######## bcd_reverse_dabble ########
Fig. 1: bcd_reverse_dabble, routed clock nets over the placement
(6 px per um)
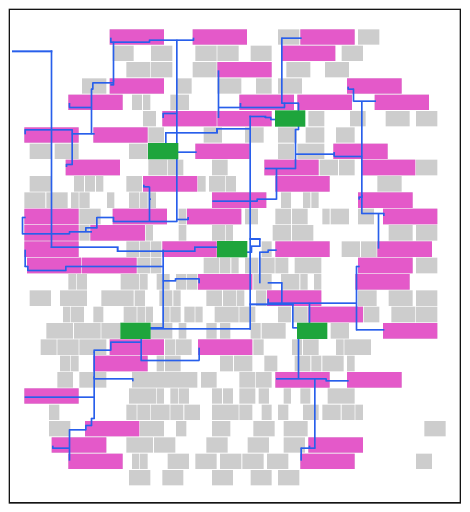

[src/rtl/bcd_reverse_dabble.sv]
// rtl/bcd_reverse_dabble.sv - four-digit BCD to 14-bit binary converter, reverse double dabble
// Operates one shift per cycle: 14 shift cycles then a one-cycle DONE pulse.
module bcd_reverse_dabble #(
  parameter int unsigned LIMIT = 1023
) (
  input  logic        clk,
  input  logic        rst_n,
  input  logic        start,
  input  logic [3:0]  Thousands_Data,
  input  logic [3:0]  Hundreds_Data,
  input  logic [3:0]  Tens_Data,
  input  logic [3:0]  Ones_Data,
  output logic [13:0] bin,
  output logic        busy,
  output logic        done,
  output logic        err,
  output logic        ovf
);

  typedef enum logic [1:0] {
    IDLE  = 2'd0,
    SHIFT = 2'd1,
    DONE  = 2'd2
  } state_t;

  state_t      state_q, state_d;
  logic [15:0] bcd_q, bcd_d;
  logic [13:0] acc_q, acc_d;
  logic [3:0]  cnt_q, cnt_d;
  logic [13:0] bin_q, bin_d;
  logic        busy_q, busy_d;
  logic        done_q, done_d;
  logic        err_q, err_d;
  logic        ovf_q, ovf_d;

  logic [29:0] shifted;
  logic [29:0] dabbled;
  logic        digit_bad;

  // A nibble reading >=8 after the shift holds a tens-bit worth 5, not 8.
  always_comb begin
    shifted = {bcd_q, acc_q} >> 1;
    dabbled = shifted;
    for (int i = 0; i < 4; i++) begin
      if (shifted[14+4*i +: 4] >= 4'd8) begin
        dabbled[14+4*i +: 4] = shifted[14+4*i +: 4] - 4'd3;
      end
    end
  end

  assign digit_bad = (Thousands_Data > 4'd9) || (Hundreds_Data > 4'd9) ||
                     (Tens_Data > 4'd9) || (Ones_Data > 4'd9);

  always_comb begin
    state_d = state_q;
    bcd_d   = bcd_q;
    acc_d   = acc_q;
    cnt_d   = cnt_q;
    bin_d   = bin_q;
    busy_d  = busy_q;
    done_d  = 1'b0;
    err_d   = err_q;
    ovf_d   = ovf_q;
    case (state_q)
      IDLE: begin
        if (start) begin
          if (digit_bad) begin
            state_d = DONE;
            done_d  = 1'b1;
            err_d   = 1'b1;
            busy_d  = 1'b0;
          end else begin
            state_d = SHIFT;
            bcd_d   = {Thousands_Data, Hundreds_Data, Tens_Data, Ones_Data};
            acc_d   = '0;
            cnt_d   = 4'd13;
            busy_d  = 1'b1;
          end
        end
      end
      SHIFT: begin
        bcd_d = dabbled[29:14];
        acc_d = dabbled[13:0];
        if (cnt_q == 4'd0) begin
          state_d = DONE;
          bin_d   = dabbled[13:0];
          ovf_d   = ({18'd0, dabbled[13:0]} > LIMIT);
          err_d   = 1'b0;
          busy_d  = 1'b0;
          done_d  = 1'b1;
        end else begin
          cnt_d = cnt_q - 4'd1;
        end
      end
      DONE: begin
        state_d = IDLE;
      end
      default: begin
        state_d = IDLE;
        busy_d  = 1'b0;
      end
    endcase
  end

  always_ff @(posedge clk or negedge rst_n) begin
    if (!rst_n) begin
      state_q <= IDLE;
      bcd_q   <= '0;
      acc_q   <= '0;
      cnt_q   <= '0;
      bin_q   <= '0;
      busy_q  <= 1'b0;
      done_q  <= 1'b0;
      err_q   <= 1'b0;
      ovf_q   <= 1'b0;
    end else begin
      state_q <= state_d;
      bcd_q   <= bcd_d;
      acc_q   <= acc_d;
      cnt_q   <= cnt_d;
      bin_q   <= bin_d;
      busy_q  <= busy_d;
      done_q  <= done_d;
      err_q   <= err_d;
      ovf_q   <= ovf_d;
    end
  end

  assign bin  = bin_q;
  assign busy = busy_q;
  assign done = done_q;
  assign err  = err_q;
  assign ovf  = ovf_q;

endmodule

[config.mk]
export PLATFORM = sky130hd
export DESIGN_NAME = bcd_reverse_dabble
export DESIGN_NICKNAME = d
export VERILOG_FILES = /design/src/rtl/bcd_reverse_dabble.sv
export SDC_FILE = /design/constraint.sdc
export NUM_CORES = 1
export LEC_CHECK = 0
export CORE_ASPECT_RATIO = 1.1
export CORE_MARGIN = 2
export CORE_UTILIZATION = 47
export CTS_BUF_LIST = sky130_fd_sc_hd__clkbuf_8
export CTS_CLUSTER_DIAMETER = 200
export DETAILED_ROUTE_END_ITERATION = 8
export GPL_TIMING_DRIVEN = 0
export HOLD_SLACK_MARGIN = 0.12
export PLACE_DENSITY = 0.7
export SLEW_MARGIN = 20
export SYNTH_ARGS = -nofsm -noshare
export SYNTH_HDL_FRONTEND = slang
export SYNTH_SLANG_ARGS = --single-unit
[constraint.sdc]
create_clock -name clk -period 2 [get_ports clk]
set_input_delay 0.3 -clock clk [delete_from_list [all_inputs] [get_ports clk]]
set_output_delay 0.3 -clock clk [all_outputs]
set_load 0.02 [all_outputs]
######## irq_controller ########
<file path="config.mk">
export PLATFORM = sky130hd
export DESIGN_NAME = irq_controller
export DESIGN_NICKNAME = d
export VERILOG_FILES = /design/src/rtl/irq_controller.sv
export SDC_FILE = /design/constraint.sdc
export NUM_CORES = 1
export LEC_CHECK = 0
export CORE_ASPECT_RATIO = 1.2
export CORE_MARGIN = 2
export CORE_UTILIZATION = 40
export DETAILED_ROUTE_END_ITERATION = 6
export PLACE_DENSITY = 0.76
export SYNTH_ARGS = -nofsm -noshare
export SYNTH_HDL_FRONTEND = slang
export SYNTH_SLANG_ARGS = --single-unit
export TNS_END_PERCENT = 10
</file>
<file path="constraint.sdc">
create_clock -name clk -period 1.72 [get_ports clk]
set_input_delay 0.258 -clock clk [delete_from_list [all_inputs] [get_ports clk]]
set_output_delay 0.258 -clock clk [all_outputs]
set_load 0.02 [all_outputs]
</file>
<file path="src/rtl/irq_controller.sv">
`default_nettype none
// ============================================================================
// irq_controller: rising-edge interrupt latch with fixed-priority req/ack to CPU
// Revision 1.0
// ============================================================================
module irq_controller #(
  parameter int                   NUM_IRQ    = 8,
  parameter int                   ID_W       = 3,
  parameter logic [NUM_IRQ-1:0]   MASK_RESET = '0
) (
  input  logic               clk,
  input  logic               reset,
  input  logic [NUM_IRQ-1:0] irq_in,
  input  logic               mask_we,
  input  logic [NUM_IRQ-1:0] mask_in,
  input  logic               clr_we,
  input  logic [NUM_IRQ-1:0] clr_in,
  input  logic               irq_ack,
  output logic               cpu_irq,
  output logic [ID_W-1:0]    irq_id,
  output logic [NUM_IRQ-1:0] mask_out,
  output logic [NUM_IRQ-1:0] pending_out
);

  typedef enum logic [1:0] {
    S_IDLE = 2'd0,
    S_REQ  = 2'd1,
    S_GAP  = 2'd2
  } state_t;

  state_t             state_q, state_d;
  logic               cpu_irq_q, cpu_irq_d;
  logic [ID_W-1:0]    irq_id_q, irq_id_d;
  logic [NUM_IRQ-1:0] pending_q, pending_d;
  logic [NUM_IRQ-1:0] mask_q, mask_d;
  logic [NUM_IRQ-1:0] prev_q, prev_d;

  logic [NUM_IRQ-1:0] rise;
  logic [NUM_IRQ-1:0] clear;
  logic [NUM_IRQ-1:0] req;
  logic [ID_W-1:0]    winner;
  logic               ack_clear;

  always_comb begin
    rise      = irq_in & ~prev_q;
    ack_clear = (state_q == S_REQ) && irq_ack;
    clear     = (clr_we ? clr_in : '0)
              | (ack_clear ? (NUM_IRQ'(1) << irq_id_q) : '0);
    req       = pending_q & ~mask_q;

    // Scan downward so the lowest set index is the last one written.
    winner = '0;
    for (int i = NUM_IRQ - 1; i >= 0; i--) begin
      if (req[i]) winner = ID_W'(i);
    end

    prev_d    = irq_in;
    pending_d = (pending_q & ~clear) | rise;
    mask_d    = mask_we ? mask_in : mask_q;
    state_d   = state_q;
    cpu_irq_d = cpu_irq_q;
    irq_id_d  = irq_id_q;

    case (state_q)
      S_IDLE: begin
        if (req != '0) begin
          irq_id_d  = winner;
          cpu_irq_d = 1'b1;
          state_d   = S_REQ;
        end
      end
      S_REQ: begin
        if (irq_ack) begin
          cpu_irq_d = 1'b0;
          state_d   = S_GAP;
        end
      end
      S_GAP: begin
        cpu_irq_d = 1'b0;
        state_d   = S_IDLE;
      end
      default: begin
        cpu_irq_d = 1'b0;
        state_d   = S_IDLE;
      end
    endcase
  end

  // Sampling irq_in at reset suppresses events from lines already high.
  always_ff @(posedge clk) begin
    if (reset) begin
      state_q   <= S_IDLE;
      cpu_irq_q <= 1'b0;
      irq_id_q  <= '0;
      pending_q <= '0;
      mask_q    <= MASK_RESET;
      prev_q    <= irq_in;
    end else begin
      state_q   <= state_d;
      cpu_irq_q <= cpu_irq_d;
      irq_id_q  <= irq_id_d;
      pending_q <= pending_d;
      mask_q    <= mask_d;
      prev_q    <= prev_d;
    end
  end

  assign cpu_irq     = cpu_irq_q;
  assign irq_id      = irq_id_q;
  assign mask_out    = mask_q;
  assign pending_out = pending_q;

endmodule
`default_nettype wire

</file>

==> layout pictures side by side <==
M3 wires.
image #1
(6 px per um)
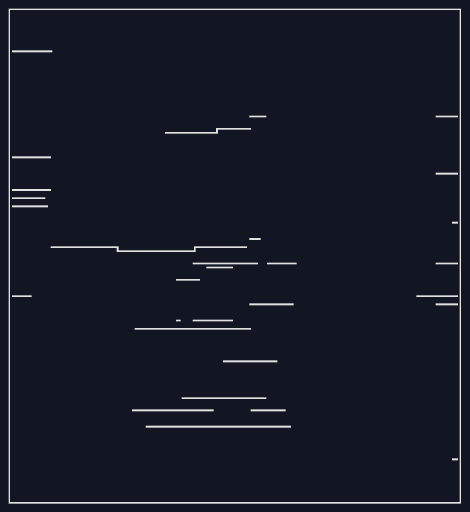
image #2
(8 px per um)
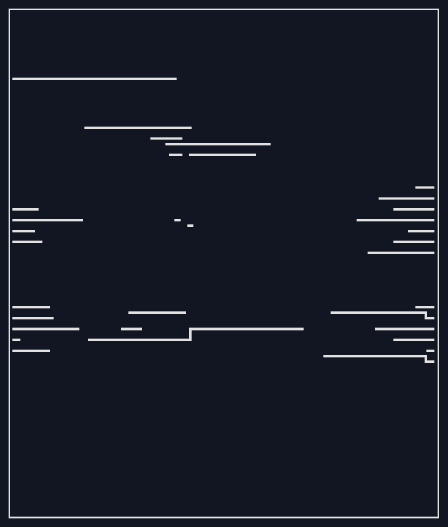
Of these, largest die: image #1
| from | picture |
|---|---|
| bcd_reverse_dabble | image #1 |
| irq_controller | image #2 |

Fig. 2: bcd_reverse_dabble, signal wires by layer
(3 px per um)
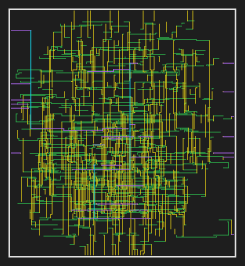
| layer | color | wire length |
|---|---|---|
| met1 | green | 2,640 um |
| met4 | cyan | 85.7 um |
| met2 | yellow | 2,880 um |
| met3 | purple | 229 um |

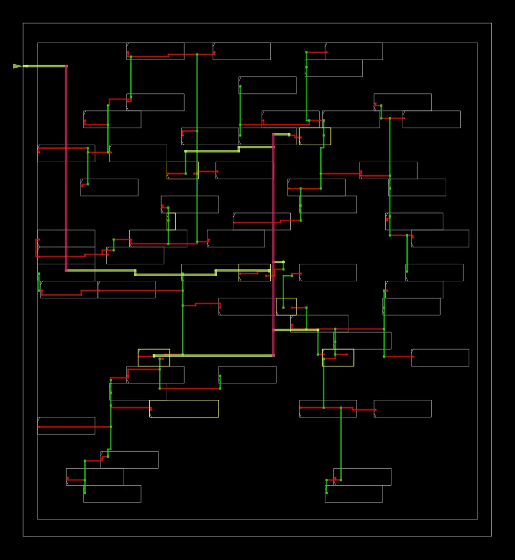
Fig. 3. Clock routing (bcd_reverse_dabble).
CLK BUF: 5
num sequential: 53
Insertion Delay late pin: 0.31 ns
Layout Skew: 0.00922 ns

Notes on Fig. 1 above:
[clock wires] blue | length: 645 um
[cells driving clock nets] green | count: 5
[flip-flops] magenta | count: 53
routed clock nets: 6
flops lie: all over the die

==> flow_summary_export.csv, bcd_reverse_dabble <==
group,metric,value,unit
logic_synthesis,synth_simple_gate_area_share,6.30,%
placement,dp_slack,-0.206,ns
worst_hold_path,min-delay-start,"busy$_DFFE_PN0P_",
finish,final_nets,308,
logic_synthesis,ys.warnings.count,0,
global_routing,grt_first_pass_wirelength,9480,um
final_timing,min_period_over_period,94.2,%
finish,final_cell_mix,"dfrtp_1 (53), clkdlybuf4s50_1 (35), o21ai_0 (18)",
logic_synthesis,ys_ff,53,
detailed_routing,top_layer,"met4",
finish,regMostFlops,"bcd_q",
setup_path,crit_top_cell,"a21oi_1",
logic_synthesis,synth_cells,234,
finish,lay_top_count,"dfrtp_1",
pwr,clk-power,0.729,mW
global_routing,grt_overflow,0,
logic_synthesis,synth-xor-area-share,2.02,%
status,outcome,"finished clean",
floorplan,num_io_pins,37,
setup_path,crit_family,"buffers and inverters",
worst_hold_path,min_path_type,"register to register",
finish,final_area,3200,um^2
clocking,numCtsBuffers,5,
global_routing,met3_usage,4.66,%
logic_synthesis,ys_seq_share,51.0,%
setup_path,crit_end,"bcd_q[5]$_DFFE_PN0P_",
bcd_reverse_dabble: cell type report:
type / count / area [um^2]
timing repair buffer: 40 / 390
buffer: 14 / 67.6
sequential: 53 / 1330
tap: 75 / 93.8
multi-input combinational: 151 / 1150
clock inverter: 3 / 42.5
clock buffer: 5 / 68.8
fill: 463 / 2160
inverter: 16 / 60.1
bcd_reverse_dabble: timing repair:
item	4_1_cts	5_1_grt
setup endpoints to repair	0	5
hold endpoints to repair	53	0
buffers inserted	0	3
hold buffers	1	0
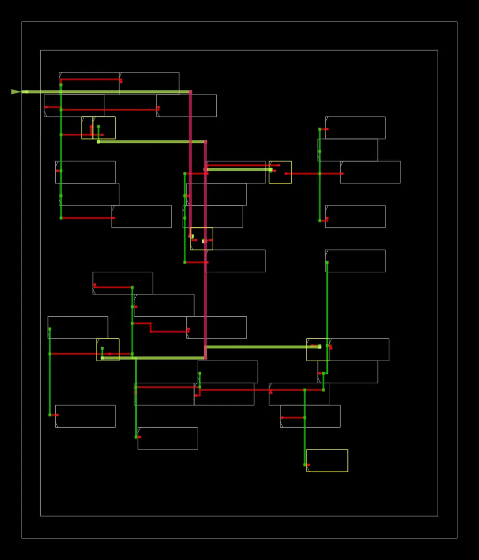
Fig. 4. Clock routing (irq_controller).
CTS Buf Count: 5
num sequential: 29

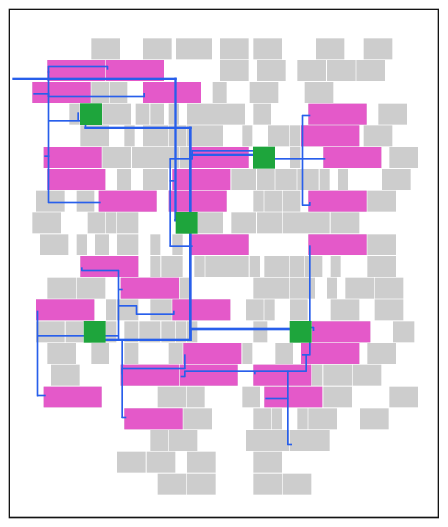
Fig. 5. Routed clock nets over the placement (irq_controller).
(8 px per um)
[flip-flops] magenta | count: 29
[cells driving clock nets] green | count: 5
[clock wires] blue | length: 331 um
routed clock nets: 6

==> flow_summary_export.csv, irq_controller <==
group,metric,value,unit
finish,final_cell_mix,"clkdlybuf4s50_1 (46), dfxtp_1 (29), nand2b_1 (15)",
finish,logic_area,558,um^2
detailed_routing,top_layer,"met4",
finish,buffer_area_share,28.8,%
placement,dp_slack,0.143,ns
final_timing,min_period_over_period,94.8,%
logic_synthesis,synth_simple_gate_area_share,22.0,%
logic_synthesis,ys_sh_adder,0,%
finish,final_nets,203,
floorplan,num_io_pins,49,
global_routing,grt_first_pass_wirelength,4470,um
status,outcome,"finished clean",
finish,comb_share,31.7,%
floorplan,fp-utilization,42.1,%
logic_synthesis,ys_ff,29,
clocking,clk_pin_slew,0.08,ns
setup_path,cp_max_fo,4,
irq_controller: path summary, 6_finish.rpt:
check                                start                         to  slack, ns  cells past startpoint
hold / removal                   irq_in[5]          prev_q[5]$_DFF_P_       0.40                      1
setup / recovery   state_q[0]$_SDFFE_PP0P_                    cpu_irq       0.09                      1
hold reg to reg          prev_q[2]$_DFF_P_  pending_out[2]$_SDFF_PP0_       0.49                      2
setup reg to reg  mask_out[1]$_SDFFE_PP0P_     irq_id[0]$_SDFFE_PP0P_       0.49                      4

######## pzcorebus_response_order_controller ########
Fig. 6: pzcorebus_response_order_controller, gate-type map
(4 px per um)
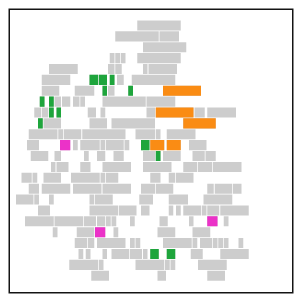

--- src/rtl/pzcorebus_pkg.sv ---
// pzcorebus_pkg: shared width helpers for the corebus response order controller
package pzcorebus_pkg;
  function automatic int calc_port_width(input int masters);
    return (masters > 1) ? $clog2(masters) : 1;
  endfunction
  function automatic int calc_count_width(input int max_outstanding);
    return $clog2(max_outstanding + 1);
  endfunction
endpackage

--- src/rtl/pzcorebus_response_order_queue.sv ---
// pzcorebus_response_order_queue: synchronous-reset FIFO of destination port indices
module pzcorebus_response_order_queue
  import pzcorebus_pkg::*;
#(
  parameter int DEPTH       = 8,
  parameter int WIDTH       = 1,
  parameter int COUNT_WIDTH = calc_count_width(DEPTH)
)(
  input  logic                   clk,
  input  logic                   rst,
  input  logic                   push,
  input  logic                   pop,
  input  logic [WIDTH-1:0]       data,
  output logic [WIDTH-1:0]       head,
  output logic                   full,
  output logic                   empty,
  output logic [COUNT_WIDTH-1:0] count
);
  localparam int PW = (DEPTH > 1) ? $clog2(DEPTH) : 1;
  logic [WIDTH-1:0] mem [DEPTH];
  logic [PW-1:0]    wp;
  logic [PW-1:0]    rp;
  function automatic logic [PW-1:0] inc(input logic [PW-1:0] p);
    return (p == PW'(DEPTH - 1)) ? '0 : p + 1'b1;
  endfunction
  assign head  = mem[rp];
  assign full  = count == COUNT_WIDTH'(DEPTH);
  assign empty = count == '0;
  always_ff @(posedge clk)
    if (push) mem[wp] <= data;
  always_ff @(posedge clk)
    if (rst) begin
      wp    <= '0;
      rp    <= '0;
      count <= '0;
    end else begin
      if (push) wp <= inc(wp);
      if (pop) rp <= inc(rp);
      count <= count + COUNT_WIDTH'(push) - COUNT_WIDTH'(pop);
    end
endmodule

--- src/rtl/pzcorebus_response_order_controller.sv ---
// pzcorebus_response_order_controller: grants the response path to masters in request issue order
module pzcorebus_response_order_controller
  import pzcorebus_pkg::*;
#(
  parameter int MASTERS         = 2,
  parameter int MAX_OUTSTANDING = 8,
  parameter int PORT_WIDTH      = calc_port_width(MASTERS),
  parameter int COUNT_WIDTH     = calc_count_width(MAX_OUTSTANDING)
)(
  input  logic                   i_clk,
  input  logic                   i_rst,
  input  logic                   i_request_valid,
  input  logic [PORT_WIDTH-1:0]  i_request_port,
  output logic                   o_request_ready,
  input  logic [MASTERS-1:0]     i_response_valid,
  input  logic [MASTERS-1:0]     i_response_last,
  input  logic                   i_response_ready,
  output logic [MASTERS-1:0]     o_response_grant,
  output logic [COUNT_WIDTH-1:0] o_outstanding,
  output logic                   o_empty,
  output logic                   o_full,
  output logic                   o_error
);
  logic                   port_ok;
  logic                   push;
  logic                   pop;
  logic                   handshake;
  logic [PORT_WIDTH-1:0]  head;
  logic [MASTERS-1:0]     zero;
  logic [COUNT_WIDTH-1:0] cnt [MASTERS];
  assign port_ok          = {1'b0, i_request_port} < (PORT_WIDTH + 1)'(MASTERS);
  assign o_request_ready  = !o_full;
  assign push             = i_request_valid && o_request_ready && port_ok;
  assign o_response_grant = o_empty ? '0 : MASTERS'(1) << head;
  assign handshake        = |(i_response_valid & o_response_grant) && i_response_ready;
  assign pop              = handshake && |(i_response_last & o_response_grant);
  pzcorebus_response_order_queue #(
    .DEPTH       (MAX_OUTSTANDING),
    .WIDTH       (PORT_WIDTH),
    .COUNT_WIDTH (COUNT_WIDTH)
  ) u_queue (
    .clk   (i_clk),
    .rst   (i_rst),
    .push  (push),
    .pop   (pop),
    .data  (i_request_port),
    .head  (head),
    .full  (o_full),
    .empty (o_empty),
    .count (o_outstanding)
  );
  always_comb begin
    zero = '0;
    for (int k = 0; k < MASTERS; k++) zero[k] = cnt[k] == '0;
  end
  always_ff @(posedge i_clk)
    if (i_rst) begin
      o_error <= 1'b0;
      for (int k = 0; k < MASTERS; k++) cnt[k] <= '0;
    end else begin
      o_error <= o_error || (i_request_valid && !port_ok) || |(i_response_valid & zero);
      for (int k = 0; k < MASTERS; k++)
        cnt[k] <= cnt[k] + COUNT_WIDTH'(push && i_request_port == PORT_WIDTH'(k))
                         - COUNT_WIDTH'(pop && head == PORT_WIDTH'(k));
    end
endmodule

--- config.mk ---
export PLATFORM = sky130hd
export DESIGN_NAME = pzcorebus_response_order_controller
export DESIGN_NICKNAME = d
export VERILOG_FILES = /design/src/rtl/pzcorebus_pkg.sv /design/src/rtl/pzcorebus_response_order_queue.sv /design/src/rtl/pzcorebus_response_order_controller.sv
export SDC_FILE = /design/constraint.sdc
export NUM_CORES = 1
export LEC_CHECK = 0
export CORE_UTILIZATION = 35
export DETAILED_ROUTE_END_ITERATION = 10
export DONT_BUFFER_PORTS = 1
export SETUP_SLACK_MARGIN = 0.02
export SYNTH_ARGS = -nofsm -noshare
export SYNTH_HDL_FRONTEND = slang
export SYNTH_SLANG_ARGS = --single-unit
export TNS_END_PERCENT = 5
--- constraint.sdc ---
create_clock -name i_clk -period 3 [get_ports i_clk]
set_clock_uncertainty 0.05 [all_clocks]
set_input_delay 0.3 -clock i_clk [delete_from_list [all_inputs] [get_ports i_clk]]
set_output_delay 0.3 -clock i_clk [all_outputs]
set_load 0.02 [all_outputs]
######## seven_seg_scanner ########
### src/rtl/seven_seg_scanner.sv
`default_nettype none
// ============================================================================
// Module   : seven_seg_scanner
// Purpose  : Time-multiplexed driver for a six-digit common-anode seven-segment
//            display (HH:MM:SS). A prescaler divides clk into digit slots.
//            At the end of every full scan the six input patterns are captured
//            together into a frame buffer. Every displayed frame therefore
//            comes from one coherent snapshot of the inputs.
// Ports    : clk          - single clock, rising edge
//            rst          - asynchronous reset, active low
//            seven_*_p1/2 - active-high {g..a} patterns (p1 tens, p2 units)
//            seg_n        - active-low segment bus {g..a}
//            an_n         - active-low digit enables, bit k = slot k
//            frame_start  - one-cycle pulse when a new snapshot is shown
// Options  : GHOST_BLANK_EN - when defined, the first DEAD cycles of every
//            slot are blanked to suppress ghosting between digits.
// Revision : 1.0 - initial release
// ============================================================================
module seven_seg_scanner #(
  parameter int PRESCALE = 50000,
  parameter int DEAD     = 16
) (
  input  logic       clk,
  input  logic       rst,
  input  logic [6:0] seven_sec_p1,
  input  logic [6:0] seven_sec_p2,
  input  logic [6:0] seven_min_p1,
  input  logic [6:0] seven_min_p2,
  input  logic [6:0] seven_hr_p1,
  input  logic [6:0] seven_hr_p2,
  output logic [6:0] seg_n,
  output logic [5:0] an_n,
  output logic       frame_start
);

  localparam int                  c_tick_w    = $clog2(PRESCALE);
  localparam logic [c_tick_w-1:0] c_tick_last = c_tick_w'(PRESCALE - 1);
  localparam logic [2:0]          c_idx_last  = 3'd5;

  // --------------------------------------------------------------------------
  // Prescaler and slot index
  // --------------------------------------------------------------------------
  logic [c_tick_w-1:0] r_tick_cnt;
  logic [c_tick_w-1:0] w_tick_nxt;
  logic [2:0]          r_idx;
  logic                w_tick_wrap;
  logic                w_frame_wrap;

  assign w_tick_wrap  = (r_tick_cnt == c_tick_last);
  assign w_frame_wrap = w_tick_wrap && (r_idx == c_idx_last);
  assign w_tick_nxt   = w_tick_wrap ? '0 : r_tick_cnt + 1'b1;

  always_ff @(posedge clk or negedge rst) begin
    if (!rst) begin
      r_tick_cnt <= '0;
      r_idx      <= 3'd0;
    end else begin
      r_tick_cnt <= w_tick_nxt;
      if (w_tick_wrap) begin
        r_idx <= w_frame_wrap ? 3'd0 : r_idx + 3'd1;
      end
    end
  end

  // --------------------------------------------------------------------------
  // Frame buffer: all six digits are captured on the same edge, the one that
  // takes the scan from slot 5 back to slot 0. Live inputs never reach the
  // segment bus directly.
  // --------------------------------------------------------------------------
  logic [6:0] r_frame [6];

  always_ff @(posedge clk or negedge rst) begin
    if (!rst) begin
      for (int i = 0; i < 6; i++) begin
        r_frame[i] <= 7'h00;
      end
    end else if (w_frame_wrap) begin
      r_frame[0] <= seven_sec_p2;
      r_frame[1] <= seven_sec_p1;
      r_frame[2] <= seven_min_p2;
      r_frame[3] <= seven_min_p1;
      r_frame[4] <= seven_hr_p2;
      r_frame[5] <= seven_hr_p1;
    end
  end

  // Explicit mux keeps the unused index codes 6 and 7 well defined.
  logic [6:0] w_pattern;

  always_comb begin
    w_pattern = 7'h00;
    case (r_idx)
      3'd0:    w_pattern = r_frame[0];
      3'd1:    w_pattern = r_frame[1];
      3'd2:    w_pattern = r_frame[2];
      3'd3:    w_pattern = r_frame[3];
      3'd4:    w_pattern = r_frame[4];
      3'd5:    w_pattern = r_frame[5];
      default: w_pattern = 7'h00;
    endcase
  end

  // --------------------------------------------------------------------------
  // SHOW/BLANK control
  // --------------------------------------------------------------------------
  logic w_blank;

`ifdef GHOST_BLANK_EN
  localparam logic [c_tick_w-1:0] c_dead = c_tick_w'(DEAD);

  typedef enum logic [0:0] {
    ST_SHOW  = 1'b0,
    ST_BLANK = 1'b1
  } state_t;

  state_t r_state;
  state_t w_state_nxt;

  always_ff @(posedge clk or negedge rst) begin
    if (!rst) begin
      r_state <= ST_SHOW;
    end else begin
      r_state <= w_state_nxt;
    end
  end

  // The decision uses the next tick value, so r_state always matches the
  // tick_cnt value held alongside it.
  always_comb begin
    w_state_nxt = ST_SHOW;
    if (w_tick_nxt < c_dead) begin
      w_state_nxt = ST_BLANK;
    end
  end

  assign w_blank = (r_state == ST_BLANK);
`else
  // Without dead-time blanking every slot is lit for all of its cycles.
  logic w_unused_dead;

  assign w_unused_dead = (DEAD != 0);
  assign w_blank       = 1'b0;
`endif

  // --------------------------------------------------------------------------
  // Registered outputs, one cycle behind idx, tick_cnt and the buffer.
  // --------------------------------------------------------------------------
  logic [6:0] w_seg_nxt;
  logic [5:0] w_an_nxt;

  always_comb begin
    w_seg_nxt = 7'h7F;
    w_an_nxt  = 6'h3F;
    if (!w_blank) begin
      w_an_nxt  = ~(6'b000001 << r_idx);
      w_seg_nxt = ~w_pattern;
    end
  end

  always_ff @(posedge clk or negedge rst) begin
    if (!rst) begin
      seg_n       <= 7'h7F;
      an_n        <= 6'h3F;
      frame_start <= 1'b0;
    end else begin
      seg_n       <= w_seg_nxt;
      an_n        <= w_an_nxt;
      frame_start <= w_frame_wrap;
    end
  end

endmodule
`default_nettype wire

### config.mk
export PLATFORM = sky130hd
export DESIGN_NAME = seven_seg_scanner
export DESIGN_NICKNAME = d
export VERILOG_FILES = /design/src/rtl/seven_seg_scanner.sv
export SDC_FILE = /design/constraint.sdc
export NUM_CORES = 1
export LEC_CHECK = 0
export ABC_CLOCK_PERIOD_IN_PS = 1830
export CORE_ASPECT_RATIO = 1.4
export CORE_UTILIZATION = 48
export DETAILED_ROUTE_END_ITERATION = 7
export PLACE_DENSITY_LB_ADDON = 0.08
export SLEW_MARGIN = 10
export SYNTH_ARGS = -nofsm -noshare
export SYNTH_HDL_FRONTEND = slang
export SYNTH_SLANG_ARGS = --single-unit
export TNS_END_PERCENT = 10
### constraint.sdc
create_clock -name clk -period 1.83 [get_ports clk]
set_input_delay 0.366 -clock clk [delete_from_list [all_inputs] [get_ports clk]]
set_output_delay 0.366 -clock clk [all_outputs]
set_load 0.01 [all_outputs]
######## reg_file_mp_flat ########
## config.mk

```make
export PLATFORM = sky130hd
export DESIGN_NAME = reg_file_mp_flat
export DESIGN_NICKNAME = d
export VERILOG_FILES = /design/src/rtl/reg_file_mp_if.sv /design/src/rtl/reg_file_mp.sv /design/src/flat_wrapper.sv
export SDC_FILE = /design/constraint.sdc
export NUM_CORES = 2
export LEC_CHECK = 0
export CAP_MARGIN = 20
export CORE_AREA = 10 10 336 338
export DETAILED_ROUTE_END_ITERATION = 7
export DIE_AREA = 0 0 346 348
export PLACE_DENSITY_LB_ADDON = 0.25
export SYNTH_ARGS = -nofsm -noshare
export SYNTH_HDL_FRONTEND = slang
export SYNTH_SLANG_ARGS = --single-unit
```

## constraint.sdc

```tcl
create_clock -name clk_in -period 3.85 [get_ports clk_in]
set_input_delay 0.9625 -clock clk_in [delete_from_list [all_inputs] [get_ports clk_in]]
set_output_delay 0.9625 -clock clk_in [all_outputs]
set_load 0.02 [all_outputs]
```

## src/rtl/reg_file_mp_if.sv

```systemverilog
// Bus bundle for reg_file_mp: decode-side read ports, writeback write port and
// bulk-clear request. The register file takes the slave side.
interface reg_file_mp_if #(
   parameter int XLEN = 32,
   parameter int NREG = 32,
   parameter int NRD  = 2,
   parameter int AW   = $clog2(NREG)
);
   logic [NRD-1:0]      rd_en_in;
   logic [NRD*AW-1:0]   rd_addr_in;
   logic [NRD*XLEN-1:0] rs_data_out;
   logic                wr_en_in;
   logic [AW-1:0]       wr_addr_in;
   logic [XLEN-1:0]     wr_data_in;
   logic                clr_req_in;
   logic                busy_out;

   modport master (
      output rd_en_in, rd_addr_in, wr_en_in, wr_addr_in, wr_data_in, clr_req_in,
      input  rs_data_out, busy_out
   );

   modport slave (
      input  rd_en_in, rd_addr_in, wr_en_in, wr_addr_in, wr_data_in, clr_req_in,
      output rs_data_out, busy_out
   );
endinterface

```

## src/rtl/reg_file_mp.sv

```systemverilog
// Multi-read-port integer register file with hardwired x0 and a sequenced bulk clear.
// Define REG_FILE_BYPASS_EN to forward same-cycle writes to the read ports.
module reg_file_mp #(
   parameter int XLEN = 32,
   parameter int NREG = 32,
   parameter int AW   = $clog2(NREG),
   parameter int NRD  = 2
) (
   input  logic         clk_in,
   input  logic         rst_in,
   reg_file_mp_if.slave bus
);

`ifdef REG_FILE_BYPASS_EN
   localparam bit BYPASS_EN = 1'b1;
`else
   localparam bit BYPASS_EN = 1'b0;
`endif

   typedef enum logic {IDLE, CLEAR} state_t;

   state_t          state_q, state_d;
   logic [AW-1:0]   cnt_q, cnt_d;
   logic [XLEN-1:0] mem_q [1:NREG-1];
   logic [XLEN-1:0] mem_d [1:NREG-1];
   logic [XLEN-1:0] rs_q [NRD];
   logic [XLEN-1:0] rs_d [NRD];
   logic [AW-1:0]   rd_addr [NRD];
   logic            busy;
   logic            wr_ok;

   assign busy         = (state_q == CLEAR);
   assign wr_ok        = bus.wr_en_in && !busy && (bus.wr_addr_in != '0);
   assign bus.busy_out = busy;

   for (genvar k = 0; k < NRD; k++) begin : g_port
      assign rd_addr[k]                       = bus.rd_addr_in[k*AW +: AW];
      assign bus.rs_data_out[k*XLEN +: XLEN]  = rs_q[k];
   end

   always_comb begin
      state_d = state_q;
      cnt_d   = cnt_q;
      case (state_q)
         IDLE: begin
            if (bus.clr_req_in) begin
               state_d = CLEAR;
               cnt_d   = AW'(1);
            end
         end
         CLEAR: begin
            if (cnt_q == AW'(NREG-1)) begin
               state_d = IDLE;
               cnt_d   = '0;
            end else begin
               cnt_d = cnt_q + 1'b1;
            end
         end
         default: begin
            state_d = IDLE;
            cnt_d   = '0;
         end
      endcase
   end

   // A write accepted alongside a clear request lands first; the sweep overwrites it later.
   always_comb begin
      mem_d = mem_q;
      if (wr_ok) begin
         mem_d[bus.wr_addr_in] = bus.wr_data_in;
      end
      if (busy) begin
         mem_d[cnt_q] = '0;
      end
   end

   always_comb begin
      rs_d = rs_q;
      for (int k = 0; k < NRD; k++) begin
         if (bus.rd_en_in[k]) begin
            if ((rd_addr[k] == '0) || busy) begin
               rs_d[k] = '0;
            end else if (BYPASS_EN && wr_ok && (bus.wr_addr_in == rd_addr[k])) begin
               rs_d[k] = bus.wr_data_in;
            end else begin
               rs_d[k] = mem_q[rd_addr[k]];
            end
         end
      end
   end

   always_ff @(posedge clk_in or negedge rst_in) begin
      if (!rst_in) begin
         state_q <= IDLE;
         cnt_q   <= '0;
         for (int i = 1; i < NREG; i++) begin
            mem_q[i] <= '0;
         end
         for (int k = 0; k < NRD; k++) begin
            rs_q[k] <= '0;
         end
      end else begin
         state_q <= state_d;
         cnt_q   <= cnt_d;
         mem_q   <= mem_d;
         rs_q    <= rs_d;
      end
   end

endmodule

```

## src/flat_wrapper.sv

```systemverilog
// flat-port wrapper written by rule: the top's interface ports become plain ports
module reg_file_mp_flat 
#(
   parameter int XLEN = 32,
   parameter int NREG = 32,
   parameter int AW   = $clog2(NREG),
   parameter int NRD  = 2
)
  (clk_in, rst_in, bus_rd_en_in, bus_rd_addr_in, bus_wr_en_in, bus_wr_addr_in, bus_wr_data_in, bus_clr_req_in, bus_rs_data_out, bus_busy_out);
  reg_file_mp_if #(.XLEN(XLEN), .NREG(NREG), .NRD(NRD), .AW(AW)) bus_i ();
  input  logic clk_in;
  input  logic rst_in;
  input wire logic [$bits(bus_i.rd_en_in)-1:0] bus_rd_en_in;
  input wire logic [$bits(bus_i.rd_addr_in)-1:0] bus_rd_addr_in;
  input wire logic [$bits(bus_i.wr_en_in)-1:0] bus_wr_en_in;
  input wire logic [$bits(bus_i.wr_addr_in)-1:0] bus_wr_addr_in;
  input wire logic [$bits(bus_i.wr_data_in)-1:0] bus_wr_data_in;
  input wire logic [$bits(bus_i.clr_req_in)-1:0] bus_clr_req_in;
  output wire logic [$bits(bus_i.rs_data_out)-1:0] bus_rs_data_out;
  output wire logic [$bits(bus_i.busy_out)-1:0] bus_busy_out;
  assign bus_i.rd_en_in = bus_rd_en_in;
  assign bus_i.rd_addr_in = bus_rd_addr_in;
  assign bus_i.wr_en_in = bus_wr_en_in;
  assign bus_i.wr_addr_in = bus_wr_addr_in;
  assign bus_i.wr_data_in = bus_wr_data_in;
  assign bus_i.clr_req_in = bus_clr_req_in;
  assign bus_rs_data_out = bus_i.rs_data_out;
  assign bus_busy_out = bus_i.busy_out;
  reg_file_mp #(.XLEN(XLEN), .NREG(NREG), .AW(AW), .NRD(NRD)) u_core (.clk_in(clk_in), .rst_in(rst_in), .bus(bus_i));
endmodule
```

######## iir_biquad_mc ########
**src/rtl/iir_biquad_mc_pkg.sv**
```systemverilog
// Shared types, coefficient indices and saturation helper for the multichannel biquad.
package iir_biquad_mc_pkg;

  typedef logic [1:0] state_t;
  localparam state_t StIdle = 2'd0;
  localparam state_t StMac  = 2'd1;
  localparam state_t StWb   = 2'd2;

  localparam int unsigned NCOEF = 5;
  localparam logic [2:0] B0 = 3'd0;
  localparam logic [2:0] B1 = 3'd1;
  localparam logic [2:0] B2 = 3'd2;
  localparam logic [2:0] A1 = 3'd3;
  localparam logic [2:0] A2 = 3'd4;

  localparam int unsigned SatW = 64;

  // Clamp v to the signed range of an ow-bit value.
  function automatic logic signed [SatW-1:0] saturate(input logic signed [SatW-1:0] v,
                                                      input int unsigned ow);
    logic signed [SatW-1:0] hi;
    logic signed [SatW-1:0] lo;
    hi = (64'sd1 <<< (ow - 1)) - 64'sd1;
    lo = -(64'sd1 <<< (ow - 1));
    if (v > hi) return hi;
    if (v < lo) return lo;
    return v;
  endfunction

endpackage

```
**src/rtl/iir_mac_sat.sv**
```systemverilog
// Shared multiplier with rounding accumulator, arithmetic shift and output saturation.
module iir_mac_sat
  import iir_biquad_mc_pkg::*;
#(
  parameter int unsigned MW   = 11,
  parameter int unsigned CW   = 16,
  parameter int unsigned AW   = 31,
  parameter int unsigned FRAC = 10,
  parameter int unsigned OW   = 11
) (
  input  logic                 clk,
  input  logic                 rst,
  input  logic                 start,
  input  logic                 en,
  input  logic signed [MW-1:0] operand,
  input  logic signed [CW-1:0] coef,
  output logic signed [OW-1:0] y,
  output logic                 sat
);

  localparam logic signed [AW-1:0] Rnd = {{(AW - FRAC){1'b0}}, 1'b1, {(FRAC - 1){1'b0}}};

  logic signed [AW-1:0]    acc_q;
  logic signed [MW+CW-1:0] prod;
  logic signed [SatW-1:0]  wide;
  logic signed [SatW-1:0]  sat_v;

  assign prod = operand * coef;

  // Rounding constant is preloaded so the five products land on a pre-biased sum.
  always_ff @(posedge clk or posedge rst) begin
    if (rst) begin
      acc_q <= '0;
    end else if (start) begin
      acc_q <= Rnd;
    end else if (en) begin
      acc_q <= acc_q + AW'(prod);
    end
  end

  always_comb begin
    wide  = SatW'(acc_q >>> FRAC);
    sat_v = saturate(wide, OW);
    y     = OW'(sat_v);
    sat   = (sat_v != wide);
  end

endmodule

```
**src/rtl/iir_biquad_mc.sv**
```systemverilog
// Time-multiplexed direct-form-I biquad: one shared MAC, 7 cycles per sample, NCH channels.
module iir_biquad_mc
  import iir_biquad_mc_pkg::*;
#(
  parameter int unsigned DW   = 9,
  parameter int unsigned OW   = 11,
  parameter int unsigned CW   = 16,
  parameter int unsigned FRAC = 10,
  parameter int unsigned NCH  = 4
) (
  input  logic                     clk,
  input  logic                     rst,
  input  logic                     in_valid,
  output logic                     in_ready,
  input  logic [$clog2(NCH)-1:0]   in_ch,
  input  logic signed [DW-1:0]     in_data,
  input  logic                     coef_we,
  input  logic [$clog2(NCH)-1:0]   coef_ch,
  input  logic [2:0]               coef_sel,
  input  logic signed [CW-1:0]     coef_data,
  input  logic [NCH-1:0]           clr_ch,
  output logic                     out_valid,
  output logic [$clog2(NCH)-1:0]   out_ch,
  output logic signed [OW-1:0]     out_data,
  output logic                     sat_flag,
  input  logic                     sat_clr
);

  localparam int unsigned MW  = (DW > OW) ? DW : OW;
  localparam int unsigned AW  = MW + CW + 4;
  localparam int unsigned CHW = $clog2(NCH);

  state_t               state_q, state_d;
  logic [2:0]           idx_q;
  logic [CHW-1:0]       ch_q;
  logic signed [DW-1:0] x_q;
  logic [NCH-1:0]       clr_pend_q;
  logic signed [CW-1:0] coef_q [NCH][NCOEF];
  logic signed [CW-1:0] snap_q [NCOEF];
  logic signed [DW-1:0] x1_q [NCH];
  logic signed [DW-1:0] x2_q [NCH];
  logic signed [OW-1:0] y1_q [NCH];
  logic signed [OW-1:0] y2_q [NCH];

  logic                 accept;
  logic signed [MW-1:0] operand;
  logic signed [CW-1:0] coef;
  logic signed [OW-1:0] y;
  logic                 sat;

  assign in_ready = (state_q == StIdle);
  assign accept   = in_valid & in_ready;

  always_comb begin
    state_d = state_q;
    unique case (state_q)
      StIdle:  if (accept) state_d = StMac;
      StMac:   if (idx_q == A2) state_d = StWb;
      StWb:    state_d = StIdle;
      default: state_d = StIdle;
    endcase
  end

  always_ff @(posedge clk or posedge rst) begin
    if (rst) begin
      state_q    <= StIdle;
      idx_q      <= B0;
      ch_q       <= '0;
      x_q        <= '0;
      clr_pend_q <= '0;
      for (int k = 0; k < NCOEF; k++) snap_q[k] <= '0;
    end else begin
      state_q <= state_d;
      if (accept) begin
        idx_q <= B0;
        ch_q  <= in_ch;
        x_q   <= in_data;
        for (int k = 0; k < NCOEF; k++) snap_q[k] <= coef_q[in_ch][k];
      end else if (state_q == StMac) begin
        idx_q <= idx_q + 3'd1;
      end
      // Clears seen mid-computation are deferred to the write-back cycle.
      if (state_q == StMac) clr_pend_q <= clr_pend_q | clr_ch;
      else                  clr_pend_q <= '0;
    end
  end

  always_ff @(posedge clk or posedge rst) begin
    if (rst) begin
      for (int c = 0; c < NCH; c++)
        for (int k = 0; k < NCOEF; k++) coef_q[c][k] <= '0;
    end else if (coef_we) begin
      for (int c = 0; c < NCH; c++)
        for (int k = 0; k < NCOEF; k++)
          if (coef_ch == CHW'(c) && coef_sel == 3'(k)) coef_q[c][k] <= coef_data;
    end
  end

  always_comb begin
    operand = '0;
    coef    = '0;
    unique case (idx_q)
      B0:      operand = MW'(x_q);
      B1:      operand = MW'(x1_q[ch_q]);
      B2:      operand = MW'(x2_q[ch_q]);
      A1:      operand = MW'(y1_q[ch_q]);
      A2:      operand = MW'(y2_q[ch_q]);
      default: operand = '0;
    endcase
    for (int k = 0; k < NCOEF; k++) if (idx_q == 3'(k)) coef = snap_q[k];
  end

  iir_mac_sat #(
    .MW   (MW),
    .CW   (CW),
    .AW   (AW),
    .FRAC (FRAC),
    .OW   (OW)
  ) u_mac (
    .clk     (clk),
    .rst     (rst),
    .start   (accept),
    .en      (state_q == StMac),
    .operand (operand),
    .coef    (coef),
    .y       (y),
    .sat     (sat)
  );

  // Later assignments win, so a clear overrides the write-back update of the same channel.
  always_ff @(posedge clk or posedge rst) begin
    if (rst) begin
      for (int c = 0; c < NCH; c++) begin
        x1_q[c] <= '0;
        x2_q[c] <= '0;
        y1_q[c] <= '0;
        y2_q[c] <= '0;
      end
    end else begin
      for (int c = 0; c < NCH; c++) begin
        if (state_q == StWb && ch_q == CHW'(c)) begin
          x2_q[c] <= x1_q[c];
          x1_q[c] <= x_q;
          y2_q[c] <= y1_q[c];
          y1_q[c] <= y;
        end
        if ((state_q == StIdle && clr_ch[c]) ||
            (state_q == StWb && (clr_ch[c] || clr_pend_q[c]))) begin
          x1_q[c] <= '0;
          x2_q[c] <= '0;
          y1_q[c] <= '0;
          y2_q[c] <= '0;
        end
      end
    end
  end

  always_ff @(posedge clk or posedge rst) begin
    if (rst) begin
      out_valid <= 1'b0;
      out_ch    <= '0;
      out_data  <= '0;
      sat_flag  <= 1'b0;
    end else begin
      out_valid <= (state_q == StWb);
      if (state_q == StWb) begin
        out_ch   <= ch_q;
        out_data <= y;
      end
      if (state_q == StWb && sat) sat_flag <= 1'b1;
      else if (sat_clr)           sat_flag <= 1'b0;
    end
  end

endmodule

```
**config.mk**
```make
export PLATFORM = sky130hd
export DESIGN_NAME = iir_biquad_mc
export DESIGN_NICKNAME = d
export VERILOG_FILES = /design/src/rtl/iir_biquad_mc_pkg.sv /design/src/rtl/iir_mac_sat.sv /design/src/rtl/iir_biquad_mc.sv
export SDC_FILE = /design/constraint.sdc
export NUM_CORES = 2
export LEC_CHECK = 0
export CORE_MARGIN = 5
export CORE_UTILIZATION = 52
export CTS_CLUSTER_DIAMETER = 40
export CTS_CLUSTER_SIZE = 14
export DETAILED_ROUTE_END_ITERATION = 8
export PLACE_DENSITY_LB_ADDON = 0.05
export SLEW_MARGIN = 0
export SYNTH_ARGS = -nofsm -noshare
export SYNTH_HDL_FRONTEND = slang
export SYNTH_SLANG_ARGS = --single-unit
```
**constraint.sdc**
```tcl
create_clock -name clk -period 23.3 [get_ports clk]
set_clock_uncertainty 0.15 [all_clocks]
set_input_delay 6.99 -clock clk [delete_from_list [all_inputs] [get_ports clk]]
set_output_delay 6.99 -clock clk [all_outputs]
set_load 0.03 [all_outputs]
```
Fig. 7: iir_biquad_mc, M3 wires
(1.5 px per um)
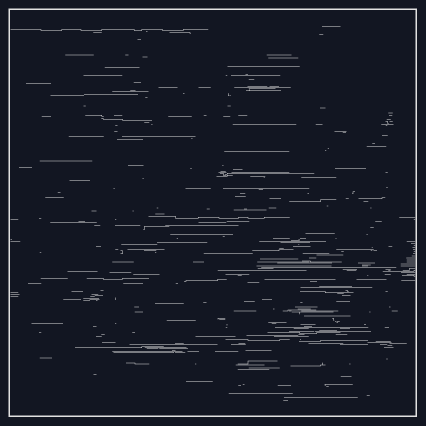
longest straight run: 89.7 um
share of all routed wire: 4.9%
main direction: horizontal
nets with wire on the layer: 179

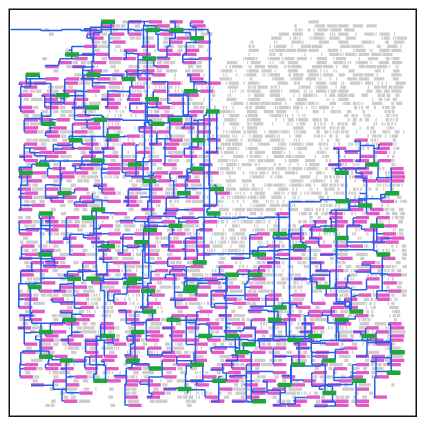
Fig. 8. Routed clock nets over the placement (iir_biquad_mc).
(1.5 px per um)
[flip-flops] magenta | count: 626
[clock wires] blue | length: 8,310 um
[cells driving clock nets] green | count: 96
routed clock nets: 97
flops lie: all over the die

==> flow_summary_export.csv, iir_biquad_mc <==
group,metric,value,unit
pwr,pwr-share-clk,28.0,%
finish,logic_area,17800,um^2
clocking,cts_tree,"done",
detailed_routing,top_layer,"met4",
setup_path,cp_slowest_cell,"buf_4",
placement,dp_slack,12.52,ns
floorplan,n_tap_cell,873,
pwr,power.internal,3.13,mW
clocking,cts.repair.resized,0,
setup_path,path_buffers,5,
pwr,power.total,5.23,mW
worst_hold_path,min-delay-start,"snap_q[38]$_DFFE_PP0P_",
logic_synthesis,ys_ff,626,
logic_synthesis,ys_seq_share,44.4,%
floorplan,fp-utilization,52.5,%
setup_path,cp.depth,5,
finish,seq_area,15700,um^2
detailed_routing,wire_per_inst,22.9,um
pwr,switching_share,40.1,%
pwr,top_power_group,"combinational cells",
logic_synthesis,common_cells,"dfrtp_1 (626), nand2_1 (508), mux2_2 (328), inv_1 (266), fa_1 (208)",
logic_synthesis,topCombFamilyByArea,"multiplexers",
finish,final_cell_mix,"dfrtp_1 (624), nand2_1 (507), mux2_2 (328)",
detailed_routing,wl_met1,39200,um
global_routing,met2_usage,41.0,%
setup_path,crit_top_cell,"buf_4",
pwr,powerSeq,1.50,mW
floorplan,die_height,270,um
final_timing,hold_viol,0,
logic_synthesis,flop_cell,"dfrtp_1",
global_routing,grt_overflow,0,
placement,gp_congestion,0.818,
logic_synthesis,top_area_cell,"dfrtp_1",
detailed_routing,avgViaCountPerCell,5.81,
status,outcome,"finished clean",
clocking,numCtsBuffers,96,
finish,n_all_inverters,267,
logic_synthesis,ys.warnings.count,0,
final_timing,fin_ws,13.37,ns
## iir_biquad_mc: sequential cells by signal (all words and copies together), names as in the netlist, 3 cells and up
register / flops
x1_q: 36
u_mac.acc_q: 31
snap_q: 80
x2_q: 36
out_data: 11
idx_q: 3
clr_pend_q: 4
coef_q: 320
y2_q: 44
y1_q: 44
x_q: 9
## iir_biquad_mc: cells by family after synthesis
kind of cell / count (synthesis)
multiplexers: 451
AND-OR/OR-AND: 382
AND/OR/NAND/NOR: 732
buffers and inverters: 470
flip-flops: 626
XOR/XNOR: 26
adder cells (fa/ha/maj): 291
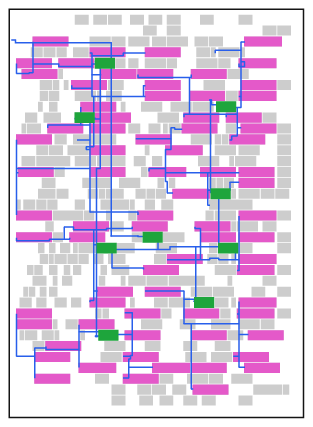
Fig. 9. Routed clock nets over the placement (seven_seg_scanner).
(4 px per um)
[flip-flops] magenta | count: 75
[cells driving clock nets] green | count: 9
[clock wires] blue | length: 884 um
flops lie: all over the die

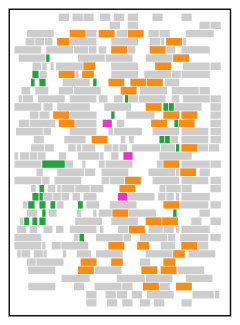
Fig. 10. Gate-type map (seven_seg_scanner).
(3 px per um)
| family | color | cells |
|---|---|---|
| NAND gates | green | 27 |
| AND-OR and OR-AND gates | magenta | 3 |
| multiplexers | orange | 46 |

==> flow_summary_export.csv, seven_seg_scanner <==
group,metric,value,unit
detailed_routing,route.detailed.drc,0,
global_routing,grt_overflow,0,
detailed_routing,avgViaCountPerCell,5.17,
pwr,top_power_group,"registers",
logic_synthesis,ys_sh_adder,2.20,%
final_timing,fin_crit,1.82,ns
logic_synthesis,synth_area,3410,um^2
clocking,cts_tree,"done",
finish,largest_registers,"r_frame: 42 flops, r_tick_cnt: 16 flops, seg_n: 7 flops",
placement,placedCellCount,400,
pwr,power.total,3.19,mW
logic_synthesis,common_cells,"dfrtp_1 (62), mux2_4 (39), dfstp_2 (13), nand2_1 (10), nand3_1 (10)",
pwr,p_switching,0.642,mW
pwr,comb-power,0.133,mW
pwr,switching_share,20.1,%
setup_path,ff2ff_path_depth,5,
finish,seq_area,1890,um^2
logic_synthesis,aoi_share,5.58,%
logic_synthesis,top_area_cell,"dfrtp_1",
clocking,clock.latency.late_pin,0.35,ns
run,warnings,30,
logic_synthesis,ys_cells,236,
finish,final_cell_mix,"dfrtp_1 (62), clkdlybuf4s50_1 (56), mux2_4 (39)",
final_timing,fin_ws,0.0132,ns
floorplan,fp-utilization,49.5,%
final_timing,setup_tns,0,ns
finish,syn2layout_area_growth,30.1,%
finish,regMostFlops,"r_frame",
floorplan,core,6890,um^2
finish,logic_gate_count,143,
placement,dp_hpwl,4790,um
pwr,peakVddDrop,0.000545,V
detailed_routing,postRouteWirelength,6990,um
logic_synthesis,synth_simple_gate_area_share,9.88,%
finish,lay_top_count,"dfrtp_1",
pwr,p_leak,2.02,nW
status,outcome,"finished clean",
finish,n_antenna_cell,0,
-- seven_seg_scanner: worst reg2reg max path: stages (launching register included) --
cell     delay [ns]
dfrtp_1        0.42
nor4b_4        0.36
nand4_4        0.19
nor2_8         0.18
buf_12         0.20
mux2_2         0.36
-- seven_seg_scanner: per-layer routing --
| metal | global-route usage (%) | wire length [um] | vias to the layer above |
|---|---|---|---|
| met2 | 37.0 | 3660 | 61 |
| met4 | 13.0 | 243 | 0 |
| met1 | 24.1 | 2810 | 1075 |
| met3 | 3.18 | 282 | 16 |
| li1 | - | - | 1003 |
| met5 | 0 | 0 | - |
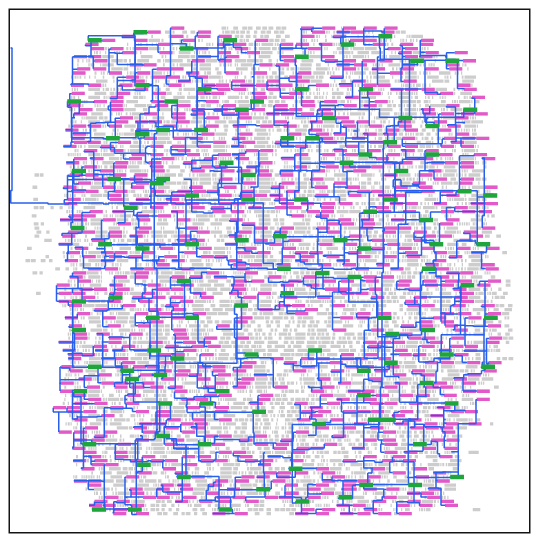
Fig. 11. Routed clock nets over the placement (reg_file_mp_flat).
(1.5 px per um)
[flip-flops] magenta | count: 1,062
[clock wires] blue | length: 13,600 um
[cells driving clock nets] green | count: 113
flops lie: all over the die

==> flow_summary_export.csv, reg_file_mp_flat <==
group,metric,value,unit
logic_synthesis,ys_seq_share,45.8,%
detailed_routing,avgViaCountPerCell,7.09,
logic_synthesis,synth.distinct_cells,46,
clocking,h-tree-depth,3,
status,outcome,"finished clean",
finish,final_nets,5906,
floorplan,n_tap_cell,1403,
finish,seq_area,26600,um^2
finish,top_area_cell_class,"multi-input combinational cells",
logic_synthesis,ys_ff,1062,
setup_path,path_cells,"clkdlybuf4s50_1",
logic_synthesis,aoi_share,12.0,%
finish,buffers,423,
pwr,power.total,33.4,mW
detailed_routing,route.antenna.remaining_nets,0,
pwr,comb-power,7.32,mW
finish,final_cell_mix,"nand2_1 (2,000), dfrtp_1 (1,062), a21oi_1 (1,002)",
setup_path,crit_end,"bus_busy_out",
finish,logic_area,29500,um^2
clocking,clockBufferDepth,3,
final_timing,report.final.slew_viol_count,0,
global_routing,grt_pass1_vias,51400,
finish,logic_gate_count,4240,
finish,syn2layout_area_growth,14.2,%
final_timing,rsz0062_at_grt,"no",
placement,gp_congestion,0.918,
setup_path,cp-start-kind,"register",
pwr,p_leak,27.6,nW
logic_synthesis,ys_sh_adder,0.108,%
[reg_file_mp_flat: layer usage]
| layer | share of wire [%] | vias up | global-route usage [%] | routed length [um] |
|---|---|---|---|---|
| met2 | 42 | 4573 | 54.7 | 99300 |
| li1 | - | 20600 | - | - |
| met5 | 0.017 | - | 0 | 40 |
| met3 | 16 | 1136 | 15.5 | 37600 |
| met1 | 35 | 25700 | 48.3 | 81100 |
| met4 | 7.0 | 8 | 22.8 | 16500 |
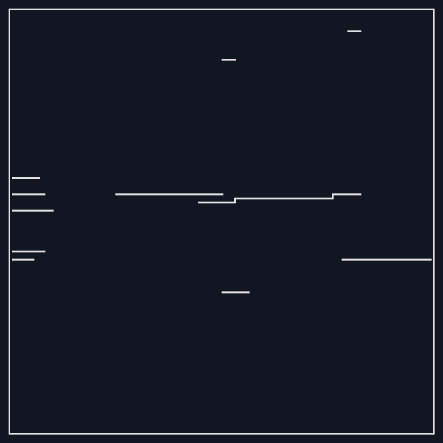
Fig. 12. M3 wires (pzcorebus_response_order_controller).
(6 px per um)
longest straight run: 17.7 um
wire length on this layer: 94.2 um
nets with wire on the layer: 8

## Picture notes: Fig. 6
| family | color | cells |
|---|---|---|
| AND-OR and OR-AND gates | magenta | 3 |
| multiplexers | orange | 5 |
| NAND gates | green | 14 |

==> flow_summary_export.csv, pzcorebus_response_order_controller <==
group,metric,value,unit
detailed_routing,route.detailed.drc,0,
status,outcome,"finished clean",
finish,instances_no_fill,220,
setup_path,cp-start-kind,"register",
logic_synthesis,flop_cell,"dfxtp_1",
global_routing,grtUsageTotal,13.0,%
placement,dp_hpwl,2220,um
logic_synthesis,ys_seq_share,41.4,%
logic_synthesis,common_cells,"dfxtp_1 (22), inv_1 (22), ha_1 (20), nor2_1 (17), nand2_1 (9)",
clocking,cts.sinks,30,
floorplan,die-area,4970,um^2
final_timing,min_period_over_period,91.8,%
logic_synthesis,ys_sh_adder,18.9,%
clocking,clock.latency.late_pin,0.28,ns
finish,n_antenna_cell,0,
clocking,clk_pin_slew,0.07,ns
setup_path,crit_family,"multiplexers",
logic_synthesis,postSynthAreaPerCell,10.3,um^2
pwr,comb-power,0.643,mW
detailed_routing,top_layer,"met4",
logic_synthesis,aoi_share,3.73,%
finish,final_cell_mix,"inv_1 (22), dfxtp_1 (22), ha_1 (20)",
finish,buffer_area_share,2.08,%
final_timing,setup_tns,0,ns
setup_path,path_cells,"mux4_1 -> mux2i_4 -> mux2i_1 -> ha_1 -> inv_1 -> ha_1 -> inv_1 -> fa_1 -> xor2_1 -> nor2_1",
placement,port_buffers,0,
-- pzcorebus_response_order_controller: path summary, 6_finish.rpt --
path                                                 start                           to  slack, ns  depth (start not counted)
worst min register to register  u_queue.rp[1]$_SDFFE_PP0N_                     register       0.46                          2
worst min-delay path                                 i_rst         cnt[0][6]$_SDFF_PP0_       0.03                          1
worst max register to register                    register  u_queue.count[2]$_SDFF_PP0_       0.25                         10
worst max-delay path                              register  u_queue.count[2]$_SDFF_PP0_       0.25                         10

######## mul_sequencer_flat ########
File: config.mk
export PLATFORM = sky130hd
export DESIGN_NAME = mul_sequencer_flat
export DESIGN_NICKNAME = d
export VERILOG_FILES = /design/src/rtl/mul_sequencer_if.sv /design/src/rtl/mul_sequencer.sv /design/src/flat_wrapper.sv
export SDC_FILE = /design/constraint.sdc
export NUM_CORES = 1
export LEC_CHECK = 0
export ABC_AREA = 0
export CAP_MARGIN = 10
export CORE_MARGIN = 4
export CORE_UTILIZATION = 41
export CTS_CLUSTER_DIAMETER = 100
export DETAILED_ROUTE_END_ITERATION = 10
export HOLD_SLACK_MARGIN = 0.02
export PLACE_DENSITY = 0.67
export SYNTH_ARGS = -nofsm -noshare
export SYNTH_HDL_FRONTEND = slang
export SYNTH_SLANG_ARGS = --single-unit
File: constraint.sdc
create_clock -name clk -period 3.45 [get_ports clk]
set_input_delay 0.5175 -clock clk [delete_from_list [all_inputs] [get_ports clk]]
set_output_delay 0.5175 -clock clk [all_outputs]
set_load 0.01 [all_outputs]
File: src/rtl/mul_sequencer_if.sv
// Handshake and data bundle between the control unit and mul_sequencer.
// The master drives the request side and the slave (the sequencer)
// returns status and the registered product halves.
interface mul_sequencer_if #(
    parameter int WIDTH = 16
);
    logic             start;
    logic [5:0]       encoded_opcode;
    logic [WIDTH-1:0] rs1data;
    logic [WIDTH-1:0] rs2data;
    logic [7:0]       statusregin;
    logic             busy;
    logic             done;
    logic [WIDTH-1:0] aluout1;
    logic [WIDTH-1:0] aluout2;
    logic [7:0]       statusregout;

    modport master (
        output start, encoded_opcode, rs1data, rs2data, statusregin,
        input  busy, done, aluout1, aluout2, statusregout
    );

    modport slave (
        input  start, encoded_opcode, rs1data, rs2data, statusregin,
        output busy, done, aluout1, aluout2, statusregout
    );
endinterface

File: src/rtl/mul_sequencer.sv
// mul_sequencer: multi-cycle shift-add multiplier for MUL (unsigned) and
// MLS (signed, sign-magnitude with a final negate). The product is split
// over aluout1 (low half) and aluout2 (high half); status carries N/Z.
// Optional feature macro: MUL_EARLY_TERM_EN -- leave RUN as soon as the
// remaining multiplier bits are all zero instead of always taking WIDTH
// cycles. Results are identical either way; only latency differs.
module mul_sequencer #(
    parameter int         WIDTH  = 16,
    parameter logic [5:0] OP_MUL = 6'b100001,
    parameter logic [5:0] OP_MLS = 6'b100010
) (
    input logic           clk,
    input logic           reset,
    mul_sequencer_if.slave bus
);

    localparam int CNT_W = $clog2(WIDTH + 1);

    typedef enum logic [1:0] {
        S_IDLE = 2'd0,
        S_RUN  = 2'd1,
        S_FIX  = 2'd2
    } state_t;

    // Magnitude of a two's complement operand; the most negative value maps
    // onto itself, which is the correct magnitude when read as unsigned.
    function automatic logic [WIDTH-1:0] fn_abs(input logic signed [WIDTH-1:0] v);
        return (v < 0) ? -v : v;
    endfunction

    // Two's complement negate of the full-width accumulator.
    function automatic logic [2*WIDTH-1:0] fn_negate(input logic [2*WIDTH-1:0] v);
        return ~v + 1'b1;
    endfunction

    state_t             state_q, state_d;
    logic [CNT_W-1:0]   count_q, count_d;
    logic               busy_q, busy_d;
    logic               done_q, done_d;
    logic [WIDTH-1:0]   aluout1_q, aluout1_d;
    logic [WIDTH-1:0]   aluout2_q, aluout2_d;
    logic [7:0]         status_q, status_d;

    logic [2*WIDTH-1:0] mcand_q, mcand_d;
    logic [WIDTH-1:0]   mplier_q, mplier_d;
    logic [2*WIDTH-1:0] acc_q, acc_d;
    logic               neg_q, neg_d;

    logic               accept_w;
    logic               last_w;
    logic [2*WIDTH-1:0] result_w;
    logic               unused_status_lsbs;

    // The low two status bits are replaced by N and Z, so they are never read.
    assign unused_status_lsbs = ^bus.statusregin[1:0];

    assign accept_w = (state_q == S_IDLE) && bus.start &&
                      ((bus.encoded_opcode == OP_MUL) || (bus.encoded_opcode == OP_MLS));

    // Next-state and datapath update for the IDLE -> RUN -> FIX sequence.
    always_comb begin
        state_d   = state_q;
        count_d   = count_q;
        busy_d    = busy_q;
        done_d    = 1'b0;
        aluout1_d = aluout1_q;
        aluout2_d = aluout2_q;
        status_d  = status_q;
        mcand_d   = mcand_q;
        mplier_d  = mplier_q;
        acc_d     = acc_q;
        neg_d     = neg_q;
        last_w    = 1'b0;
        result_w  = neg_q ? fn_negate(acc_q) : acc_q;

        case (state_q)
            S_IDLE: begin
                if (accept_w) begin
                    if (bus.encoded_opcode == OP_MLS) begin
                        mcand_d  = {{WIDTH{1'b0}}, fn_abs(bus.rs1data)};
                        mplier_d = fn_abs(bus.rs2data);
                        neg_d    = bus.rs1data[WIDTH-1] ^ bus.rs2data[WIDTH-1];
                    end else begin
                        mcand_d  = {{WIDTH{1'b0}}, bus.rs1data};
                        mplier_d = bus.rs2data;
                        neg_d    = 1'b0;
                    end
                    acc_d   = '0;
                    count_d = '0;
                    busy_d  = 1'b1;
                    state_d = S_RUN;
                end
            end

            S_RUN: begin
                if (mplier_q[0]) begin
                    acc_d = acc_q + mcand_q;
                end
                mcand_d  = mcand_q << 1;
                mplier_d = mplier_q >> 1;
                count_d  = count_q + 1'b1;
`ifdef MUL_EARLY_TERM_EN
                last_w   = (count_q == CNT_W'(WIDTH - 1)) || ((mplier_q >> 1) == '0);
`else
                last_w   = (count_q == CNT_W'(WIDTH - 1));
`endif
                if (last_w) begin
                    state_d = S_FIX;
                end
            end

            S_FIX: begin
                aluout1_d = result_w[WIDTH-1:0];
                aluout2_d = result_w[2*WIDTH-1:WIDTH];
                status_d  = {bus.statusregin[7:2], result_w[2*WIDTH-1], (result_w == '0)};
                done_d    = 1'b1;
                busy_d    = 1'b0;
                state_d   = S_IDLE;
            end

            default: begin
                busy_d  = 1'b0;
                state_d = S_IDLE;
            end
        endcase
    end

    // Control state and visible outputs; cleared immediately by reset.
    always_ff @(posedge clk or posedge reset) begin
        if (reset) begin
            state_q   <= S_IDLE;
            count_q   <= '0;
            busy_q    <= 1'b0;
            done_q    <= 1'b0;
            aluout1_q <= '0;
            aluout2_q <= '0;
            status_q  <= '0;
        end else begin
            state_q   <= state_d;
            count_q   <= count_d;
            busy_q    <= busy_d;
            done_q    <= done_d;
            aluout1_q <= aluout1_d;
            aluout2_q <= aluout2_d;
            status_q  <= status_d;
        end
    end

    // Shift-add working registers; always reloaded on accept, so no reset.
    always_ff @(posedge clk) begin
        mcand_q  <= mcand_d;
        mplier_q <= mplier_d;
        acc_q    <= acc_d;
        neg_q    <= neg_d;
    end

    assign bus.busy         = busy_q;
    assign bus.done         = done_q;
    assign bus.aluout1      = aluout1_q;
    assign bus.aluout2      = aluout2_q;
    assign bus.statusregout = status_q;

endmodule

File: src/flat_wrapper.sv
// flat-port wrapper written by rule: the top's interface ports become plain ports
module mul_sequencer_flat 
#(
    parameter int         WIDTH  = 16,
    parameter logic [5:0] OP_MUL = 6'b100001,
    parameter logic [5:0] OP_MLS = 6'b100010
)
  (clk, reset, bus_start, bus_encoded_opcode, bus_rs1data, bus_rs2data, bus_statusregin, bus_busy, bus_done, bus_aluout1, bus_aluout2, bus_statusregout);
  mul_sequencer_if #(.WIDTH(WIDTH)) bus_i ();
  input logic clk;
  input logic reset;
  input wire logic [$bits(bus_i.start)-1:0] bus_start;
  input wire logic [$bits(bus_i.encoded_opcode)-1:0] bus_encoded_opcode;
  input wire logic [$bits(bus_i.rs1data)-1:0] bus_rs1data;
  input wire logic [$bits(bus_i.rs2data)-1:0] bus_rs2data;
  input wire logic [$bits(bus_i.statusregin)-1:0] bus_statusregin;
  output wire logic [$bits(bus_i.busy)-1:0] bus_busy;
  output wire logic [$bits(bus_i.done)-1:0] bus_done;
  output wire logic [$bits(bus_i.aluout1)-1:0] bus_aluout1;
  output wire logic [$bits(bus_i.aluout2)-1:0] bus_aluout2;
  output wire logic [$bits(bus_i.statusregout)-1:0] bus_statusregout;
  assign bus_i.start = bus_start;
  assign bus_i.encoded_opcode = bus_encoded_opcode;
  assign bus_i.rs1data = bus_rs1data;
  assign bus_i.rs2data = bus_rs2data;
  assign bus_i.statusregin = bus_statusregin;
  assign bus_busy = bus_i.busy;
  assign bus_done = bus_i.done;
  assign bus_aluout1 = bus_i.aluout1;
  assign bus_aluout2 = bus_i.aluout2;
  assign bus_statusregout = bus_i.statusregout;
  mul_sequencer #(.WIDTH(WIDTH), .OP_MUL(OP_MUL), .OP_MLS(OP_MLS)) u_core (.clk(clk), .reset(reset), .bus(bus_i));
endmodule
######## memory_access_rv32 ########
File: src/rtl/memory_access_rv32.sv
// RV32 load/store memory-access stage: one bus request per access,
// load data right-aligned by byte offset, result handed downstream.
module memory_access_rv32 #(
  parameter int DATA_LEN = 32,
  parameter int ADDR_LEN = 32
) (
  input  logic                clk,
  input  logic                rst_n,
  input  logic                in_valid,
  output logic                in_ready,
  input  logic [ADDR_LEN-1:0] in_addr,
  input  logic [DATA_LEN-1:0] in_wdata,
  input  logic                in_is_load,
  input  logic                in_is_store,
  input  logic                in_is_byte,
  input  logic                in_is_half,
  input  logic                in_is_word,
  input  logic                in_is_sign,
  output logic                mem_req_valid,
  input  logic                mem_req_ready,
  output logic [ADDR_LEN-1:0] mem_req_addr,
  output logic                mem_req_wen,
  output logic [DATA_LEN-1:0] mem_req_wdata,
  output logic [3:0]          mem_req_wstrb,
  input  logic                mem_resp_valid,
  input  logic [DATA_LEN-1:0] mem_resp_data,
  input  logic                mem_resp_err,
  output logic                out_valid,
  input  logic                out_ready,
  output logic [DATA_LEN-1:0] out_pre_data,
  output logic                out_is_load,
  output logic                out_is_byte,
  output logic                out_is_half,
  output logic                out_is_word,
  output logic                out_is_sign,
  output logic                out_misalign,
  output logic                out_bus_err
);

  typedef enum logic [1:0] {
    IDLE = 2'd0,
    REQ  = 2'd1,
    WAIT = 2'd2,
    DONE = 2'd3
  } state_t;

  state_t              state_q;
  logic [ADDR_LEN-1:0] addr_q;
  logic [DATA_LEN-1:0] wdata_q;
  logic [DATA_LEN-1:0] pre_q;
  logic [3:0]          wstrb_q;
  logic                wen_q;
  logic                load_q;
  logic                byte_q;
  logic                half_q;
  logic                word_q;
  logic                sign_q;
  logic                mis_q;
  logic                err_q;

  logic [1:0]          off;
  logic                sel_byte;
  logic                sel_half;
  logic                sel_word;
  logic                fault;
  logic                wen_d;
  logic [DATA_LEN-1:0] wdata_d;
  logic [3:0]          wstrb_d;

  assign off = in_addr[1:0];

  // Width priority byte > half > word when several bits are set.
  assign sel_byte = in_is_byte;
  assign sel_half = !in_is_byte && in_is_half;
  assign sel_word = !in_is_byte && !in_is_half && in_is_word;

  assign fault = !(in_is_load || in_is_store)
              || !(sel_byte || sel_half || sel_word)
              || (sel_half && off[0])
              || (sel_word && (off != 2'b00));

  assign wen_d = in_is_store && !in_is_load;

  always_comb begin
    wdata_d = in_wdata;
    wstrb_d = 4'b1111;
    unique case (1'b1)
      sel_byte: begin
        wdata_d = {4{in_wdata[7:0]}};
        wstrb_d = 4'b0001 << off;
      end
      sel_half: begin
        wdata_d = {2{in_wdata[15:0]}};
        wstrb_d = 4'b0011 << off;
      end
      default: ;
    endcase
  end

  always_ff @(posedge clk or negedge rst_n) begin
    if (!rst_n) begin
      state_q <= IDLE;
      addr_q  <= '0;
      wdata_q <= '0;
      pre_q   <= '0;
      wstrb_q <= '0;
      wen_q   <= 1'b0;
      load_q  <= 1'b0;
      byte_q  <= 1'b0;
      half_q  <= 1'b0;
      word_q  <= 1'b0;
      sign_q  <= 1'b0;
      mis_q   <= 1'b0;
      err_q   <= 1'b0;
    end else begin
      case (state_q)
        IDLE: if (in_valid) begin
          addr_q  <= in_addr;
          wdata_q <= wdata_d;
          wstrb_q <= wen_d ? wstrb_d : 4'b0000;
          wen_q   <= wen_d;
          load_q  <= in_is_load;
          byte_q  <= in_is_byte;
          half_q  <= in_is_half;
          word_q  <= in_is_word;
          sign_q  <= in_is_sign;
          pre_q   <= '0;
          mis_q   <= fault;
          err_q   <= 1'b0;
          state_q <= fault ? DONE : REQ;
        end
        REQ: if (mem_req_ready) begin
          state_q <= WAIT;
        end
        WAIT: if (mem_resp_valid) begin
          err_q   <= mem_resp_err;
          pre_q   <= (load_q && !mem_resp_err)
                   ? mem_resp_data >> {addr_q[1:0], 3'b000}
                   : '0;
          state_q <= DONE;
        end
        DONE: if (out_ready) begin
          mis_q   <= 1'b0;
          err_q   <= 1'b0;
          state_q <= IDLE;
        end
        default: state_q <= IDLE;
      endcase
    end
  end

  assign in_ready      = (state_q == IDLE);
  assign mem_req_valid = (state_q == REQ);
  assign out_valid     = (state_q == DONE);

  assign mem_req_addr  = {addr_q[ADDR_LEN-1:2], 2'b00};
  assign mem_req_wen   = wen_q;
  assign mem_req_wdata = wdata_q;
  assign mem_req_wstrb = wstrb_q;

  assign out_pre_data  = pre_q;
  assign out_is_load   = load_q;
  assign out_is_byte   = byte_q;
  assign out_is_half   = half_q;
  assign out_is_word   = word_q;
  assign out_is_sign   = sign_q;
  assign out_misalign  = mis_q;
  assign out_bus_err   = err_q;

endmodule

File: config.mk
export PLATFORM = sky130hd
export DESIGN_NAME = memory_access_rv32
export DESIGN_NICKNAME = d
export VERILOG_FILES = /design/src/rtl/memory_access_rv32.sv
export SDC_FILE = /design/constraint.sdc
export NUM_CORES = 1
export LEC_CHECK = 0
export CORE_MARGIN = 3
export CORE_UTILIZATION = 43
export DETAILED_ROUTE_END_ITERATION = 8
export PLACE_DENSITY = 0.8
export SLEW_MARGIN = 25
export SYNTH_ARGS = -nofsm -noshare
export SYNTH_HDL_FRONTEND = slang
export SYNTH_SLANG_ARGS = --single-unit
File: constraint.sdc
create_clock -name clk -period 2.09 [get_ports clk]
set_input_delay 0.209 -clock clk [delete_from_list [all_inputs] [get_ports clk]]
set_output_delay 0.209 -clock clk [all_outputs]
set_load 0.01 [all_outputs]
######## hwpe_stream_source_job_sequencer ########
--- src/rtl/hwpe_stream_source_job_sequencer.sv ---
// Job sequencer for one hwpe_stream_source: queues jobs, replays each one REPEAT times.
// Push-to-start 2 cycles; job_ready_o drops while the queue is full, START waits on ready_start.
module hwpe_stream_source_job_sequencer #(
    parameter int unsigned JOB_DEPTH = 4,
    parameter int unsigned TS_W      = 16,
    localparam int unsigned LW       = $clog2(JOB_DEPTH + 1),
    localparam int unsigned PW       = $clog2(JOB_DEPTH)
) (
    input  logic            clk_i,
    input  logic            rst_ni,
    input  logic            clear_i,
    input  logic            job_valid_i,
    output logic            job_ready_o,
    input  logic [31:0]     job_base_addr_i,
    input  logic [TS_W-1:0] job_trans_size_i,
    input  logic [15:0]     job_line_stride_i,
    input  logic [15:0]     job_line_length_i,
    input  logic [7:0]      job_repeat_i,
    output logic [31:0]     src_base_addr_o,
    output logic [TS_W-1:0] src_trans_size_o,
    output logic [15:0]     src_line_stride_o,
    output logic [15:0]     src_line_length_o,
    output logic            src_req_start_o,
    input  logic            src_ready_start_i,
    input  logic            src_done_i,
    output logic            busy_o,
    output logic            job_done_o,
    output logic            err_size_zero_o,
    output logic [LW-1:0]   queue_level_o,
    output logic [15:0]     jobs_done_cnt_o
);

    typedef struct packed {
        logic [31:0]     base;
        logic [TS_W-1:0] size;
        logic [15:0]     stride;
        logic [15:0]     length;
        logic [7:0]      rep;
    } job_t;

    typedef enum logic [1:0] {IDLE, START, RUN} state_t;

    state_t        state_q, state_d;
    job_t          mem [JOB_DEPTH];
    job_t          head;
    logic [PW-1:0] wr_ptr_q, rd_ptr_q;
    logic [LW-1:0] level_q;
    logic [7:0]    rep_cnt_q;
    logic          full, empty, push, pop, run_done, last_run;

    function automatic logic [PW-1:0] ptr_inc(input logic [PW-1:0] p);
        return (p == PW'(JOB_DEPTH - 1)) ? '0 : p + PW'(1);
    endfunction

    assign full          = (level_q == LW'(JOB_DEPTH));
    assign empty         = (level_q == '0);
    assign job_ready_o   = ~full;
    assign push          = job_valid_i & ~full & ~clear_i;
    assign head          = mem[rd_ptr_q];
    assign last_run      = (rep_cnt_q == 8'd1);
    assign busy_o        = (state_q != IDLE);
    assign queue_level_o = level_q;

    always_ff @(posedge clk_i or negedge rst_ni) begin
        if (!rst_ni) state_q <= IDLE;
        else         state_q <= state_d;
    end

    // clear_i overrides every transition and masks req_start in its own cycle
    always_comb begin
        state_d         = state_q;
        pop             = 1'b0;
        run_done        = 1'b0;
        src_req_start_o = 1'b0;
        if (clear_i) begin
            state_d = IDLE;
        end else begin
            unique case (state_q)
                IDLE: begin
                    if (!empty) begin
                        pop = 1'b1;
                        if (head.size != '0) state_d = START;
                    end
                end
                START: begin
                    src_req_start_o = src_ready_start_i;
                    if (src_ready_start_i) state_d = RUN;
                end
                RUN: begin
                    if (src_done_i) begin
                        run_done = 1'b1;
                        state_d  = last_run ? IDLE : START;
                    end
                end
                default: state_d = IDLE;
            endcase
        end
    end

    always_ff @(posedge clk_i) begin
        if (push) mem[wr_ptr_q] <= '{base:   job_base_addr_i,   size:   job_trans_size_i,
                                     stride: job_line_stride_i, length: job_line_length_i,
                                     rep:    job_repeat_i};
    end

    always_ff @(posedge clk_i or negedge rst_ni) begin
        if (!rst_ni) begin
            wr_ptr_q          <= '0;
            rd_ptr_q          <= '0;
            level_q           <= '0;
            rep_cnt_q         <= '0;
            src_base_addr_o   <= '0;
            src_trans_size_o  <= '0;
            src_line_stride_o <= '0;
            src_line_length_o <= '0;
            job_done_o        <= 1'b0;
            err_size_zero_o   <= 1'b0;
            jobs_done_cnt_o   <= '0;
        end else if (clear_i) begin
            wr_ptr_q          <= '0;
            rd_ptr_q          <= '0;
            level_q           <= '0;
            rep_cnt_q         <= '0;
            src_base_addr_o   <= '0;
            src_trans_size_o  <= '0;
            src_line_stride_o <= '0;
            src_line_length_o <= '0;
            job_done_o        <= 1'b0;
            err_size_zero_o   <= 1'b0;
            jobs_done_cnt_o   <= '0;
        end else begin
            job_done_o      <= run_done & last_run;
            err_size_zero_o <= pop & (head.size == '0);
            if (push) wr_ptr_q <= ptr_inc(wr_ptr_q);
            if (pop)  rd_ptr_q <= ptr_inc(rd_ptr_q);
            case ({push, pop})
                2'b10:   level_q <= level_q + LW'(1);
                2'b01:   level_q <= level_q - LW'(1);
                default: level_q <= level_q;
            endcase
            // a zero-size pop is discarded and leaves the previous ctrl fields in place
            if (pop && (head.size != '0)) begin
                src_base_addr_o   <= head.base;
                src_trans_size_o  <= head.size;
                src_line_stride_o <= head.stride;
                src_line_length_o <= head.length;
                rep_cnt_q         <= (head.rep == 8'd0) ? 8'd1 : head.rep;
            end else if (run_done && !last_run) begin
                rep_cnt_q <= rep_cnt_q - 8'd1;
            end
            if (run_done && last_run) jobs_done_cnt_o <= jobs_done_cnt_o + 16'd1;
        end
    end

endmodule

--- config.mk ---
export PLATFORM = sky130hd
export DESIGN_NAME = hwpe_stream_source_job_sequencer
export DESIGN_NICKNAME = d
export VERILOG_FILES = /design/src/rtl/hwpe_stream_source_job_sequencer.sv
export SDC_FILE = /design/constraint.sdc
export NUM_CORES = 1
export LEC_CHECK = 0
export CAP_MARGIN = 20
export CORE_MARGIN = 5
export CORE_UTILIZATION = 25
export CTS_CLUSTER_DIAMETER = 30
export DETAILED_ROUTE_END_ITERATION = 8
export GPL_ROUTABILITY_DRIVEN = 0
export PLACE_DENSITY = 0.53
export SETUP_SLACK_MARGIN = 0.3
export SYNTH_ARGS = -nofsm -noshare
export SYNTH_HDL_FRONTEND = slang
export SYNTH_SLANG_ARGS = --single-unit
--- constraint.sdc ---
create_clock -name clk_i -period 4.78 [get_ports clk_i]
set_clock_uncertainty 0.1 [all_clocks]
set_input_delay 1.195 -clock clk_i [delete_from_list [all_inputs] [get_ports clk_i]]
set_output_delay 1.195 -clock clk_i [all_outputs]
set_load 0.01 [all_outputs]
Fig. 13: hwpe_stream_source_job_sequencer, clock routing
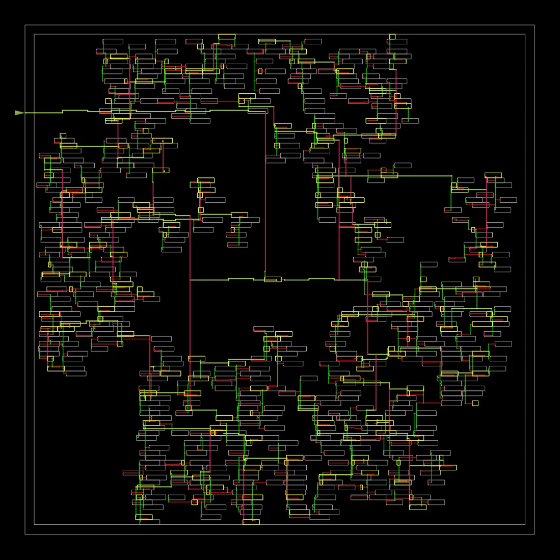
clk sinks: 467
total clock network power: 7.60 mW
Insertion Delay late pin: 0.64 ns
num sequential: 467

==> flow_summary_export.csv, hwpe_stream_source_job_sequencer <==
group,metric,value,unit
status,outcome,"finished clean",
setup_path,ff2ff_path_depth,7,
detailed_routing,drt_first_pass_iters,4,
finish,buffer_area_share,8.83,%
setup_path,critPathCaptureType,"primary output",
clocking,cts_tree,"done",
global_routing,grtUsageTotal,11.4,%
pwr,power_density,631,nW/um^2
setup_path,crit_end,"src_req_start_o",
finish,logic_gate_count,411,
setup_path,max_stage_delay,0.56,ns
floorplan,num_io_pins,198,
pwr,powerSeq,5.32,mW
finish,final_area,25300,um^2
logic_synthesis,ys_area,18200,um^2
final_timing,setup_tns,0,ns
logic_synthesis,postSynthAreaPerCell,19.6,um^2
setup_path,path_buffers,2,
finish,logic_area,4510,um^2
final_timing,worst_slew_pin_slew,0.858,ns
logic_synthesis,ys_sh_adder,0.660,%
run,warnings,30,
floorplan,core,72600,um^2
finish,syn2layout_area_growth,39.1,%
pwr,switching_share,26.2,%
clocking,clk_pin_slew,0.04,ns
detailed_routing,route.antenna.remaining_nets,0,
global_routing,grt_first_pass_wirelength,67800,um
clocking,ctsHoldBuffers,0,
pwr,p_leak,9.01,nW
finish,drive_gt1_share,29.8,%
logic_synthesis,synthMuxAreaShare,16.6,%
worst_hold_path,hold_path_end,"jobs_done_cnt_o[15]$_DFFE_PN0P_",
worst_hold_path,hold_path_depth,2,
global_routing,grt_pass1_vias,10600,
logic_synthesis,synth.most_common_cell,"edfxtp_1",
pwr,comb-power,3.03,mW
logic_synthesis,synth_cells,929,
logic_synthesis,async_flop_share,24.6,%
global_routing,grt_overflow,0,
[hwpe_stream_source_job_sequencer: state kept, by name, summed over array words and instances (netlist names)]
register	count
state_q	2
jobs_done_cnt_o	16
wr_ptr_q	2
job_done_o	1
mem	352
src_base_addr_o	32
src_line_length_o	16
src_line_stride_o	16
rep_cnt_q	8
src_trans_size_o	16
queue_level_o	3
rd_ptr_q	2
err_size_zero_o	1
[hwpe_stream_source_job_sequencer: routing by layer]
metal  track usage, %  vias to the layer above
li1                 -                     4281
met1             14.5                     5030
met2             18.6                      240
met3             3.50                       84
met4             3.95                        8
met5                0                        -
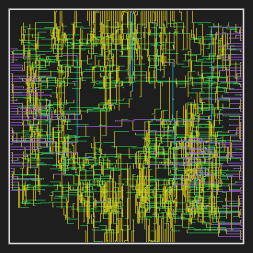
Fig. 14. Signal wires by layer (memory_access_rv32).
(2 px per um)
| layer | color | wire length |
|---|---|---|
| met4 | cyan | 314 um |
| met1 | green | 5,760 um |
| met3 | purple | 1,400 um |
| met2 | yellow | 6,990 um |

==> flow_summary_export.csv, memory_access_rv32 <==
group,metric,value,unit
floorplan,n_tap_cell,143,
finish,seq_share,35.7,%
status,outcome,"finished clean",
logic_synthesis,ys_seq_share,52.6,%
logic_synthesis,async_flop_share,100,%
global_routing,grt_overflow,0,
setup_path,cp_max_fo,5,
setup_path,ff2ff_path_depth,6,
placement,post_dp_cell_area,7370,um^2
placement,port_buffers,217,
finish,logic_area,2100,um^2
logic_synthesis,aoi_share,12.6,%
final_timing,rsz0062_at_grt,"no",
worst_hold_path,min_path_type,"input pin to asynchronous set/reset pin",
finish,logic_gate_count,287,
logic_synthesis,ys_cells,462,
clocking,numCtsBuffers,9,
logic_synthesis,ys_area,5240,um^2
==> memory_access_rv32: state kept, by name, indices dropped and copies added (netlist names), 2 cells and up <==
register / flops
addr_q: 32
mem_req_wstrb: 4
out_pre_data: 32
state_q: 2
mem_req_wdata: 32
==> memory_access_rv32: where the power goes <==
part / leakage, nW / switching, mW / internal, mW
sequential: 1.40 / 0.494 / 2.99
clock: 0.162 / 0.736 / 1.06
combinational: 1.81 / 2.09 / 2.65
==> memory_access_rv32: what timing repair did <==
item | in CTS | in global routing
hold buffers | 1 | 0
setup endpoints to repair | 16 | 0
endpoints found under the hold margin | 38 | 0
gates resized | 1 | 0
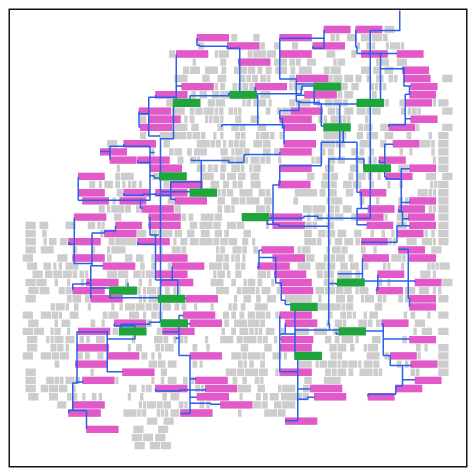
Fig. 15. Routed clock nets over the placement (mul_sequencer_flat).
(3 px per um)
[cells driving clock nets] green | count: 17
[clock wires] blue | length: 1,690 um
[flip-flops] magenta | count: 129
flops lie: all over the die

==> flow_summary_export.csv, mul_sequencer_flat <==
group,metric,value,unit
logic_synthesis,synth_cells,920,
final_timing,finalSetupViolations,0,
finish,n_antenna_cell,0,
detailed_routing,drtIter0Drc,328,
pwr,power.total,5.98,mW
final_timing,whs,0.469,ns
finish,syn2layout_area_growth,20.4,%
run,warnings,29,
floorplan,n_tap_cell,270,
pwr,peakVddDrop,0.000287,V
detailed_routing,drt_first_pass_iters,4,
detailed_routing,route.met3.wl,1160,um
setup_path,crit_required,3.61,ns
final_timing,slew_headroom,33.6,%
detailed_routing,avgViaCountPerCell,5.40,
pwr,top_power_group,"registers",
setup_path,r2r_end,"u_core.acc_q[28]$_SDFFCE_PN0P_",
placement,placedCellCount,1251,
logic_synthesis,async_flop_share,37.2,%
finish,fillers,1940,
logic_synthesis,postSynthAreaPerCell,9.24,um^2
global_routing,grt_max_degree,68,
finish,final_area,10200,um^2
finish,seq_share,35.5,%
detailed_routing,route.detailed.drc,0,
setup_path,critPathCaptureType,"register",
worst_hold_path,hold_path_end,"u_core.bus.statusregout[3]$_DFFE_PP0P_",
finish,clock_area_share,5.54,%
clocking,cts_tree,"done",
finish,utilization,50.4,%
global_routing,busiest_layer,"met2",
logic_synthesis,synth.most_common_cell,"nand2_1",
status,outcome,"finished clean",
logic_synthesis,flop_cell,"edfxtp_1",
global_routing,grt_overflow,0,
floorplan,die-area,23100,um^2
detailed_routing,route.antenna.remaining_nets,0,
pwr,p_leak,3.95,nW
final_timing,rsz0062_at_grt,"no",
logic_synthesis,ys_ff,129,
setup_path,reg2reg_from,"u_core.acc_q[2]$_SDFFCE_PN0P_",
pwr,pwr-share-clk,28.5,%
==> mul_sequencer_flat: cell families (layout without fill, tap and decap cells) <==
logic type	count (synthesis)	in the layout	share of synthesized area (%)
XOR/XNOR	75	75	7.72
buffers and inverters	61	153	2.87
AND-OR/OR-AND	240	240	18.1
flip-flops	129	129	42.7
AND/OR/NAND/NOR	367	367	21.7
adder cells (fa/ha/maj)	38	38	5.68
multiplexers	10	10	1.21

######## div_share_arbiter ########
**src/rtl/div_share_arbiter.sv**
```systemverilog
// div_share_arbiter: round-robin share of one pipelined 64/16 remainder divider with in-order result routing
module div_share_arbiter #(
  parameter int N_REQ       = 3,
  parameter int DIV_LATENCY = 68
) (
  input  logic                  CLK,
  input  logic                  RST,
  input  logic [N_REQ-1:0]      REQ,
  input  logic [64*N_REQ-1:0]   REQ_DIVIDEND,
  input  logic [16*N_REQ-1:0]   REQ_DIVISOR,
  output logic [N_REQ-1:0]      GNT,
  output logic [N_REQ-1:0]      RSP_VALID,
  output logic [16*N_REQ-1:0]   RSP_REM,
  output logic [N_REQ-1:0]      RSP_DIVZERO,
  output logic [63:0]           DIV_DIVIDEND,
  output logic [15:0]           DIV_DIVISOR,
  output logic                  DIV_TVALID,
  input  logic                  DIV_TREADY,
  input  logic [15:0]           DIV_REM,
  input  logic                  DIV_DOUT_TVALID,
  output logic                  ERR_UNDERFLOW
);
  localparam int tw = $clog2(N_REQ);
  localparam int cw = $clog2(N_REQ + 1);
  localparam int dw = $clog2(DIV_LATENCY + 1);

  typedef enum logic {IDLE, ISSUE} state_t;

  state_t           state, state_nx;
  logic [N_REQ-1:0] busy, elig;
  logic [tw-1:0]    rr, pick, cand, head, zidx, wr_ptr, rd_ptr;
  logic [tw-1:0]    fifo [N_REQ];
  logic [cw-1:0]    count;
  logic [dw-1:0]    drain;
  logic [63:0]      cur_dvd;
  logic [15:0]      cur_dvs;
  logic             found, do_grant, nz, push, pop, zval;

  assign elig    = REQ & ~busy;
  assign cur_dvd = REQ_DIVIDEND[64*pick +: 64];
  assign cur_dvs = REQ_DIVISOR[16*pick +: 16];
  assign head    = fifo[rd_ptr];
  assign push    = do_grant & nz;
  assign pop     = DIV_DOUT_TVALID & (count != '0);

  // first eligible requester strictly after the last winner, wrapping
  always_comb begin
    found = 1'b0;
    pick  = '0;
    cand  = '0;
    for (int k = 1; k <= N_REQ; k++) begin
      cand = tw'((int'(rr) + k) % N_REQ);
      if (!found && elig[cand]) begin
        found = 1'b1;
        pick  = cand;
      end
    end
  end

  always_ff @(posedge CLK or posedge RST)
    if (RST) state <= IDLE;
    else     state <= state_nx;

  always_comb
    state_nx = (state == IDLE) ? ((do_grant && nz) ? ISSUE : IDLE)
                               : ((DIV_TREADY) ? IDLE : ISSUE);

  always_comb begin
    do_grant   = (state == IDLE) && found && (drain == '0);
    nz         = cur_dvs != '0;
    DIV_TVALID = state == ISSUE;
  end

  always_ff @(posedge CLK)
    if (push) fifo[wr_ptr] <= pick;

  always_ff @(posedge CLK or posedge RST)
    if (RST) begin
      GNT           <= '0;
      RSP_VALID     <= '0;
      RSP_REM       <= '0;
      RSP_DIVZERO   <= '0;
      DIV_DIVIDEND  <= '0;
      DIV_DIVISOR   <= '0;
      ERR_UNDERFLOW <= 1'b0;
      busy          <= '0;
      rr            <= tw'(N_REQ - 1);
      wr_ptr        <= '0;
      rd_ptr        <= '0;
      count         <= '0;
      drain         <= dw'(DIV_LATENCY);
      zval          <= 1'b0;
      zidx          <= '0;
    end else begin
      GNT         <= '0;
      RSP_VALID   <= '0;
      RSP_DIVZERO <= '0;
      zval        <= do_grant & ~nz;
      zidx        <= pick;
      count       <= count + cw'(push) - cw'(pop);
      if (drain != '0) drain <= drain - 1'b1;
      // zero-divisor results bypass the divider and answer one cycle after the grant
      if (zval) begin
        RSP_VALID[zidx]         <= 1'b1;
        RSP_DIVZERO[zidx]       <= 1'b1;
        RSP_REM[16*zidx +: 16]  <= '0;
        busy[zidx]              <= 1'b0;
      end
      if (pop) begin
        RSP_VALID[head]         <= 1'b1;
        RSP_REM[16*head +: 16]  <= DIV_REM;
        busy[head]              <= 1'b0;
        rd_ptr                  <= (rd_ptr == tw'(N_REQ - 1)) ? '0 : rd_ptr + 1'b1;
      end
      // strays during the post-reset drain belong to operations issued before reset
      if (DIV_DOUT_TVALID && count == '0 && drain == '0) ERR_UNDERFLOW <= 1'b1;
      if (do_grant) begin
        GNT[pick]  <= 1'b1;
        busy[pick] <= 1'b1;
        rr         <= pick;
      end
      if (push) begin
        DIV_DIVIDEND <= cur_dvd;
        DIV_DIVISOR  <= cur_dvs;
        wr_ptr       <= (wr_ptr == tw'(N_REQ - 1)) ? '0 : wr_ptr + 1'b1;
      end
    end
endmodule

```
**config.mk**
```make
export PLATFORM = sky130hd
export DESIGN_NAME = div_share_arbiter
export DESIGN_NICKNAME = d
export VERILOG_FILES = /design/src/rtl/div_share_arbiter.sv
export SDC_FILE = /design/constraint.sdc
export NUM_CORES = 1
export LEC_CHECK = 0
export CAP_MARGIN = 30
export CORE_ASPECT_RATIO = 0.7
export CORE_UTILIZATION = 44
export CTS_BUF_LIST = sky130_fd_sc_hd__clkbuf_16
export CTS_CLUSTER_DIAMETER = 50
export CTS_CLUSTER_SIZE = 40
export DETAILED_ROUTE_END_ITERATION = 12
export GPL_TIMING_DRIVEN = 0
export PLACE_DENSITY = 0.83
export RECOVER_POWER = 100
export SLEW_MARGIN = 20
export SYNTH_ARGS = -nofsm -noshare
export SYNTH_HDL_FRONTEND = slang
export SYNTH_SLANG_ARGS = --single-unit
```
**constraint.sdc**
```tcl
create_clock -name CLK -period 6.86 [get_ports CLK]
set_clock_uncertainty 0.05 [all_clocks]
set_input_delay 2.058 -clock CLK [delete_from_list [all_inputs] [get_ports CLK]]
set_output_delay 2.058 -clock CLK [all_outputs]
set_load 0.01 [all_outputs]
```
######## regfile_write_arbiter ########
[config.mk]
export PLATFORM = sky130hd
export DESIGN_NAME = regfile_write_arbiter
export DESIGN_NICKNAME = d
export VERILOG_FILES = /design/src/rtl/regfile_write_arbiter.sv
export SDC_FILE = /design/constraint.sdc
export NUM_CORES = 1
export LEC_CHECK = 0
export CORE_MARGIN = 2
export CORE_UTILIZATION = 43
export CTS_BUF_LIST = sky130_fd_sc_hd__clkbuf_2 sky130_fd_sc_hd__clkbuf_4 sky130_fd_sc_hd__clkbuf_8
export DETAILED_ROUTE_END_ITERATION = 8
export HOLD_SLACK_MARGIN = 0.02
export MAX_ROUTING_LAYER = met4
export PLACE_DENSITY_LB_ADDON = 0.2
export SLEW_MARGIN = 20
export SYNTH_ARGS = -nofsm -noshare
export SYNTH_HDL_FRONTEND = slang
export SYNTH_SLANG_ARGS = --single-unit
[constraint.sdc]
create_clock -name Clk -period 3.65 [get_ports Clk]
set_input_delay 0.365 -clock Clk [delete_from_list [all_inputs] [get_ports Clk]]
set_output_delay 0.365 -clock Clk [all_outputs]
set_load 0.01 [all_outputs]
[src/rtl/regfile_write_arbiter.sv]
// regfile_write_arbiter
// Shares the register file's single write port between the ALU writeback
// source (A) and the memory-load writeback source (M). Each source uses a
// valid/ready handshake. At most one request is granted per cycle, and a
// simultaneous request from both sources is resolved round-robin. The
// register-file write port is driven from registered outputs. A saturating
// counter records contention cycles for performance debug.
//
// Ports
//   Clk            clock, rising edge
//   Reset          synchronous, active-high
//   Hold           blocks all grants while high
//   ValidA/RegA/DataA, ReadyA   ALU writeback request and its grant
//   ValidM/RegM/DataM, ReadyM   load writeback request and its grant
//   RegWrite/WriteRegister/WriteData   registered register-file write port
//   LastGrantM     1 when the most recent grant went to M
//   ConflictCount  saturating count of cycles where both were valid and Hold was low
module regfile_write_arbiter #(
  parameter int COUNT_WIDTH = 8
) (
  input  logic                   Clk,
  input  logic                   Reset,
  input  logic                   Hold,
  input  logic                   ValidA,
  input  logic [4:0]             RegA,
  input  logic [31:0]            DataA,
  output logic                   ReadyA,
  input  logic                   ValidM,
  input  logic [4:0]             RegM,
  input  logic [31:0]            DataM,
  output logic                   ReadyM,
  output logic                   RegWrite,
  output logic [4:0]             WriteRegister,
  output logic [31:0]            WriteData,
  output logic                   LastGrantM,
  output logic [COUNT_WIDTH-1:0] ConflictCount
);

  logic                   vld_p1;
  logic [4:0]             writeRegister_p1;
  logic [31:0]            writeData_p1;
  logic                   lastGrantM_p1;
  logic [COUNT_WIDTH-1:0] conflictCount_p1;
  logic                   conflict;

  function automatic logic [COUNT_WIDTH-1:0] satInc(input logic [COUNT_WIDTH-1:0] v);
    return (&v) ? v : v + COUNT_WIDTH'(1);
  endfunction

  // Stage 0: combinational grant. A lone requester always wins while Hold is
  // low. On a tie, the grant goes to the source that did not win last time.
  assign ReadyA   = ~Reset & ~Hold & ValidA & (~ValidM | lastGrantM_p1);
  assign ReadyM   = ~Reset & ~Hold & ValidM & (~ValidA | ~lastGrantM_p1);
  assign conflict = ValidA & ValidM & ~Hold;

  // Stage 1: registered write port, round-robin state and contention counter.
  always_ff @(posedge Clk) begin
    if (Reset) begin
      vld_p1           <= 1'b0;
      writeRegister_p1 <= '0;
      writeData_p1     <= '0;
      lastGrantM_p1    <= 1'b1;
      conflictCount_p1 <= '0;
    end else begin
      vld_p1 <= ReadyA | ReadyM;
      if (ReadyA) begin
        writeRegister_p1 <= RegA;
        writeData_p1     <= DataA;
        lastGrantM_p1    <= 1'b0;
      end else if (ReadyM) begin
        writeRegister_p1 <= RegM;
        writeData_p1     <= DataM;
        lastGrantM_p1    <= 1'b1;
      end
      if (conflict) begin
        conflictCount_p1 <= satInc(conflictCount_p1);
      end
    end
  end

  assign RegWrite      = vld_p1;
  assign WriteRegister = writeRegister_p1;
  assign WriteData     = writeData_p1;
  assign LastGrantM    = lastGrantM_p1;
  assign ConflictCount = conflictCount_p1;

endmodule

######## pla_preimage_search_flat ########
**src/rtl/pla_preimage_if.sv**
```systemverilog
// pla_preimage_if: request/evaluator/response bundle for the PLA preimage search engine
interface pla_preimage_if #(parameter int IN_W = 5, parameter int OUT_W = 14);
  logic                 req_valid;
  logic                 req_ready;
  logic [OUT_W-1:0]     req_target;
  logic [OUT_W-1:0]     req_mask;
  logic                 req_stop_first;
  logic                 abort;
  logic [IN_W-1:0]      cand_o;
  logic [OUT_W-1:0]     resp_i;
  logic                 rsp_valid;
  logic                 rsp_ready;
  logic                 rsp_found;
  logic [IN_W-1:0]      rsp_first;
  logic [IN_W:0]        rsp_count;
  logic [(2**IN_W)-1:0] rsp_hitmap;
  modport slave (
    input  req_valid, req_target, req_mask, req_stop_first, abort, resp_i, rsp_ready,
    output req_ready, cand_o, rsp_valid, rsp_found, rsp_first, rsp_count, rsp_hitmap
  );
  modport master (
    output req_valid, req_target, req_mask, req_stop_first, abort, resp_i, rsp_ready,
    input  req_ready, cand_o, rsp_valid, rsp_found, rsp_first, rsp_count, rsp_hitmap
  );
endinterface

```
**src/rtl/pla_preimage_search.sv**
```systemverilog
// pla_preimage_search: sweeps every input code through an external evaluator and
// collects first match, match count and hit bitmap for a masked target response.
module pla_preimage_search #(
  parameter int IN_W  = 5,
  parameter int OUT_W = 14
) (
  input logic clk,
  input logic rst_n,
  pla_preimage_if.slave bus
);
  localparam int N = 2**IN_W;
  typedef enum logic [1:0] {IDLE, SWEEP, DONE} state_t;
  state_t state_q, state_d;
  logic [IN_W-1:0] cand_q, cand_d, first_q, first_d;
  logic [OUT_W-1:0] tgt_q, tgt_d, mask_q, mask_d;
  logic stop_q, stop_d, found_q, found_d, ready_q, ready_d, valid_q, valid_d;
  logic [IN_W:0] count_q, count_d;
  logic [N-1:0] hit_q, hit_d;
  logic match, last;
  // target is stored pre-masked so the compare is a single masked equality
  always_comb begin
    state_d = state_q;
    cand_d  = cand_q;
    first_d = first_q;
    tgt_d   = tgt_q;
    mask_d  = mask_q;
    stop_d  = stop_q;
    found_d = found_q;
    count_d = count_q;
    hit_d   = hit_q;
    match   = (bus.resp_i & mask_q) == tgt_q;
    last    = &cand_q;
    if (state_q == IDLE && bus.req_valid) begin
      tgt_d   = bus.req_target & bus.req_mask;
      mask_d  = bus.req_mask;
      stop_d  = bus.req_stop_first;
      found_d = 1'b0;
      first_d = '0;
      count_d = '0;
      hit_d   = '0;
      cand_d  = '0;
      state_d = SWEEP;
    end else if (state_q == SWEEP && bus.abort) begin
      cand_d  = '0;
      state_d = IDLE;
    end else if (state_q == SWEEP) begin
      if (match) begin
        hit_d[cand_q] = 1'b1;
        count_d = count_q + 1'b1;
        first_d = found_q ? first_q : cand_q;
        found_d = 1'b1;
      end
      state_d = (last || (stop_q && match && !found_q)) ? DONE : SWEEP;
      cand_d  = (state_d == DONE) ? '0 : cand_q + 1'b1;
    end else if (state_q == DONE && bus.rsp_ready) begin
      state_d = IDLE;
    end
    ready_d = state_d == IDLE;
    valid_d = state_d == DONE;
  end
  always_ff @(posedge clk or negedge rst_n) begin
    if (!rst_n) begin
      state_q <= IDLE;
      cand_q  <= '0;
      first_q <= '0;
      tgt_q   <= '0;
      mask_q  <= '0;
      stop_q  <= 1'b0;
      found_q <= 1'b0;
      count_q <= '0;
      hit_q   <= '0;
      ready_q <= 1'b1;
      valid_q <= 1'b0;
    end else begin
      state_q <= state_d;
      cand_q  <= cand_d;
      first_q <= first_d;
      tgt_q   <= tgt_d;
      mask_q  <= mask_d;
      stop_q  <= stop_d;
      found_q <= found_d;
      count_q <= count_d;
      hit_q   <= hit_d;
      ready_q <= ready_d;
      valid_q <= valid_d;
    end
  end
  assign bus.req_ready  = ready_q;
  assign bus.rsp_valid  = valid_q;
  assign bus.cand_o     = cand_q;
  assign bus.rsp_found  = found_q;
  assign bus.rsp_first  = first_q;
  assign bus.rsp_count  = count_q;
  assign bus.rsp_hitmap = hit_q;
endmodule
```
**src/flat_wrapper.sv**
```systemverilog
// flat-port wrapper written by rule: the top's interface ports become plain ports
module pla_preimage_search_flat 
#(
  parameter int IN_W  = 5,
  parameter int OUT_W = 14
)
  (clk, rst_n, bus_req_valid, bus_req_target, bus_req_mask, bus_req_stop_first, bus_abort, bus_resp_i, bus_rsp_ready, bus_req_ready, bus_cand_o, bus_rsp_valid, bus_rsp_found, bus_rsp_first, bus_rsp_count, bus_rsp_hitmap);
  pla_preimage_if #(.IN_W(IN_W), .OUT_W(OUT_W)) bus_i ();
  input logic clk;
  input logic rst_n;
  input wire logic [$bits(bus_i.req_valid)-1:0] bus_req_valid;
  input wire logic [$bits(bus_i.req_target)-1:0] bus_req_target;
  input wire logic [$bits(bus_i.req_mask)-1:0] bus_req_mask;
  input wire logic [$bits(bus_i.req_stop_first)-1:0] bus_req_stop_first;
  input wire logic [$bits(bus_i.abort)-1:0] bus_abort;
  input wire logic [$bits(bus_i.resp_i)-1:0] bus_resp_i;
  input wire logic [$bits(bus_i.rsp_ready)-1:0] bus_rsp_ready;
  output wire logic [$bits(bus_i.req_ready)-1:0] bus_req_ready;
  output wire logic [$bits(bus_i.cand_o)-1:0] bus_cand_o;
  output wire logic [$bits(bus_i.rsp_valid)-1:0] bus_rsp_valid;
  output wire logic [$bits(bus_i.rsp_found)-1:0] bus_rsp_found;
  output wire logic [$bits(bus_i.rsp_first)-1:0] bus_rsp_first;
  output wire logic [$bits(bus_i.rsp_count)-1:0] bus_rsp_count;
  output wire logic [$bits(bus_i.rsp_hitmap)-1:0] bus_rsp_hitmap;
  assign bus_i.req_valid = bus_req_valid;
  assign bus_i.req_target = bus_req_target;
  assign bus_i.req_mask = bus_req_mask;
  assign bus_i.req_stop_first = bus_req_stop_first;
  assign bus_i.abort = bus_abort;
  assign bus_i.resp_i = bus_resp_i;
  assign bus_i.rsp_ready = bus_rsp_ready;
  assign bus_req_ready = bus_i.req_ready;
  assign bus_cand_o = bus_i.cand_o;
  assign bus_rsp_valid = bus_i.rsp_valid;
  assign bus_rsp_found = bus_i.rsp_found;
  assign bus_rsp_first = bus_i.rsp_first;
  assign bus_rsp_count = bus_i.rsp_count;
  assign bus_rsp_hitmap = bus_i.rsp_hitmap;
  pla_preimage_search #(.IN_W(IN_W), .OUT_W(OUT_W)) u_core (.clk(clk), .rst_n(rst_n), .bus(bus_i));
endmodule
```
**config.mk**
```make
export PLATFORM = sky130hd
export DESIGN_NAME = pla_preimage_search_flat
export DESIGN_NICKNAME = d
export VERILOG_FILES = /design/src/rtl/pla_preimage_if.sv /design/src/rtl/pla_preimage_search.sv /design/src/flat_wrapper.sv
export SDC_FILE = /design/constraint.sdc
export NUM_CORES = 1
export LEC_CHECK = 0
export CAP_MARGIN = 10
export CORE_UTILIZATION = 40
export CTS_CLUSTER_DIAMETER = 150
export CTS_CLUSTER_SIZE = 28
export DETAILED_ROUTE_END_ITERATION = 6
export PLACE_DENSITY = 0.65
export SLEW_MARGIN = 30
export SYNTH_ARGS = -nofsm -noshare
export SYNTH_HDL_FRONTEND = slang
export SYNTH_SLANG_ARGS = --single-unit
export TNS_END_PERCENT = 5
```
**constraint.sdc**
```tcl
create_clock -name clk -period 2.4 [get_ports clk]
set_clock_uncertainty 0.05 [all_clocks]
set_input_delay 0.48 -clock clk [delete_from_list [all_inputs] [get_ports clk]]
set_output_delay 0.48 -clock clk [all_outputs]
set_load 0.02 [all_outputs]
```
######## scariv_fpu_done_merger ########
--- src/rtl/scariv_fpu_done_merger.sv ---
// scariv_fpu_done_merger: merges the FPU mv/fpnew done reports into one ordered ROB stream via a FIFO.
// SCARIV_FPU_DONE_BYPASS_EN enables a 0-cycle bypass when the FIFO is empty and the ROB is ready.
module scariv_fpu_done_merger #(
  parameter int DEPTH      = 8,
  parameter int CMT_ID_W   = 6,
  parameter int GRP_ID_W   = 5,
  parameter int EXC_W      = 6,
  parameter int STALL_FREE = 4
) (
  input  logic                i_clk,
  input  logic                i_reset_n,
  input  logic                i_mv_valid,
  input  logic [CMT_ID_W-1:0] i_mv_cmt_id,
  input  logic [GRP_ID_W-1:0] i_mv_grp_id,
  input  logic [EXC_W-1:0]    i_mv_exc,
  input  logic                i_fp_valid,
  input  logic [CMT_ID_W-1:0] i_fp_cmt_id,
  input  logic [GRP_ID_W-1:0] i_fp_grp_id,
  input  logic [EXC_W-1:0]    i_fp_exc,
  input  logic                i_flush,
  output logic                o_done_valid,
  input  logic                i_done_ready,
  output logic [CMT_ID_W-1:0] o_done_cmt_id,
  output logic [GRP_ID_W-1:0] o_done_grp_id,
  output logic [EXC_W-1:0]    o_done_exc,
  output logic                o_stall,
  output logic                o_overflow
);
  localparam int AW = $clog2(DEPTH);
  localparam int EW = CMT_ID_W + GRP_ID_W + EXC_W;
  logic [EW-1:0] mem_q [DEPTH];
  logic [AW:0] wr_q, wr_d, rd_q, rd_d, cnt_q, cnt_d;
  logic [AW+1:0] avail;
  logic [AW-1:0] wa_fp, wa_mv;
  logic [EW-1:0] fp_ent, mv_ent, head, byp_ent;
  logic head_vld, pop, in_fp, in_mv, acc_fp, acc_mv, drop, stall_d, stall_q, ovf_q;
  logic byp, byp_fp, byp_mv;
  assign fp_ent = {i_fp_cmt_id, i_fp_grp_id, i_fp_exc};
  assign mv_ent = {i_mv_cmt_id, i_mv_grp_id, i_mv_exc};
  assign head_vld = cnt_q != '0;
`ifdef SCARIV_FPU_DONE_BYPASS_EN
  // fp is older, so it takes the bypass when both fire and mv queues behind it
  assign byp = !head_vld && i_done_ready && (i_fp_valid || i_mv_valid) && !i_flush;
  assign byp_fp = byp && i_fp_valid;
  assign byp_mv = byp && !i_fp_valid;
  assign byp_ent = byp_fp ? fp_ent : mv_ent;
`else
  assign byp = 1'b0;
  assign byp_fp = 1'b0;
  assign byp_mv = 1'b0;
  assign byp_ent = '0;
`endif
  always_comb begin
    head = mem_q[rd_q[AW-1:0]];
    pop = head_vld && i_done_ready;
    in_fp = i_fp_valid && !byp_fp && !i_flush;
    in_mv = i_mv_valid && !byp_mv && !i_flush;
    avail = (AW+2)'(DEPTH) - (AW+2)'(cnt_q) + (AW+2)'(pop);
    acc_fp = in_fp && avail != '0;
    acc_mv = in_mv && avail > (AW+2)'(acc_fp);
    drop = (in_fp && !acc_fp) || (in_mv && !acc_mv);
    wa_fp = wr_q[AW-1:0];
    wa_mv = wa_fp + AW'(acc_fp);
    wr_d = i_flush ? wr_q : wr_q + (AW+1)'(acc_fp) + (AW+1)'(acc_mv);
    rd_d = i_flush ? wr_q : rd_q + (AW+1)'(pop);
    cnt_d = i_flush ? '0 : cnt_q + (AW+1)'(acc_fp) + (AW+1)'(acc_mv) - (AW+1)'(pop);
    stall_d = ((AW+2)'(DEPTH) - (AW+2)'(cnt_d)) < (AW+2)'(STALL_FREE);
    o_done_valid = head_vld || byp;
    {o_done_cmt_id, o_done_grp_id, o_done_exc} = byp ? byp_ent : head_vld ? head : '0;
    o_stall = stall_q;
    o_overflow = ovf_q;
  end
  always_ff @(posedge i_clk or negedge i_reset_n) begin
    if (!i_reset_n) begin
      wr_q <= '0;
      rd_q <= '0;
      cnt_q <= '0;
      stall_q <= 1'b0;
      ovf_q <= 1'b0;
      for (int i = 0; i < DEPTH; i++) mem_q[i] <= '0;
    end else begin
      wr_q <= wr_d;
      rd_q <= rd_d;
      cnt_q <= cnt_d;
      stall_q <= stall_d;
      ovf_q <= ovf_q | drop;
      if (acc_fp) mem_q[wa_fp] <= fp_ent;
      if (acc_mv) mem_q[wa_mv] <= mv_ent;
    end
  end
`ifdef SIMULATION
  always_ff @(posedge i_clk) if (i_reset_n && drop) $error("scariv_fpu_done_merger: done report dropped");
`endif
endmodule

--- config.mk ---
export PLATFORM = sky130hd
export DESIGN_NAME = scariv_fpu_done_merger
export DESIGN_NICKNAME = d
export VERILOG_FILES = /design/src/rtl/scariv_fpu_done_merger.sv
export SDC_FILE = /design/constraint.sdc
export NUM_CORES = 1
export LEC_CHECK = 0
export ABC_CLOCK_PERIOD_IN_PS = 8100
export CAP_MARGIN = 25
export CORE_ASPECT_RATIO = 0.5
export CORE_MARGIN = 4
export CORE_UTILIZATION = 55
export CTS_BUF_LIST = sky130_fd_sc_hd__clkbuf_4
export DETAILED_ROUTE_END_ITERATION = 10
export PLACE_DENSITY = 0.75
export SYNTH_ARGS = -nofsm -noshare
export SYNTH_HDL_FRONTEND = slang
export SYNTH_SLANG_ARGS = --single-unit
export TNS_END_PERCENT = 50
--- constraint.sdc ---
create_clock -name i_clk -period 8.1 [get_ports i_clk]
set_input_delay 2.025 -clock i_clk [delete_from_list [all_inputs] [get_ports i_clk]]
set_output_delay 2.025 -clock i_clk [all_outputs]
set_load 0.05 [all_outputs]
######## regfile_arbiter ########
File: src/rtl/regfile_arbiter.sv
// Arbitrates NREQ requesters onto the 8-bit register file, splitting pair writes into high/low byte cycles.
// Optional macro REGFILE_ARB_ROUND_ROBIN_EN selects round-robin arbitration; undefined gives fixed priority.
module regfile_arbiter #(
  parameter int NREQ  = 3,
  parameter int OWN_W = 2
) (
  input  logic                 i_Clk,
  input  logic                 i_Reset,
  input  logic                 i_Enable,
  input  logic [NREQ-1:0]      i_Req,
  input  logic [NREQ-1:0]      i_Pair,
  input  logic [3*NREQ-1:0]    i_Addr,
  input  logic [16*NREQ-1:0]   i_Data,
  output logic [NREQ-1:0]      o_Grant,
  output logic                 o_Busy,
  output logic [OWN_W-1:0]     o_Owner,
  output logic [7:0]           o_RegWrite,
  output logic [7:0]           o_RegData
);

  // state | meaning
  // IDLE  | waiting for a request, capture happens on the leaving tick
  // WR_HI | pair write, high byte to {addr[2:1],0}
  // WR_LO | final byte write, grant pulse to owner
  typedef enum logic [1:0] {
    IDLE  = 2'd0,
    WR_HI = 2'd1,
    WR_LO = 2'd2
  } state_t;

  state_t           state_q;
  state_t           state_d;
  logic [OWN_W-1:0] owner_q;
  logic             cap_pair_q;
  logic [2:0]       cap_addr_q;
  logic [15:0]      cap_data_q;
  logic [OWN_W-1:0] win;
  logic             any_req;
  logic [2:0]       wr_idx;
  logic [7:0]       wr_byte;
  logic             wr_en;

`ifdef REGFILE_ARB_ROUND_ROBIN_EN
  logic [OWN_W-1:0] rr_ptr_q;
  int               rr_idx;
  logic             rr_found;

  // Search starts just after the last owner so every requester gets a turn.
  always_comb begin
    win      = '0;
    rr_idx   = 0;
    rr_found = 1'b0;
    for (int off = 1; off <= NREQ; off++) begin
      rr_idx = (int'(rr_ptr_q) + off) % NREQ;
      if (!rr_found && i_Req[rr_idx]) begin
        win      = OWN_W'(rr_idx);
        rr_found = 1'b1;
      end
    end
  end
`else
  always_comb begin
    win = '0;
    for (int i = NREQ - 1; i >= 0; i--) begin
      if (i_Req[i]) win = OWN_W'(i);
    end
  end
`endif

  assign any_req = |i_Req;

  always_comb begin
    state_d = state_q;
    case (state_q)
      IDLE:    if (any_req) state_d = i_Pair[win] ? WR_HI : WR_LO;
      WR_HI:   state_d = WR_LO;
      WR_LO:   state_d = IDLE;
      default: state_d = IDLE;
    endcase
  end

  always_ff @(posedge i_Clk) begin
    if (i_Reset) begin
      state_q    <= IDLE;
      owner_q    <= '0;
      cap_pair_q <= 1'b0;
      cap_addr_q <= 3'd0;
      cap_data_q <= 16'd0;
    end else if (i_Enable) begin
      state_q <= state_d;
      if (state_q == IDLE && any_req) begin
        owner_q    <= win;
        cap_pair_q <= i_Pair[win];
        cap_addr_q <= i_Addr[3*win +: 3];
        cap_data_q <= i_Data[16*win +: 16];
      end
    end
  end

`ifdef REGFILE_ARB_ROUND_ROBIN_EN
  // Pointer moves when the final byte cycle starts; on a direct 8-bit capture the owner is still the live winner.
  always_ff @(posedge i_Clk) begin
    if (i_Reset) begin
      rr_ptr_q <= OWN_W'(NREQ - 1);
    end else if (i_Enable && state_d == WR_LO && state_q != WR_LO) begin
      rr_ptr_q <= (state_q == IDLE) ? win : owner_q;
    end
  end
`endif

  // Outputs come only from registered capture/state, never from the live request inputs.
  always_comb begin
    wr_en   = 1'b0;
    wr_idx  = 3'd0;
    wr_byte = 8'd0;
    case (state_q)
      WR_HI: begin
        wr_en   = 1'b1;
        wr_idx  = {cap_addr_q[2:1], 1'b0};
        wr_byte = cap_data_q[15:8];
      end
      WR_LO: begin
        wr_en   = 1'b1;
        wr_idx  = cap_pair_q ? {cap_addr_q[2:1], 1'b1} : cap_addr_q;
        wr_byte = cap_data_q[7:0];
      end
      default: begin
        wr_en   = 1'b0;
        wr_idx  = 3'd0;
        wr_byte = 8'd0;
      end
    endcase
    // The flag register has no storage behind its low nibble.
    if (wr_en && wr_idx == 3'd7) wr_byte[3:0] = 4'h0;
  end

  assign o_RegWrite = wr_en ? (8'd1 << wr_idx) : 8'd0;
  assign o_RegData  = wr_byte;
  assign o_Grant    = (state_q == WR_LO) ? (NREQ'(1) << owner_q) : '0;
  assign o_Busy     = (state_q != IDLE);
  assign o_Owner    = owner_q;

endmodule

File: config.mk
export PLATFORM = sky130hd
export DESIGN_NAME = regfile_arbiter
export DESIGN_NICKNAME = d
export VERILOG_FILES = /design/src/rtl/regfile_arbiter.sv
export SDC_FILE = /design/constraint.sdc
export NUM_CORES = 1
export LEC_CHECK = 0
export ABC_AREA = 1
export CORE_MARGIN = 2
export CORE_UTILIZATION = 43
export CTS_BUF_LIST = sky130_fd_sc_hd__clkbuf_8
export DETAILED_ROUTE_END_ITERATION = 12
export PLACE_DENSITY = 0.89
export SYNTH_ARGS = -nofsm -noshare
export SYNTH_HDL_FRONTEND = slang
export SYNTH_SLANG_ARGS = --single-unit
File: constraint.sdc
create_clock -name i_Clk -period 3.9 [get_ports i_Clk]
set_input_delay 0.975 -clock i_Clk [delete_from_list [all_inputs] [get_ports i_Clk]]
set_output_delay 0.975 -clock i_Clk [all_outputs]
set_load 0.03 [all_outputs]
Fig. 16: regfile_arbiter, gate-type map
(4 px per um)
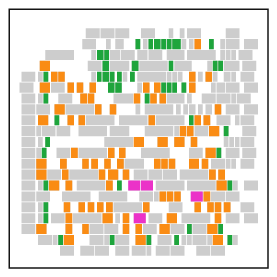
| family | color | cells | most used |
|---|---|---|---|
| NAND gates | green | 46 | nand2_1 |
| AND-OR and OR-AND gates | magenta | 4 | a22o_1 |
| inverting AOI/OAI gates | orange | 90 | a21oi_1 |

==> flow_summary_export.csv, regfile_arbiter <==
group,metric,value,unit
status,outcome,"finished clean",
final_timing,fin_crit,3.39,ns
setup_path,crit_family,"buffers and inverters",
pwr,power.total,0.669,mW
detailed_routing,top_layer,"met4",
logic_synthesis,ys_area,1560,um^2
detailed_routing,route.antenna.remaining_nets,0,
finish,buffers,89,
finish,logic_gate_count,164,
final_timing,min_period_over_period,87.0,%
finish,regMostFlops,"cap_data_q",
logic_synthesis,area_leaders,"dfxtp_1 (31%), a21oi_1 (14%), nand2_1 (9.1%)",
logic_synthesis,synth-xor-area-share,0,%
finish,clock_area_share,2.22,%
setup_path,max_stage_delay,0.67,ns
final_timing,rsz0062_at_grt,"no",
pwr,top_power_group,"registers",
logic_synthesis,ys_cells,240,
pwr,powerSeq,0.284,mW
setup_path,cp_max_fo,9,
worst_hold_path,min_path_type,"register to register",
pwr,power.internal,0.472,mW
global_routing,grt_max_degree,42,
finish,fillers,290,
floorplan,core,3420,um^2
logic_synthesis,syn-num-nets,309,
run,warnings,28,
pwr,power_frac_seq,42.5,%
placement,gp_congestion,0.839,
detailed_routing,wl_met1,2060,um
detailed_routing,drt_first_pass_iters,4,
floorplan,rows,21,
setup_path,crit_required,2.92,ns
logic_synthesis,aoi_share,34.7,%
setup_path,critPathCaptureType,"primary output",
finish,seq_area,480,um^2
pwr,switching_share,29.5,%
clocking,cts.sinks,24,
finish,comb_share,34.6,%
setup_path,arrival,2.42,ns
clocking,cts.repair.resized,0,
clocking,numCtsBuffers,3,
finish,instances_no_fill,365,
finish,n_all_inverters,38,
regfile_arbiter: worst register-to-register path, cell delays in order (launching register included):
cell and delay, ns:
dfxtp_1 0.37, inv_1 0.07, ha_1 0.24, nand2_1 0.09
inv_1 0.05, nand2_2 0.37, inv_2 0.25, o21ai_0 0.26
a21oi_1 0.07
regfile_arbiter: path summary, 6_finish.rpt:
path,depth (start not counted),slack [ns],end
hold / removal,2,0.48,cap_pair_q$_SDFFE_PP0P_
setup / recovery,10,0.51,o_RegData[3]
setup reg to reg,8,2.01,cap_data_q[1]$_SDFFE_PP0P_
hold reg to reg,2,0.48,cap_pair_q$_SDFFE_PP0P_
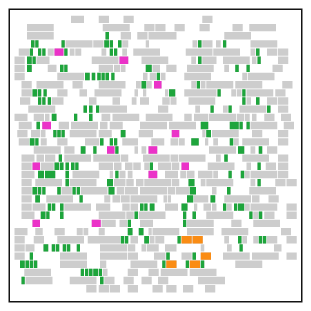
Fig. 17. Gate-type map (pla_preimage_search_flat).
(3 px per um)
| family | color | cells | most used |
|---|---|---|---|
| multiplexers | orange | 5 | mux2i_1 |
| AND-OR and OR-AND gates | magenta | 12 | a21o_1 |
| NAND gates | green | 162 | nand2_1 |

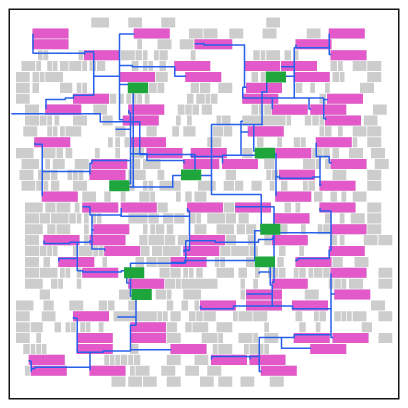
Fig. 18. Routed clock nets over the placement (pla_preimage_search_flat).
(4 px per um)
[flip-flops] magenta | count: 82
[cells driving clock nets] green | count: 9
[clock wires] blue | length: 1,000 um
flops lie: all over the die

==> flow_summary_export.csv, pla_preimage_search_flat <==
group,metric,value,unit
logic_synthesis,ys_seq_share,56.9,%
logic_synthesis,common_cells,"nand2_1 (129), dfrtp_1 (81), o21ai_0 (40), nand3_1 (24), clkbuf_1 (14)",
logic_synthesis,top_area_cell,"dfrtp_1",
detailed_routing,route.detailed.drc,0,
final_timing,fin_crit,2.32,ns
setup_path,arrival,2.56,ns
logic_synthesis,topCombFamilyByArea,"simple AND/OR/NAND/NOR gates",
logic_synthesis,flop_cell,"dfrtp_1",
finish,final_cell_mix,"nand2_1 (124), clkdlybuf4s50_1 (88), dfrtp_1 (81)",
logic_synthesis,ys_cells,387,
detailed_routing,vias,3207,
floorplan,die_height,97.0,um
setup_path,cp.depth,8,
pwr,top_power_group,"registers",
pwr,comb-power,0.569,mW
placement,gp_congestion,0.778,
detailed_routing,avgViaCountPerCell,5.21,
setup_path,ff2ff_path_depth,7,
finish,largest_reg_flops,32,
logic_synthesis,synthMuxAreaShare,1.39,%
final_timing,hold_viol,0,
clocking,h-tree-depth,3,
clocking,cts_root_buf,"clkbuf_8",
detailed_routing,met2_length,4220,um
final_timing,fmax,431,MHz
finish,instances_no_fill,615,
pwr,power.total,3.26,mW
global_routing,busiest_layer,"met2",
clocking,ctsHoldBuffers,0,
clocking,clock.latency.late_pin,0.35,ns
final_timing,rsz0062_at_grt,"no",
status,outcome,"finished clean",
pwr,clk-power,1.11,mW
clocking,cts_tree,"done",
clocking,cts.sinks,82,
pwr,p_leak,2.44,nW
logic_synthesis,synth.most_common_cell,"nand2_1",
finish,final_area,5140,um^2
detailed_routing,wl_met1,3990,um
pwr,switching_share,27.0,%
pla_preimage_search_flat: cell type report:
class	count	share of cell area, %
Tap cell	108	2.63
Sequential cell	82	39.9
Clock inverter	5	1.51
Clock buffer	11	2.75
Multi-Input combinational cell	283	29.6
Antenna cell	1	0.0487
Inverter	6	0.438
Timing Repair Buffer	119	23.1
pla_preimage_search_flat: repair_timing:
| action | in CTS | in global routing |
|---|---|---|
| pin swaps | 5 | 14 |
| setup buffers | 1 | 2 |
| endpoints found under the setup margin | 7 | 40 |
| gates cloned | 0 | 1 |
| resized | 0 | 31 |
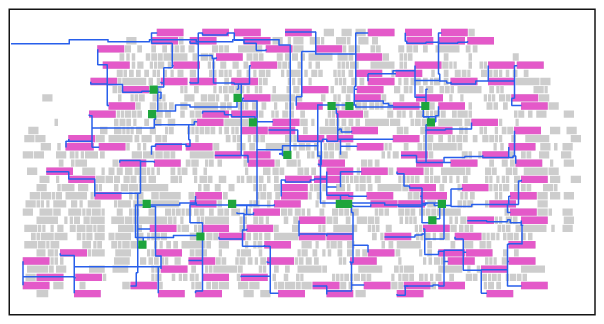
Fig. 19. Routed clock nets over the placement (scariv_fpu_done_merger).
(3 px per um)
[clock wires] blue | length: 2,000 um
[cells driving clock nets] green | count: 17
[flip-flops] magenta | count: 148
routed clock nets: 18

==> flow_summary_export.csv, scariv_fpu_done_merger <==
group,metric,value,unit
status,outcome,"finished clean",
logic_synthesis,edf_count,0,
run,warnings,28,
floorplan,num_io_pins,60,
detailed_routing,top_layer,"met4",
setup_path,cp_slowest_cell,"or2_1",
setup_path,max_stage_delay,0.70,ns
clocking,cts.sinks,148,
final_timing,rsz0062_at_grt,"no",
detailed_routing,route.detailed.drc,0,
finish,logic_gate_count,881,
detailed_routing,route.antenna.remaining_nets,0,
finish,n_antenna_cell,0,
final_timing,report.final.slew_viol_count,0,
setup_path,r2r_slack,2.73,ns
worst_hold_path,hold_path_depth,1,
pwr,peakVddDrop,0.000354,V
detailed_routing,wl_met1,12700,um
logic_synthesis,aoi_share,18.0,%
pwr,p_switching,2.37,mW
clocking,cts_tree,"done",
floorplan,die-area,19700,um^2
placement,port_buffers,59,
final_timing,hold_viol,0,
logic_synthesis,synth.most_common_cell,"nand2_1",
clocking,clockBufferDepth,2,
detailed_routing,met2_length,13700,um
finish,n_all_inverters,18,
[scariv_fpu_done_merger: stage by stage]
stage                     setup WS (ns)  power (mW)  hold WS [ns]  utilization [%]
final                              2.06        4.63         0.501             62.1
after floorplan                    2.59        3.32         0.522                -
after global placement             1.66        4.03         0.483             60.2
after detailed placement           1.56        4.10         0.460             60.5
after global routing               1.88        4.88         0.531             62.1
after CTS                          2.16        4.56         0.507             62.1
[scariv_fpu_done_merger: sequential cells by signal, indices dropped and copies added, names as in the netlist]
name,count
mem_q,136
cnt_q,4
rd_q,3
wr_q,3
o_overflow,1
o_stall,1
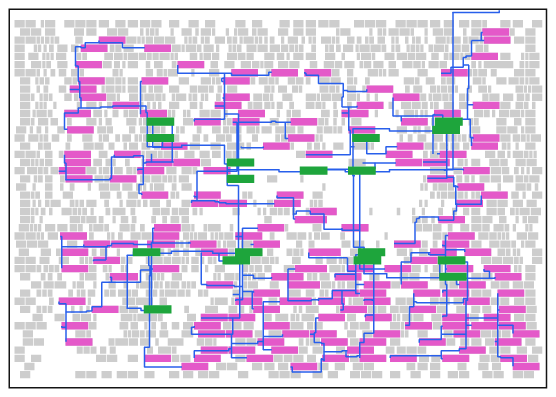
Fig. 20. Routed clock nets over the placement (div_share_arbiter).
(3 px per um)
[cells driving clock nets] green | count: 17
[flip-flops] magenta | count: 166
[clock wires] blue | length: 2,150 um
routed clock nets: 18

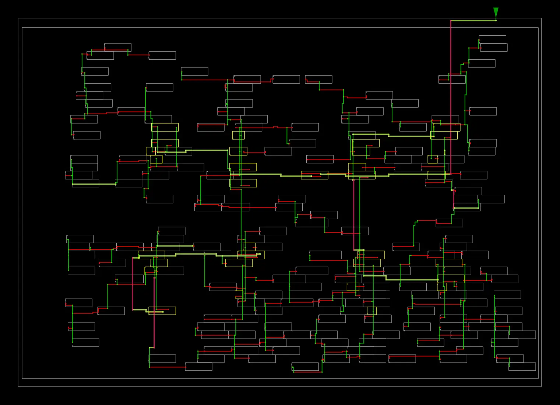
Fig. 21. Clock routing (div_share_arbiter).
CLK BUF: 17
CTS Buf Count: 17

==> flow_summary_export.csv, div_share_arbiter <==
group,metric,value,unit
final_timing,fin_ws,0.294,ns
logic_synthesis,syn-num-nets,1387,
clocking,cts.sinks,166,
detailed_routing,route.detailed.drc,0,
final_timing,slew_headroom,-133,%
status,violations,"capacitance limit, slew limit",
logic_synthesis,synth-xor-area-share,0.638,%
finish,final_cell_mix,"clkdlybuf4s50_1 (259), dfrtp_1 (157), nand2_1 (157)",
logic_synthesis,top_area_cell,"dfrtp_1",
clocking,cts.repair.resized,0,
status,outcome,"complete, but fails checks",
detailed_routing,avgViaCountPerCell,5.94,
final_timing,rsz0062_at_grt,"no",
worst_hold_path,min-delay-start,"ERR_UNDERFLOW$_DFFE_PP0P_",
pwr,power.internal,3.53,mW
clocking,clk_pin_slew,0.07,ns
final_timing,worst_slew_pin_slew,3.48,ns
run,drv_cap,1,
final_timing,report.final.slew_viol_count,78,
setup_path,path_buffers,3,
setup_path,worstSetupPathType,"input pin to register",
div_share_arbiter: final cells by class:
cell class	count	area [um^2]	share of cell area, %
Multi-Input combinational cell	750	4640	31.7
Sequential cell	166	4190	28.7
Timing Repair Buffer	405	4060	27.8
Clock buffer	17	425	2.91
Buffer	104	418	2.86
Inverter	92	349	2.39
Tap cell	276	345	2.36
Clock inverter	15	180	1.23
Antenna cell	4	10.0	0.0685
div_share_arbiter: stage by stage:
step	hold slack [ns]	std cells
after global routing	0.427	1828
after CTS	0.426	1825
after global placement	0.401	1789
after floorplan	0.376	1112
final	0.420	1829
after detailed placement	0.409	1793
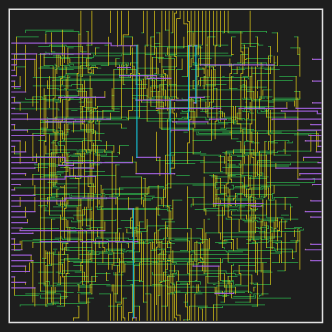
Fig. 22. Signal wires by layer (regfile_write_arbiter).
(4 px per um)
| layer | color | wire length |
|---|---|---|
| met1 | green | 3,200 um |
| met2 | yellow | 3,540 um |
| met4 | cyan | 109 um |
| met3 | purple | 595 um |

==> flow_summary_export.csv, regfile_write_arbiter <==
group,metric,value,unit
setup_path,r2r_end,"ConflictCount[0]$_SDFFE_PP0P_",
logic_synthesis,ys_seq_share,40.0,%
placement,placedCellCount,452,
logic_synthesis,top_area_cell,"dfxtp_1",
logic_synthesis,edf_count,0,
setup_path,crit_end,"ReadyA",
finish,instances_no_fill,458,
setup_path,worstSetupPathType,"input pin to primary output",
worst_hold_path,hold_path_depth,2,
detailed_routing,wl_met1,3200,um
global_routing,met3_usage,5.93,%
floorplan,core,5200,um^2
floorplan,fp-utilization,45.2,%
pwr,power_frac_seq,49.3,%
placement,gp_congestion,0.927,
detailed_routing,avgViaCountPerCell,5.78,
global_routing,antenna_found_initial,0,
finish,logic_gate_count,198,
logic_synthesis,synth.distinct_cells,33,
final_timing,min_period_over_period,73.1,%
detailed_routing,drt_first_pass_iters,4,
pwr,power.internal,0.834,mW
status,outcome,"finished clean",
worst_hold_path,min-delay-start,"WriteData[22]$_SDFFE_PP0P_",
clocking,cts.repair.resized,0,
clocking,cts_root_buf,"clkbuf_8",
setup_path,cp-start-kind,"input pin",
global_routing,grt_first_pass_wirelength,12100,um
final_timing,report.final.slew_viol_count,0,
[regfile_write_arbiter: state kept, by name, summed over array words and instances, names as in the netlist]
| name | cells |
|---|---|
| LastGrantM | 1 |
| ConflictCount | 8 |
| WriteData | 32 |
| WriteRegister | 5 |
| RegWrite | 1 |
[regfile_write_arbiter: critical path, cell delays in order]
cell and delay (ns):
clkdlybuf4s50_1 0.53, nand2b_4 0.40, or3_4 0.42, inv_1 0.06, clkdlybuf4s50_1 0.53
[regfile_write_arbiter: logic make-up after synthesis]
family	count (synthesis)
compound gates	124
buf+inv	35
fa+ha+maj	1
flops	47
mux	4
simple gates	69

######## element_majority_bundle ########
Fig. 23: element_majority_bundle, signal wires by layer
(1.5 px per um)
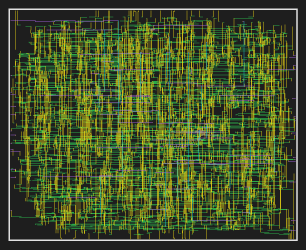

--- src/rtl/hdc_kernel_pkg.sv ---
// hdc_kernel_pkg: shared kernel FSM states, count-width helper and default word width
package hdc_kernel_pkg;
  localparam int HV_DATA_WIDTH_DEFAULT = 32;
  typedef enum logic [1:0] {IDLE, ACCUM, RESOLVE, DONE} kernel_state_t;
  function automatic int count_width(input int max_inputs);
    return $clog2(max_inputs + 1);
  endfunction
endpackage

--- src/rtl/majority_bit_counter.sv ---
// majority_bit_counter: per-bit ones counter with tie-resolved majority against beat count n
module majority_bit_counter #(
  parameter int   COUNT_WIDTH = 5,
  parameter logic TIE_VALUE   = 1'b0
) (
  input  logic                   clk,
  input  logic                   reset_n,
  input  logic                   load,
  input  logic                   inc,
  input  logic                   bit_in,
  input  logic [COUNT_WIDTH-1:0] n,
  output logic                   maj
);
  logic [COUNT_WIDTH-1:0] cnt;
  logic [COUNT_WIDTH:0]   twice;
  logic [COUNT_WIDTH:0]   total;
  assign twice = {cnt, 1'b0};
  assign total = {1'b0, n};
  assign maj = twice > total ? 1'b1 : twice < total ? 1'b0 : TIE_VALUE;
  always_ff @(posedge clk or negedge reset_n)
    if (!reset_n) cnt <= '0;
    else if (load) cnt <= COUNT_WIDTH'(bit_in);
    else if (inc) cnt <= cnt + COUNT_WIDTH'(bit_in);
endmodule

--- src/rtl/element_majority_bundle.sv ---
// element_majority_bundle: element-wise majority vote over a first/last framed word stream
module element_majority_bundle
  import hdc_kernel_pkg::*;
#(
  parameter int   HV_DATA_WIDTH = HV_DATA_WIDTH_DEFAULT,
  parameter int   MAX_INPUTS    = 31,
  parameter int   COUNT_WIDTH   = count_width(MAX_INPUTS),
  parameter logic TIE_VALUE     = 1'b0
) (
  input  logic                     clk,
  input  logic                     reset_n,
  input  logic                     valid,
  input  logic                     first,
  input  logic                     last,
  input  logic [HV_DATA_WIDTH-1:0] data_in,
  output logic [HV_DATA_WIDTH-1:0] data_out,
  output logic                     ready,
  output logic                     done,
  output logic                     overflow
);
  kernel_state_t state;
  logic [COUNT_WIDTH-1:0] n;
  logic [HV_DATA_WIDTH-1:0] maj;
  logic accept, start, inc;
  assign ready = state == IDLE || state == ACCUM;
  assign accept = valid && ready;
  assign start = accept && first;
  // n saturates at MAX_INPUTS, which also bounds every per-bit counter
  assign inc = accept && !first && state == ACCUM && n < COUNT_WIDTH'(MAX_INPUTS);
  for (genvar g = 0; g < HV_DATA_WIDTH; g++) begin : g_bit
    majority_bit_counter #(.COUNT_WIDTH(COUNT_WIDTH), .TIE_VALUE(TIE_VALUE)) u_cnt (
      .clk(clk), .reset_n(reset_n), .load(start), .inc(inc),
      .bit_in(data_in[g]), .n(n), .maj(maj[g])
    );
  end
  always_ff @(posedge clk or negedge reset_n)
    if (!reset_n) begin
      state <= IDLE;
      n <= '0;
      data_out <= '0;
      done <= 1'b0;
      overflow <= 1'b0;
    end else begin
      done <= 1'b0;
      case (state)
        IDLE, ACCUM: if (accept) begin
          if (first) begin
            n <= COUNT_WIDTH'(1);
            overflow <= 1'b0;
          end else if (inc) n <= n + 1'b1;
          else if (state == ACCUM) overflow <= 1'b1;
          if (first || state == ACCUM) state <= last ? RESOLVE : ACCUM;
        end
        RESOLVE: begin
          data_out <= maj;
          state <= DONE;
        end
        default: begin
          done <= 1'b1;
          state <= IDLE;
        end
      endcase
    end
endmodule

--- config.mk ---
export PLATFORM = sky130hd
export DESIGN_NAME = element_majority_bundle
export DESIGN_NICKNAME = d
export VERILOG_FILES = /design/src/rtl/hdc_kernel_pkg.sv /design/src/rtl/majority_bit_counter.sv /design/src/rtl/element_majority_bundle.sv
export SDC_FILE = /design/constraint.sdc
export NUM_CORES = 1
export LEC_CHECK = 0
export CAP_MARGIN = 20
export CELL_PAD_IN_SITES_DETAIL_PLACEMENT = 1
export CELL_PAD_IN_SITES_GLOBAL_PLACEMENT = 1
export CORE_ASPECT_RATIO = 0.8
export CORE_UTILIZATION = 43
export DETAILED_ROUTE_END_ITERATION = 10
export GPL_TIMING_DRIVEN = 0
export PLACE_DENSITY_LB_ADDON = 0.1
export SYNTH_ARGS = -nofsm -noshare
export SYNTH_HDL_FRONTEND = slang
export SYNTH_SLANG_ARGS = --single-unit
--- constraint.sdc ---
create_clock -name clk -period 2.1 [get_ports clk]
set_clock_uncertainty 0.05 [all_clocks]
set_input_delay 0.315 -clock clk [delete_from_list [all_inputs] [get_ports clk]]
set_output_delay 0.315 -clock clk [all_outputs]
set_load 0.05 [all_outputs]
######## mem_port_arbiter ########
**src/rtl/mem_port_arbiter.sv**
```systemverilog
// mem_port_arbiter: shares one memory port between fetch and data stages, DM has priority.
// Define ARB_TIMEOUT_EN to abort accesses unacknowledged for TIMEOUT cycles and pulse bus_err.
module mem_port_arbiter #(
  parameter int ADDR_W  = 32,
  parameter int DATA_W  = 32,
  parameter int TIMEOUT = 255
) (
  input  logic                clk,
  input  logic                reset_n,
  input  logic                if_req,
  input  logic [ADDR_W-1:0]   if_addr,
  input  logic                if_kill,
  output logic [DATA_W-1:0]   if_rdata,
  output logic                if_ready,
  input  logic                dm_req,
  input  logic                dm_we,
  input  logic [ADDR_W-1:0]   dm_addr,
  input  logic [DATA_W-1:0]   dm_wdata,
  input  logic [DATA_W/8-1:0] dm_wmask,
  output logic [DATA_W-1:0]   dm_rdata,
  output logic                dm_ready,
  output logic                mem_req,
  output logic                mem_we,
  output logic [ADDR_W-1:0]   mem_addr,
  output logic [DATA_W-1:0]   mem_wdata,
  output logic [DATA_W/8-1:0] mem_wmask,
  input  logic [DATA_W-1:0]   mem_rdata,
  input  logic                mem_ack,
  output logic                stall_f,
  output logic                stall_m,
  output logic                bus_err
);
  typedef enum logic [1:0] {IDLE, GNT_DM, GNT_IF, RESP} state_t;
  state_t              state_q;
  logic                sel_dm_q, kill_q, if_ready_q, dm_ready_q;
  logic                mem_req_q, mem_we_q;
  logic [ADDR_W-1:0]   mem_addr_q;
  logic [DATA_W-1:0]   mem_wdata_q, if_rdata_q, dm_rdata_q;
  logic [DATA_W/8-1:0] mem_wmask_q;
  logic                tmo;
`ifdef ARB_TIMEOUT_EN
  logic [15:0] cnt_q;
  logic        bus_err_q;
  assign tmo     = cnt_q == 16'(TIMEOUT - 1);
  assign bus_err = bus_err_q;
`else
  assign tmo     = 1'b0;
  assign bus_err = 1'b0;
`endif
  assign mem_req   = mem_req_q;
  assign mem_we    = mem_we_q;
  assign mem_addr  = mem_addr_q;
  assign mem_wdata = mem_wdata_q;
  assign mem_wmask = mem_wmask_q;
  assign if_rdata  = if_rdata_q;
  assign dm_rdata  = dm_rdata_q;
  assign dm_ready  = dm_ready_q;
  // A flush arriving during the response cycle still cancels the fetch.
  assign if_ready  = if_ready_q & ~if_kill;
  assign stall_f   = if_req & ~if_ready & ~if_kill;
  assign stall_m   = dm_req & ~dm_ready;
  always_ff @(posedge clk or negedge reset_n) begin
    if (!reset_n) begin
      state_q     <= IDLE;
      sel_dm_q    <= 1'b0;
      kill_q      <= 1'b0;
      if_ready_q  <= 1'b0;
      dm_ready_q  <= 1'b0;
      mem_req_q   <= 1'b0;
      mem_we_q    <= 1'b0;
      mem_addr_q  <= '0;
      mem_wdata_q <= '0;
      mem_wmask_q <= '0;
      if_rdata_q  <= '0;
      dm_rdata_q  <= '0;
`ifdef ARB_TIMEOUT_EN
      cnt_q       <= '0;
      bus_err_q   <= 1'b0;
`endif
    end else begin
      if_ready_q <= 1'b0;
      dm_ready_q <= 1'b0;
`ifdef ARB_TIMEOUT_EN
      bus_err_q  <= 1'b0;
      cnt_q      <= cnt_q + 16'd1;
`endif
      case (state_q)
        IDLE: begin
          if (dm_req || (if_req && !if_kill)) begin
            state_q     <= dm_req ? GNT_DM : GNT_IF;
            sel_dm_q    <= dm_req;
            mem_req_q   <= 1'b1;
            mem_we_q    <= dm_req & dm_we;
            mem_addr_q  <= dm_req ? dm_addr : if_addr;
            mem_wdata_q <= dm_wdata;
            mem_wmask_q <= dm_req ? dm_wmask : '0;
`ifdef ARB_TIMEOUT_EN
            cnt_q       <= '0;
`endif
          end
        end
        GNT_DM, GNT_IF: begin
          if (state_q == GNT_IF && if_kill) kill_q <= 1'b1;
          if (mem_ack || tmo) begin
            state_q   <= RESP;
            mem_req_q <= 1'b0;
`ifdef ARB_TIMEOUT_EN
            bus_err_q <= ~mem_ack;
`endif
            // Timed-out accesses return zero; completed stores leave dm_rdata alone.
            if (sel_dm_q) begin
              dm_ready_q <= 1'b1;
              if (!mem_we_q || !mem_ack) dm_rdata_q <= mem_ack ? mem_rdata : '0;
            end else if (!(kill_q || if_kill)) begin
              if_ready_q <= 1'b1;
              if_rdata_q <= mem_ack ? mem_rdata : '0;
            end
          end
        end
        default: begin
          state_q <= IDLE;
          kill_q  <= 1'b0;
        end
      endcase
    end
  end
endmodule

```
**config.mk**
```make
export PLATFORM = sky130hd
export DESIGN_NAME = mem_port_arbiter
export DESIGN_NICKNAME = d
export VERILOG_FILES = /design/src/rtl/mem_port_arbiter.sv
export SDC_FILE = /design/constraint.sdc
export NUM_CORES = 1
export LEC_CHECK = 0
export CAP_MARGIN = 20
export CELL_PAD_IN_SITES_DETAIL_PLACEMENT = 2
export CELL_PAD_IN_SITES_GLOBAL_PLACEMENT = 2
export CORE_ASPECT_RATIO = 0.9
export CORE_MARGIN = 5
export CORE_UTILIZATION = 26
export CTS_CLUSTER_DIAMETER = 60
export DETAILED_ROUTE_END_ITERATION = 16
export GPL_TIMING_DRIVEN = 0
export PLACE_DENSITY = 0.9
export REMOVE_ABC_BUFFERS = 1
export SYNTH_ARGS = -nofsm -noshare
export SYNTH_HDL_FRONTEND = slang
export SYNTH_SLANG_ARGS = --single-unit
```
**constraint.sdc**
```tcl
create_clock -name clk -period 2.4 [get_ports clk]
set_input_delay 0.24 -clock clk [delete_from_list [all_inputs] [get_ports clk]]
set_output_delay 0.24 -clock clk [all_outputs]
set_load 0.005 [all_outputs]
```
######## mb_alu_seq ########
File: config.mk
export PLATFORM = sky130hd
export DESIGN_NAME = mb_alu_seq
export DESIGN_NICKNAME = d
export VERILOG_FILES = /design/src/rtl/mb_alu_seq_pkg.sv /design/src/rtl/mb_alu_seq.sv
export SDC_FILE = /design/constraint.sdc
export NUM_CORES = 1
export LEC_CHECK = 0
export ABC_AREA = 1
export CORE_MARGIN = 2
export CORE_UTILIZATION = 34
export CTS_BUF_LIST = sky130_fd_sc_hd__clkbuf_2
export DETAILED_ROUTE_END_ITERATION = 16
export GPL_TIMING_DRIVEN = 0
export PLACE_DENSITY = 0.67
export SETUP_SLACK_MARGIN = 0.3
export SLEW_MARGIN = 20
export SYNTH_ARGS = -nofsm -noshare
export SYNTH_HDL_FRONTEND = slang
export SYNTH_SLANG_ARGS = --single-unit
File: constraint.sdc
create_clock -name clk -period 2.8 [get_ports clk]
set_input_delay 0.42 -clock clk [delete_from_list [all_inputs] [get_ports clk]]
set_output_delay 0.42 -clock clk [all_outputs]
set_load 0.02 [all_outputs]
File: src/rtl/mb_alu_seq_pkg.sv
// Shared definitions for the multi-byte ALU sequencer: ALUOp codes,
// command opcodes and FSM states.
package mb_alu_seq_pkg;

  // ALUOp encodings understood by the 8-bit ALU beside the sequencer
  localparam logic [4:0] ALU_ADD  = 5'b01101;
  localparam logic [4:0] ALU_XOR  = 5'b10000;
  localparam logic [4:0] ALU_AND  = 5'b01111;
  localparam logic [4:0] ALU_OR   = 5'b10101;
  localparam logic [4:0] ALU_LSR  = 5'b10001;
  localparam logic [4:0] ALU_LSRC = 5'b10010;
  localparam logic [4:0] ALU_LSL  = 5'b10011;
  localparam logic [4:0] ALU_LSLC = 5'b10100;
  localparam logic [4:0] ALU_CMP  = 5'b00101;
  localparam logic [4:0] ALU_NOP  = 5'b00000;

  typedef enum logic [2:0] {
    OP_ADD = 3'd0,
    OP_LSL = 3'd1,
    OP_LSR = 3'd2,
    OP_CMP = 3'd3,
    OP_XOR = 3'd4,
    OP_AND = 3'd5,
    OP_OR  = 3'd6,
    OP_RSV = 3'd7
  } cmd_op_e;

  typedef enum logic [1:0] {
    ST_IDLE = 2'd0,
    ST_RUN  = 2'd1,
    ST_FIN  = 2'd2
  } state_e;

  // Ops whose carry ripples from byte to byte and ends up in carry_out
  function automatic logic op_uses_carry(input cmd_op_e op);
    return (op == OP_ADD) || (op == OP_LSL) || (op == OP_LSR);
  endfunction

endpackage

File: src/rtl/mb_alu_seq.sv
// Multi-byte ALU sequencer: walks an 8-bit ALU over a 1..MAX_BYTES operand,
// one byte per cycle, chaining carries and collecting result flags.
// Optional feature: define MB_ALU_SEQ_CMP_EN to enable the CMP command;
// without it cmd_op=3 is rejected like the reserved opcode.
module mb_alu_seq
  import mb_alu_seq_pkg::*;
#(
  parameter int MAX_BYTES = 4,
  localparam int LEN_W = (MAX_BYTES > 1) ? $clog2(MAX_BYTES) : 1
) (
  input  logic             clk,
  input  logic             reset,
  input  logic             start,
  input  logic [2:0]       cmd_op,
  input  logic [LEN_W-1:0] cmd_len,
  output logic [4:0]       alu_op,
  output logic             alu_ci,
  input  logic             alu_co,
  input  logic             alu_zero,
  input  logic             alu_equal,
  input  logic             alu_gt,
  input  logic             alu_lt,
  output logic [LEN_W-1:0] byte_idx,
  output logic             wr_en,
  output logic             busy,
  output logic             done,
  output logic             err,
  output logic             carry_out,
  output logic             res_zero,
  output logic             res_eq,
  output logic             res_gt,
  output logic             res_lt
);

  state_e           state_q, state_d;
  cmd_op_e          op_q;
  logic [LEN_W-1:0] len_q;
  logic [LEN_W-1:0] cnt_q;
  logic             carry_q;
  logic             zero_q;
  logic             err_q;
  logic             accept;
  logic             cmd_rsv;
  logic             first_byte;
  logic             last_byte;

  assign accept     = (state_q == ST_IDLE) && start;
  assign first_byte = (cnt_q == '0);
  assign last_byte  = (cnt_q == len_q);

`ifdef MB_ALU_SEQ_CMP_EN
  assign cmd_rsv = (cmd_op == 3'd7);
`else
  assign cmd_rsv = (cmd_op == 3'd7) || (cmd_op == 3'd3);
`endif

  // State register; reset lands in IDLE without passing through FIN
  always_ff @(posedge clk or posedge reset) begin
    if (reset) state_q <= ST_IDLE;
    else       state_q <= state_d;
  end

  // Next state plus all per-cycle ALU control, derived from the current byte
  always_comb begin
    state_d  = state_q;
    alu_op   = ALU_NOP;
    alu_ci   = 1'b0;
    wr_en    = 1'b0;
    byte_idx = '0;
    busy     = (state_q != ST_IDLE);
    done     = 1'b0;
    err      = 1'b0;
    case (state_q)
      ST_IDLE: begin
        if (start) state_d = cmd_rsv ? ST_FIN : ST_RUN;
      end
      ST_RUN: begin
        byte_idx = ((op_q == OP_LSR) || (op_q == OP_CMP)) ? (len_q - cnt_q) : cnt_q;
        wr_en    = (op_q != OP_CMP);
        case (op_q)
          OP_ADD: begin
            alu_op = ALU_ADD;
            alu_ci = first_byte ? 1'b0 : carry_q;
          end
          OP_LSL: begin
            alu_op = first_byte ? ALU_LSL : ALU_LSLC;
            alu_ci = first_byte ? 1'b0 : carry_q;
          end
          OP_LSR: begin
            alu_op = first_byte ? ALU_LSR : ALU_LSRC;
            alu_ci = first_byte ? 1'b0 : carry_q;
          end
          OP_CMP:  alu_op = ALU_CMP;
          OP_XOR:  alu_op = ALU_XOR;
          OP_AND:  alu_op = ALU_AND;
          OP_OR:   alu_op = ALU_OR;
          default: alu_op = ALU_NOP;
        endcase
        if (last_byte || ((op_q == OP_CMP) && !alu_equal)) state_d = ST_FIN;
      end
      ST_FIN: begin
        done    = 1'b1;
        err     = err_q;
        state_d = ST_IDLE;
      end
      default: state_d = ST_IDLE;
    endcase
  end

  // Command latch, byte counter, carry chain and zero accumulation
  always_ff @(posedge clk or posedge reset) begin
    if (reset) begin
      op_q    <= OP_ADD;
      len_q   <= '0;
      cnt_q   <= '0;
      carry_q <= 1'b0;
      zero_q  <= 1'b0;
      err_q   <= 1'b0;
    end else if (accept) begin
      op_q    <= cmd_op_e'(cmd_op);
      len_q   <= cmd_len;
      cnt_q   <= '0;
      carry_q <= 1'b0;
      zero_q  <= !cmd_rsv;
      err_q   <= cmd_rsv;
    end else if (state_q == ST_RUN) begin
      cnt_q <= cnt_q + 1'b1;
      if (op_uses_carry(op_q)) carry_q <= alu_co;
      if (wr_en) zero_q <= zero_q & alu_zero;
    end
  end

  assign carry_out = carry_q;
  assign res_zero  = zero_q;

`ifdef MB_ALU_SEQ_CMP_EN
  logic eq_q, gt_q, lt_q;

  // Comparison flags: first unequal byte decides gt/lt, full match sets eq
  always_ff @(posedge clk or posedge reset) begin
    if (reset) begin
      eq_q <= 1'b0;
      gt_q <= 1'b0;
      lt_q <= 1'b0;
    end else if (accept) begin
      eq_q <= 1'b0;
      gt_q <= 1'b0;
      lt_q <= 1'b0;
    end else if ((state_q == ST_RUN) && (op_q == OP_CMP)) begin
      if (!alu_equal) begin
        gt_q <= alu_gt;
        lt_q <= alu_lt;
      end else if (last_byte) begin
        eq_q <= 1'b1;
      end
    end
  end

  assign res_eq = eq_q;
  assign res_gt = gt_q;
  assign res_lt = lt_q;
`else
  logic unused_cmp;
  assign unused_cmp = ^{alu_gt, alu_lt};
  assign res_eq = 1'b0;
  assign res_gt = 1'b0;
  assign res_lt = 1'b0;
`endif

endmodule

######## vmem_map_ctl ########
**config.mk**
```make
export PLATFORM = sky130hd
export DESIGN_NAME = vmem_map_ctl
export DESIGN_NICKNAME = d
export VERILOG_FILES = /design/src/rtl/vmem_map_ctl.sv
export SDC_FILE = /design/constraint.sdc
export NUM_CORES = 1
export LEC_CHECK = 0
export CAP_MARGIN = 5
export CORE_MARGIN = 5
export CORE_UTILIZATION = 40
export CTS_BUF_LIST = sky130_fd_sc_hd__clkbuf_8 sky130_fd_sc_hd__clkbuf_16
export DETAILED_ROUTE_END_ITERATION = 6
export PLACE_DENSITY = 0.78
export SETUP_SLACK_MARGIN = 0.02
export SYNTH_ARGS = -nofsm -noshare
export SYNTH_HDL_FRONTEND = slang
export SYNTH_SLANG_ARGS = --single-unit
```
**constraint.sdc**
```tcl
create_clock -name clk -period 1.7 [get_ports clk]
set_input_delay 0.17 -clock clk [delete_from_list [all_inputs] [get_ports clk]]
set_output_delay 0.17 -clock clk [all_outputs]
set_load 0.1 [all_outputs]
```
**src/rtl/vmem_map_ctl.sv**
```systemverilog
// vmem_map_ctl: sequences VMEM0/VMEM1 map lookups, microcode map writes and the power-up clear sweep
module vmem_map_ctl #(
  parameter int ADR0_WIDTH = 11,
  parameter int DATA0_WIDTH = 5,
  parameter logic [DATA0_WIDTH-1:0] INIT_VAL = 5'd31
) (
  input  logic                        clk,
  input  logic                        reset,
  input  logic                        lkup_req,
  input  logic [15:0]                 mapi,
  input  logic                        wr_req,
  input  logic [DATA0_WIDTH-1:0]      wr_data,
  input  logic                        init_req,
  input  logic [DATA0_WIDTH-1:0]      vmap,
  output logic                        lkup_ack,
  output logic                        vm0rp,
  output logic                        vm0wp,
  output logic [ADR0_WIDTH-1:0]       vm0_adr,
  output logic [DATA0_WIDTH-1:0]      vm0_wdata,
  output logic                        vm1rp,
  output logic [DATA0_WIDTH+4:0]      vm1_adr,
  output logic                        map_done,
  output logic                        busy
);
  typedef enum logic [2:0] {IDLE, RD0, RD1, DONE, WR, INIT} state_t;
  state_t state, state_n;
  logic [15:0] adr_q;
  logic [DATA0_WIDTH-1:0] wd_q;
  logic [ADR0_WIDTH-1:0] cnt;
  always_ff @(posedge clk or posedge reset)
    if (reset) begin
      state <= IDLE;
      adr_q <= '0;
      wd_q <= '0;
      cnt <= '0;
    end else begin
      state <= state_n;
      if (lkup_ack) begin
        adr_q <= mapi;
        wd_q <= wr_data;
      end
      if (state == INIT) cnt <= cnt + 1'b1;
    end
  always_comb begin
    state_n = IDLE;
    unique case (state)
      IDLE: state_n = init_req ? INIT : wr_req ? WR : lkup_req ? RD0 : IDLE;
      RD0: state_n = RD1;
      RD1: state_n = DONE;
      INIT: state_n = &cnt ? IDLE : INIT;
      default: state_n = IDLE;
    endcase
  end
  // strobes decode registered state only; lkup_ack is the sole request-driven output
  always_comb begin
    lkup_ack = (state == IDLE) && !init_req && (wr_req || lkup_req);
    busy = state != IDLE;
    vm0rp = state == RD0;
    vm0wp = (state == WR) || (state == INIT);
    vm1rp = state == RD1;
    map_done = state == DONE;
    vm0_adr = (state == INIT) ? cnt : (vm0rp || state == WR) ? adr_q[15:5] : '0;
    vm0_wdata = (state == INIT) ? INIT_VAL : (state == WR) ? wd_q : '0;
    vm1_adr = vm1rp ? {vmap, adr_q[4:0]} : '0;
  end
endmodule
```

==> notes/layouts.md <==
Pictures saved along the way, in no particular order.

Routed clock nets over the placement.
Plate I
(3 px per um)
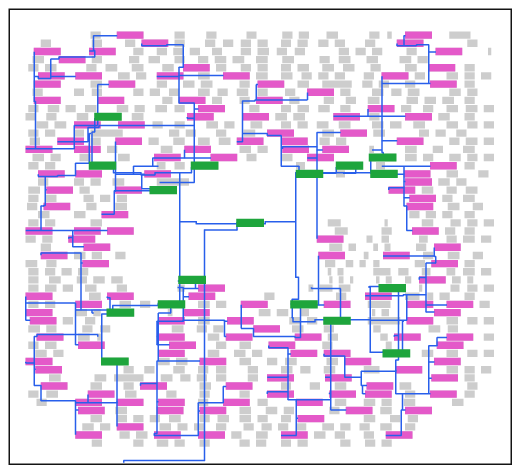
Plate II
(2 px per um)
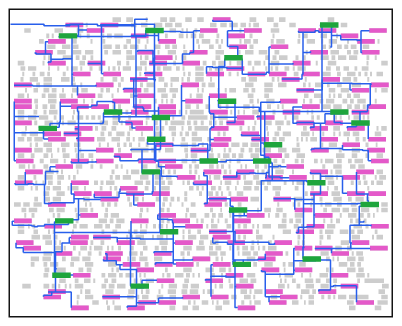
Plate III
(10 px per um)
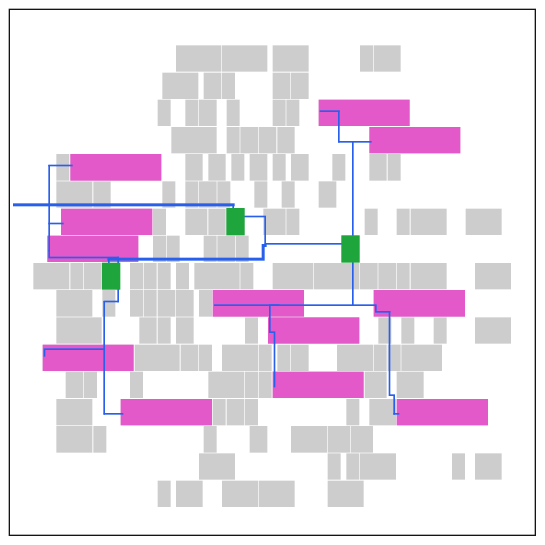
Plate IV
(6 px per um)
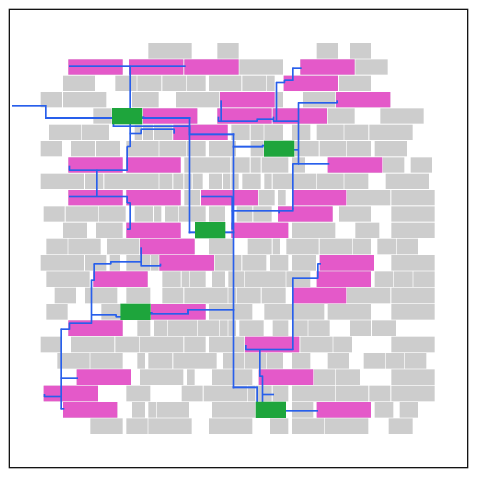
Plate III: mb_alu_seq
Plate IV: vmem_map_ctl
Plate I: mem_port_arbiter
Plate II: element_majority_bundle
The one with the fewest sequential cells is Plate III.
The one with the most sequential cells is Plate II.

Key to Plate III:
[cells driving clock nets] green | count: 3
[flip-flops] magenta | count: 12
[clock wires] blue | length: 165 um
routed clock nets: 4

Fig. 24: element_majority_bundle, M3 wires
(2 px per um)
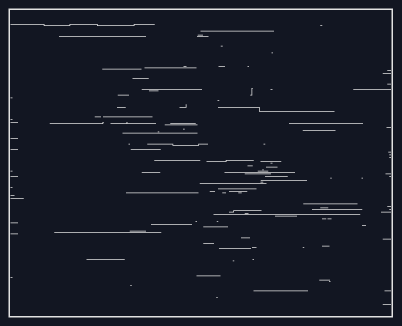
wire length on this layer: 1,280 um
longest straight run: 73.1 um
nets with wire on the layer: 82

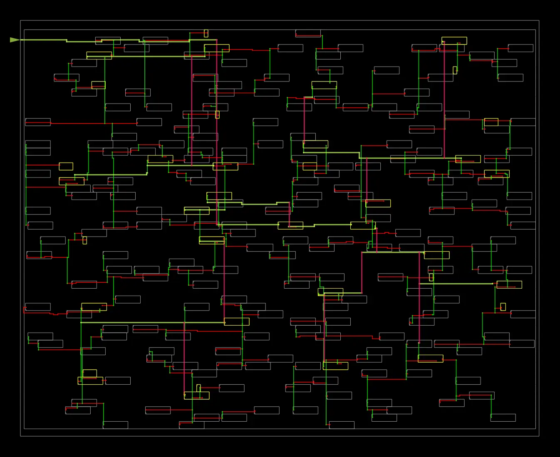
Fig. 25. Clock routing (element_majority_bundle).
CLK BUF: 36
clk sinks: 201
num sequential: 201

About Fig. 23:
| layer | color | wire length |
|---|---|---|
| met1 | green | 18,800 um |
| met4 | cyan | 739 um |
| met2 | yellow | 18,600 um |
| met3 | purple | 1,280 um |

==> flow_summary_export.csv, element_majority_bundle <==
group,metric,value,unit
finish,n_antenna_cell,1,
logic_synthesis,synth-xor-area-share,0.0714,%
finish,final_area,14400,um^2
placement,dp_slack,-0.796,ns
final_timing,rsz0062_at_grt,"yes",
floorplan,n_tap_cell,364,
global_routing,grtUsageTotal,28.0,%
final_timing,hold_viol,0,
finish,comb_share,48.2,%
final_timing,fin_ws,-0.000194,ns
finish,lay_top_count,"dfrtp_1",
logic_synthesis,ys_seq_share,41.0,%
final_timing,slew_headroom,40.0,%
finish,seq_share,35.0,%
detailed_routing,postRouteWirelength,39400,um
pwr,pwr-share-clk,20.4,%
setup_path,cp.depth,6,
finish,seq_area,5030,um^2
setup_path,crit_required,2.50,ns
floorplan,num_io_pins,72,
global_routing,grt_pass1_vias,10800,
logic_synthesis,common_cells,"dfrtp_1 (201), ha_1 (193), nand2_1 (192), nor2_1 (80), nand4_1 (77)",
clocking,numCtsBuffers,24,
final_timing,finalSetupViolations,1,
finish,n_all_inverters,9,
setup_path,arrival,2.50,ns
status,outcome,"complete, but fails checks",
finish,buffer_area_share,8.37,%
setup_path,worstSetupPathType,"register to register",
floorplan,die_height,153,um
global_routing,grt_first_pass_wirelength,62800,um
logic_synthesis,async_flop_share,100,%
logic_synthesis,top_area_cell,"dfrtp_1",
final_timing,worst_slew_pin_slew,0.899,ns
pwr,powerSeq,5.92,mW
pwr,p_comb_share,49.1,%
status,violations,"setup timing",
logic_synthesis,syn-num-nets,1470,
element_majority_bundle: sequential cells by signal (all words and copies together), names as in the netlist:
signal and count:
overflow 1, done 1, g_bit.u_cnt.cnt 160, state 2
n 5, data_out 32
element_majority_bundle: layer usage:
metal  GRT usage (%)  vias up  routed length (um)
met3            3.10       52                1280
met5               0        -                   0
met2            46.2      182               18600
met1            39.4     5237               18800
met4            5.49        0                 739
li1                -     4799                   -
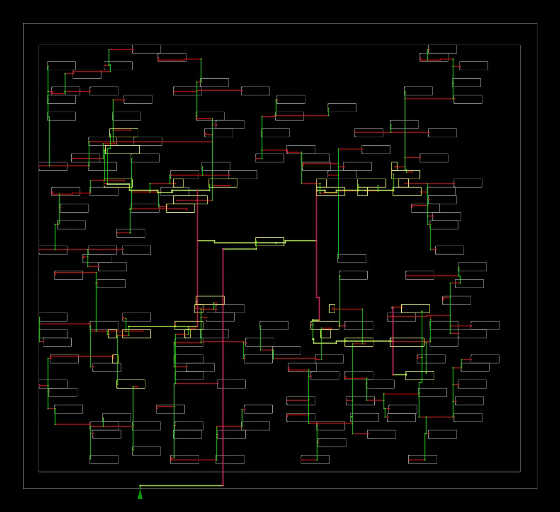
Fig. 26. Clock routing (mem_port_arbiter).
clk sinks: 140
Insertion Delay late pin: 0.41 ns
CTS Buf Count: 17
Layout Skew: 0.0137 ns
CLK BUF: 17

==> flow_summary_export.csv, mem_port_arbiter <==
group,metric,value,unit
placement,dp_hpwl,14900,um
global_routing,met2_usage,28.0,%
final_timing,fin_ws,0.234,ns
final_timing,finalSetupViolations,0,
setup_path,crit_end,"if_rdata[10]$_DFFE_PN0P_",
floorplan,die_height,151,um
final_timing,fmax,462,MHz
detailed_routing,top_layer,"met4",
detailed_routing,route.met3.wl,1410,um
floorplan,num_io_pins,278,
pwr,top_power_group,"combinational cells",
global_routing,grt_max_degree,72,
status,outcome,"finished clean",
finish,n_all_inverters,3,
detailed_routing,route.detailed.drc,0,
logic_synthesis,ys_cells,360,
final_timing,hold_viol,0,
logic_synthesis,edf_count,0,
logic_synthesis,synth.most_common_cell,"mux2_2",
pwr,power_density,1280,nW/um^2
setup_path,crit_family,"buffers and inverters",
detailed_routing,wire_per_inst,20.2,um
worst_hold_path,min_path_type,"input pin to asynchronous set/reset pin",
finish,drive_gt1_share,30.5,%
final_timing,fin_crit,2.17,ns
final_timing,min_period_over_period,90.3,%
global_routing,grt_first_pass_wirelength,29500,um
detailed_routing,drtIter0Drc,120,
run,drv_cap,0,
floorplan,die_w,167,um
finish,comb_share,22.2,%
setup_path,arrival,2.45,ns
logic_synthesis,flop_cell,"dfrtp_1",
detailed_routing,drt_first_pass_iters,3,
finish,top_area_cell_class,"registers",
finish,final_cell_mix,"clkdlybuf4s50_1 (274), mux2_2 (156), dfrtp_1 (140)",
mem_port_arbiter: cell families after synthesis:
logic type,Yosys count,synth area share (%)
AOI/OAI and AO/OA,13,1.69
adders and majority gates,4,0.869
buffers and inverters,23,2.87
DFF,140,60.8
muxes,163,31.8
other,1,0.0651
and+or+nand+nor,16,1.83
mem_port_arbiter: sequential cells by signal, summed over array words and instances, names as in the netlist:
signal      count
sel_dm_q        1
kill_q          1
mem_req         1
if_rdata       32
mem_wdata      32
mem_wmask       4
dm_rdata       32
mem_we          1
state_q         2
mem_addr       32
dm_ready        1
if_ready_q      1
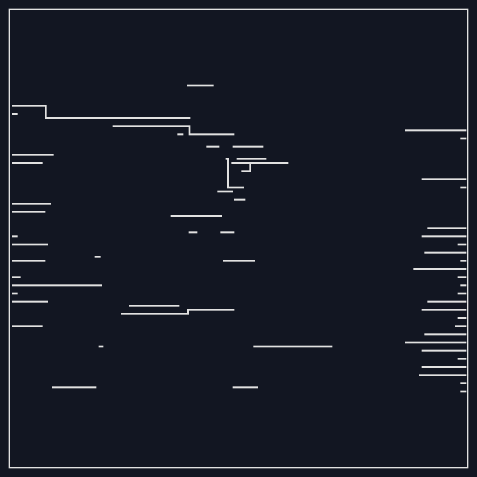
Fig. 27. M3 wires (vmem_map_ctl).
(6 px per um)
main direction: horizontal
wire length on this layer: 332 um
longest straight run: 23.9 um
share of all routed wire: 6.1%
nets with wire on the layer: 50

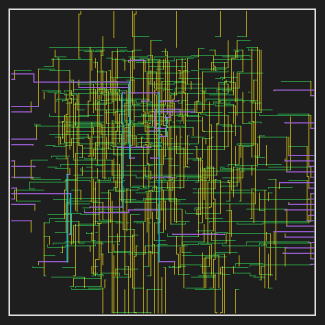
Fig. 28. Signal wires by layer (vmem_map_ctl).
(4 px per um)
| layer | color | wire length |
|---|---|---|
| met2 | yellow | 2,790 um |
| met3 | purple | 332 um |
| met1 | green | 2,190 um |
| met4 | cyan | 127 um |

==> flow_summary_export.csv, vmem_map_ctl <==
group,metric,value,unit
status,outcome,"complete, but fails checks",
status,violations,"setup timing",
final_timing,min_period_over_period,108,%
setup_path,ff2ff_path_depth,5,
logic_synthesis,postSynthAreaPerCell,10.8,um^2
clocking,cts.repair.resized,40,
clocking,cts.sinks,35,
global_routing,grt_max_degree,36,
setup_path,arrival,1.67,ns
global_routing,grt_pass1_vias,1749,
global_routing,grt_first_pass_wirelength,8810,um
setup_path,worstSetupPathType,"register to primary output",
setup_path,cp-start-kind,"register",
detailed_routing,route.met3.wl,331,um
clocking,cts_setup_buffers,9,
finish,buffers,86,
logic_synthesis,top_area_share,50.0,%
logic_synthesis,syn-num-nets,194,
logic_synthesis,common_cells,"dfrtp_1 (35), nor2_1 (25), mux2_2 (21), a22oi_1 (11), and2_1 (11)",
setup_path,crit_required,1.53,ns
run,drv_cap,0,
setup_path,crit_top_cell,"buf_12",
placement,port_buffers,62,
detailed_routing,wl_met1,2190,um
detailed_routing,drtIter0Drc,94,
finish,largest_registers,"adr_q: 16 flops, cnt: 11 flops, wd_q: 5 flops",
finish,largest_reg_flops,16,
final_timing,fin_ws,-0.141,ns
pwr,peakVddDrop,0.000437,V
setup_path,cp-startpoint,"state[0]$_DFF_PP0_",
finish,clock_area_share,2.47,%
final_timing,finalSetupViolations,34,
logic_synthesis,synth_cells,162,
setup_path,path_cells,"buf_6 -> xor2_4 -> buf_12 -> a22oi_2 -> nor2_4 -> buf_12",
logic_synthesis,ys_cells,162,
floorplan,num_io_pins,63,
==> vmem_map_ctl: metrics by stage <==
stage / setup TNS (ns) / hold WS [ns] / utilization (%)
after CTS: -1.75 / 0.302 / 78.0
final: -1.99 / 0.290 / 80.2
after detailed placement: -3.00 / 0.497 / 69.6
after floorplan: -5.83 / 0.318 / -
after global routing: -3.97 / 0.348 / 80.2
after global placement: -2.30 / 0.488 / 69.6
==> vmem_map_ctl: routing by layer <==
metal,track usage (%),up-vias
met5,0,-
met4,6.29,0
met3,5.44,15
met2,31.1,68
met1,22.9,766
li1,-,725
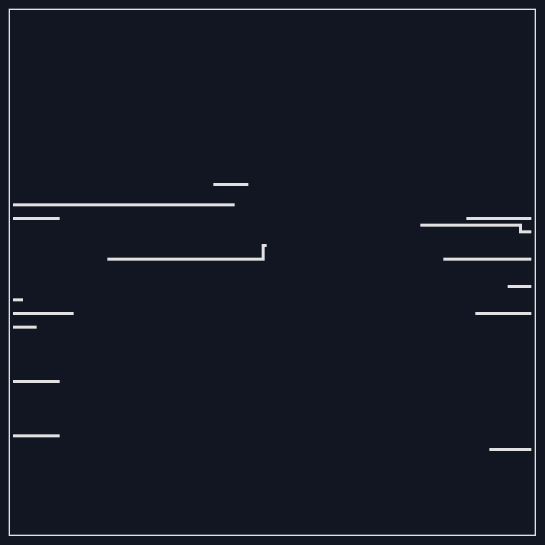
Fig. 29. M3 wires (mb_alu_seq).
(10 px per um)
nets with wire on the layer: 15
wire length on this layer: 101 um
main direction: horizontal

==> flow_summary_export.csv, mb_alu_seq <==
group,metric,value,unit
placement,gp_congestion,0.828,
detailed_routing,wire_per_inst,10.1,um
final_timing,whs,0.442,ns
detailed_routing,drt_first_pass_iters,4,
logic_synthesis,ys_ff,12,
setup_path,cp-startpoint,"cnt_q[0]$_DFFE_PP0P_",
finish,logic_area,389,um^2
floorplan,die-area,2750,um^2
clocking,clockBufferDepth,2,
setup_path,path_buffers,2,
global_routing,busiest_layer,"met2",
pwr,p_leak,0.611,nW
final_timing,report.final.slew_viol_count,0,
clocking,clk_pin_slew,0.12,ns
finish,n_all_inverters,19,
pwr,peakVddDrop,0.000516,V
placement,placedCellCount,168,
setup_path,cp.depth,4,
detailed_routing,avgViaCountPerCell,4.51,
placement,dp_slack,0.701,ns
global_routing,grt_pass1_vias,756,
finish,utilization,50.2,%
setup_path,worstSetupPathType,"register to primary output",
finish,seq_area,300,um^2
floorplan,rows,17,
status,outcome,"finished clean",
floorplan,num_io_pins,30,
placement,dp_hpwl,1390,um
floorplan,fp-utilization,36.1,%
logic_synthesis,area_leaders,"dfrtp_1 (38%), nand2_1 (12%), inv_1 (7.5%)",
[mb_alu_seq: cells by family (layout without fill, tap and decap cells)]
kind of cell	count (synthesis)	in the layout	share of synthesized area [%]
and+or+nand+nor	57	57	32.6
AOI/OAI and AO/OA	18	18	11.6
other	1	3	0.470
adders and majority gates	2	2	3.13
DFF	12	12	37.6
buffers and inverters	24	52	14.6
[mb_alu_seq: sequential cells by signal, summed over array words and instances (netlist names)]
name	flops
carry_out	1
cnt_q	2
err_q	1
len_q	2
op_q	3
res_zero	1
state_q	2

######## reg_rename_file_flat ########
$ cat config.mk
export PLATFORM = sky130hd
export DESIGN_NAME = reg_rename_file_flat
export DESIGN_NICKNAME = d
export VERILOG_FILES = /design/src/rtl/reg_rename_file_pkg.sv /design/src/rtl/reg_rename_file_if.sv /design/src/rtl/reg_rename_file_rf_read_port.sv /design/src/rtl/reg_rename_file.sv /design/src/flat_wrapper.sv
export SDC_FILE = /design/constraint.sdc
export NUM_CORES = 2
export LEC_CHECK = 0
export CAP_MARGIN = 20
export CORE_MARGIN = 4
export CORE_UTILIZATION = 63
export DETAILED_ROUTE_END_ITERATION = 8
export PLACE_DENSITY = 0.84
export SLEW_MARGIN = 20
export SYNTH_ARGS = -nofsm -noshare
export SYNTH_HDL_FRONTEND = slang
export SYNTH_HIERARCHICAL = 1
export SYNTH_SLANG_ARGS = --single-unit
$ cat constraint.sdc
create_clock -name clk -period 7.9 [get_ports clk]
set_clock_uncertainty 0.15 [all_clocks]
set_input_delay 1.58 -clock clk [delete_from_list [all_inputs] [get_ports clk]]
set_output_delay 1.58 -clock clk [all_outputs]
set_load 0.02 [all_outputs]
$ cat src/rtl/reg_rename_file_pkg.sv
// Shared types and constants for the rename register file.
// Tag value NULL_ROB_IDX means the architectural value is current (no pending producer).
package reg_rename_file_pkg;

  localparam int REG_BIT    = 5;
  localparam int ROB_IDX_LN = 4;
  localparam int ROB_BIT    = ROB_IDX_LN;
  localparam int WORD_LN    = 32;
  localparam int NUM_REGS   = 1 << REG_BIT;

  typedef logic [REG_BIT-1:0] reg_idx_t;
  typedef logic [ROB_BIT-1:0] rob_idx_t;
  typedef logic [WORD_LN-1:0] word_t;

  localparam word_t    ZERO_WORD    = '0;
  localparam reg_idx_t ZERO_REG_IDX = '0;
  localparam rob_idx_t NULL_ROB_IDX = '0;

endpackage

$ cat src/rtl/reg_rename_file_if.sv
// Decode read/rename and ROB commit/rollback bundle for the rename register file.
// master = ID/ROB side driving requests, slave = register file.
interface reg_rename_file_if;
  import reg_rename_file_pkg::*;

  reg_idx_t id_rs1;
  reg_idx_t id_rs2;
  rob_idx_t id_src1;
  rob_idx_t id_src2;
  word_t    id_val1;
  word_t    id_val2;
  logic     id_rn_ena;
  reg_idx_t id_rn_rd;
  rob_idx_t id_rn_idx;
  logic     reg_wr_ena;
  reg_idx_t reg_wr_rd;
  word_t    reg_wr_val;
  rob_idx_t reg_wr_idx;
  logic     rob_rb_ena;

  modport master (
    output id_rs1, id_rs2, id_rn_ena, id_rn_rd, id_rn_idx,
    output reg_wr_ena, reg_wr_rd, reg_wr_val, reg_wr_idx, rob_rb_ena,
    input  id_src1, id_src2, id_val1, id_val2
  );

  modport slave (
    input  id_rs1, id_rs2, id_rn_ena, id_rn_rd, id_rn_idx,
    input  reg_wr_ena, reg_wr_rd, reg_wr_val, reg_wr_idx, rob_rb_ena,
    output id_src1, id_src2, id_val1, id_val2
  );

endinterface

$ cat src/rtl/reg_rename_file_rf_read_port.sv
// One source-operand read: x0 forced to zero, same-cycle commit bypass on tag match.
// Purely combinational, zero latency; no backpressure.
module reg_rename_file_rf_read_port
  import reg_rename_file_pkg::*;
(
  input  reg_idx_t rs,
  input  rob_idx_t cur_tag,
  input  word_t    cur_val,
  input  logic     wr_ena,
  input  reg_idx_t wr_rd,
  input  word_t    wr_val,
  input  rob_idx_t wr_idx,
  output rob_idx_t src,
  output word_t    val
);

  always_comb begin
    src = cur_tag;
    val = cur_val;
    if (rs == ZERO_REG_IDX) begin
      src = NULL_ROB_IDX;
      val = ZERO_WORD;
    end else if (wr_ena && wr_rd == rs && wr_idx == cur_tag) begin
      // The producer retires this cycle: hand its value straight to decode.
      src = NULL_ROB_IDX;
      val = wr_val;
    end
  end

endmodule

$ cat src/rtl/reg_rename_file.sv
// Architectural register file with ROB rename tags: two bypassed read ports, rename, commit, rollback.
// Reads are combinational; updates take effect at the next clock; rdy low freezes all state.
module reg_rename_file
  import reg_rename_file_pkg::*;
(
  input logic              clk,
  input logic              rst,
  input logic              rdy,
  reg_rename_file_if.slave rf
);

  word_t    val_q [NUM_REGS];
  word_t    val_d [NUM_REGS];
  rob_idx_t tag_q [NUM_REGS];
  rob_idx_t tag_d [NUM_REGS];

  reg_rename_file_rf_read_port u_rd1 (
    .rs      (rf.id_rs1),
    .cur_tag (tag_q[rf.id_rs1]),
    .cur_val (val_q[rf.id_rs1]),
    .wr_ena  (rf.reg_wr_ena),
    .wr_rd   (rf.reg_wr_rd),
    .wr_val  (rf.reg_wr_val),
    .wr_idx  (rf.reg_wr_idx),
    .src     (rf.id_src1),
    .val     (rf.id_val1)
  );

  reg_rename_file_rf_read_port u_rd2 (
    .rs      (rf.id_rs2),
    .cur_tag (tag_q[rf.id_rs2]),
    .cur_val (val_q[rf.id_rs2]),
    .wr_ena  (rf.reg_wr_ena),
    .wr_rd   (rf.reg_wr_rd),
    .wr_val  (rf.reg_wr_val),
    .wr_idx  (rf.reg_wr_idx),
    .src     (rf.id_src2),
    .val     (rf.id_val2)
  );

  always_comb begin
    val_d = val_q;
    tag_d = tag_q;
    if (rdy) begin
      if (rf.reg_wr_ena && rf.reg_wr_rd != ZERO_REG_IDX) begin
        // Value lands even on a stale commit; only a matching tag is cleared.
        val_d[rf.reg_wr_rd] = rf.reg_wr_val;
        if (tag_q[rf.reg_wr_rd] == rf.reg_wr_idx) begin
          tag_d[rf.reg_wr_rd] = NULL_ROB_IDX;
        end
      end
      if (rf.id_rn_ena && rf.id_rn_rd != ZERO_REG_IDX) begin
        tag_d[rf.id_rn_rd] = rf.id_rn_idx;
      end
      // Rollback drops every rename but keeps the commit that triggered it.
      if (rf.rob_rb_ena) begin
        for (int i = 0; i < NUM_REGS; i++) begin
          tag_d[i] = NULL_ROB_IDX;
        end
      end
    end
  end

  always_ff @(posedge clk) begin
    if (rst) begin
      for (int i = 0; i < NUM_REGS; i++) begin
        val_q[i] <= ZERO_WORD;
        tag_q[i] <= NULL_ROB_IDX;
      end
    end else begin
      val_q <= val_d;
      tag_q <= tag_d;
    end
  end

endmodule

$ cat src/flat_wrapper.sv
// flat-port wrapper written by rule: the top's interface ports become plain ports
module reg_rename_file_flat import reg_rename_file_pkg::*;
  (clk, rst, rdy, rf_id_rs1, rf_id_rs2, rf_id_rn_ena, rf_id_rn_rd, rf_id_rn_idx, rf_reg_wr_ena, rf_reg_wr_rd, rf_reg_wr_val, rf_reg_wr_idx, rf_rob_rb_ena, rf_id_src1, rf_id_src2, rf_id_val1, rf_id_val2);
  reg_rename_file_if rf_i ();
  input logic clk;
  input logic rst;
  input logic rdy;
  input wire logic [$bits(rf_i.id_rs1)-1:0] rf_id_rs1;
  input wire logic [$bits(rf_i.id_rs2)-1:0] rf_id_rs2;
  input wire logic [$bits(rf_i.id_rn_ena)-1:0] rf_id_rn_ena;
  input wire logic [$bits(rf_i.id_rn_rd)-1:0] rf_id_rn_rd;
  input wire logic [$bits(rf_i.id_rn_idx)-1:0] rf_id_rn_idx;
  input wire logic [$bits(rf_i.reg_wr_ena)-1:0] rf_reg_wr_ena;
  input wire logic [$bits(rf_i.reg_wr_rd)-1:0] rf_reg_wr_rd;
  input wire logic [$bits(rf_i.reg_wr_val)-1:0] rf_reg_wr_val;
  input wire logic [$bits(rf_i.reg_wr_idx)-1:0] rf_reg_wr_idx;
  input wire logic [$bits(rf_i.rob_rb_ena)-1:0] rf_rob_rb_ena;
  output wire logic [$bits(rf_i.id_src1)-1:0] rf_id_src1;
  output wire logic [$bits(rf_i.id_src2)-1:0] rf_id_src2;
  output wire logic [$bits(rf_i.id_val1)-1:0] rf_id_val1;
  output wire logic [$bits(rf_i.id_val2)-1:0] rf_id_val2;
  assign rf_i.id_rs1 = rf_id_rs1;
  assign rf_i.id_rs2 = rf_id_rs2;
  assign rf_i.id_rn_ena = rf_id_rn_ena;
  assign rf_i.id_rn_rd = rf_id_rn_rd;
  assign rf_i.id_rn_idx = rf_id_rn_idx;
  assign rf_i.reg_wr_ena = rf_reg_wr_ena;
  assign rf_i.reg_wr_rd = rf_reg_wr_rd;
  assign rf_i.reg_wr_val = rf_reg_wr_val;
  assign rf_i.reg_wr_idx = rf_reg_wr_idx;
  assign rf_i.rob_rb_ena = rf_rob_rb_ena;
  assign rf_id_src1 = rf_i.id_src1;
  assign rf_id_src2 = rf_i.id_src2;
  assign rf_id_val1 = rf_i.id_val1;
  assign rf_id_val2 = rf_i.id_val2;
  reg_rename_file u_core (.clk(clk), .rst(rst), .rdy(rdy), .rf(rf_i));
endmodule
######## int_inject_ctrl ########
File: config.mk
export PLATFORM = sky130hd
export DESIGN_NAME = int_inject_ctrl
export DESIGN_NICKNAME = d
export VERILOG_FILES = /design/src/rtl/int_inject_pkg.sv /design/src/rtl/int_inject_channel.sv /design/src/rtl/int_inject_ctrl.sv
export SDC_FILE = /design/constraint.sdc
export NUM_CORES = 1
export LEC_CHECK = 0
export CAP_MARGIN = 30
export CORE_ASPECT_RATIO = 1.25
export CORE_MARGIN = 3
export CORE_UTILIZATION = 44
export DETAILED_ROUTE_END_ITERATION = 10
export PLACE_DENSITY = 0.74
export SETUP_SLACK_MARGIN = 0.2
export SYNTH_ARGS = -nofsm -noshare
export SYNTH_HDL_FRONTEND = slang
export SYNTH_SLANG_ARGS = --single-unit
File: constraint.sdc
create_clock -name clk -period 5.9 [get_ports clk]
set_input_delay 0.885 -clock clk [delete_from_list [all_inputs] [get_ports clk]]
set_output_delay 0.885 -clock clk [all_outputs]
set_load 0.02 [all_outputs]
File: src/rtl/int_inject_pkg.sv
// Shared types and helpers for the interrupt-injection controller: channel
// state encoding, acknowledge address defaults and the acknowledge decode.
package int_inject_pkg;

    typedef enum logic [2:0] {
        ST_DISABLED = 3'd0,
        ST_ARMED    = 3'd1,
        ST_DELAY    = 3'd2,
        ST_ASSERTED = 3'd3,
        ST_COOLDOWN = 3'd4,
        ST_DONE     = 3'd5
    } ch_state_e;

    localparam logic [31:0] DEFAULT_ACK_ADDR = 32'h0000_7F20;
    localparam logic [31:0] WORD_MASK        = 32'hFFFF_FFFC;

    // Any byte lane written anywhere inside the acknowledge word counts.
    function automatic logic is_ack(input logic [31:0] addr,
                                    input logic [3:0]  byteen,
                                    input logic [31:0] ack_addr);
        return (|byteen) && ((addr & WORD_MASK) == (ack_addr & WORD_MASK));
    endfunction

endpackage

File: src/rtl/int_inject_channel.sv
// One injection channel: arms on a trigger PC, waits a programmable delay,
// holds its interrupt until acknowledged, then re-arms or finishes.
module int_inject_channel
    import int_inject_pkg::*;
#(
    parameter int CNT_W   = 8,
    parameter int DLY_W   = 8,
    parameter int TIMEOUT = 1024
) (
    input  logic             clk,
    input  logic             reset,
    input  logic             cfg_load,
    input  logic [31:0]      cfg_pc,
    input  logic [CNT_W-1:0] cfg_count,
    input  logic [DLY_W-1:0] cfg_delay,
    input  logic [31:0]      pc,
    input  logic             ack,
    output logic             asserted,
    output logic             fire,
    output logic             timeout_hit,
    output ch_state_e        state
);

    localparam int TMR_W = (TIMEOUT > 1) ? $clog2(TIMEOUT + 1) : 1;
    localparam logic [TMR_W-1:0] TMR_LAST = (TIMEOUT > 0) ? TMR_W'(TIMEOUT - 1) : '0;

    ch_state_e        state_q, state_d;
    logic [31:0]      trig_pc_q;
    logic [CNT_W-1:0] remaining_q;
    logic [DLY_W-1:0] dly_q;
    logic [DLY_W-1:0] dcnt_q;
    logic [TMR_W-1:0] timer_q;
    logic             asserted_q;

    logic             pc_match;
    logic             unlimited;
    logic [CNT_W-1:0] rem_dec;
    logic             staying_asserted;

    assign pc_match  = ((pc & WORD_MASK) == trig_pc_q);
    assign unlimited = &remaining_q;
    assign rem_dec   = remaining_q - CNT_W'(1);

    always_ff @(posedge clk or negedge reset) begin
        if (!reset) begin
            state_q <= ST_DISABLED;
        end else begin
            state_q <= state_d;
        end
    end

    // A configuration write overrides every other event on this channel.
    always_comb begin
        state_d = state_q;
        if (cfg_load) begin
            state_d = (cfg_count != '0) ? ST_ARMED : ST_DISABLED;
        end else begin
            case (state_q)
                ST_ARMED: begin
                    if (pc_match) state_d = (dly_q == '0) ? ST_ASSERTED : ST_DELAY;
                end
                ST_DELAY: begin
                    if (dcnt_q == DLY_W'(1)) state_d = ST_ASSERTED;
                end
                ST_ASSERTED: begin
                    if (ack) state_d = (unlimited || rem_dec != '0) ? ST_COOLDOWN : ST_DONE;
                end
                ST_COOLDOWN: begin
                    if (!pc_match) state_d = ST_ARMED;
                end
                default: state_d = state_q;
            endcase
        end
    end

    always_comb begin
        staying_asserted = (state_q == ST_ASSERTED) && (state_d == ST_ASSERTED);
        fire             = (state_d == ST_ASSERTED) && (state_q != ST_ASSERTED);
        timeout_hit      = (TIMEOUT != 0) && staying_asserted && (timer_q == TMR_LAST);
        asserted         = asserted_q;
        state            = state_q;
    end

    always_ff @(posedge clk or negedge reset) begin
        if (!reset) begin
            trig_pc_q   <= '0;
            remaining_q <= '0;
            dly_q       <= '0;
            dcnt_q      <= '0;
            timer_q     <= '0;
            asserted_q  <= 1'b0;
        end else begin
            if (cfg_load) begin
                trig_pc_q   <= cfg_pc & WORD_MASK;
                remaining_q <= cfg_count;
                dly_q       <= cfg_delay;
            end else if (state_q == ST_ASSERTED && ack && !unlimited) begin
                remaining_q <= rem_dec;
            end

            if (state_d == ST_DELAY) begin
                dcnt_q <= (state_q == ST_DELAY) ? dcnt_q - DLY_W'(1) : dly_q;
            end else begin
                dcnt_q <= '0;
            end

            // Timer holds at its last value; the sticky error lives in the top.
            if (staying_asserted) begin
                if (timer_q != TMR_LAST) timer_q <= timer_q + TMR_W'(1);
            end else begin
                timer_q <= '0;
            end

            asserted_q <= (state_d == ST_ASSERTED);
        end
    end

endmodule

File: src/rtl/int_inject_ctrl.sv
// Multi-channel interrupt-injection controller: watches the CPU PC and the
// interrupt-space store bus, and drives the CPU interrupt input.
module int_inject_ctrl
    import int_inject_pkg::*;
#(
    parameter int          NUM_CH   = 4,
    parameter int          CNT_W    = 8,
    parameter int          DLY_W    = 8,
    parameter int          TIMEOUT  = 1024,
    parameter logic [31:0] ACK_ADDR = DEFAULT_ACK_ADDR,
    localparam int         CH_W     = (NUM_CH > 1) ? $clog2(NUM_CH) : 1
) (
    input  logic                    clk,
    input  logic                    reset,
    input  logic [31:0]             macroscopic_pc,
    input  logic [31:0]             m_int_addr,
    input  logic [3:0]              m_int_byteen,
    input  logic                    cfg_we,
    input  logic [CH_W-1:0]         cfg_ch,
    input  logic [31:0]             cfg_pc,
    input  logic [CNT_W-1:0]        cfg_count,
    input  logic [DLY_W-1:0]        cfg_delay,
    output logic                    interrupt,
    output logic [NUM_CH-1:0]       int_vec,
    output logic                    timeout_err,
    output logic [15:0]             fire_total,
    output ch_state_e [NUM_CH-1:0]  ch_state
);

    logic              ack;
    logic [NUM_CH-1:0] fire;
    logic [NUM_CH-1:0] tmo_hit;
    logic [4:0]        fire_cnt;
    logic [16:0]       fire_sum;
    logic [15:0]       fire_total_d;

    assign ack = is_ack(m_int_addr, m_int_byteen, ACK_ADDR);

    // Indices at or beyond NUM_CH match no channel and are dropped.
    for (genvar i = 0; i < NUM_CH; i++) begin : g_ch
        logic cfg_load;
        assign cfg_load = cfg_we && (cfg_ch == CH_W'(i));

        int_inject_channel #(
            .CNT_W   (CNT_W),
            .DLY_W   (DLY_W),
            .TIMEOUT (TIMEOUT)
        ) u_ch (
            .clk         (clk),
            .reset       (reset),
            .cfg_load    (cfg_load),
            .cfg_pc      (cfg_pc),
            .cfg_count   (cfg_count),
            .cfg_delay   (cfg_delay),
            .pc          (macroscopic_pc),
            .ack         (ack),
            .asserted    (int_vec[i]),
            .fire        (fire[i]),
            .timeout_hit (tmo_hit[i]),
            .state       (ch_state[i])
        );
    end

    assign interrupt = |int_vec;

    always_comb begin
        fire_cnt = '0;
        for (int i = 0; i < NUM_CH; i++) begin
            fire_cnt = fire_cnt + 5'(fire[i]);
        end
        fire_sum     = {1'b0, fire_total} + {12'd0, fire_cnt};
        fire_total_d = fire_sum[16] ? 16'hFFFF : fire_sum[15:0];
    end

    always_ff @(posedge clk or negedge reset) begin
        if (!reset) begin
            fire_total  <= '0;
            timeout_err <= 1'b0;
        end else begin
            fire_total <= fire_total_d;
            if (|tmo_hit) timeout_err <= 1'b1;
        end
    end

endmodule

######## spwm_carrier_gen ########
[config.mk]
export PLATFORM = sky130hd
export DESIGN_NAME = spwm_carrier_gen
export DESIGN_NICKNAME = d
export VERILOG_FILES = /design/src/rtl/spwm_carrier_gen.sv
export SDC_FILE = /design/constraint.sdc
export NUM_CORES = 1
export LEC_CHECK = 0
export CORE_UTILIZATION = 55
export CTS_BUF_LIST = sky130_fd_sc_hd__clkbuf_8 sky130_fd_sc_hd__clkbuf_16
export CTS_CLUSTER_DIAMETER = 40
export DETAILED_ROUTE_END_ITERATION = 8
export GPL_TIMING_DRIVEN = 0
export PLACE_DENSITY = 0.79
export RECOVER_POWER = 50
export SYNTH_ARGS = -nofsm -noshare
export SYNTH_HDL_FRONTEND = slang
export SYNTH_SLANG_ARGS = --single-unit
[constraint.sdc]
create_clock -name clk -period 5.7 [get_ports clk]
set_input_delay 1.14 -clock clk [delete_from_list [all_inputs] [get_ports clk]]
set_output_delay 1.14 -clock clk [all_outputs]
set_load 0.05 [all_outputs]
[src/rtl/spwm_carrier_gen.sv]
// Prescaled carrier ramp (saw-down, saw-up, triangle) for an SPWM comparator stage.
// Top and mode are shadow-loaded only at period boundaries; dropping en stops cleanly at the next boundary.
module spwm_carrier_gen #(
    parameter int WIDTH       = 15,
    parameter int PRESCALE    = 3,
    parameter int TOP_DEFAULT = 15358
) (
    input  logic             clk,
    input  logic             rst,
    input  logic             en,
    input  logic [1:0]       mode,
    input  logic [WIDTH-1:0] top,
    output logic [WIDTH-1:0] carrier,
    output logic             step,
    output logic             period_start,
    output logic             peak,
    output logic             valley,
    output logic             dir,
    output logic             busy
);

    localparam int PW = (PRESCALE > 1) ? $clog2(PRESCALE) : 1;
    localparam logic [PW-1:0]    PLAST = PW'(PRESCALE - 1);
    localparam logic [PW-1:0]    PONE  = PW'(1);
    localparam logic [WIDTH-1:0] ONE   = WIDTH'(1);

    typedef enum logic {
        IDLE = 1'b0,
        RUN  = 1'b1
    } state_t;

    typedef enum logic [1:0] {
        M_DOWN = 2'b00,
        M_UP   = 2'b01,
        M_TRI  = 2'b10,
        M_RSV  = 2'b11
    } mode_t;

    state_t           state_q, state_d;
    mode_t            mode_q, mode_d, mode_in;
    logic [WIDTH-1:0] top_q, top_d;
    logic [WIDTH-1:0] carrier_q, carrier_d;
    logic [PW-1:0]    presc_q, presc_d;
    logic             dir_q, dir_d;
    logic             busy_q, busy_d;
    logic             step_q, step_d;
    logic             ps_q, ps_d;
    logic             peak_q, peak_d;
    logic             valley_q, valley_d;

    logic [WIDTH-1:0] start_val;
    logic             start_dir;
    logic [WIDTH-1:0] nxt;
    logic             dir_nxt;
    logic             upd;
    logic             at_boundary;

    // Reserved mode code behaves as saw-down.
    always_comb begin
        mode_in = M_DOWN;
        unique case (mode)
            2'b01:   mode_in = M_UP;
            2'b10:   mode_in = M_TRI;
            default: mode_in = M_DOWN;
        endcase
    end

    // First value of a new period. A triangle continuing from 0 skips straight to 1 so 0 is not shown twice.
    always_comb begin
        start_val = '0;
        start_dir = 1'b0;
        unique case (mode_in)
            M_UP: begin
                start_val = '0;
                start_dir = 1'b1;
            end
            M_TRI: begin
                start_val = (state_q == RUN && carrier_q == '0 && top != '0) ? ONE : '0;
                start_dir = (start_val != top);
            end
            default: begin
                start_val = top;
                start_dir = 1'b0;
            end
        endcase
    end

    // Period boundary: saw wraps, or a triangle about to leave 0 after descending.
    always_comb begin
        at_boundary = 1'b0;
        unique case (mode_q)
            M_UP:    at_boundary = (carrier_q == top_q);
            M_TRI:   at_boundary = !dir_q && (carrier_q == '0);
            default: at_boundary = (carrier_q == '0);
        endcase
    end

    always_comb begin
        state_d   = state_q;
        mode_d    = mode_q;
        top_d     = top_q;
        carrier_d = carrier_q;
        presc_d   = presc_q;
        dir_d     = dir_q;
        busy_d    = busy_q;
        step_d    = 1'b0;
        ps_d      = 1'b0;
        peak_d    = 1'b0;
        valley_d  = 1'b0;
        nxt       = carrier_q;
        dir_nxt   = dir_q;
        upd       = 1'b0;

        unique case (state_q)
            IDLE: begin
                if (en) begin
                    state_d = RUN;
                    busy_d  = 1'b1;
                    presc_d = '0;
                    top_d   = top;
                    mode_d  = mode_in;
                    ps_d    = 1'b1;
                    nxt     = start_val;
                    dir_nxt = start_dir;
                    upd     = 1'b1;
                end
            end
            RUN: begin
                if (presc_q == PLAST) begin
                    presc_d = '0;
                    if (at_boundary) begin
                        if (!en) begin
                            state_d = IDLE;
                            busy_d  = 1'b0;
                        end else begin
                            top_d   = top;
                            mode_d  = mode_in;
                            ps_d    = 1'b1;
                            step_d  = 1'b1;
                            nxt     = start_val;
                            dir_nxt = start_dir;
                            upd     = 1'b1;
                        end
                    end else begin
                        step_d = 1'b1;
                        upd    = 1'b1;
                        unique case (mode_q)
                            M_UP: begin
                                nxt     = carrier_q + ONE;
                                dir_nxt = 1'b1;
                            end
                            M_TRI: begin
                                if (dir_q) begin
                                    nxt     = carrier_q + ONE;
                                    dir_nxt = (nxt != top_q);
                                end else begin
                                    nxt     = carrier_q - ONE;
                                    dir_nxt = 1'b0;
                                end
                            end
                            default: begin
                                nxt     = carrier_q - ONE;
                                dir_nxt = 1'b0;
                            end
                        endcase
                    end
                end else begin
                    presc_d = presc_q + PONE;
                end
            end
            default: state_d = IDLE;
        endcase

        if (upd) begin
            carrier_d = nxt;
            dir_d     = dir_nxt;
            peak_d    = (nxt == top_d);
            valley_d  = (nxt == '0);
        end
    end

    always_ff @(posedge clk) begin
        if (rst) begin
            state_q   <= IDLE;
            mode_q    <= M_DOWN;
            top_q     <= WIDTH'(TOP_DEFAULT);
            carrier_q <= '0;
            presc_q   <= '0;
            dir_q     <= 1'b0;
            busy_q    <= 1'b0;
            step_q    <= 1'b0;
            ps_q      <= 1'b0;
            peak_q    <= 1'b0;
            valley_q  <= 1'b0;
        end else begin
            state_q   <= state_d;
            mode_q    <= mode_d;
            top_q     <= top_d;
            carrier_q <= carrier_d;
            presc_q   <= presc_d;
            dir_q     <= dir_d;
            busy_q    <= busy_d;
            step_q    <= step_d;
            ps_q      <= ps_d;
            peak_q    <= peak_d;
            valley_q  <= valley_d;
        end
    end

    assign carrier      = carrier_q;
    assign step         = step_q;
    assign period_start = ps_q;
    assign peak         = peak_q;
    assign valley       = valley_q;
    assign dir          = dir_q;
    assign busy         = busy_q;

endmodule

Fig. 30: reg_rename_file_flat, signal wires by layer
(1 px per um)
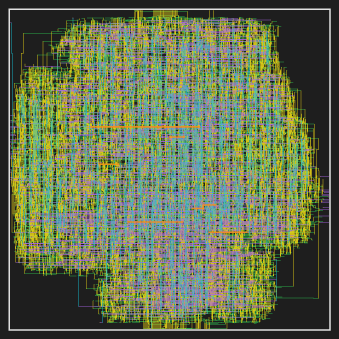
| layer | color | wire length |
|---|---|---|
| met4 | cyan | 23.5 mm |
| met3 | purple | 43.4 mm |
| met5 | orange | 259 um |
| met1 | green | 70.6 mm |
| met2 | yellow | 95.5 mm |

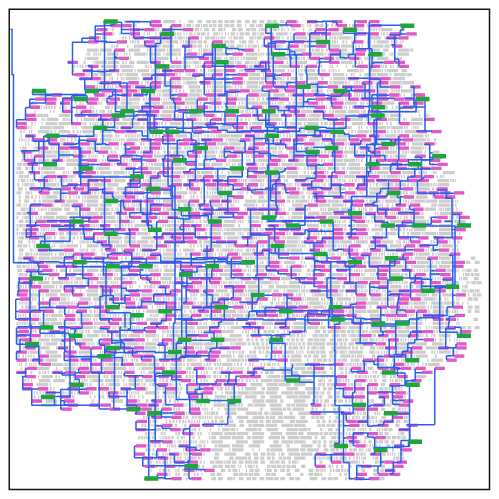
Fig. 31. Routed clock nets over the placement (reg_rename_file_flat).
(1.5 px per um)
[clock wires] blue | length: 13,500 um
[cells driving clock nets] green | count: 114
[flip-flops] magenta | count: 1,152
routed clock nets: 115

==> flow_summary_export.csv, reg_rename_file_flat <==
group,metric,value,unit
status,outcome,"complete, but fails checks",
status,violations,"DRC",
logic_synthesis,top_area_cell,"dfxtp_1",
logic_synthesis,ys.warnings.count,6,
setup_path,crit_required,6.17,ns
clocking,clock.latency.late_pin,0.74,ns
logic_synthesis,common_cells,"nand2_1 (2,230), dfxtp_1 (1,152), a21oi_1 (1,069), mux4_2 (736), clkbuf_1 (539)",
placement,gp_congestion,1.04,
pwr,power.total,12.6,mW
detailed_routing,route.detailed.drc,7,
final_timing,rsz0062_at_grt,"no",
finish,logic_gate_count,4798,
pwr,peakVddDrop,0.000185,V
finish,n_all_inverters,1,
pwr,power_density,187,nW/um^2
finish,drive_gt1_share,19.3,%
logic_synthesis,synth.most_common_cell,"nand2_1",
global_routing,antenna_found_initial,14,
global_routing,met2_usage,61.5,%
detailed_routing,drt_first_pass_iters,9,
worst_hold_path,hold_path_depth,2,
clocking,cts.sinks,1152,
logic_synthesis,synth.distinct_cells,39,
floorplan,rows,113,
pwr,pwr-share-clk,46.2,%
final_timing,report.final.slew_viol_count,0,
detailed_routing,wire_per_inst,30.2,um
setup_path,worstSetupPathType,"input pin to primary output",
## reg_rename_file_flat: state kept, by name (all words and copies together) (netlist names)
register	flops
u_core/val_q	1024
u_core/tag_q	128
## reg_rename_file_flat: logic make-up after synthesis
family	synth area share, %
flip-flops	37.8
AND/OR/NAND/NOR	16.7
AND-OR/OR-AND	10.9
XOR/XNOR	0.273
buffers and inverters	4.19
multiplexers	30.1
## reg_rename_file_flat: worst max-delay path: cells and delay by family
family / cells / cell delay (ns)
XOR/XNOR: 1 / 0.26
buffers and inverters: 3 / 1.36
multiplexers: 4 / 1.66
AND/OR/NAND/NOR: 2 / 0.65
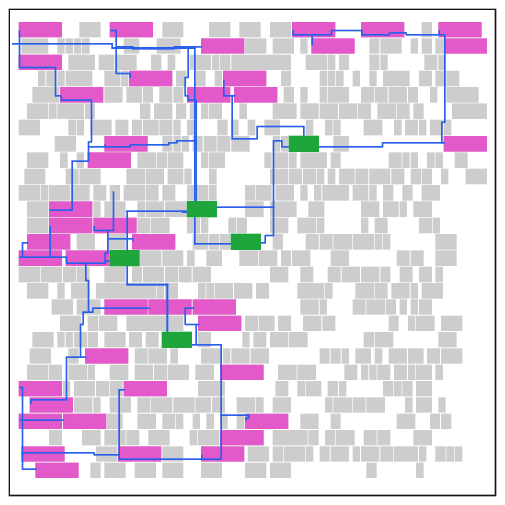
Fig. 32. Routed clock nets over the placement (spwm_carrier_gen).
(6 px per um)
[clock wires] blue | length: 592 um
[flip-flops] magenta | count: 41
[cells driving clock nets] green | count: 5
flops lie: all over the die
routed clock nets: 6

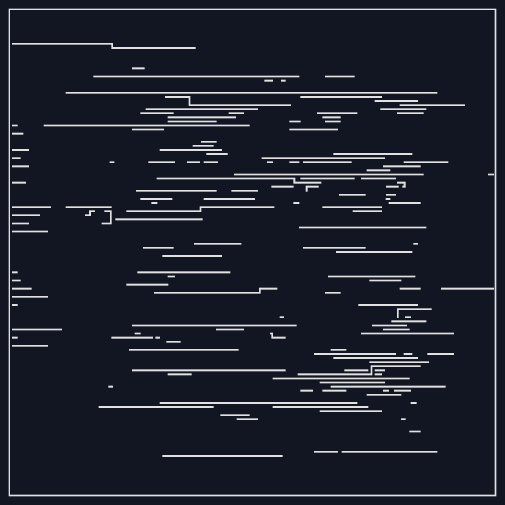
Fig. 33. M3 wires (spwm_carrier_gen).
(6 px per um)
main direction: horizontal
longest straight run: 61.6 um
wire length on this layer: 1,190 um
nets with wire on the layer: 114

==> flow_summary_export.csv, spwm_carrier_gen <==
group,metric,value,unit
floorplan,die_height,80.8,um
detailed_routing,drtIter0Drc,391,
finish,n_all_inverters,12,
finish,instances_no_fill,558,
pwr,switching_share,40.7,%
setup_path,cp.depth,13,
final_timing,fmax,237,MHz
worst_hold_path,min_path_type,"register to register",
status,outcome,"finished clean",
final_timing,rsz0062_at_grt,"no",
pwr,comb-power,0.361,mW
final_timing,hold_viol,0,
setup_path,cp_slowest_cell,"nor3b_1",
setup_path,max_stage_delay,0.55,ns
setup_path,crit_family,"simple AND/OR/NAND/NOR gates",
pwr,top_power_group,"combinational cells",
setup_path,crit_end,"peak$_SDFF_PP0_",
worst_hold_path,min-delay-start,"busy$_SDFFE_PP0P_",
pwr,power.total,0.884,mW
clocking,cts_root_buf,"clkbuf_8",
setup_path,cp_max_fo,9,
logic_synthesis,ys.warnings.count,0,
-- spwm_carrier_gen: kinds of logic (layout without fill, tap and decap cells) --
kind of cell               after synthesis  after routing  share of synthesized area, %
AOI/OAI and AO/OA                       93             93                          20.3
xor gates and xnor gates                49             49                          13.9
adders and majority gates                9              9                          3.30
buffers and inverters                   44             92                          5.94
DFF                                     41             41                          24.0
muxes                                   16             16                          4.73
and+or+nand+nor                        183            183                          27.8
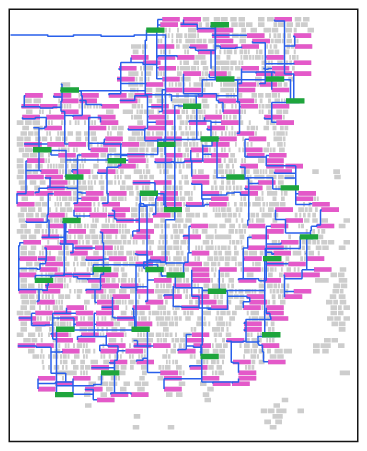
Fig. 34. Routed clock nets over the placement (int_inject_ctrl).
(2 px per um)
[flip-flops] magenta | count: 293
[cells driving clock nets] green | count: 30
[clock wires] blue | length: 3,690 um
routed clock nets: 31
flops lie: all over the die

==> flow_summary_export.csv, int_inject_ctrl <==
group,metric,value,unit
status,outcome,"finished clean",
pwr,p_switching,1.49,mW
logic_synthesis,ys_seq_share,47.5,%
logic_synthesis,synth_simple_gate_area_share,24.8,%
finish,regMostFlops,"g_ch.u_ch.trig_pc_q",
pwr,power.internal,3.83,mW
clocking,clock.latency.late_pin,0.56,ns
global_routing,grt_overflow,0,
setup_path,critPathCaptureType,"register",
placement,port_buffers,148,
clocking,h-tree-depth,1,
clocking,numCtsBuffers,30,
finish,final_area,18500,um^2
floorplan,num_io_pins,155,
clocking,clockBufferDepth,3,
logic_synthesis,top_area_cell,"dfrtp_1",
finish,comb_share,41.6,%
finish,clock_area_share,5.61,%
logic_synthesis,syn-num-nets,1802,
finish,drive_gt1_share,9.02,%
detailed_routing,wire_per_inst,17.6,um
==> int_inject_ctrl: routing by layer <==
layer | track usage, % | vias to the layer above | part of all wire, %
met5 | 0 | - | 0.022
met4 | 9.09 | 2 | 4.2
met3 | 3.77 | 108 | 5.4
met2 | 37.6 | 352 | 50
met1 | 25.9 | 6006 | 40
li1 | - | 5890 | -
==> int_inject_ctrl: power by group through the flow <==
stage	clock, mW	sequential, mW	combinational, mW
final	2.00	2.44	0.878
after detailed placement	0	2.48	0.877
after floorplan	0	2.42	0.547
after CTS	2.03	2.44	0.885
after global placement	0	2.46	0.856
after global routing	2.12	2.47	0.976

######## gpio_pad_ctrl_flat ########
Fig. 35: gpio_pad_ctrl_flat, signal wires by layer
(4 px per um)
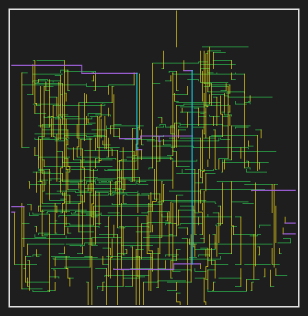

File: config.mk
export PLATFORM = sky130hd
export DESIGN_NAME = gpio_pad_ctrl_flat
export DESIGN_NICKNAME = d
export VERILOG_FILES = /design/src/rtl/gpio_pad_ctrl_if.sv /design/src/rtl/gpio_pad_ctrl.sv /design/src/flat_wrapper.sv
export SDC_FILE = /design/constraint.sdc
export NUM_CORES = 1
export LEC_CHECK = 0
export CELL_PAD_IN_SITES_DETAIL_PLACEMENT = 1
export CELL_PAD_IN_SITES_GLOBAL_PLACEMENT = 1
export CORE_AREA = 2 2 70 72
export CTS_CLUSTER_DIAMETER = 40
export DETAILED_ROUTE_END_ITERATION = 16
export DIE_AREA = 0 0 72 74
export GPL_TIMING_DRIVEN = 0
export MAX_ROUTING_LAYER = met4
export PLACE_DENSITY = 0.77
export SYNTH_ARGS = -nofsm -noshare
export SYNTH_HDL_FRONTEND = slang
export SYNTH_SLANG_ARGS = --single-unit
File: constraint.sdc
create_clock -name clk -period 3.55 [get_ports clk]
set_input_delay 0.71 -clock clk [delete_from_list [all_inputs] [get_ports clk]]
set_output_delay 0.71 -clock clk [all_outputs]
set_load 0.03 [all_outputs]
File: src/rtl/gpio_pad_ctrl_if.sv
// Core/pad signal bundle for one GPIO pad controller.
// master: the core and pad side that drive requests and the pad DI return.
// slave:  the controller that drives the pad pins and the filtered status.
interface gpio_pad_ctrl_if;
  logic oe_req;
  logic dout;
  logic pull_en;
  logic in_en;
  logic clr_contention;
  logic pad_do;
  logic pad_oen;
  logic pad_ren;
  logic pad_ie;
  logic pad_di;
  logic din;
  logic din_rise;
  logic din_fall;
  logic contention;
  logic busy;

  modport master (
    output oe_req, dout, pull_en, in_en, clr_contention, pad_di,
    input  pad_do, pad_oen, pad_ren, pad_ie, din, din_rise, din_fall, contention, busy
  );

  modport slave (
    input  oe_req, dout, pull_en, in_en, clr_contention, pad_di,
    output pad_do, pad_oen, pad_ren, pad_ie, din, din_rise, din_fall, contention, busy
  );
endinterface

File: src/rtl/gpio_pad_ctrl.sv
// Core-side controller for a single GPIO pad cell: drives DO/OEN/REN/IE,
// filters the DI return, checks readback while driving and sequences the
// output-to-input turnaround so IE never sees a settling pad.
//
// state    | meaning
// ---------+-----------------------------------------------------------
// ST_IN    | pad released, receiver enabled by in_en, pull by pull_en
// ST_DRIVE | pad driven from dout, readback checked once settled
// ST_TURN  | pad released, IE held low while the pad line settles
module gpio_pad_ctrl #(
  parameter int SYNC_STAGES   = 2,
  parameter int FILT_CYCLES   = 4,
  parameter int SETTLE_CYCLES = 4,
  parameter int TURN_CYCLES   = 2,
  parameter int CW            = 8
) (
  input logic           clk,
  input logic           rst,
  gpio_pad_ctrl_if.slave bus
);

  typedef enum logic [1:0] {
    ST_IN    = 2'd0,
    ST_DRIVE = 2'd1,
    ST_TURN  = 2'd2
  } state_t;

  localparam logic [CW-1:0] SETTLE_LOAD = CW'(SETTLE_CYCLES);
  localparam logic [CW-1:0] TURN_LOAD   = CW'(TURN_CYCLES);
  localparam logic [CW-1:0] FILT_LAST   = CW'(FILT_CYCLES - 1);
  localparam logic [CW-1:0] ONE         = CW'(1);

  state_t state;
  state_t state_nxt;

  logic [SYNC_STAGES-1:0] sync_q;
  logic                   sync_di;

  // settle and turn timers are down-counters; zero is the terminal count
  logic [CW-1:0] settle_cnt;
  logic [CW-1:0] settle_nxt;
  logic [CW-1:0] turn_cnt;
  logic [CW-1:0] turn_nxt;
  logic [CW-1:0] filt_cnt;

  logic pad_do_q;
  logic pad_oen_q;
  logic pad_ren_q;
  logic pad_ie_q;
  logic busy_q;
  logic din_q;
  logic din_rise_q;
  logic din_fall_q;
  logic contention_q;

  logic pad_do_nxt;
  logic pad_oen_nxt;
  logic pad_ren_nxt;
  logic pad_ie_nxt;
  logic busy_nxt;

  logic mismatch;
  logic filt_frozen;

  assign sync_di = sync_q[SYNC_STAGES-1];

  // Readback is only meaningful once the settle timer has run out in DRIVE.
  assign mismatch = (state == ST_DRIVE) && (settle_cnt == '0) && (sync_di != pad_do_q);

  // The filter must not chase the pad while we drive it or the receiver is off.
  assign filt_frozen = (state != ST_IN) || !pad_ie_q;

  // Multi-flop synchroniser for the asynchronous pad DI return.
  always_ff @(posedge clk) begin
    if (rst) begin
      sync_q <= '0;
    end else begin
      sync_q <= {sync_q[SYNC_STAGES-2:0], bus.pad_di};
    end
  end

  // FSM state register.
  always_ff @(posedge clk) begin
    if (rst) begin
      state <= ST_IN;
    end else begin
      state <= state_nxt;
    end
  end

  // Next state, timer reloads and next values of the registered pad pins.
  always_comb begin
    state_nxt   = state;
    settle_nxt  = settle_cnt;
    turn_nxt    = turn_cnt;
    pad_do_nxt  = pad_do_q;
    pad_oen_nxt = 1'b1;
    pad_ren_nxt = ~bus.pull_en;
    pad_ie_nxt  = bus.in_en;

    case (state)
      ST_IN: begin
        if (bus.oe_req) state_nxt = ST_DRIVE;
      end
      ST_DRIVE: begin
        if (!bus.oe_req) state_nxt = ST_TURN;
      end
      ST_TURN: begin
        // a new drive request aborts the turnaround immediately
        if (bus.oe_req) state_nxt = ST_DRIVE;
        else if (turn_cnt <= ONE) state_nxt = ST_IN;
      end
      default: state_nxt = ST_IN;
    endcase

    case (state_nxt)
      ST_DRIVE: begin
        pad_oen_nxt = 1'b0;
        pad_do_nxt  = bus.dout;
        pad_ren_nxt = 1'b1;
        pad_ie_nxt  = 1'b1;
        // any new value on the line restarts the settle window
        if ((state != ST_DRIVE) || (bus.dout != pad_do_q)) settle_nxt = SETTLE_LOAD;
        else if (settle_cnt != '0) settle_nxt = settle_cnt - ONE;
      end
      ST_TURN: begin
        pad_ie_nxt = 1'b0;
        if (state != ST_TURN) turn_nxt = TURN_LOAD;
        else if (turn_cnt != '0) turn_nxt = turn_cnt - ONE;
      end
      default: ;
    endcase

    busy_nxt = (state_nxt == ST_TURN) || ((state_nxt == ST_DRIVE) && (settle_nxt != '0));
  end

  // Registered pad pins, timers and busy.
  always_ff @(posedge clk) begin
    if (rst) begin
      pad_do_q   <= 1'b0;
      pad_oen_q  <= 1'b1;
      pad_ren_q  <= 1'b0;
      pad_ie_q   <= 1'b0;
      busy_q     <= 1'b0;
      settle_cnt <= '0;
      turn_cnt   <= '0;
    end else begin
      pad_do_q   <= pad_do_nxt;
      pad_oen_q  <= pad_oen_nxt;
      pad_ren_q  <= pad_ren_nxt;
      pad_ie_q   <= pad_ie_nxt;
      busy_q     <= busy_nxt;
      settle_cnt <= settle_nxt;
      turn_cnt   <= turn_nxt;
    end
  end

  // Glitch filter: din follows sync_di only after FILT_CYCLES stable disagreeing cycles.
  always_ff @(posedge clk) begin
    if (rst) begin
      filt_cnt   <= '0;
      din_q      <= 1'b0;
      din_rise_q <= 1'b0;
      din_fall_q <= 1'b0;
    end else begin
      din_rise_q <= 1'b0;
      din_fall_q <= 1'b0;
      if (filt_frozen || (sync_di == din_q)) begin
        filt_cnt <= '0;
      end else if (filt_cnt >= FILT_LAST) begin
        filt_cnt   <= '0;
        din_q      <= sync_di;
        din_rise_q <= sync_di;
        din_fall_q <= ~sync_di;
      end else begin
        filt_cnt <= filt_cnt + ONE;
      end
    end
  end

  // Sticky contention flag; a fresh mismatch beats a clear in the same cycle.
  always_ff @(posedge clk) begin
    if (rst) begin
      contention_q <= 1'b0;
    end else if (mismatch) begin
      contention_q <= 1'b1;
    end else if (bus.clr_contention) begin
      contention_q <= 1'b0;
    end
  end

  assign bus.pad_do     = pad_do_q;
  assign bus.pad_oen    = pad_oen_q;
  assign bus.pad_ren    = pad_ren_q;
  assign bus.pad_ie     = pad_ie_q;
  assign bus.busy       = busy_q;
  assign bus.din        = din_q;
  assign bus.din_rise   = din_rise_q;
  assign bus.din_fall   = din_fall_q;
  assign bus.contention = contention_q;

endmodule

File: src/flat_wrapper.sv
// flat-port wrapper written by rule: the top's interface ports become plain ports
module gpio_pad_ctrl_flat 
#(
  parameter int SYNC_STAGES   = 2,
  parameter int FILT_CYCLES   = 4,
  parameter int SETTLE_CYCLES = 4,
  parameter int TURN_CYCLES   = 2,
  parameter int CW            = 8
)
  (clk, rst, bus_oe_req, bus_dout, bus_pull_en, bus_in_en, bus_clr_contention, bus_pad_di, bus_pad_do, bus_pad_oen, bus_pad_ren, bus_pad_ie, bus_din, bus_din_rise, bus_din_fall, bus_contention, bus_busy);
  gpio_pad_ctrl_if bus_i ();
  input logic clk;
  input logic rst;
  input wire logic [$bits(bus_i.oe_req)-1:0] bus_oe_req;
  input wire logic [$bits(bus_i.dout)-1:0] bus_dout;
  input wire logic [$bits(bus_i.pull_en)-1:0] bus_pull_en;
  input wire logic [$bits(bus_i.in_en)-1:0] bus_in_en;
  input wire logic [$bits(bus_i.clr_contention)-1:0] bus_clr_contention;
  input wire logic [$bits(bus_i.pad_di)-1:0] bus_pad_di;
  output wire logic [$bits(bus_i.pad_do)-1:0] bus_pad_do;
  output wire logic [$bits(bus_i.pad_oen)-1:0] bus_pad_oen;
  output wire logic [$bits(bus_i.pad_ren)-1:0] bus_pad_ren;
  output wire logic [$bits(bus_i.pad_ie)-1:0] bus_pad_ie;
  output wire logic [$bits(bus_i.din)-1:0] bus_din;
  output wire logic [$bits(bus_i.din_rise)-1:0] bus_din_rise;
  output wire logic [$bits(bus_i.din_fall)-1:0] bus_din_fall;
  output wire logic [$bits(bus_i.contention)-1:0] bus_contention;
  output wire logic [$bits(bus_i.busy)-1:0] bus_busy;
  assign bus_i.oe_req = bus_oe_req;
  assign bus_i.dout = bus_dout;
  assign bus_i.pull_en = bus_pull_en;
  assign bus_i.in_en = bus_in_en;
  assign bus_i.clr_contention = bus_clr_contention;
  assign bus_i.pad_di = bus_pad_di;
  assign bus_pad_do = bus_i.pad_do;
  assign bus_pad_oen = bus_i.pad_oen;
  assign bus_pad_ren = bus_i.pad_ren;
  assign bus_pad_ie = bus_i.pad_ie;
  assign bus_din = bus_i.din;
  assign bus_din_rise = bus_i.din_rise;
  assign bus_din_fall = bus_i.din_fall;
  assign bus_contention = bus_i.contention;
  assign bus_busy = bus_i.busy;
  gpio_pad_ctrl #(.SYNC_STAGES(SYNC_STAGES), .FILT_CYCLES(FILT_CYCLES), .SETTLE_CYCLES(SETTLE_CYCLES), .TURN_CYCLES(TURN_CYCLES), .CW(CW)) u_core (.clk(clk), .rst(rst), .bus(bus_i));
endmodule
######## param_lock_ctrl ########
--- config.mk ---
export PLATFORM = sky130hd
export DESIGN_NAME = param_lock_ctrl
export DESIGN_NICKNAME = d
export VERILOG_FILES = /design/src/rtl/lock_pkg.sv /design/src/rtl/tick_gen.sv /design/src/rtl/param_lock_ctrl.sv
export SDC_FILE = /design/constraint.sdc
export NUM_CORES = 1
export LEC_CHECK = 0
export CORE_MARGIN = 1.5
export CORE_UTILIZATION = 45
export DETAILED_ROUTE_END_ITERATION = 16
export GPL_ROUTABILITY_DRIVEN = 0
export GPL_TIMING_DRIVEN = 0
export PLACE_DENSITY = 0.69
export SKIP_LAST_GASP = 1
export SYNTH_ARGS = -nofsm -noshare
export SYNTH_HDL_FRONTEND = slang
export SYNTH_SLANG_ARGS = --single-unit
--- constraint.sdc ---
create_clock -name Clk -period 3.5 [get_ports Clk]
set_input_delay 0.7 -clock Clk [delete_from_list [all_inputs] [get_ports Clk]]
set_output_delay 0.7 -clock Clk [all_outputs]
set_load 0.005 [all_outputs]
--- src/rtl/lock_pkg.sv ---
// Shared types and constants for the parametrised lock controller.
// State encoding is exported on the state port for the display driver.
package lock_pkg;

  localparam int TRY_W  = 4;
  localparam int TIME_W = 8;

  typedef enum logic [2:0] {
    LOCKED = 3'd0,
    ENTRY  = 3'd1,
    OPEN   = 3'd2,
    ALARM  = 3'd3
  } lock_state_e;

  // LED vector order: {red, green, alarm}
  localparam logic [2:0] LED_LOCKED = 3'b100;
  localparam logic [2:0] LED_ENTRY  = 3'b100;
  localparam logic [2:0] LED_OPEN   = 3'b010;
  localparam logic [2:0] LED_ALARM  = 3'b101;

  function automatic logic [2:0] led_of(input lock_state_e s);
    case (s)
      ENTRY:   led_of = LED_ENTRY;
      OPEN:    led_of = LED_OPEN;
      ALARM:   led_of = LED_ALARM;
      default: led_of = LED_LOCKED;
    endcase
  endfunction

endpackage

--- src/rtl/tick_gen.sv ---
// Free-running prescaler: counts 0..TICK_DIV-1 and flags the wrap cycle.
// i_clr restarts the count so a fresh entry window gets a full first tick.
module tick_gen #(
  parameter int TICK_DIV = 100_000_000
) (
  input  logic Clk,
  input  logic reset,
  input  logic i_clr,
  output logic o_tick
);

  localparam int CNT_W = (TICK_DIV > 2) ? $clog2(TICK_DIV) : 1;
  localparam logic [CNT_W-1:0] LAST = CNT_W'(TICK_DIV - 1);

  logic [CNT_W-1:0] r_cnt;
  logic             w_wrap;

  assign w_wrap = (r_cnt == LAST);
  assign o_tick = w_wrap;

  always_ff @(posedge Clk or negedge reset) begin
    if (!reset) begin
      r_cnt <= '0;
    end else if (i_clr || w_wrap) begin
      r_cnt <= '0;
    end else begin
      r_cnt <= r_cnt + CNT_W'(1);
    end
  end

endmodule

--- src/rtl/param_lock_ctrl.sv ---
// Keypad lock controller: password check, entry countdown, attempt limit,
// key change and alarm lockout, with registered outputs for the display.
//
// state  | meaning
// LOCKED | idle, waiting for start
// ENTRY  | entry window running, confirm judges pw_in
// OPEN   | unlocked, confirm with pw_set rewrites the key
// ALARM  | too many failures, held until lockout timer expires
module param_lock_ctrl
  import lock_pkg::*;
#(
  parameter int              PW_W         = 8,
  parameter logic [PW_W-1:0] DEFAULT_KEY  = '0,
  parameter int              MAX_TRIES    = 3,
  parameter int              ENTRY_SECS   = 9,
  parameter int              LOCKOUT_SECS = 30,
  parameter int              TICK_DIV     = 100_000_000
) (
  input  logic              Clk,
  input  logic              reset,
  input  logic [PW_W-1:0]   pw_in,
  input  logic              start,
  input  logic              confirm,
  input  logic              pw_set,
  input  logic              lock,
  output logic              green,
  output logic              red,
  output logic              alarm,
  output logic [2:0]        state,
  output logic [TRY_W-1:0]  tries_left,
  output logic [TIME_W-1:0] time_left,
  output logic              err_pulse
);

  localparam logic [TIME_W-1:0] ENTRY_T = TIME_W'(ENTRY_SECS);
  localparam logic [TIME_W-1:0] LOCK_T  = TIME_W'(LOCKOUT_SECS);
  localparam logic [TRY_W-1:0]  MAX_T   = TRY_W'(MAX_TRIES);

  lock_state_e       r_state, w_state_nx;
  logic [PW_W-1:0]   r_key, w_key_nx;
  logic [TRY_W-1:0]  r_fail_cnt, w_fail_nx, w_fail_inc;
  logic [TIME_W-1:0] r_time_left, w_time_nx;
  logic [TRY_W-1:0]  r_tries;
  logic              r_green, r_red, r_alarm, r_err;
  logic              w_err_nx, w_clr, w_tick, w_expiry;
  logic [2:0]        w_led_nx;

  tick_gen #(.TICK_DIV(TICK_DIV)) u_tick_gen (
    .Clk    (Clk),
    .reset  (reset),
    .i_clr  (w_clr),
    .o_tick (w_tick)
  );

  assign w_expiry   = w_tick && (r_time_left == TIME_W'(1));
  assign w_fail_inc = (r_fail_cnt >= MAX_T) ? MAX_T : r_fail_cnt + TRY_W'(1);

  always_comb begin
    w_state_nx = r_state;
    w_key_nx   = r_key;
    w_fail_nx  = r_fail_cnt;
    w_time_nx  = r_time_left;
    w_err_nx   = 1'b0;
    w_clr      = 1'b0;
    unique case (r_state)
      LOCKED: begin
        w_time_nx = ENTRY_T;
        if (!lock && start) begin
          w_state_nx = ENTRY;
          w_clr      = 1'b1;
        end
      end
      ENTRY: begin
        if (lock) begin
          w_state_nx = LOCKED;
          w_time_nx  = ENTRY_T;
        end else if (confirm && (pw_in == r_key)) begin
          w_state_nx = OPEN;
          w_fail_nx  = '0;
          w_time_nx  = '0;
        end else if (confirm || w_expiry) begin
          // A confirm coinciding with expiry is one attempt, judged above on pw_in.
          w_err_nx  = 1'b1;
          w_fail_nx = w_fail_inc;
          if (w_fail_inc == MAX_T) begin
            w_state_nx = ALARM;
            w_time_nx  = LOCK_T;
          end else begin
            w_time_nx = ENTRY_T;
          end
        end else if (w_tick && (r_time_left != '0)) begin
          w_time_nx = r_time_left - TIME_W'(1);
        end
      end
      OPEN: begin
        w_time_nx = '0;
        if (lock) begin
          w_state_nx = LOCKED;
          w_time_nx  = ENTRY_T;
        end else if (confirm && pw_set) begin
          w_key_nx = pw_in;
        end
      end
      ALARM: begin
        if (w_tick) begin
          if (r_time_left <= TIME_W'(1)) begin
            w_state_nx = LOCKED;
            w_fail_nx  = '0;
            w_time_nx  = ENTRY_T;
          end else begin
            w_time_nx = r_time_left - TIME_W'(1);
          end
        end
      end
      default: begin
        w_state_nx = LOCKED;
        w_time_nx  = ENTRY_T;
      end
    endcase
  end

  assign w_led_nx = led_of(w_state_nx);

  always_ff @(posedge Clk or negedge reset) begin
    if (!reset) begin
      r_state     <= LOCKED;
      r_key       <= DEFAULT_KEY;
      r_fail_cnt  <= '0;
      r_time_left <= ENTRY_T;
      r_tries     <= MAX_T;
      r_red       <= 1'b1;
      r_green     <= 1'b0;
      r_alarm     <= 1'b0;
      r_err       <= 1'b0;
    end else begin
      r_state     <= w_state_nx;
      r_key       <= w_key_nx;
      r_fail_cnt  <= w_fail_nx;
      r_time_left <= w_time_nx;
      r_tries     <= MAX_T - w_fail_nx;
      r_red       <= w_led_nx[2];
      r_green     <= w_led_nx[1];
      r_alarm     <= w_led_nx[0];
      r_err       <= w_err_nx;
    end
  end

  assign state      = r_state;
  assign tries_left = r_tries;
  assign time_left  = r_time_left;
  assign green      = r_green;
  assign red        = r_red;
  assign alarm      = r_alarm;
  assign err_pulse  = r_err;

endmodule

######## stock_scanner ########
## src/rtl/inv_pkg.sv

```systemverilog
// Shared inventory types: default widths, the item record passed between
// the update core, scanner and display, and the scanner FSM encoding.
package inv_pkg;

  localparam int INV_AW = 8;
  localparam int INV_DW = 8;

  typedef struct packed {
    logic [INV_AW-1:0] code;
    logic [INV_DW-1:0] quant;
  } item_rec_t;

  typedef enum logic [2:0] {
    S_IDLE   = 3'd0,
    S_READ   = 3'd1,
    S_WAIT   = 3'd2,
    S_CHECK  = 3'd3,
    S_EMIT   = 3'd4,
    S_FINISH = 3'd5
  } scan_state_t;

endpackage

```

## src/rtl/scan_rd_delay.sv

```systemverilog
// Tracks an issued read strobe through the memory pipeline; o_vld is high
// in the cycle the read data is valid, RD_LAT cycles after i_vld.
module scan_rd_delay #(
  parameter int RD_LAT = 1
) (
  input  logic i_clk,
  input  logic i_rst,
  input  logic i_vld,
  output logic o_vld
);

  logic [RD_LAT-1:0] r_sh;

  always_ff @(posedge i_clk or posedge i_rst) begin
    if (i_rst) begin
      r_sh <= '0;
    end else begin
      r_sh[0] <= i_vld;
      for (int i = 1; i < RD_LAT; i++) begin
        r_sh[i] <= r_sh[i-1];
      end
    end
  end

  assign o_vld = r_sh[RD_LAT-1];

endmodule

```

## src/rtl/stock_scanner.sv

```systemverilog
// Sweeps item memory 0..DEPTH-1 after a start pulse and streams every item whose
// quantity is <= the sampled threshold; RD_LAT+2 cycles per item, +1 per emitted item.
module stock_scanner
  import inv_pkg::*;
#(
  parameter int AW     = INV_AW,
  parameter int DW     = INV_DW,
  parameter int DEPTH  = 256,
  parameter int RD_LAT = 1
) (
  input  logic          i_clk,
  input  logic          i_rst,
  input  logic          i_start,
  input  logic [DW-1:0] i_threshold,
  output logic          o_rd_en,
  output logic [AW-1:0] o_rd_addr,
  input  logic [DW-1:0] i_rd_data,
  output logic          o_item_valid,
  input  logic          i_item_ready,
  output logic [AW-1:0] o_item_code,
  output logic [DW-1:0] o_item_quant,
  output logic          o_busy,
  output logic          o_done,
  output logic [AW:0]   o_low_count
);

  // Termination is an equality compare so DEPTH == 2**AW never relies on wrap.
  localparam logic [AW-1:0] LAST = AW'(DEPTH - 1);

  scan_state_t   r_state;
  logic [AW-1:0] r_addr;
  logic [DW-1:0] r_thr;
  logic [DW-1:0] r_quant;
  logic          w_cap;

  scan_rd_delay #(.RD_LAT(RD_LAT)) u_rd_delay (
    .i_clk (i_clk),
    .i_rst (i_rst),
    .i_vld (o_rd_en),
    .o_vld (w_cap)
  );

  assign o_rd_addr = r_addr;

  always_ff @(posedge i_clk or posedge i_rst) begin
    if (i_rst) begin
      r_state      <= S_IDLE;
      r_addr       <= '0;
      r_thr        <= '0;
      r_quant      <= '0;
      o_rd_en      <= 1'b0;
      o_item_valid <= 1'b0;
      o_item_code  <= '0;
      o_item_quant <= '0;
      o_busy       <= 1'b0;
      o_done       <= 1'b0;
      o_low_count  <= '0;
    end else begin
      o_done <= 1'b0;
      case (r_state)
        S_IDLE: begin
          if (i_start) begin
            r_thr       <= i_threshold;
            r_addr      <= '0;
            o_low_count <= '0;
            o_busy      <= 1'b1;
            o_rd_en     <= 1'b1;
            r_state     <= S_READ;
          end
        end
        S_READ: begin
          o_rd_en <= 1'b0;
          r_state <= S_WAIT;
        end
        S_WAIT: begin
          if (w_cap) begin
            r_quant <= i_rd_data;
            r_state <= S_CHECK;
          end
        end
        S_CHECK: begin
          if (r_quant <= r_thr) begin
            o_item_valid <= 1'b1;
            o_item_code  <= r_addr;
            o_item_quant <= r_quant;
            r_state      <= S_EMIT;
          end else if (r_addr == LAST) begin
            o_done  <= 1'b1;
            r_state <= S_FINISH;
          end else begin
            r_addr  <= r_addr + 1'b1;
            o_rd_en <= 1'b1;
            r_state <= S_READ;
          end
        end
        S_EMIT: begin
          // Item fields stay untouched until the consumer takes them.
          if (i_item_ready) begin
            o_item_valid <= 1'b0;
            o_low_count  <= o_low_count + 1'b1;
            if (r_addr == LAST) begin
              o_done  <= 1'b1;
              r_state <= S_FINISH;
            end else begin
              r_addr  <= r_addr + 1'b1;
              o_rd_en <= 1'b1;
              r_state <= S_READ;
            end
          end
        end
        S_FINISH: begin
          o_busy  <= 1'b0;
          r_state <= S_IDLE;
        end
        default: r_state <= S_IDLE;
      endcase
    end
  end

endmodule

```

## config.mk

```make
export PLATFORM = sky130hd
export DESIGN_NAME = stock_scanner
export DESIGN_NICKNAME = d
export VERILOG_FILES = /design/src/rtl/inv_pkg.sv /design/src/rtl/scan_rd_delay.sv /design/src/rtl/stock_scanner.sv
export SDC_FILE = /design/constraint.sdc
export NUM_CORES = 1
export LEC_CHECK = 0
export CELL_PAD_IN_SITES_DETAIL_PLACEMENT = 0
export CELL_PAD_IN_SITES_GLOBAL_PLACEMENT = 1
export CORE_MARGIN = 8
export CORE_UTILIZATION = 36
export CTS_CLUSTER_DIAMETER = 200
export DETAILED_ROUTE_END_ITERATION = 8
export PLACE_DENSITY_LB_ADDON = 0.1
export SYNTH_ARGS = -nofsm -noshare
export SYNTH_HDL_FRONTEND = slang
export SYNTH_SLANG_ARGS = --single-unit
export TNS_END_PERCENT = 30
```

## constraint.sdc

```tcl
create_clock -name i_clk -period 2.3 [get_ports i_clk]
set_clock_uncertainty 0.05 [all_clocks]
set_input_delay 0.46 -clock i_clk [delete_from_list [all_inputs] [get_ports i_clk]]
set_output_delay 0.46 -clock i_clk [all_outputs]
set_load 0.05 [all_outputs]
```

Fig. 36: stock_scanner, clock routing
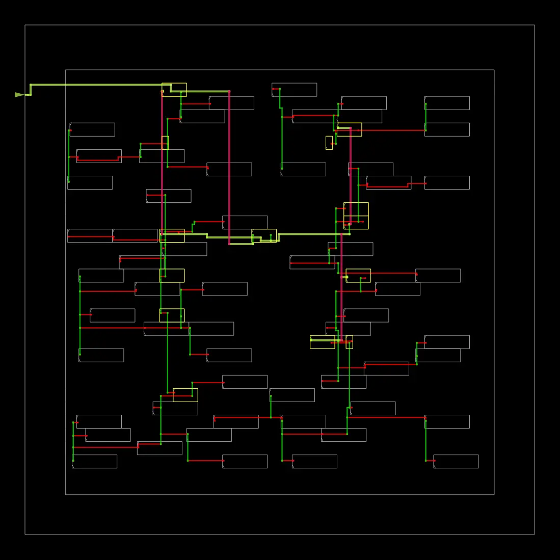
clk sinks: 57
Insertion Delay late pin: 0.33 ns
CLK BUF: 14

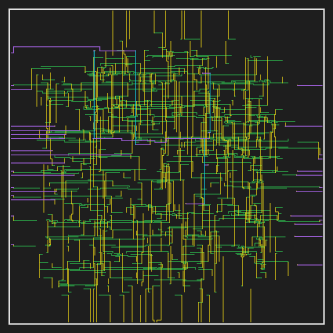
Fig. 37. Signal wires by layer (stock_scanner).
(3 px per um)
| layer | color | wire length |
|---|---|---|
| met3 | purple | 392 um |
| met4 | cyan | 102 um |
| met1 | green | 3,020 um |
| met2 | yellow | 2,900 um |

==> flow_summary_export.csv, stock_scanner <==
group,metric,value,unit
finish,final_area,3770,um^2
pwr,power.internal,2.70,mW
logic_synthesis,common_cells,"dfrtp_1 (57), o21ai_0 (25), mux2_2 (24), nand2_1 (22), inv_1 (16)",
pwr,power_density,1220,nW/um^2
finish,final_nets,350,
clocking,cts_tree,"done",
global_routing,met2_usage,18.6,%
clocking,numCtsBuffers,9,
setup_path,cp_slowest_cell,"clkdlybuf4s50_1",
finish,flop-count,57,
placement,dp_hpwl,4510,um
final_timing,fmax,458,MHz
worst_hold_path,hold_path_depth,0,
detailed_routing,route.antenna.remaining_nets,0,
logic_synthesis,edf_count,0,
pwr,p_switching,1.90,mW
status,outcome,"finished clean",
setup_path,path_buffers,1,
worst_hold_path,min_path_type,"register to register",
setup_path,arrival,1.67,ns
detailed_routing,drtIter0Drc,117,
detailed_routing,avgViaCountPerCell,4.92,
[stock_scanner: power groups by stage]
| stage | Combinational [mW] | Clock (mW) | Sequential (mW) |
|---|---|---|---|
| floorplan | 1.28 | 0 | 1.87 |
| global placement | 2.32 | 0 | 1.49 |
| detailed placement | 2.32 | 0 | 1.50 |
| CTS | 2.33 | 0.838 | 1.48 |
| global route | 2.54 | 0.884 | 1.52 |
| finish | 2.33 | 0.802 | 1.48 |
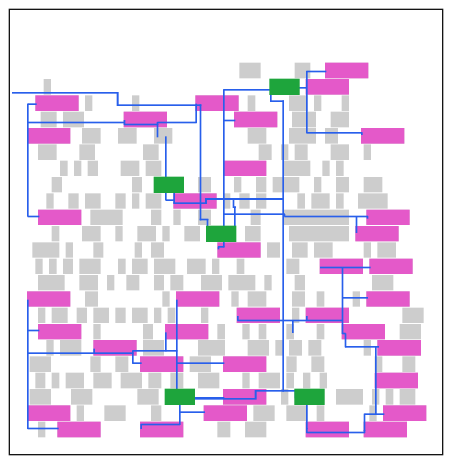
Fig. 38. Routed clock nets over the placement (gpio_pad_ctrl_flat).
(6 px per um)
[cells driving clock nets] green | count: 5
[flip-flops] magenta | count: 37
[clock wires] blue | length: 524 um
routed clock nets: 6

Notes on Fig. 35 above:
| layer | color | wire length |
|---|---|---|
| met3 | purple | 100 um |
| met4 | cyan | 67.3 um |
| met1 | green | 1,690 um |
| met2 | yellow | 1,830 um |

==> flow_summary_export.csv, gpio_pad_ctrl_flat <==
group,metric,value,unit
status,outcome,"finished clean",
placement,dp_hpwl,2790,um
final_timing,worst_clock_skew,0.00925,ns
floorplan,n_tap_cell,54,
pwr,p_comb_share,15.7,%
finish,final_area,2070,um^2
finish,logic_area,930,um^2
pwr,p_switching,0.261,mW
final_timing,fmax,310,MHz
global_routing,grt_overflow,0,
logic_synthesis,synth.most_common_cell,"dfxtp_1",
global_routing,grtUsageTotal,16.7,%
clocking,clk_pin_slew,0.07,ns
finish,clock_area_share,5.38,%
logic_synthesis,synth-xor-area-share,7.19,%
setup_path,cp_max_fo,10,
logic_synthesis,ys_cells,190,
detailed_routing,route.detailed.drc,0,
final_timing,hold_viol,0,
placement,gp_congestion,0.810,
detailed_routing,drt_first_pass_iters,3,
detailed_routing,wl_met1,1690,um
worst_hold_path,hold_path_depth,1,
floorplan,num_io_pins,17,
worst_hold_path,min-delay-start,"u_core.filt_cnt[0]$_SDFF_PP0_",
setup_path,r2r_end,"u_core.bus.busy$_SDFF_PP0_",
global_routing,grt_first_pass_wirelength,6520,um
global_routing,busiest_layer,"met2",
finish,flop-count,37,
setup_path,cp_slowest_cell,"or4_4",
logic_synthesis,ys_sh_adder,5.87,%
global_routing,antenna_found_initial,0,
finish,final_nets,234,
logic_synthesis,synth.distinct_cells,39,
logic_synthesis,ys_area,1710,um^2
detailed_routing,met2_length,1830,um
final_timing,finalSetupViolations,0,
clocking,cts.sinks,37,
setup_path,reg2reg_from,"u_core.turn_cnt[2]$_SDFFE_PP0P_",
floorplan,die_w,72,um
finish,n_all_inverters,12,
detailed_routing,postRouteWirelength,3690,um
==> gpio_pad_ctrl_flat: logic make-up after synthesis <==
kind of cell | after synthesis
AND-OR/OR-AND | 27
XOR/XNOR | 14
adder cells (fa/ha/maj) | 8
buffers and inverters | 16
flip-flops | 37
multiplexers | 5
other | 1
AND/OR/NAND/NOR | 82
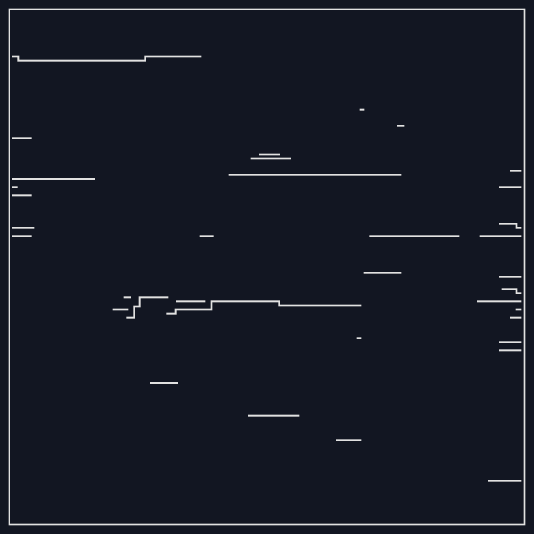
Fig. 39. M3 wires (param_lock_ctrl).
(6 px per um)
longest straight run: 28.5 um
share of all routed wire: 3.8%

==> flow_summary_export.csv, param_lock_ctrl <==
group,metric,value,unit
final_timing,setup_tns,0,ns
finish,buffers,43,
logic_synthesis,common_cells,"dfrtp_1 (52), nor2_1 (40), nand3_1 (17), xnor2_1 (17), xor2_1 (16)",
pwr,pwr-share-clk,39.6,%
floorplan,rows,29,
finish,top_area_cell_class,"multi-input combinational cells",
pwr,top_power_group,"registers",
status,violations,"DRC",
finish,seq_share,38.7,%
detailed_routing,met2_length,2760,um
logic_synthesis,edf_count,0,
clocking,h-tree-depth,3,
floorplan,n_tap_cell,77,
detailed_routing,route.met3.wl,235,um
placement,port_buffers,31,
setup_path,r2r_end,"r_fail_cnt[1]$_DFF_PN0_",
logic_synthesis,flop_cell,"dfrtp_1",
clocking,clk_pin_slew,0.07,ns
finish,final_area,3700,um^2
clocking,cts_root_buf,"clkbuf_8",
pwr,powerSeq,0.751,mW
finish,flop-count,57,
clocking,clockBufferDepth,2,
global_routing,antenna_found_initial,0,
logic_synthesis,synthMuxAreaShare,3.26,%
logic_synthesis,synth_cells,304,
detailed_routing,route.detailed.drc,2,
final_timing,slew_headroom,37.1,%
logic_synthesis,synth.most_common_cell,"dfrtp_1",
status,outcome,"complete, but fails checks",
clocking,numCtsBuffers,9,
logic_synthesis,top_area_cell,"dfrtp_1",
==> param_lock_ctrl: registers in the layout, indices dropped and copies added, names as in the netlist <==
signal / flops
r_fail_cnt: 3
red: 1
time_left: 8
alarm: 1
err_pulse: 1
r_key: 8
state: 3
u_tick_gen.r_cnt: 27
green: 1
tries_left: 4
==> param_lock_ctrl: worst max-delay path, stage by stage (launching register included) <==
cell	delay (ns)
dfrtp_1	0.39
ha_1	0.20
and3_1	0.15
buf_2	0.15
and2_1	0.12
buf_2	0.18
nand4_1	0.27
o311ai_2	0.52
o211ai_2	0.24
a22o_1	0.27

==> layout pictures side by side <==
Gate-type map.
picture 1
(3 px per um)
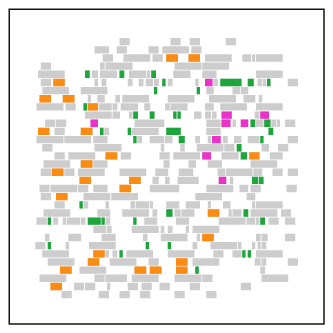
picture 2
(4 px per um)
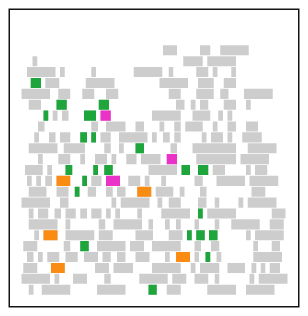
picture 3
(3 px per um)
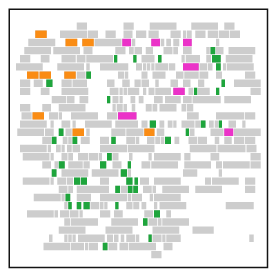
param_lock_ctrl: picture 3
stock_scanner: picture 1
gpio_pad_ctrl_flat: picture 2


######## sprite_motion_controller_flat ########
$ cat config.mk
export PLATFORM = sky130hd
export DESIGN_NAME = sprite_motion_controller_flat
export DESIGN_NICKNAME = d
export VERILOG_FILES = /design/src/rtl/sprite_motion_if.sv /design/src/rtl/sprite_motion_controller.sv /design/src/flat_wrapper.sv
export SDC_FILE = /design/constraint.sdc
export NUM_CORES = 1
export LEC_CHECK = 0
export CAP_MARGIN = 20
export CORE_ASPECT_RATIO = 2
export CORE_MARGIN = 8
export CORE_UTILIZATION = 50
export CTS_BUF_LIST = sky130_fd_sc_hd__clkbuf_4 sky130_fd_sc_hd__clkbuf_8 sky130_fd_sc_hd__clkbuf_16
export CTS_CLUSTER_DIAMETER = 60
export DETAILED_ROUTE_END_ITERATION = 8
export HOLD_SLACK_MARGIN = 0.02
export PLACE_DENSITY = 0.77
export SLEW_MARGIN = 20
export SYNTH_ARGS = -nofsm -noshare
export SYNTH_HDL_FRONTEND = slang
export SYNTH_SLANG_ARGS = --single-unit
$ cat constraint.sdc
create_clock -name real100clock -period 2.05 [get_ports real100clock]
set_input_delay 0.41 -clock real100clock [delete_from_list [all_inputs] [get_ports real100clock]]
set_output_delay 0.41 -clock real100clock [all_outputs]
set_load 0.02 [all_outputs]
$ cat src/rtl/sprite_motion_if.sv
// Control inputs and position/event outputs of the sprite motion controller.
interface sprite_motion_if;
  logic        vsync;
  logic        enable;
  logic        pause;
  logic [9:0]  spriteX;
  logic [8:0]  spriteY;
  logic        frameTick;
  logic        bounce;
  logic        cornerHit;
  logic [15:0] frameCount;

  modport master (output vsync, enable, pause,
                  input  spriteX, spriteY, frameTick, bounce, cornerHit, frameCount);
  modport slave  (input  vsync, enable, pause,
                  output spriteX, spriteY, frameTick, bounce, cornerHit, frameCount);
endinterface

$ cat src/rtl/sprite_motion_controller.sv
// Bouncing-sprite position generator: one step per vsync falling edge while RUN,
// reflecting off the screen edges.
module sprite_motion_controller #(
  parameter int SCREEN_W = 640,
  parameter int SCREEN_H = 480,
  parameter int SPRITE_W = 32,
  parameter int SPRITE_H = 32,
  parameter int SPEED    = 2,
  parameter int START_X  = 100,
  parameter int START_Y  = 100
) (
  input  logic            real100clock,
  input  logic            rst_n,
  sprite_motion_if.slave  bus
);
  localparam logic [10:0] MAXX = 11'(SCREEN_W - SPRITE_W);
  localparam logic [10:0] MAXY = 11'(SCREEN_H - SPRITE_H);
  localparam logic [10:0] SPD  = 11'(SPEED);

  typedef enum logic [1:0] {IDLE, RUN, HOLD} state_t;

  state_t      state_q, state_d;
  logic        vs1_q, vs2_q, vs_prev_q;
  logic [1:0]  rdy_q;
  logic        armed_q, armed_d;
  logic        evt_q, evt_d;
  logic [9:0]  x_q, x_d;
  logic [8:0]  y_q, y_d;
  logic        dx_q, dx_d, dy_q, dy_d;
  logic        tick_q, tick_d, bounce_q, bounce_d, corner_q, corner_d;
  logic [15:0] fc_q, fc_d;
  logic [10:0] xw, yw, xs, ys;
  logic        rx, ry;

  // The edge detector only arms once a genuine high level has reached the
  // second sync flop after reset, so a vsync held low through reset is not
  // mistaken for a falling edge.
  always_comb begin
    armed_d = armed_q | (rdy_q[1] & vs2_q);
    evt_d   = armed_q & vs_prev_q & ~vs2_q;
  end

  always_comb begin
    state_d = state_q;
    unique case (state_q)
      IDLE:    if (bus.enable) state_d = RUN;
      RUN:     if (!bus.enable) state_d = IDLE; else if (bus.pause) state_d = HOLD;
      HOLD:    if (!bus.enable) state_d = IDLE; else if (!bus.pause) state_d = RUN;
      default: state_d = IDLE;
    endcase
  end

  always_comb begin
    x_d      = x_q;
    y_d      = y_q;
    dx_d     = dx_q;
    dy_d     = dy_q;
    fc_d     = fc_q;
    tick_d   = 1'b0;
    bounce_d = 1'b0;
    corner_d = 1'b0;
    rx       = 1'b0;
    ry       = 1'b0;
    xw       = {1'b0, x_q};
    yw       = {2'b0, y_q};
    xs       = xw;
    ys       = yw;
    if (evt_q && state_q == RUN) begin
      // 11-bit math so x+SPEED never wraps before the limit compare
      if (dx_q) begin
        if (xw + SPD >= MAXX) begin xs = MAXX; dx_d = 1'b0; rx = 1'b1; end
        else xs = xw + SPD;
      end else begin
        if (xw <= SPD) begin xs = '0; dx_d = 1'b1; rx = 1'b1; end
        else xs = xw - SPD;
      end
      if (dy_q) begin
        if (yw + SPD >= MAXY) begin ys = MAXY; dy_d = 1'b0; ry = 1'b1; end
        else ys = yw + SPD;
      end else begin
        if (yw <= SPD) begin ys = '0; dy_d = 1'b1; ry = 1'b1; end
        else ys = yw - SPD;
      end
      x_d      = xs[9:0];
      y_d      = ys[8:0];
      fc_d     = fc_q + 16'd1;
      tick_d   = 1'b1;
      bounce_d = rx | ry;
      corner_d = rx & ry;
    end
  end

  always_ff @(posedge real100clock or negedge rst_n) begin
    if (!rst_n) begin
      vs1_q     <= 1'b1;
      vs2_q     <= 1'b1;
      vs_prev_q <= 1'b1;
      rdy_q     <= 2'b00;
      armed_q   <= 1'b0;
      evt_q     <= 1'b0;
      state_q   <= IDLE;
      x_q       <= 10'(START_X);
      y_q       <= 9'(START_Y);
      dx_q      <= 1'b1;
      dy_q      <= 1'b1;
      fc_q      <= '0;
      tick_q    <= 1'b0;
      bounce_q  <= 1'b0;
      corner_q  <= 1'b0;
    end else begin
      vs1_q     <= bus.vsync;
      vs2_q     <= vs1_q;
      vs_prev_q <= vs2_q;
      rdy_q     <= {rdy_q[0], 1'b1};
      armed_q   <= armed_d;
      evt_q     <= evt_d;
      state_q   <= state_d;
      x_q       <= x_d;
      y_q       <= y_d;
      dx_q      <= dx_d;
      dy_q      <= dy_d;
      fc_q      <= fc_d;
      tick_q    <= tick_d;
      bounce_q  <= bounce_d;
      corner_q  <= corner_d;
    end
  end

  assign bus.spriteX    = x_q;
  assign bus.spriteY    = y_q;
  assign bus.frameTick  = tick_q;
  assign bus.bounce     = bounce_q;
  assign bus.cornerHit  = corner_q;
  assign bus.frameCount = fc_q;
endmodule

$ cat src/flat_wrapper.sv
// flat-port wrapper written by rule: the top's interface ports become plain ports
module sprite_motion_controller_flat 
#(
  parameter int SCREEN_W = 640,
  parameter int SCREEN_H = 480,
  parameter int SPRITE_W = 32,
  parameter int SPRITE_H = 32,
  parameter int SPEED    = 2,
  parameter int START_X  = 100,
  parameter int START_Y  = 100
)
  (real100clock, rst_n, bus_vsync, bus_enable, bus_pause, bus_spriteX, bus_spriteY, bus_frameTick, bus_bounce, bus_cornerHit, bus_frameCount);
  sprite_motion_if bus_i ();
  input  logic real100clock;
  input  logic rst_n;
  input wire logic [$bits(bus_i.vsync)-1:0] bus_vsync;
  input wire logic [$bits(bus_i.enable)-1:0] bus_enable;
  input wire logic [$bits(bus_i.pause)-1:0] bus_pause;
  output wire logic [$bits(bus_i.spriteX)-1:0] bus_spriteX;
  output wire logic [$bits(bus_i.spriteY)-1:0] bus_spriteY;
  output wire logic [$bits(bus_i.frameTick)-1:0] bus_frameTick;
  output wire logic [$bits(bus_i.bounce)-1:0] bus_bounce;
  output wire logic [$bits(bus_i.cornerHit)-1:0] bus_cornerHit;
  output wire logic [$bits(bus_i.frameCount)-1:0] bus_frameCount;
  assign bus_i.vsync = bus_vsync;
  assign bus_i.enable = bus_enable;
  assign bus_i.pause = bus_pause;
  assign bus_spriteX = bus_i.spriteX;
  assign bus_spriteY = bus_i.spriteY;
  assign bus_frameTick = bus_i.frameTick;
  assign bus_bounce = bus_i.bounce;
  assign bus_cornerHit = bus_i.cornerHit;
  assign bus_frameCount = bus_i.frameCount;
  sprite_motion_controller #(.SCREEN_W(SCREEN_W), .SCREEN_H(SCREEN_H), .SPRITE_W(SPRITE_W), .SPRITE_H(SPRITE_H), .SPEED(SPEED), .START_X(START_X), .START_Y(START_Y)) u_core (.real100clock(real100clock), .rst_n(rst_n), .bus(bus_i));
endmodule
######## port_tx_link ########
$ cat src/rtl/port_io_pkg.sv
// Shared definitions for the port_tx_link serial-output peripheral:
// control/status bit positions, FSM encoding and the reset status value.
package port_io_pkg;

    localparam int unsigned CTRL_REQ       = 0;
    localparam int unsigned CTRL_EN        = 1;
    localparam int unsigned CTRL_FLUSH     = 2;
    localparam int unsigned CTRL_PAR_ODD   = 3;
    localparam int unsigned CTRL_PAR_FORCE = 4;

    localparam int unsigned ST_ACK    = 0;
    localparam int unsigned ST_FULL   = 1;
    localparam int unsigned ST_EMPTY  = 2;
    localparam int unsigned ST_BUSY   = 3;
    localparam int unsigned ST_LVL_LO = 4;
    localparam int unsigned ST_LVL_HI = 6;
    localparam int unsigned ST_PERR   = 7;

    localparam logic [7:0] STATUS_RST = 8'h04;

    typedef enum logic [2:0] {
        S_IDLE   = 3'd0,
        S_START  = 3'd1,
        S_DATA   = 3'd2,
        S_PARITY = 3'd3,
        S_STOP   = 3'd4
    } tx_state_t;

    // Even parity bit for odd=0, odd parity bit for odd=1.
    function automatic logic parity_bit(input logic [7:0] d, input logic odd);
        return (^d) ^ odd;
    endfunction

endpackage

$ cat src/rtl/port_fifo.sv
// Small synchronous byte FIFO with show-ahead read data and registered
// full/empty/level flags; flush empties it in one cycle.
module port_fifo #(
    parameter int unsigned DEPTH = 4
) (
    input  logic       clk,
    input  logic       reset,
    input  logic       i_push,
    input  logic       i_pop,
    input  logic       i_flush,
    input  logic [7:0] i_wr_data,
    output logic [7:0] o_rd_data,
    output logic       o_full,
    output logic       o_empty,
    output logic [2:0] o_level
);
    localparam int unsigned AW = $clog2(DEPTH);

    logic [7:0]    r_mem [DEPTH];
    logic [AW-1:0] r_wr_ptr;
    logic [AW-1:0] r_rd_ptr;
    logic [2:0]    r_level;
    logic          r_full;
    logic          r_empty;
    logic [2:0]    w_level_next;
    logic          w_do_push;
    logic          w_do_pop;

    assign w_do_push = i_push & ~r_full & ~i_flush;
    assign w_do_pop  = i_pop & ~r_empty & ~i_flush;

    always_comb begin
        w_level_next = r_level;
        if (w_do_push && !w_do_pop) begin
            w_level_next = r_level + 3'd1;
        end else if (w_do_pop && !w_do_push) begin
            w_level_next = r_level - 3'd1;
        end
    end

    always_ff @(posedge clk) begin
        if (reset || i_flush) begin
            r_wr_ptr <= '0;
            r_rd_ptr <= '0;
            r_level  <= '0;
            r_full   <= 1'b0;
            r_empty  <= 1'b1;
        end else begin
            if (w_do_push) r_wr_ptr <= r_wr_ptr + AW'(1);
            if (w_do_pop)  r_rd_ptr <= r_rd_ptr + AW'(1);
            r_level <= w_level_next;
            r_full  <= (w_level_next == 3'(DEPTH));
            r_empty <= (w_level_next == 3'd0);
        end
    end

    always_ff @(posedge clk) begin
        if (w_do_push) r_mem[r_wr_ptr] <= i_wr_data;
    end

    assign o_rd_data = r_mem[r_rd_ptr];
    assign o_full    = r_full;
    assign o_empty   = r_empty;
    assign o_level   = r_level;

endmodule

$ cat src/rtl/port_tx_link.sv
// CPU port-mapped byte transmitter: toggle handshake into a FIFO, 8N1 serial out.
// Define PORT_TX_PARITY_EN for an extra parity bit (8E1/8O1) and a forced-error line test.
module port_tx_link
    import port_io_pkg::*;
#(
    parameter int unsigned CLKS_PER_BIT = 16,
    parameter int unsigned FIFO_DEPTH   = 4
) (
    input  logic       clk,
    input  logic       reset,
    input  logic [7:0] ctrl_in,
    input  logic [7:0] data_in,
    output logic [7:0] status_out,
    output logic       tx_out
);
    localparam logic [7:0] BAUD_LAST = 8'(CLKS_PER_BIT - 1);

    logic [7:0] r_ctrl_q;
    logic [7:0] r_data_q;
    logic       r_ack;
    logic       r_busy;
    tx_state_t  r_state;
    tx_state_t  w_state_next;
    logic [7:0] r_baud;
    logic [2:0] r_bit;
    logic [7:0] r_shift;

    logic       w_pending;
    logic       w_push;
    logic       w_pop;
    logic       w_flush;
    logic       w_en;
    logic       w_can_start;
    logic       w_baud_done;
    logic       w_tx;
    logic       w_par_bit;
    logic       w_par_err;
    logic       w_unused_ctrl;
    logic       w_fifo_full;
    logic       w_fifo_empty;
    logic [2:0] w_fifo_level;
    logic [7:0] w_fifo_rd;

    always_ff @(posedge clk) begin
        if (reset) begin
            r_ctrl_q <= '0;
            r_data_q <= '0;
        end else begin
            r_ctrl_q <= ctrl_in;
            r_data_q <= data_in;
        end
    end

    assign w_flush     = r_ctrl_q[CTRL_FLUSH];
    assign w_en        = r_ctrl_q[CTRL_EN];
    assign w_pending   = r_ctrl_q[CTRL_REQ] ^ r_ack;
    // Registered full: a pop this cycle only frees the slot for next cycle's push.
    assign w_push      = w_pending & ~w_flush & ~w_fifo_full;
    assign w_can_start = w_en & ~w_fifo_empty & ~w_flush;
    assign w_baud_done = (r_baud == BAUD_LAST);

    port_fifo #(.DEPTH(FIFO_DEPTH)) u_fifo (
        .clk       (clk),
        .reset     (reset),
        .i_push    (w_push),
        .i_pop     (w_pop),
        .i_flush   (w_flush),
        .i_wr_data (r_data_q),
        .o_rd_data (w_fifo_rd),
        .o_full    (w_fifo_full),
        .o_empty   (w_fifo_empty),
        .o_level   (w_fifo_level)
    );

    always_ff @(posedge clk) begin
        if (reset)       r_ack <= 1'b0;
        else if (w_push) r_ack <= ~r_ack;
    end

    always_ff @(posedge clk) begin
        if (reset) r_state <= S_IDLE;
        else       r_state <= w_state_next;
    end

    always_comb begin
        w_state_next = r_state;
        unique case (r_state)
            S_IDLE:   if (w_can_start) w_state_next = S_START;
            S_START:  if (w_baud_done) w_state_next = S_DATA;
            S_DATA: begin
                if (w_baud_done && r_bit == 3'd7) begin
`ifdef PORT_TX_PARITY_EN
                    w_state_next = S_PARITY;
`else
                    w_state_next = S_STOP;
`endif
                end
            end
            S_PARITY: if (w_baud_done) w_state_next = S_STOP;
            // Last stop cycle chains straight into the next start bit.
            S_STOP:   if (w_baud_done) w_state_next = w_can_start ? S_START : S_IDLE;
            default:  w_state_next = S_IDLE;
        endcase
    end

    always_comb begin
        w_tx  = 1'b1;
        w_pop = 1'b0;
        unique case (r_state)
            S_IDLE:   w_pop = w_can_start;
            S_START:  w_tx  = 1'b0;
            S_DATA:   w_tx  = r_shift[0];
            S_PARITY: w_tx  = w_par_bit;
            S_STOP:   w_pop = w_baud_done & w_can_start;
            default:  w_tx  = 1'b1;
        endcase
    end

    assign tx_out = w_tx;

    always_ff @(posedge clk) begin
        if (reset) begin
            r_baud  <= '0;
            r_bit   <= '0;
            r_shift <= '0;
        end else begin
            if (r_state == S_IDLE || w_baud_done) r_baud <= '0;
            else                                  r_baud <= r_baud + 8'd1;
            if (w_pop) begin
                r_shift <= w_fifo_rd;
                r_bit   <= '0;
            end else if (r_state == S_DATA && w_baud_done) begin
                r_shift <= r_shift >> 1;
                r_bit   <= r_bit + 3'd1;
            end
        end
    end

    always_ff @(posedge clk) begin
        if (reset) r_busy <= 1'b0;
        else       r_busy <= (w_state_next != S_IDLE);
    end

`ifdef PORT_TX_PARITY_EN
    logic r_par_bit;
    logic r_par_force;
    logic r_par_err;

    always_ff @(posedge clk) begin
        if (reset) begin
            r_par_bit   <= 1'b0;
            r_par_force <= 1'b0;
        end else if (w_pop) begin
            r_par_bit   <= parity_bit(w_fifo_rd, r_ctrl_q[CTRL_PAR_ODD]) ^ r_ctrl_q[CTRL_PAR_FORCE];
            r_par_force <= r_ctrl_q[CTRL_PAR_FORCE];
        end
    end

    always_ff @(posedge clk) begin
        if (reset || w_flush) begin
            r_par_err <= 1'b0;
        end else if (r_state == S_STOP && w_baud_done && r_par_force) begin
            r_par_err <= 1'b1;
        end
    end

    assign w_par_bit     = r_par_bit;
    assign w_par_err     = r_par_err;
    assign w_unused_ctrl = ^r_ctrl_q[7:5];
`else
    assign w_par_bit     = 1'b1;
    assign w_par_err     = 1'b0;
    assign w_unused_ctrl = ^r_ctrl_q[7:3];
`endif

    assign status_out = {w_par_err, w_fifo_level, r_busy, w_fifo_empty, w_fifo_full, r_ack};

endmodule

$ cat config.mk
export PLATFORM = sky130hd
export DESIGN_NAME = port_tx_link
export DESIGN_NICKNAME = d
export VERILOG_FILES = /design/src/rtl/port_io_pkg.sv /design/src/rtl/port_fifo.sv /design/src/rtl/port_tx_link.sv
export SDC_FILE = /design/constraint.sdc
export NUM_CORES = 1
export LEC_CHECK = 0
export CAP_MARGIN = 10
export CORE_ASPECT_RATIO = 1.5
export CORE_MARGIN = 5
export CORE_UTILIZATION = 57
export DETAILED_ROUTE_END_ITERATION = 6
export PLACE_DENSITY_LB_ADDON = 0.15
export SLEW_MARGIN = 10
export SYNTH_ARGS = -nofsm -noshare
export SYNTH_HDL_FRONTEND = slang
export SYNTH_HIERARCHICAL = 1
export SYNTH_SLANG_ARGS = --single-unit
$ cat constraint.sdc
create_clock -name clk -period 2.8 [get_ports clk]
set_input_delay 0.84 -clock clk [delete_from_list [all_inputs] [get_ports clk]]
set_output_delay 0.84 -clock clk [all_outputs]
set_load 0.05 [all_outputs]

==> layout pictures side by side <==
M3 wires.
(4 px per um)
panel A
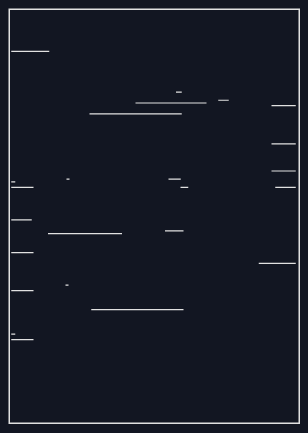
panel B
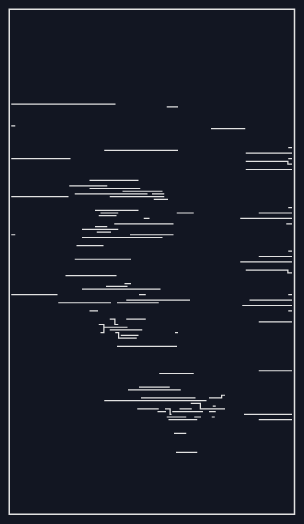
sprite_motion_controller_flat -> panel B
port_tx_link -> panel A

Fig. 40: port_tx_link, routed clock nets over the placement
(4 px per um)
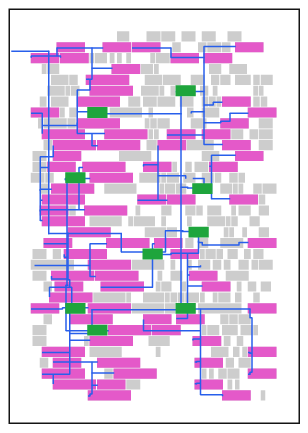
[cells driving clock nets] green | count: 9
[clock wires] blue | length: 872 um
[flip-flops] magenta | count: 78
flops lie: all over the die
routed clock nets: 10

==> flow_summary_export.csv, port_tx_link <==
group,metric,value,unit
status,outcome,"finished clean",
final_timing,slew_headroom,64.9,%
pwr,comb-power,0.151,mW
finish,top_area_cell_class,"registers",
logic_synthesis,common_cells,"dfxtp_1 (46), edfxtp_1 (32), nor2_1 (24), nand2_1 (15), inv_1 (14)",
finish,clock_area_share,5.73,%
finish,logic_gate_count,160,
finish,final_nets,318,
finish,instances_no_fill,368,
pwr,p_switching,0.494,mW
pwr,top_power_group,"registers",
finish,flop-count,78,
pwr,switching_share,21.7,%
logic_synthesis,syn-num-nets,297,
clocking,cts_root_buf,"clkbuf_8",
setup_path,ff2ff_path_depth,8,
setup_path,cp-startpoint,"r_state[2]$_SDFF_PP0_",
finish,buffer_area_share,6.73,%
final_timing,rsz0062_at_grt,"no",
setup_path,crit_required,1.96,ns
logic_synthesis,async_flop_share,0,%
finish,seq_area,1880,um^2
clocking,clockBufferDepth,2,
logic_synthesis,synth_simple_gate_area_share,16.2,%
final_timing,fmax,379,MHz
global_routing,busiest_layer,"met2",
final_timing,fin_ws,0.159,ns
floorplan,fp-utilization,57.8,%
worst_hold_path,min-delay-start,"r_baud[0]$_SDFF_PP0_",
global_routing,grt_pass1_vias,1965,
run,warnings,35,
placement,dp_hpwl,3690,um
detailed_routing,drtIter0Drc,58,
final_timing,report.final.slew_viol_count,0,
worst_hold_path,min_path_type,"register to register",
clocking,cts.sinks,78,
detailed_routing,wl_met1,2190,um
setup_path,crit_family,"buffers and inverters",
[port_tx_link: worst max path at each step]
stage | endpoint | slack, ns | depth (start not counted)
2_1_floorplan | tx_out | 0.29 | 3
3_3_place_gp | u_fifo/o_empty$_SDFF_PP1_ | 0.51 | 8
3_5_place_dp | u_fifo/o_empty$_SDFF_PP1_ | 0.49 | 8
4_1_cts | tx_out | 0.13 | 3
5_1_grt | tx_out | 0.05 | 3
6_report | tx_out | 0.16 | 3
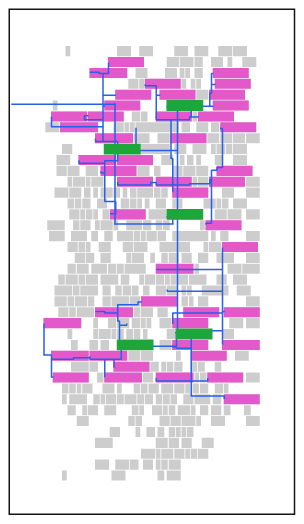
Fig. 41. Routed clock nets over the placement (sprite_motion_controller_flat).
(4 px per um)
[clock wires] blue | length: 580 um
[cells driving clock nets] green | count: 5
[flip-flops] magenta | count: 47
routed clock nets: 6

==> flow_summary_export.csv, sprite_motion_controller_flat <==
group,metric,value,unit
status,outcome,"finished clean",
setup_path,critPathCaptureType,"primary output",
clocking,numCtsBuffers,5,
final_timing,worst_clock_skew,0.00692,ns
clocking,ctsHoldBuffers,0,
logic_synthesis,synthMuxAreaShare,0.746,%
run,drv_cap,0,
global_routing,met1_usage,20.2,%
floorplan,die_height,126,um
logic_synthesis,async_flop_share,100,%
finish,buffers,69,
detailed_routing,drtIter0Drc,319,
finish,logic_area,1670,um^2
clocking,clockBufferDepth,2,
finish,final_area,3780,um^2
finish,largest_reg_flops,16,
placement,dp_slack,0.0202,ns
logic_synthesis,area_leaders,"dfrtp_1 (30%), dfstp_2 (9.6%), xnor2_1 (4.4%)",
placement,post_dp_cell_area,3550,um^2
detailed_routing,drt_first_pass_iters,5,
clocking,h-tree-depth,2,
logic_synthesis,synth.most_common_cell,"dfrtp_1",
finish,clock_area_share,4.53,%
finish,nClkBuffers,5,
setup_path,r2r_slack,0.08,ns
floorplan,die-area,8930,um^2
floorplan,rows,40,
sprite_motion_controller_flat: power by group:
part,total (mW),switching (mW),internal [mW],leakage [nW]
combinational,2.36,1.27,1.09,0.945
sequential,1.56,0.396,1.16,0.581
clock,0.941,0.361,0.579,0.0804
total,4.86,2.03,2.84,1.61

######## and_gate ########
Fig. 42: and_gate, gate-type map
(4 px per um)
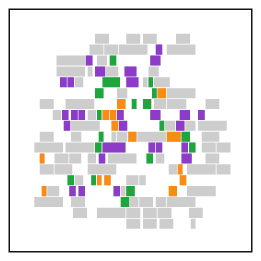
Fig. 43: and_gate, routed clock nets over the placement
(8 px per um)
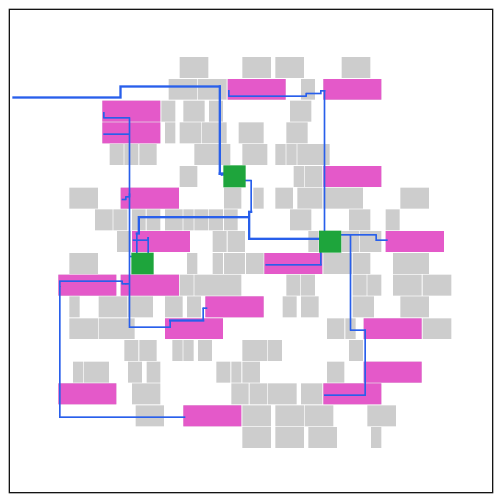
Fig. 44: and_gate, signal wires by layer
(4 px per um)
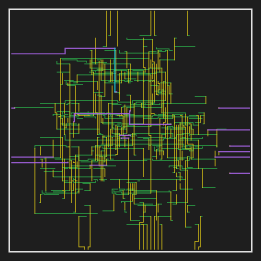
==> config.mk <==
export PLATFORM = sky130hd
export DESIGN_NAME = and_gate
export DESIGN_NICKNAME = d
export VERILOG_FILES = /design/src/rtl/and_gate.sv
export SDC_FILE = /design/constraint.sdc
export NUM_CORES = 1
export LEC_CHECK = 0
export ABC_CLOCK_PERIOD_IN_PS = 2600
export CORE_MARGIN = 5
export CORE_UTILIZATION = 35
export CTS_BUF_LIST = sky130_fd_sc_hd__clkbuf_4 sky130_fd_sc_hd__clkbuf_8 sky130_fd_sc_hd__clkbuf_16
export DETAILED_ROUTE_END_ITERATION = 8
export GPL_TIMING_DRIVEN = 0
export PLACE_DENSITY_LB_ADDON = 0.1
export SLEW_MARGIN = 20
export SYNTH_ARGS = -nofsm -noshare
export SYNTH_HDL_FRONTEND = slang
export SYNTH_SLANG_ARGS = --single-unit
==> constraint.sdc <==
create_clock -name clk -period 2.6 [get_ports clk]
set_input_delay 0.39 -clock clk [delete_from_list [all_inputs] [get_ports clk]]
set_output_delay 0.39 -clock clk [all_outputs]
set_load 0.05 [all_outputs]
==> src/rtl/and_gate.sv <==
// Three-operand bitwise AND with a registered copy, a capture-valid flag and a
// saturating counter of enabled cycles on which every result bit was set.
module and_gate #(
   parameter int WIDTH = 1,
   parameter int CNT_W = 16
) (
   input  logic             clk,
   input  logic             rst,
   input  logic [WIDTH-1:0] a,
   input  logic [WIDTH-1:0] b,
   input  logic [WIDTH-1:0] c,
   input  logic             en,
   output logic [WIDTH-1:0] sum,
   output logic [WIDTH-1:0] sum_q,
   output logic             sum_q_vld,
   output logic             all_ones,
   output logic [CNT_W-1:0] hit_cnt,
   output logic             hit_sat
);

   localparam logic [CNT_W-1:0] CNT_MAX = '1;
   localparam logic [CNT_W-1:0] CNT_ONE = {{(CNT_W-1){1'b0}}, 1'b1};

   logic hit_inc;

   for (genvar i = 0; i < WIDTH; i++) begin : g_bit
      assign sum[i] = a[i] & b[i] & c[i];
   end

   assign all_ones = &sum;
   assign hit_sat  = (hit_cnt == CNT_MAX);
   // Saturation is enforced by refusing the increment at the top value.
   assign hit_inc  = en & all_ones & ~hit_sat;

   always_ff @(posedge clk) begin
      if (rst) begin
         sum_q     <= '0;
         sum_q_vld <= 1'b0;
         hit_cnt   <= '0;
      end else begin
         sum_q_vld <= en;
         if (en)      sum_q   <= sum;
         if (hit_inc) hit_cnt <= hit_cnt + CNT_ONE;
      end
   end

endmodule

==> flow_summary_export.csv <==
group,metric,value,unit
global_routing,grt_max_degree,11,
final_timing,setup_tns,0,ns
status,outcome,"finished clean",
worst_hold_path,min_path_type,"input pin to register",
logic_synthesis,top_area_cell,"dfxtp_1",
finish,buffers,29,
final_timing,finalSetupViolations,0,
detailed_routing,drtIter0Drc,38,
detailed_routing,route.met3.wl,135,um
setup_path,worstSetupPathType,"input pin to primary output",
placement,dp_hpwl,1670,um
finish,logic_gate_count,79,
global_routing,met1_usage,16.4,%
finish,utilization,49.5,%
final_timing,whs,0.471,ns
logic_synthesis,edf_count,0,
detailed_routing,drt_first_pass_iters,4,
placement,dp_slack,0.258,ns
logic_synthesis,synthMuxAreaShare,1.13,%
logic_synthesis,top_area_share,40.8,%
logic_synthesis,ys_cells,104,
pwr,power.total,0.493,mW
placement,post_dp_cell_area,1180,um^2
placement,placedCellCount,159,
floorplan,die_w,60.2,um
logic_synthesis,ys_area,883,um^2
final_timing,fin_crit,2.36,ns
setup_path,cp-startpoint,"a",
floorplan,core,2450,um^2
setup_path,ff2ff_path_depth,5,
final_timing,report.final.slew_viol_count,0,
setup_path,critPathCaptureType,"primary output",
detailed_routing,vias,907,
logic_synthesis,topCombFamilyByArea,"simple AND/OR/NAND/NOR gates",
placement,port_buffers,25,
final_timing,worst_slew_pin_slew,0.814,ns
finish,seq_area,360,um^2
global_routing,met2_usage,20.7,%
logic_synthesis,postSynthAreaPerCell,8.49,um^2
logic_synthesis,ys_sh_adder,1.42,%
final_timing,min_period_over_period,90.7,%
About Fig. 42:
| family | color | cells | most used |
|---|---|---|---|
| NOR gates | orange | 14 | nor3_1 |
| NAND gates | green | 18 | nand2_1 |
| inverting AOI/OAI gates | purple | 27 | a21oi_1 |

About Fig. 43:
[flip-flops] magenta | count: 18
[clock wires] blue | length: 253 um
[cells driving clock nets] green | count: 3
routed clock nets: 4

About Fig. 44:
| layer | color | wire length |
|---|---|---|
| met3 | purple | 135 um |
| met1 | green | 1,030 um |
| met2 | yellow | 1,050 um |
| met4 | cyan | 10.9 um |

==> where the power goes <==
group / switching [mW] / internal (mW)
sequential: 0.00119 / 0.277
clock: 0.0916 / 0.0855
combinational: 0.0225 / 0.0147
==> state kept, by name, indices dropped and copies added, names as in the netlist <==
register and cells:
hit_cnt 16, sum_q 1, sum_q_vld 1
==> worst max-delay path, cell delays in order <==
cell and delay [ns]:
clkdlybuf4s50_1 0.50, and3_1 0.18, buf_4 0.10, clkdlybuf4s50_1 0.79


==> gallery <==
Clock routing.
(a)
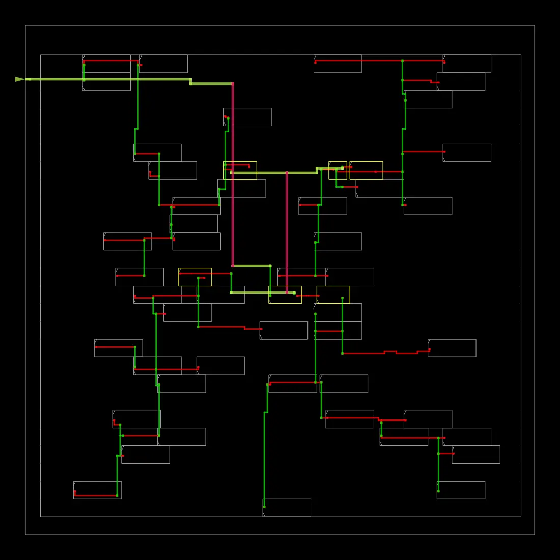
(b)
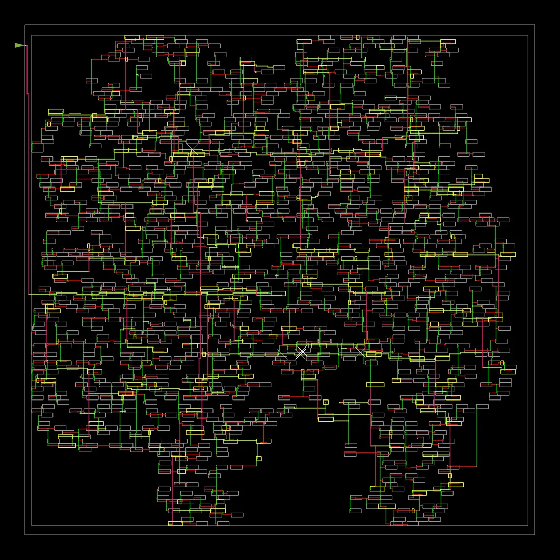
(c)
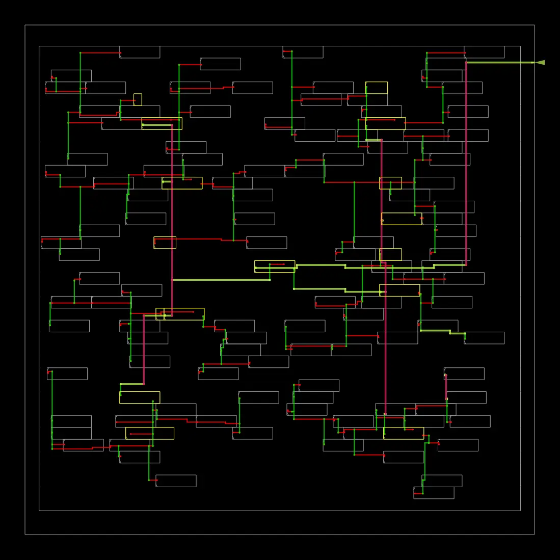
(d)
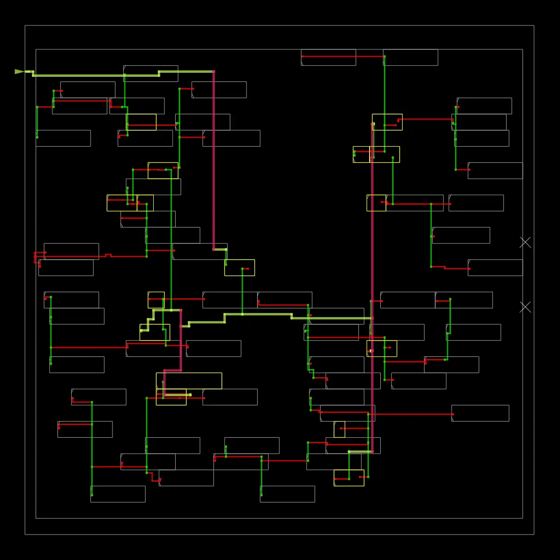
(e)
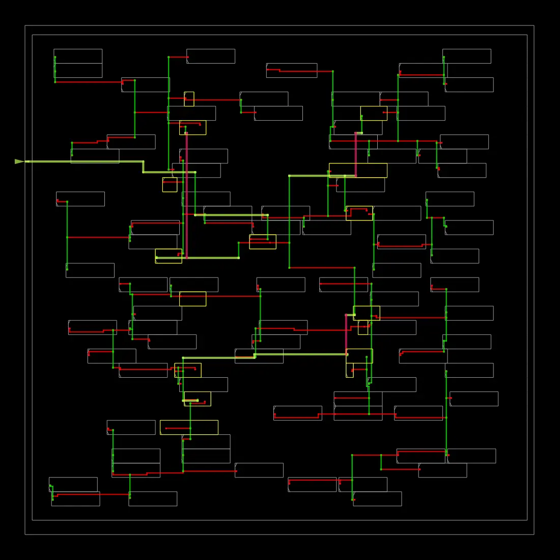
(f)
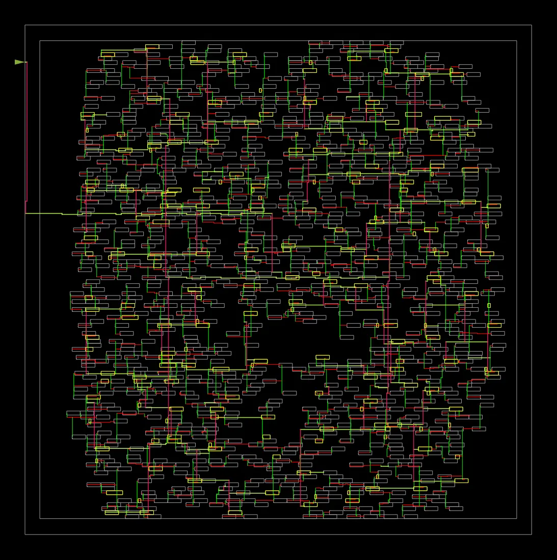
(d) -> param_lock_ctrl
(a) -> regfile_write_arbiter
(e) -> pla_preimage_search_flat
(b) -> reg_rename_file_flat
(f) -> reg_file_mp_flat
(c) -> memory_access_rv32


==> layout pictures side by side <==
Routed clock nets over the placement.
shot_01.png
(4 px per um)
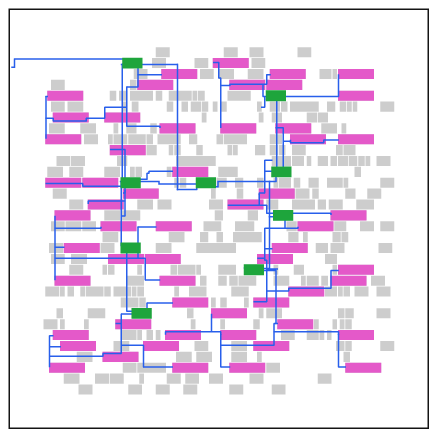
shot_02.png
(6 px per um)
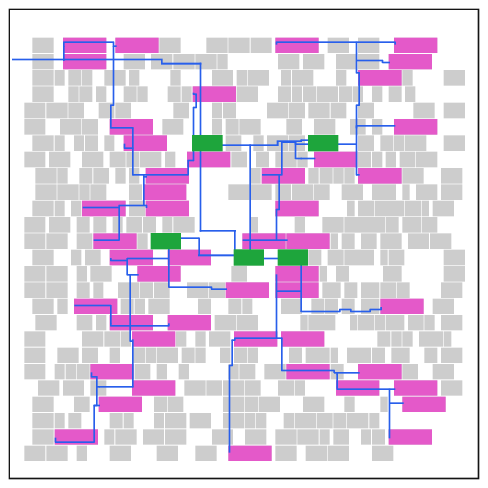
shot_03.png
(6 px per um)
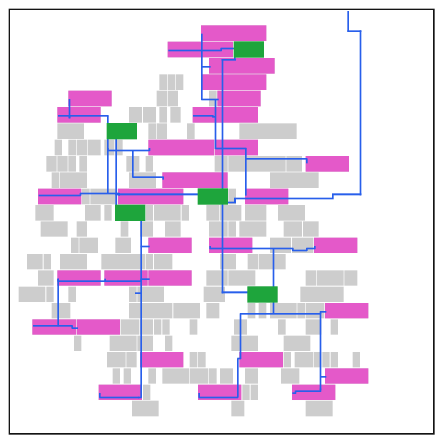
shot_04.png
(1.5 px per um)
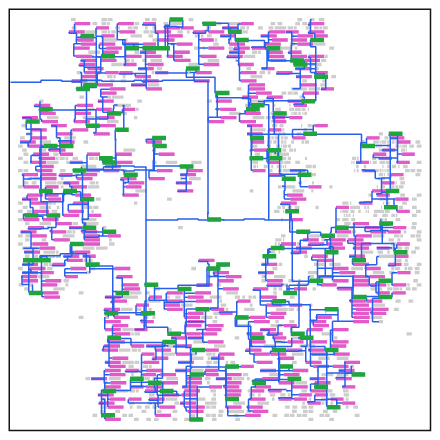
pzcorebus_response_order_controller is shot_03.png.
stock_scanner is shot_01.png.
hwpe_stream_source_job_sequencer is shot_04.png.
regfile_write_arbiter is shot_02.png.
Of these, fewest sequential cells: shot_03.png
Of these, most sequential cells: shot_04.png

Key to shot_03.png:
[flip-flops] magenta | count: 30
[cells driving clock nets] green | count: 5
[clock wires] blue | length: 425 um
routed clock nets: 6

Power figures rest on the tool's default switching activity, not on a simulated workload.
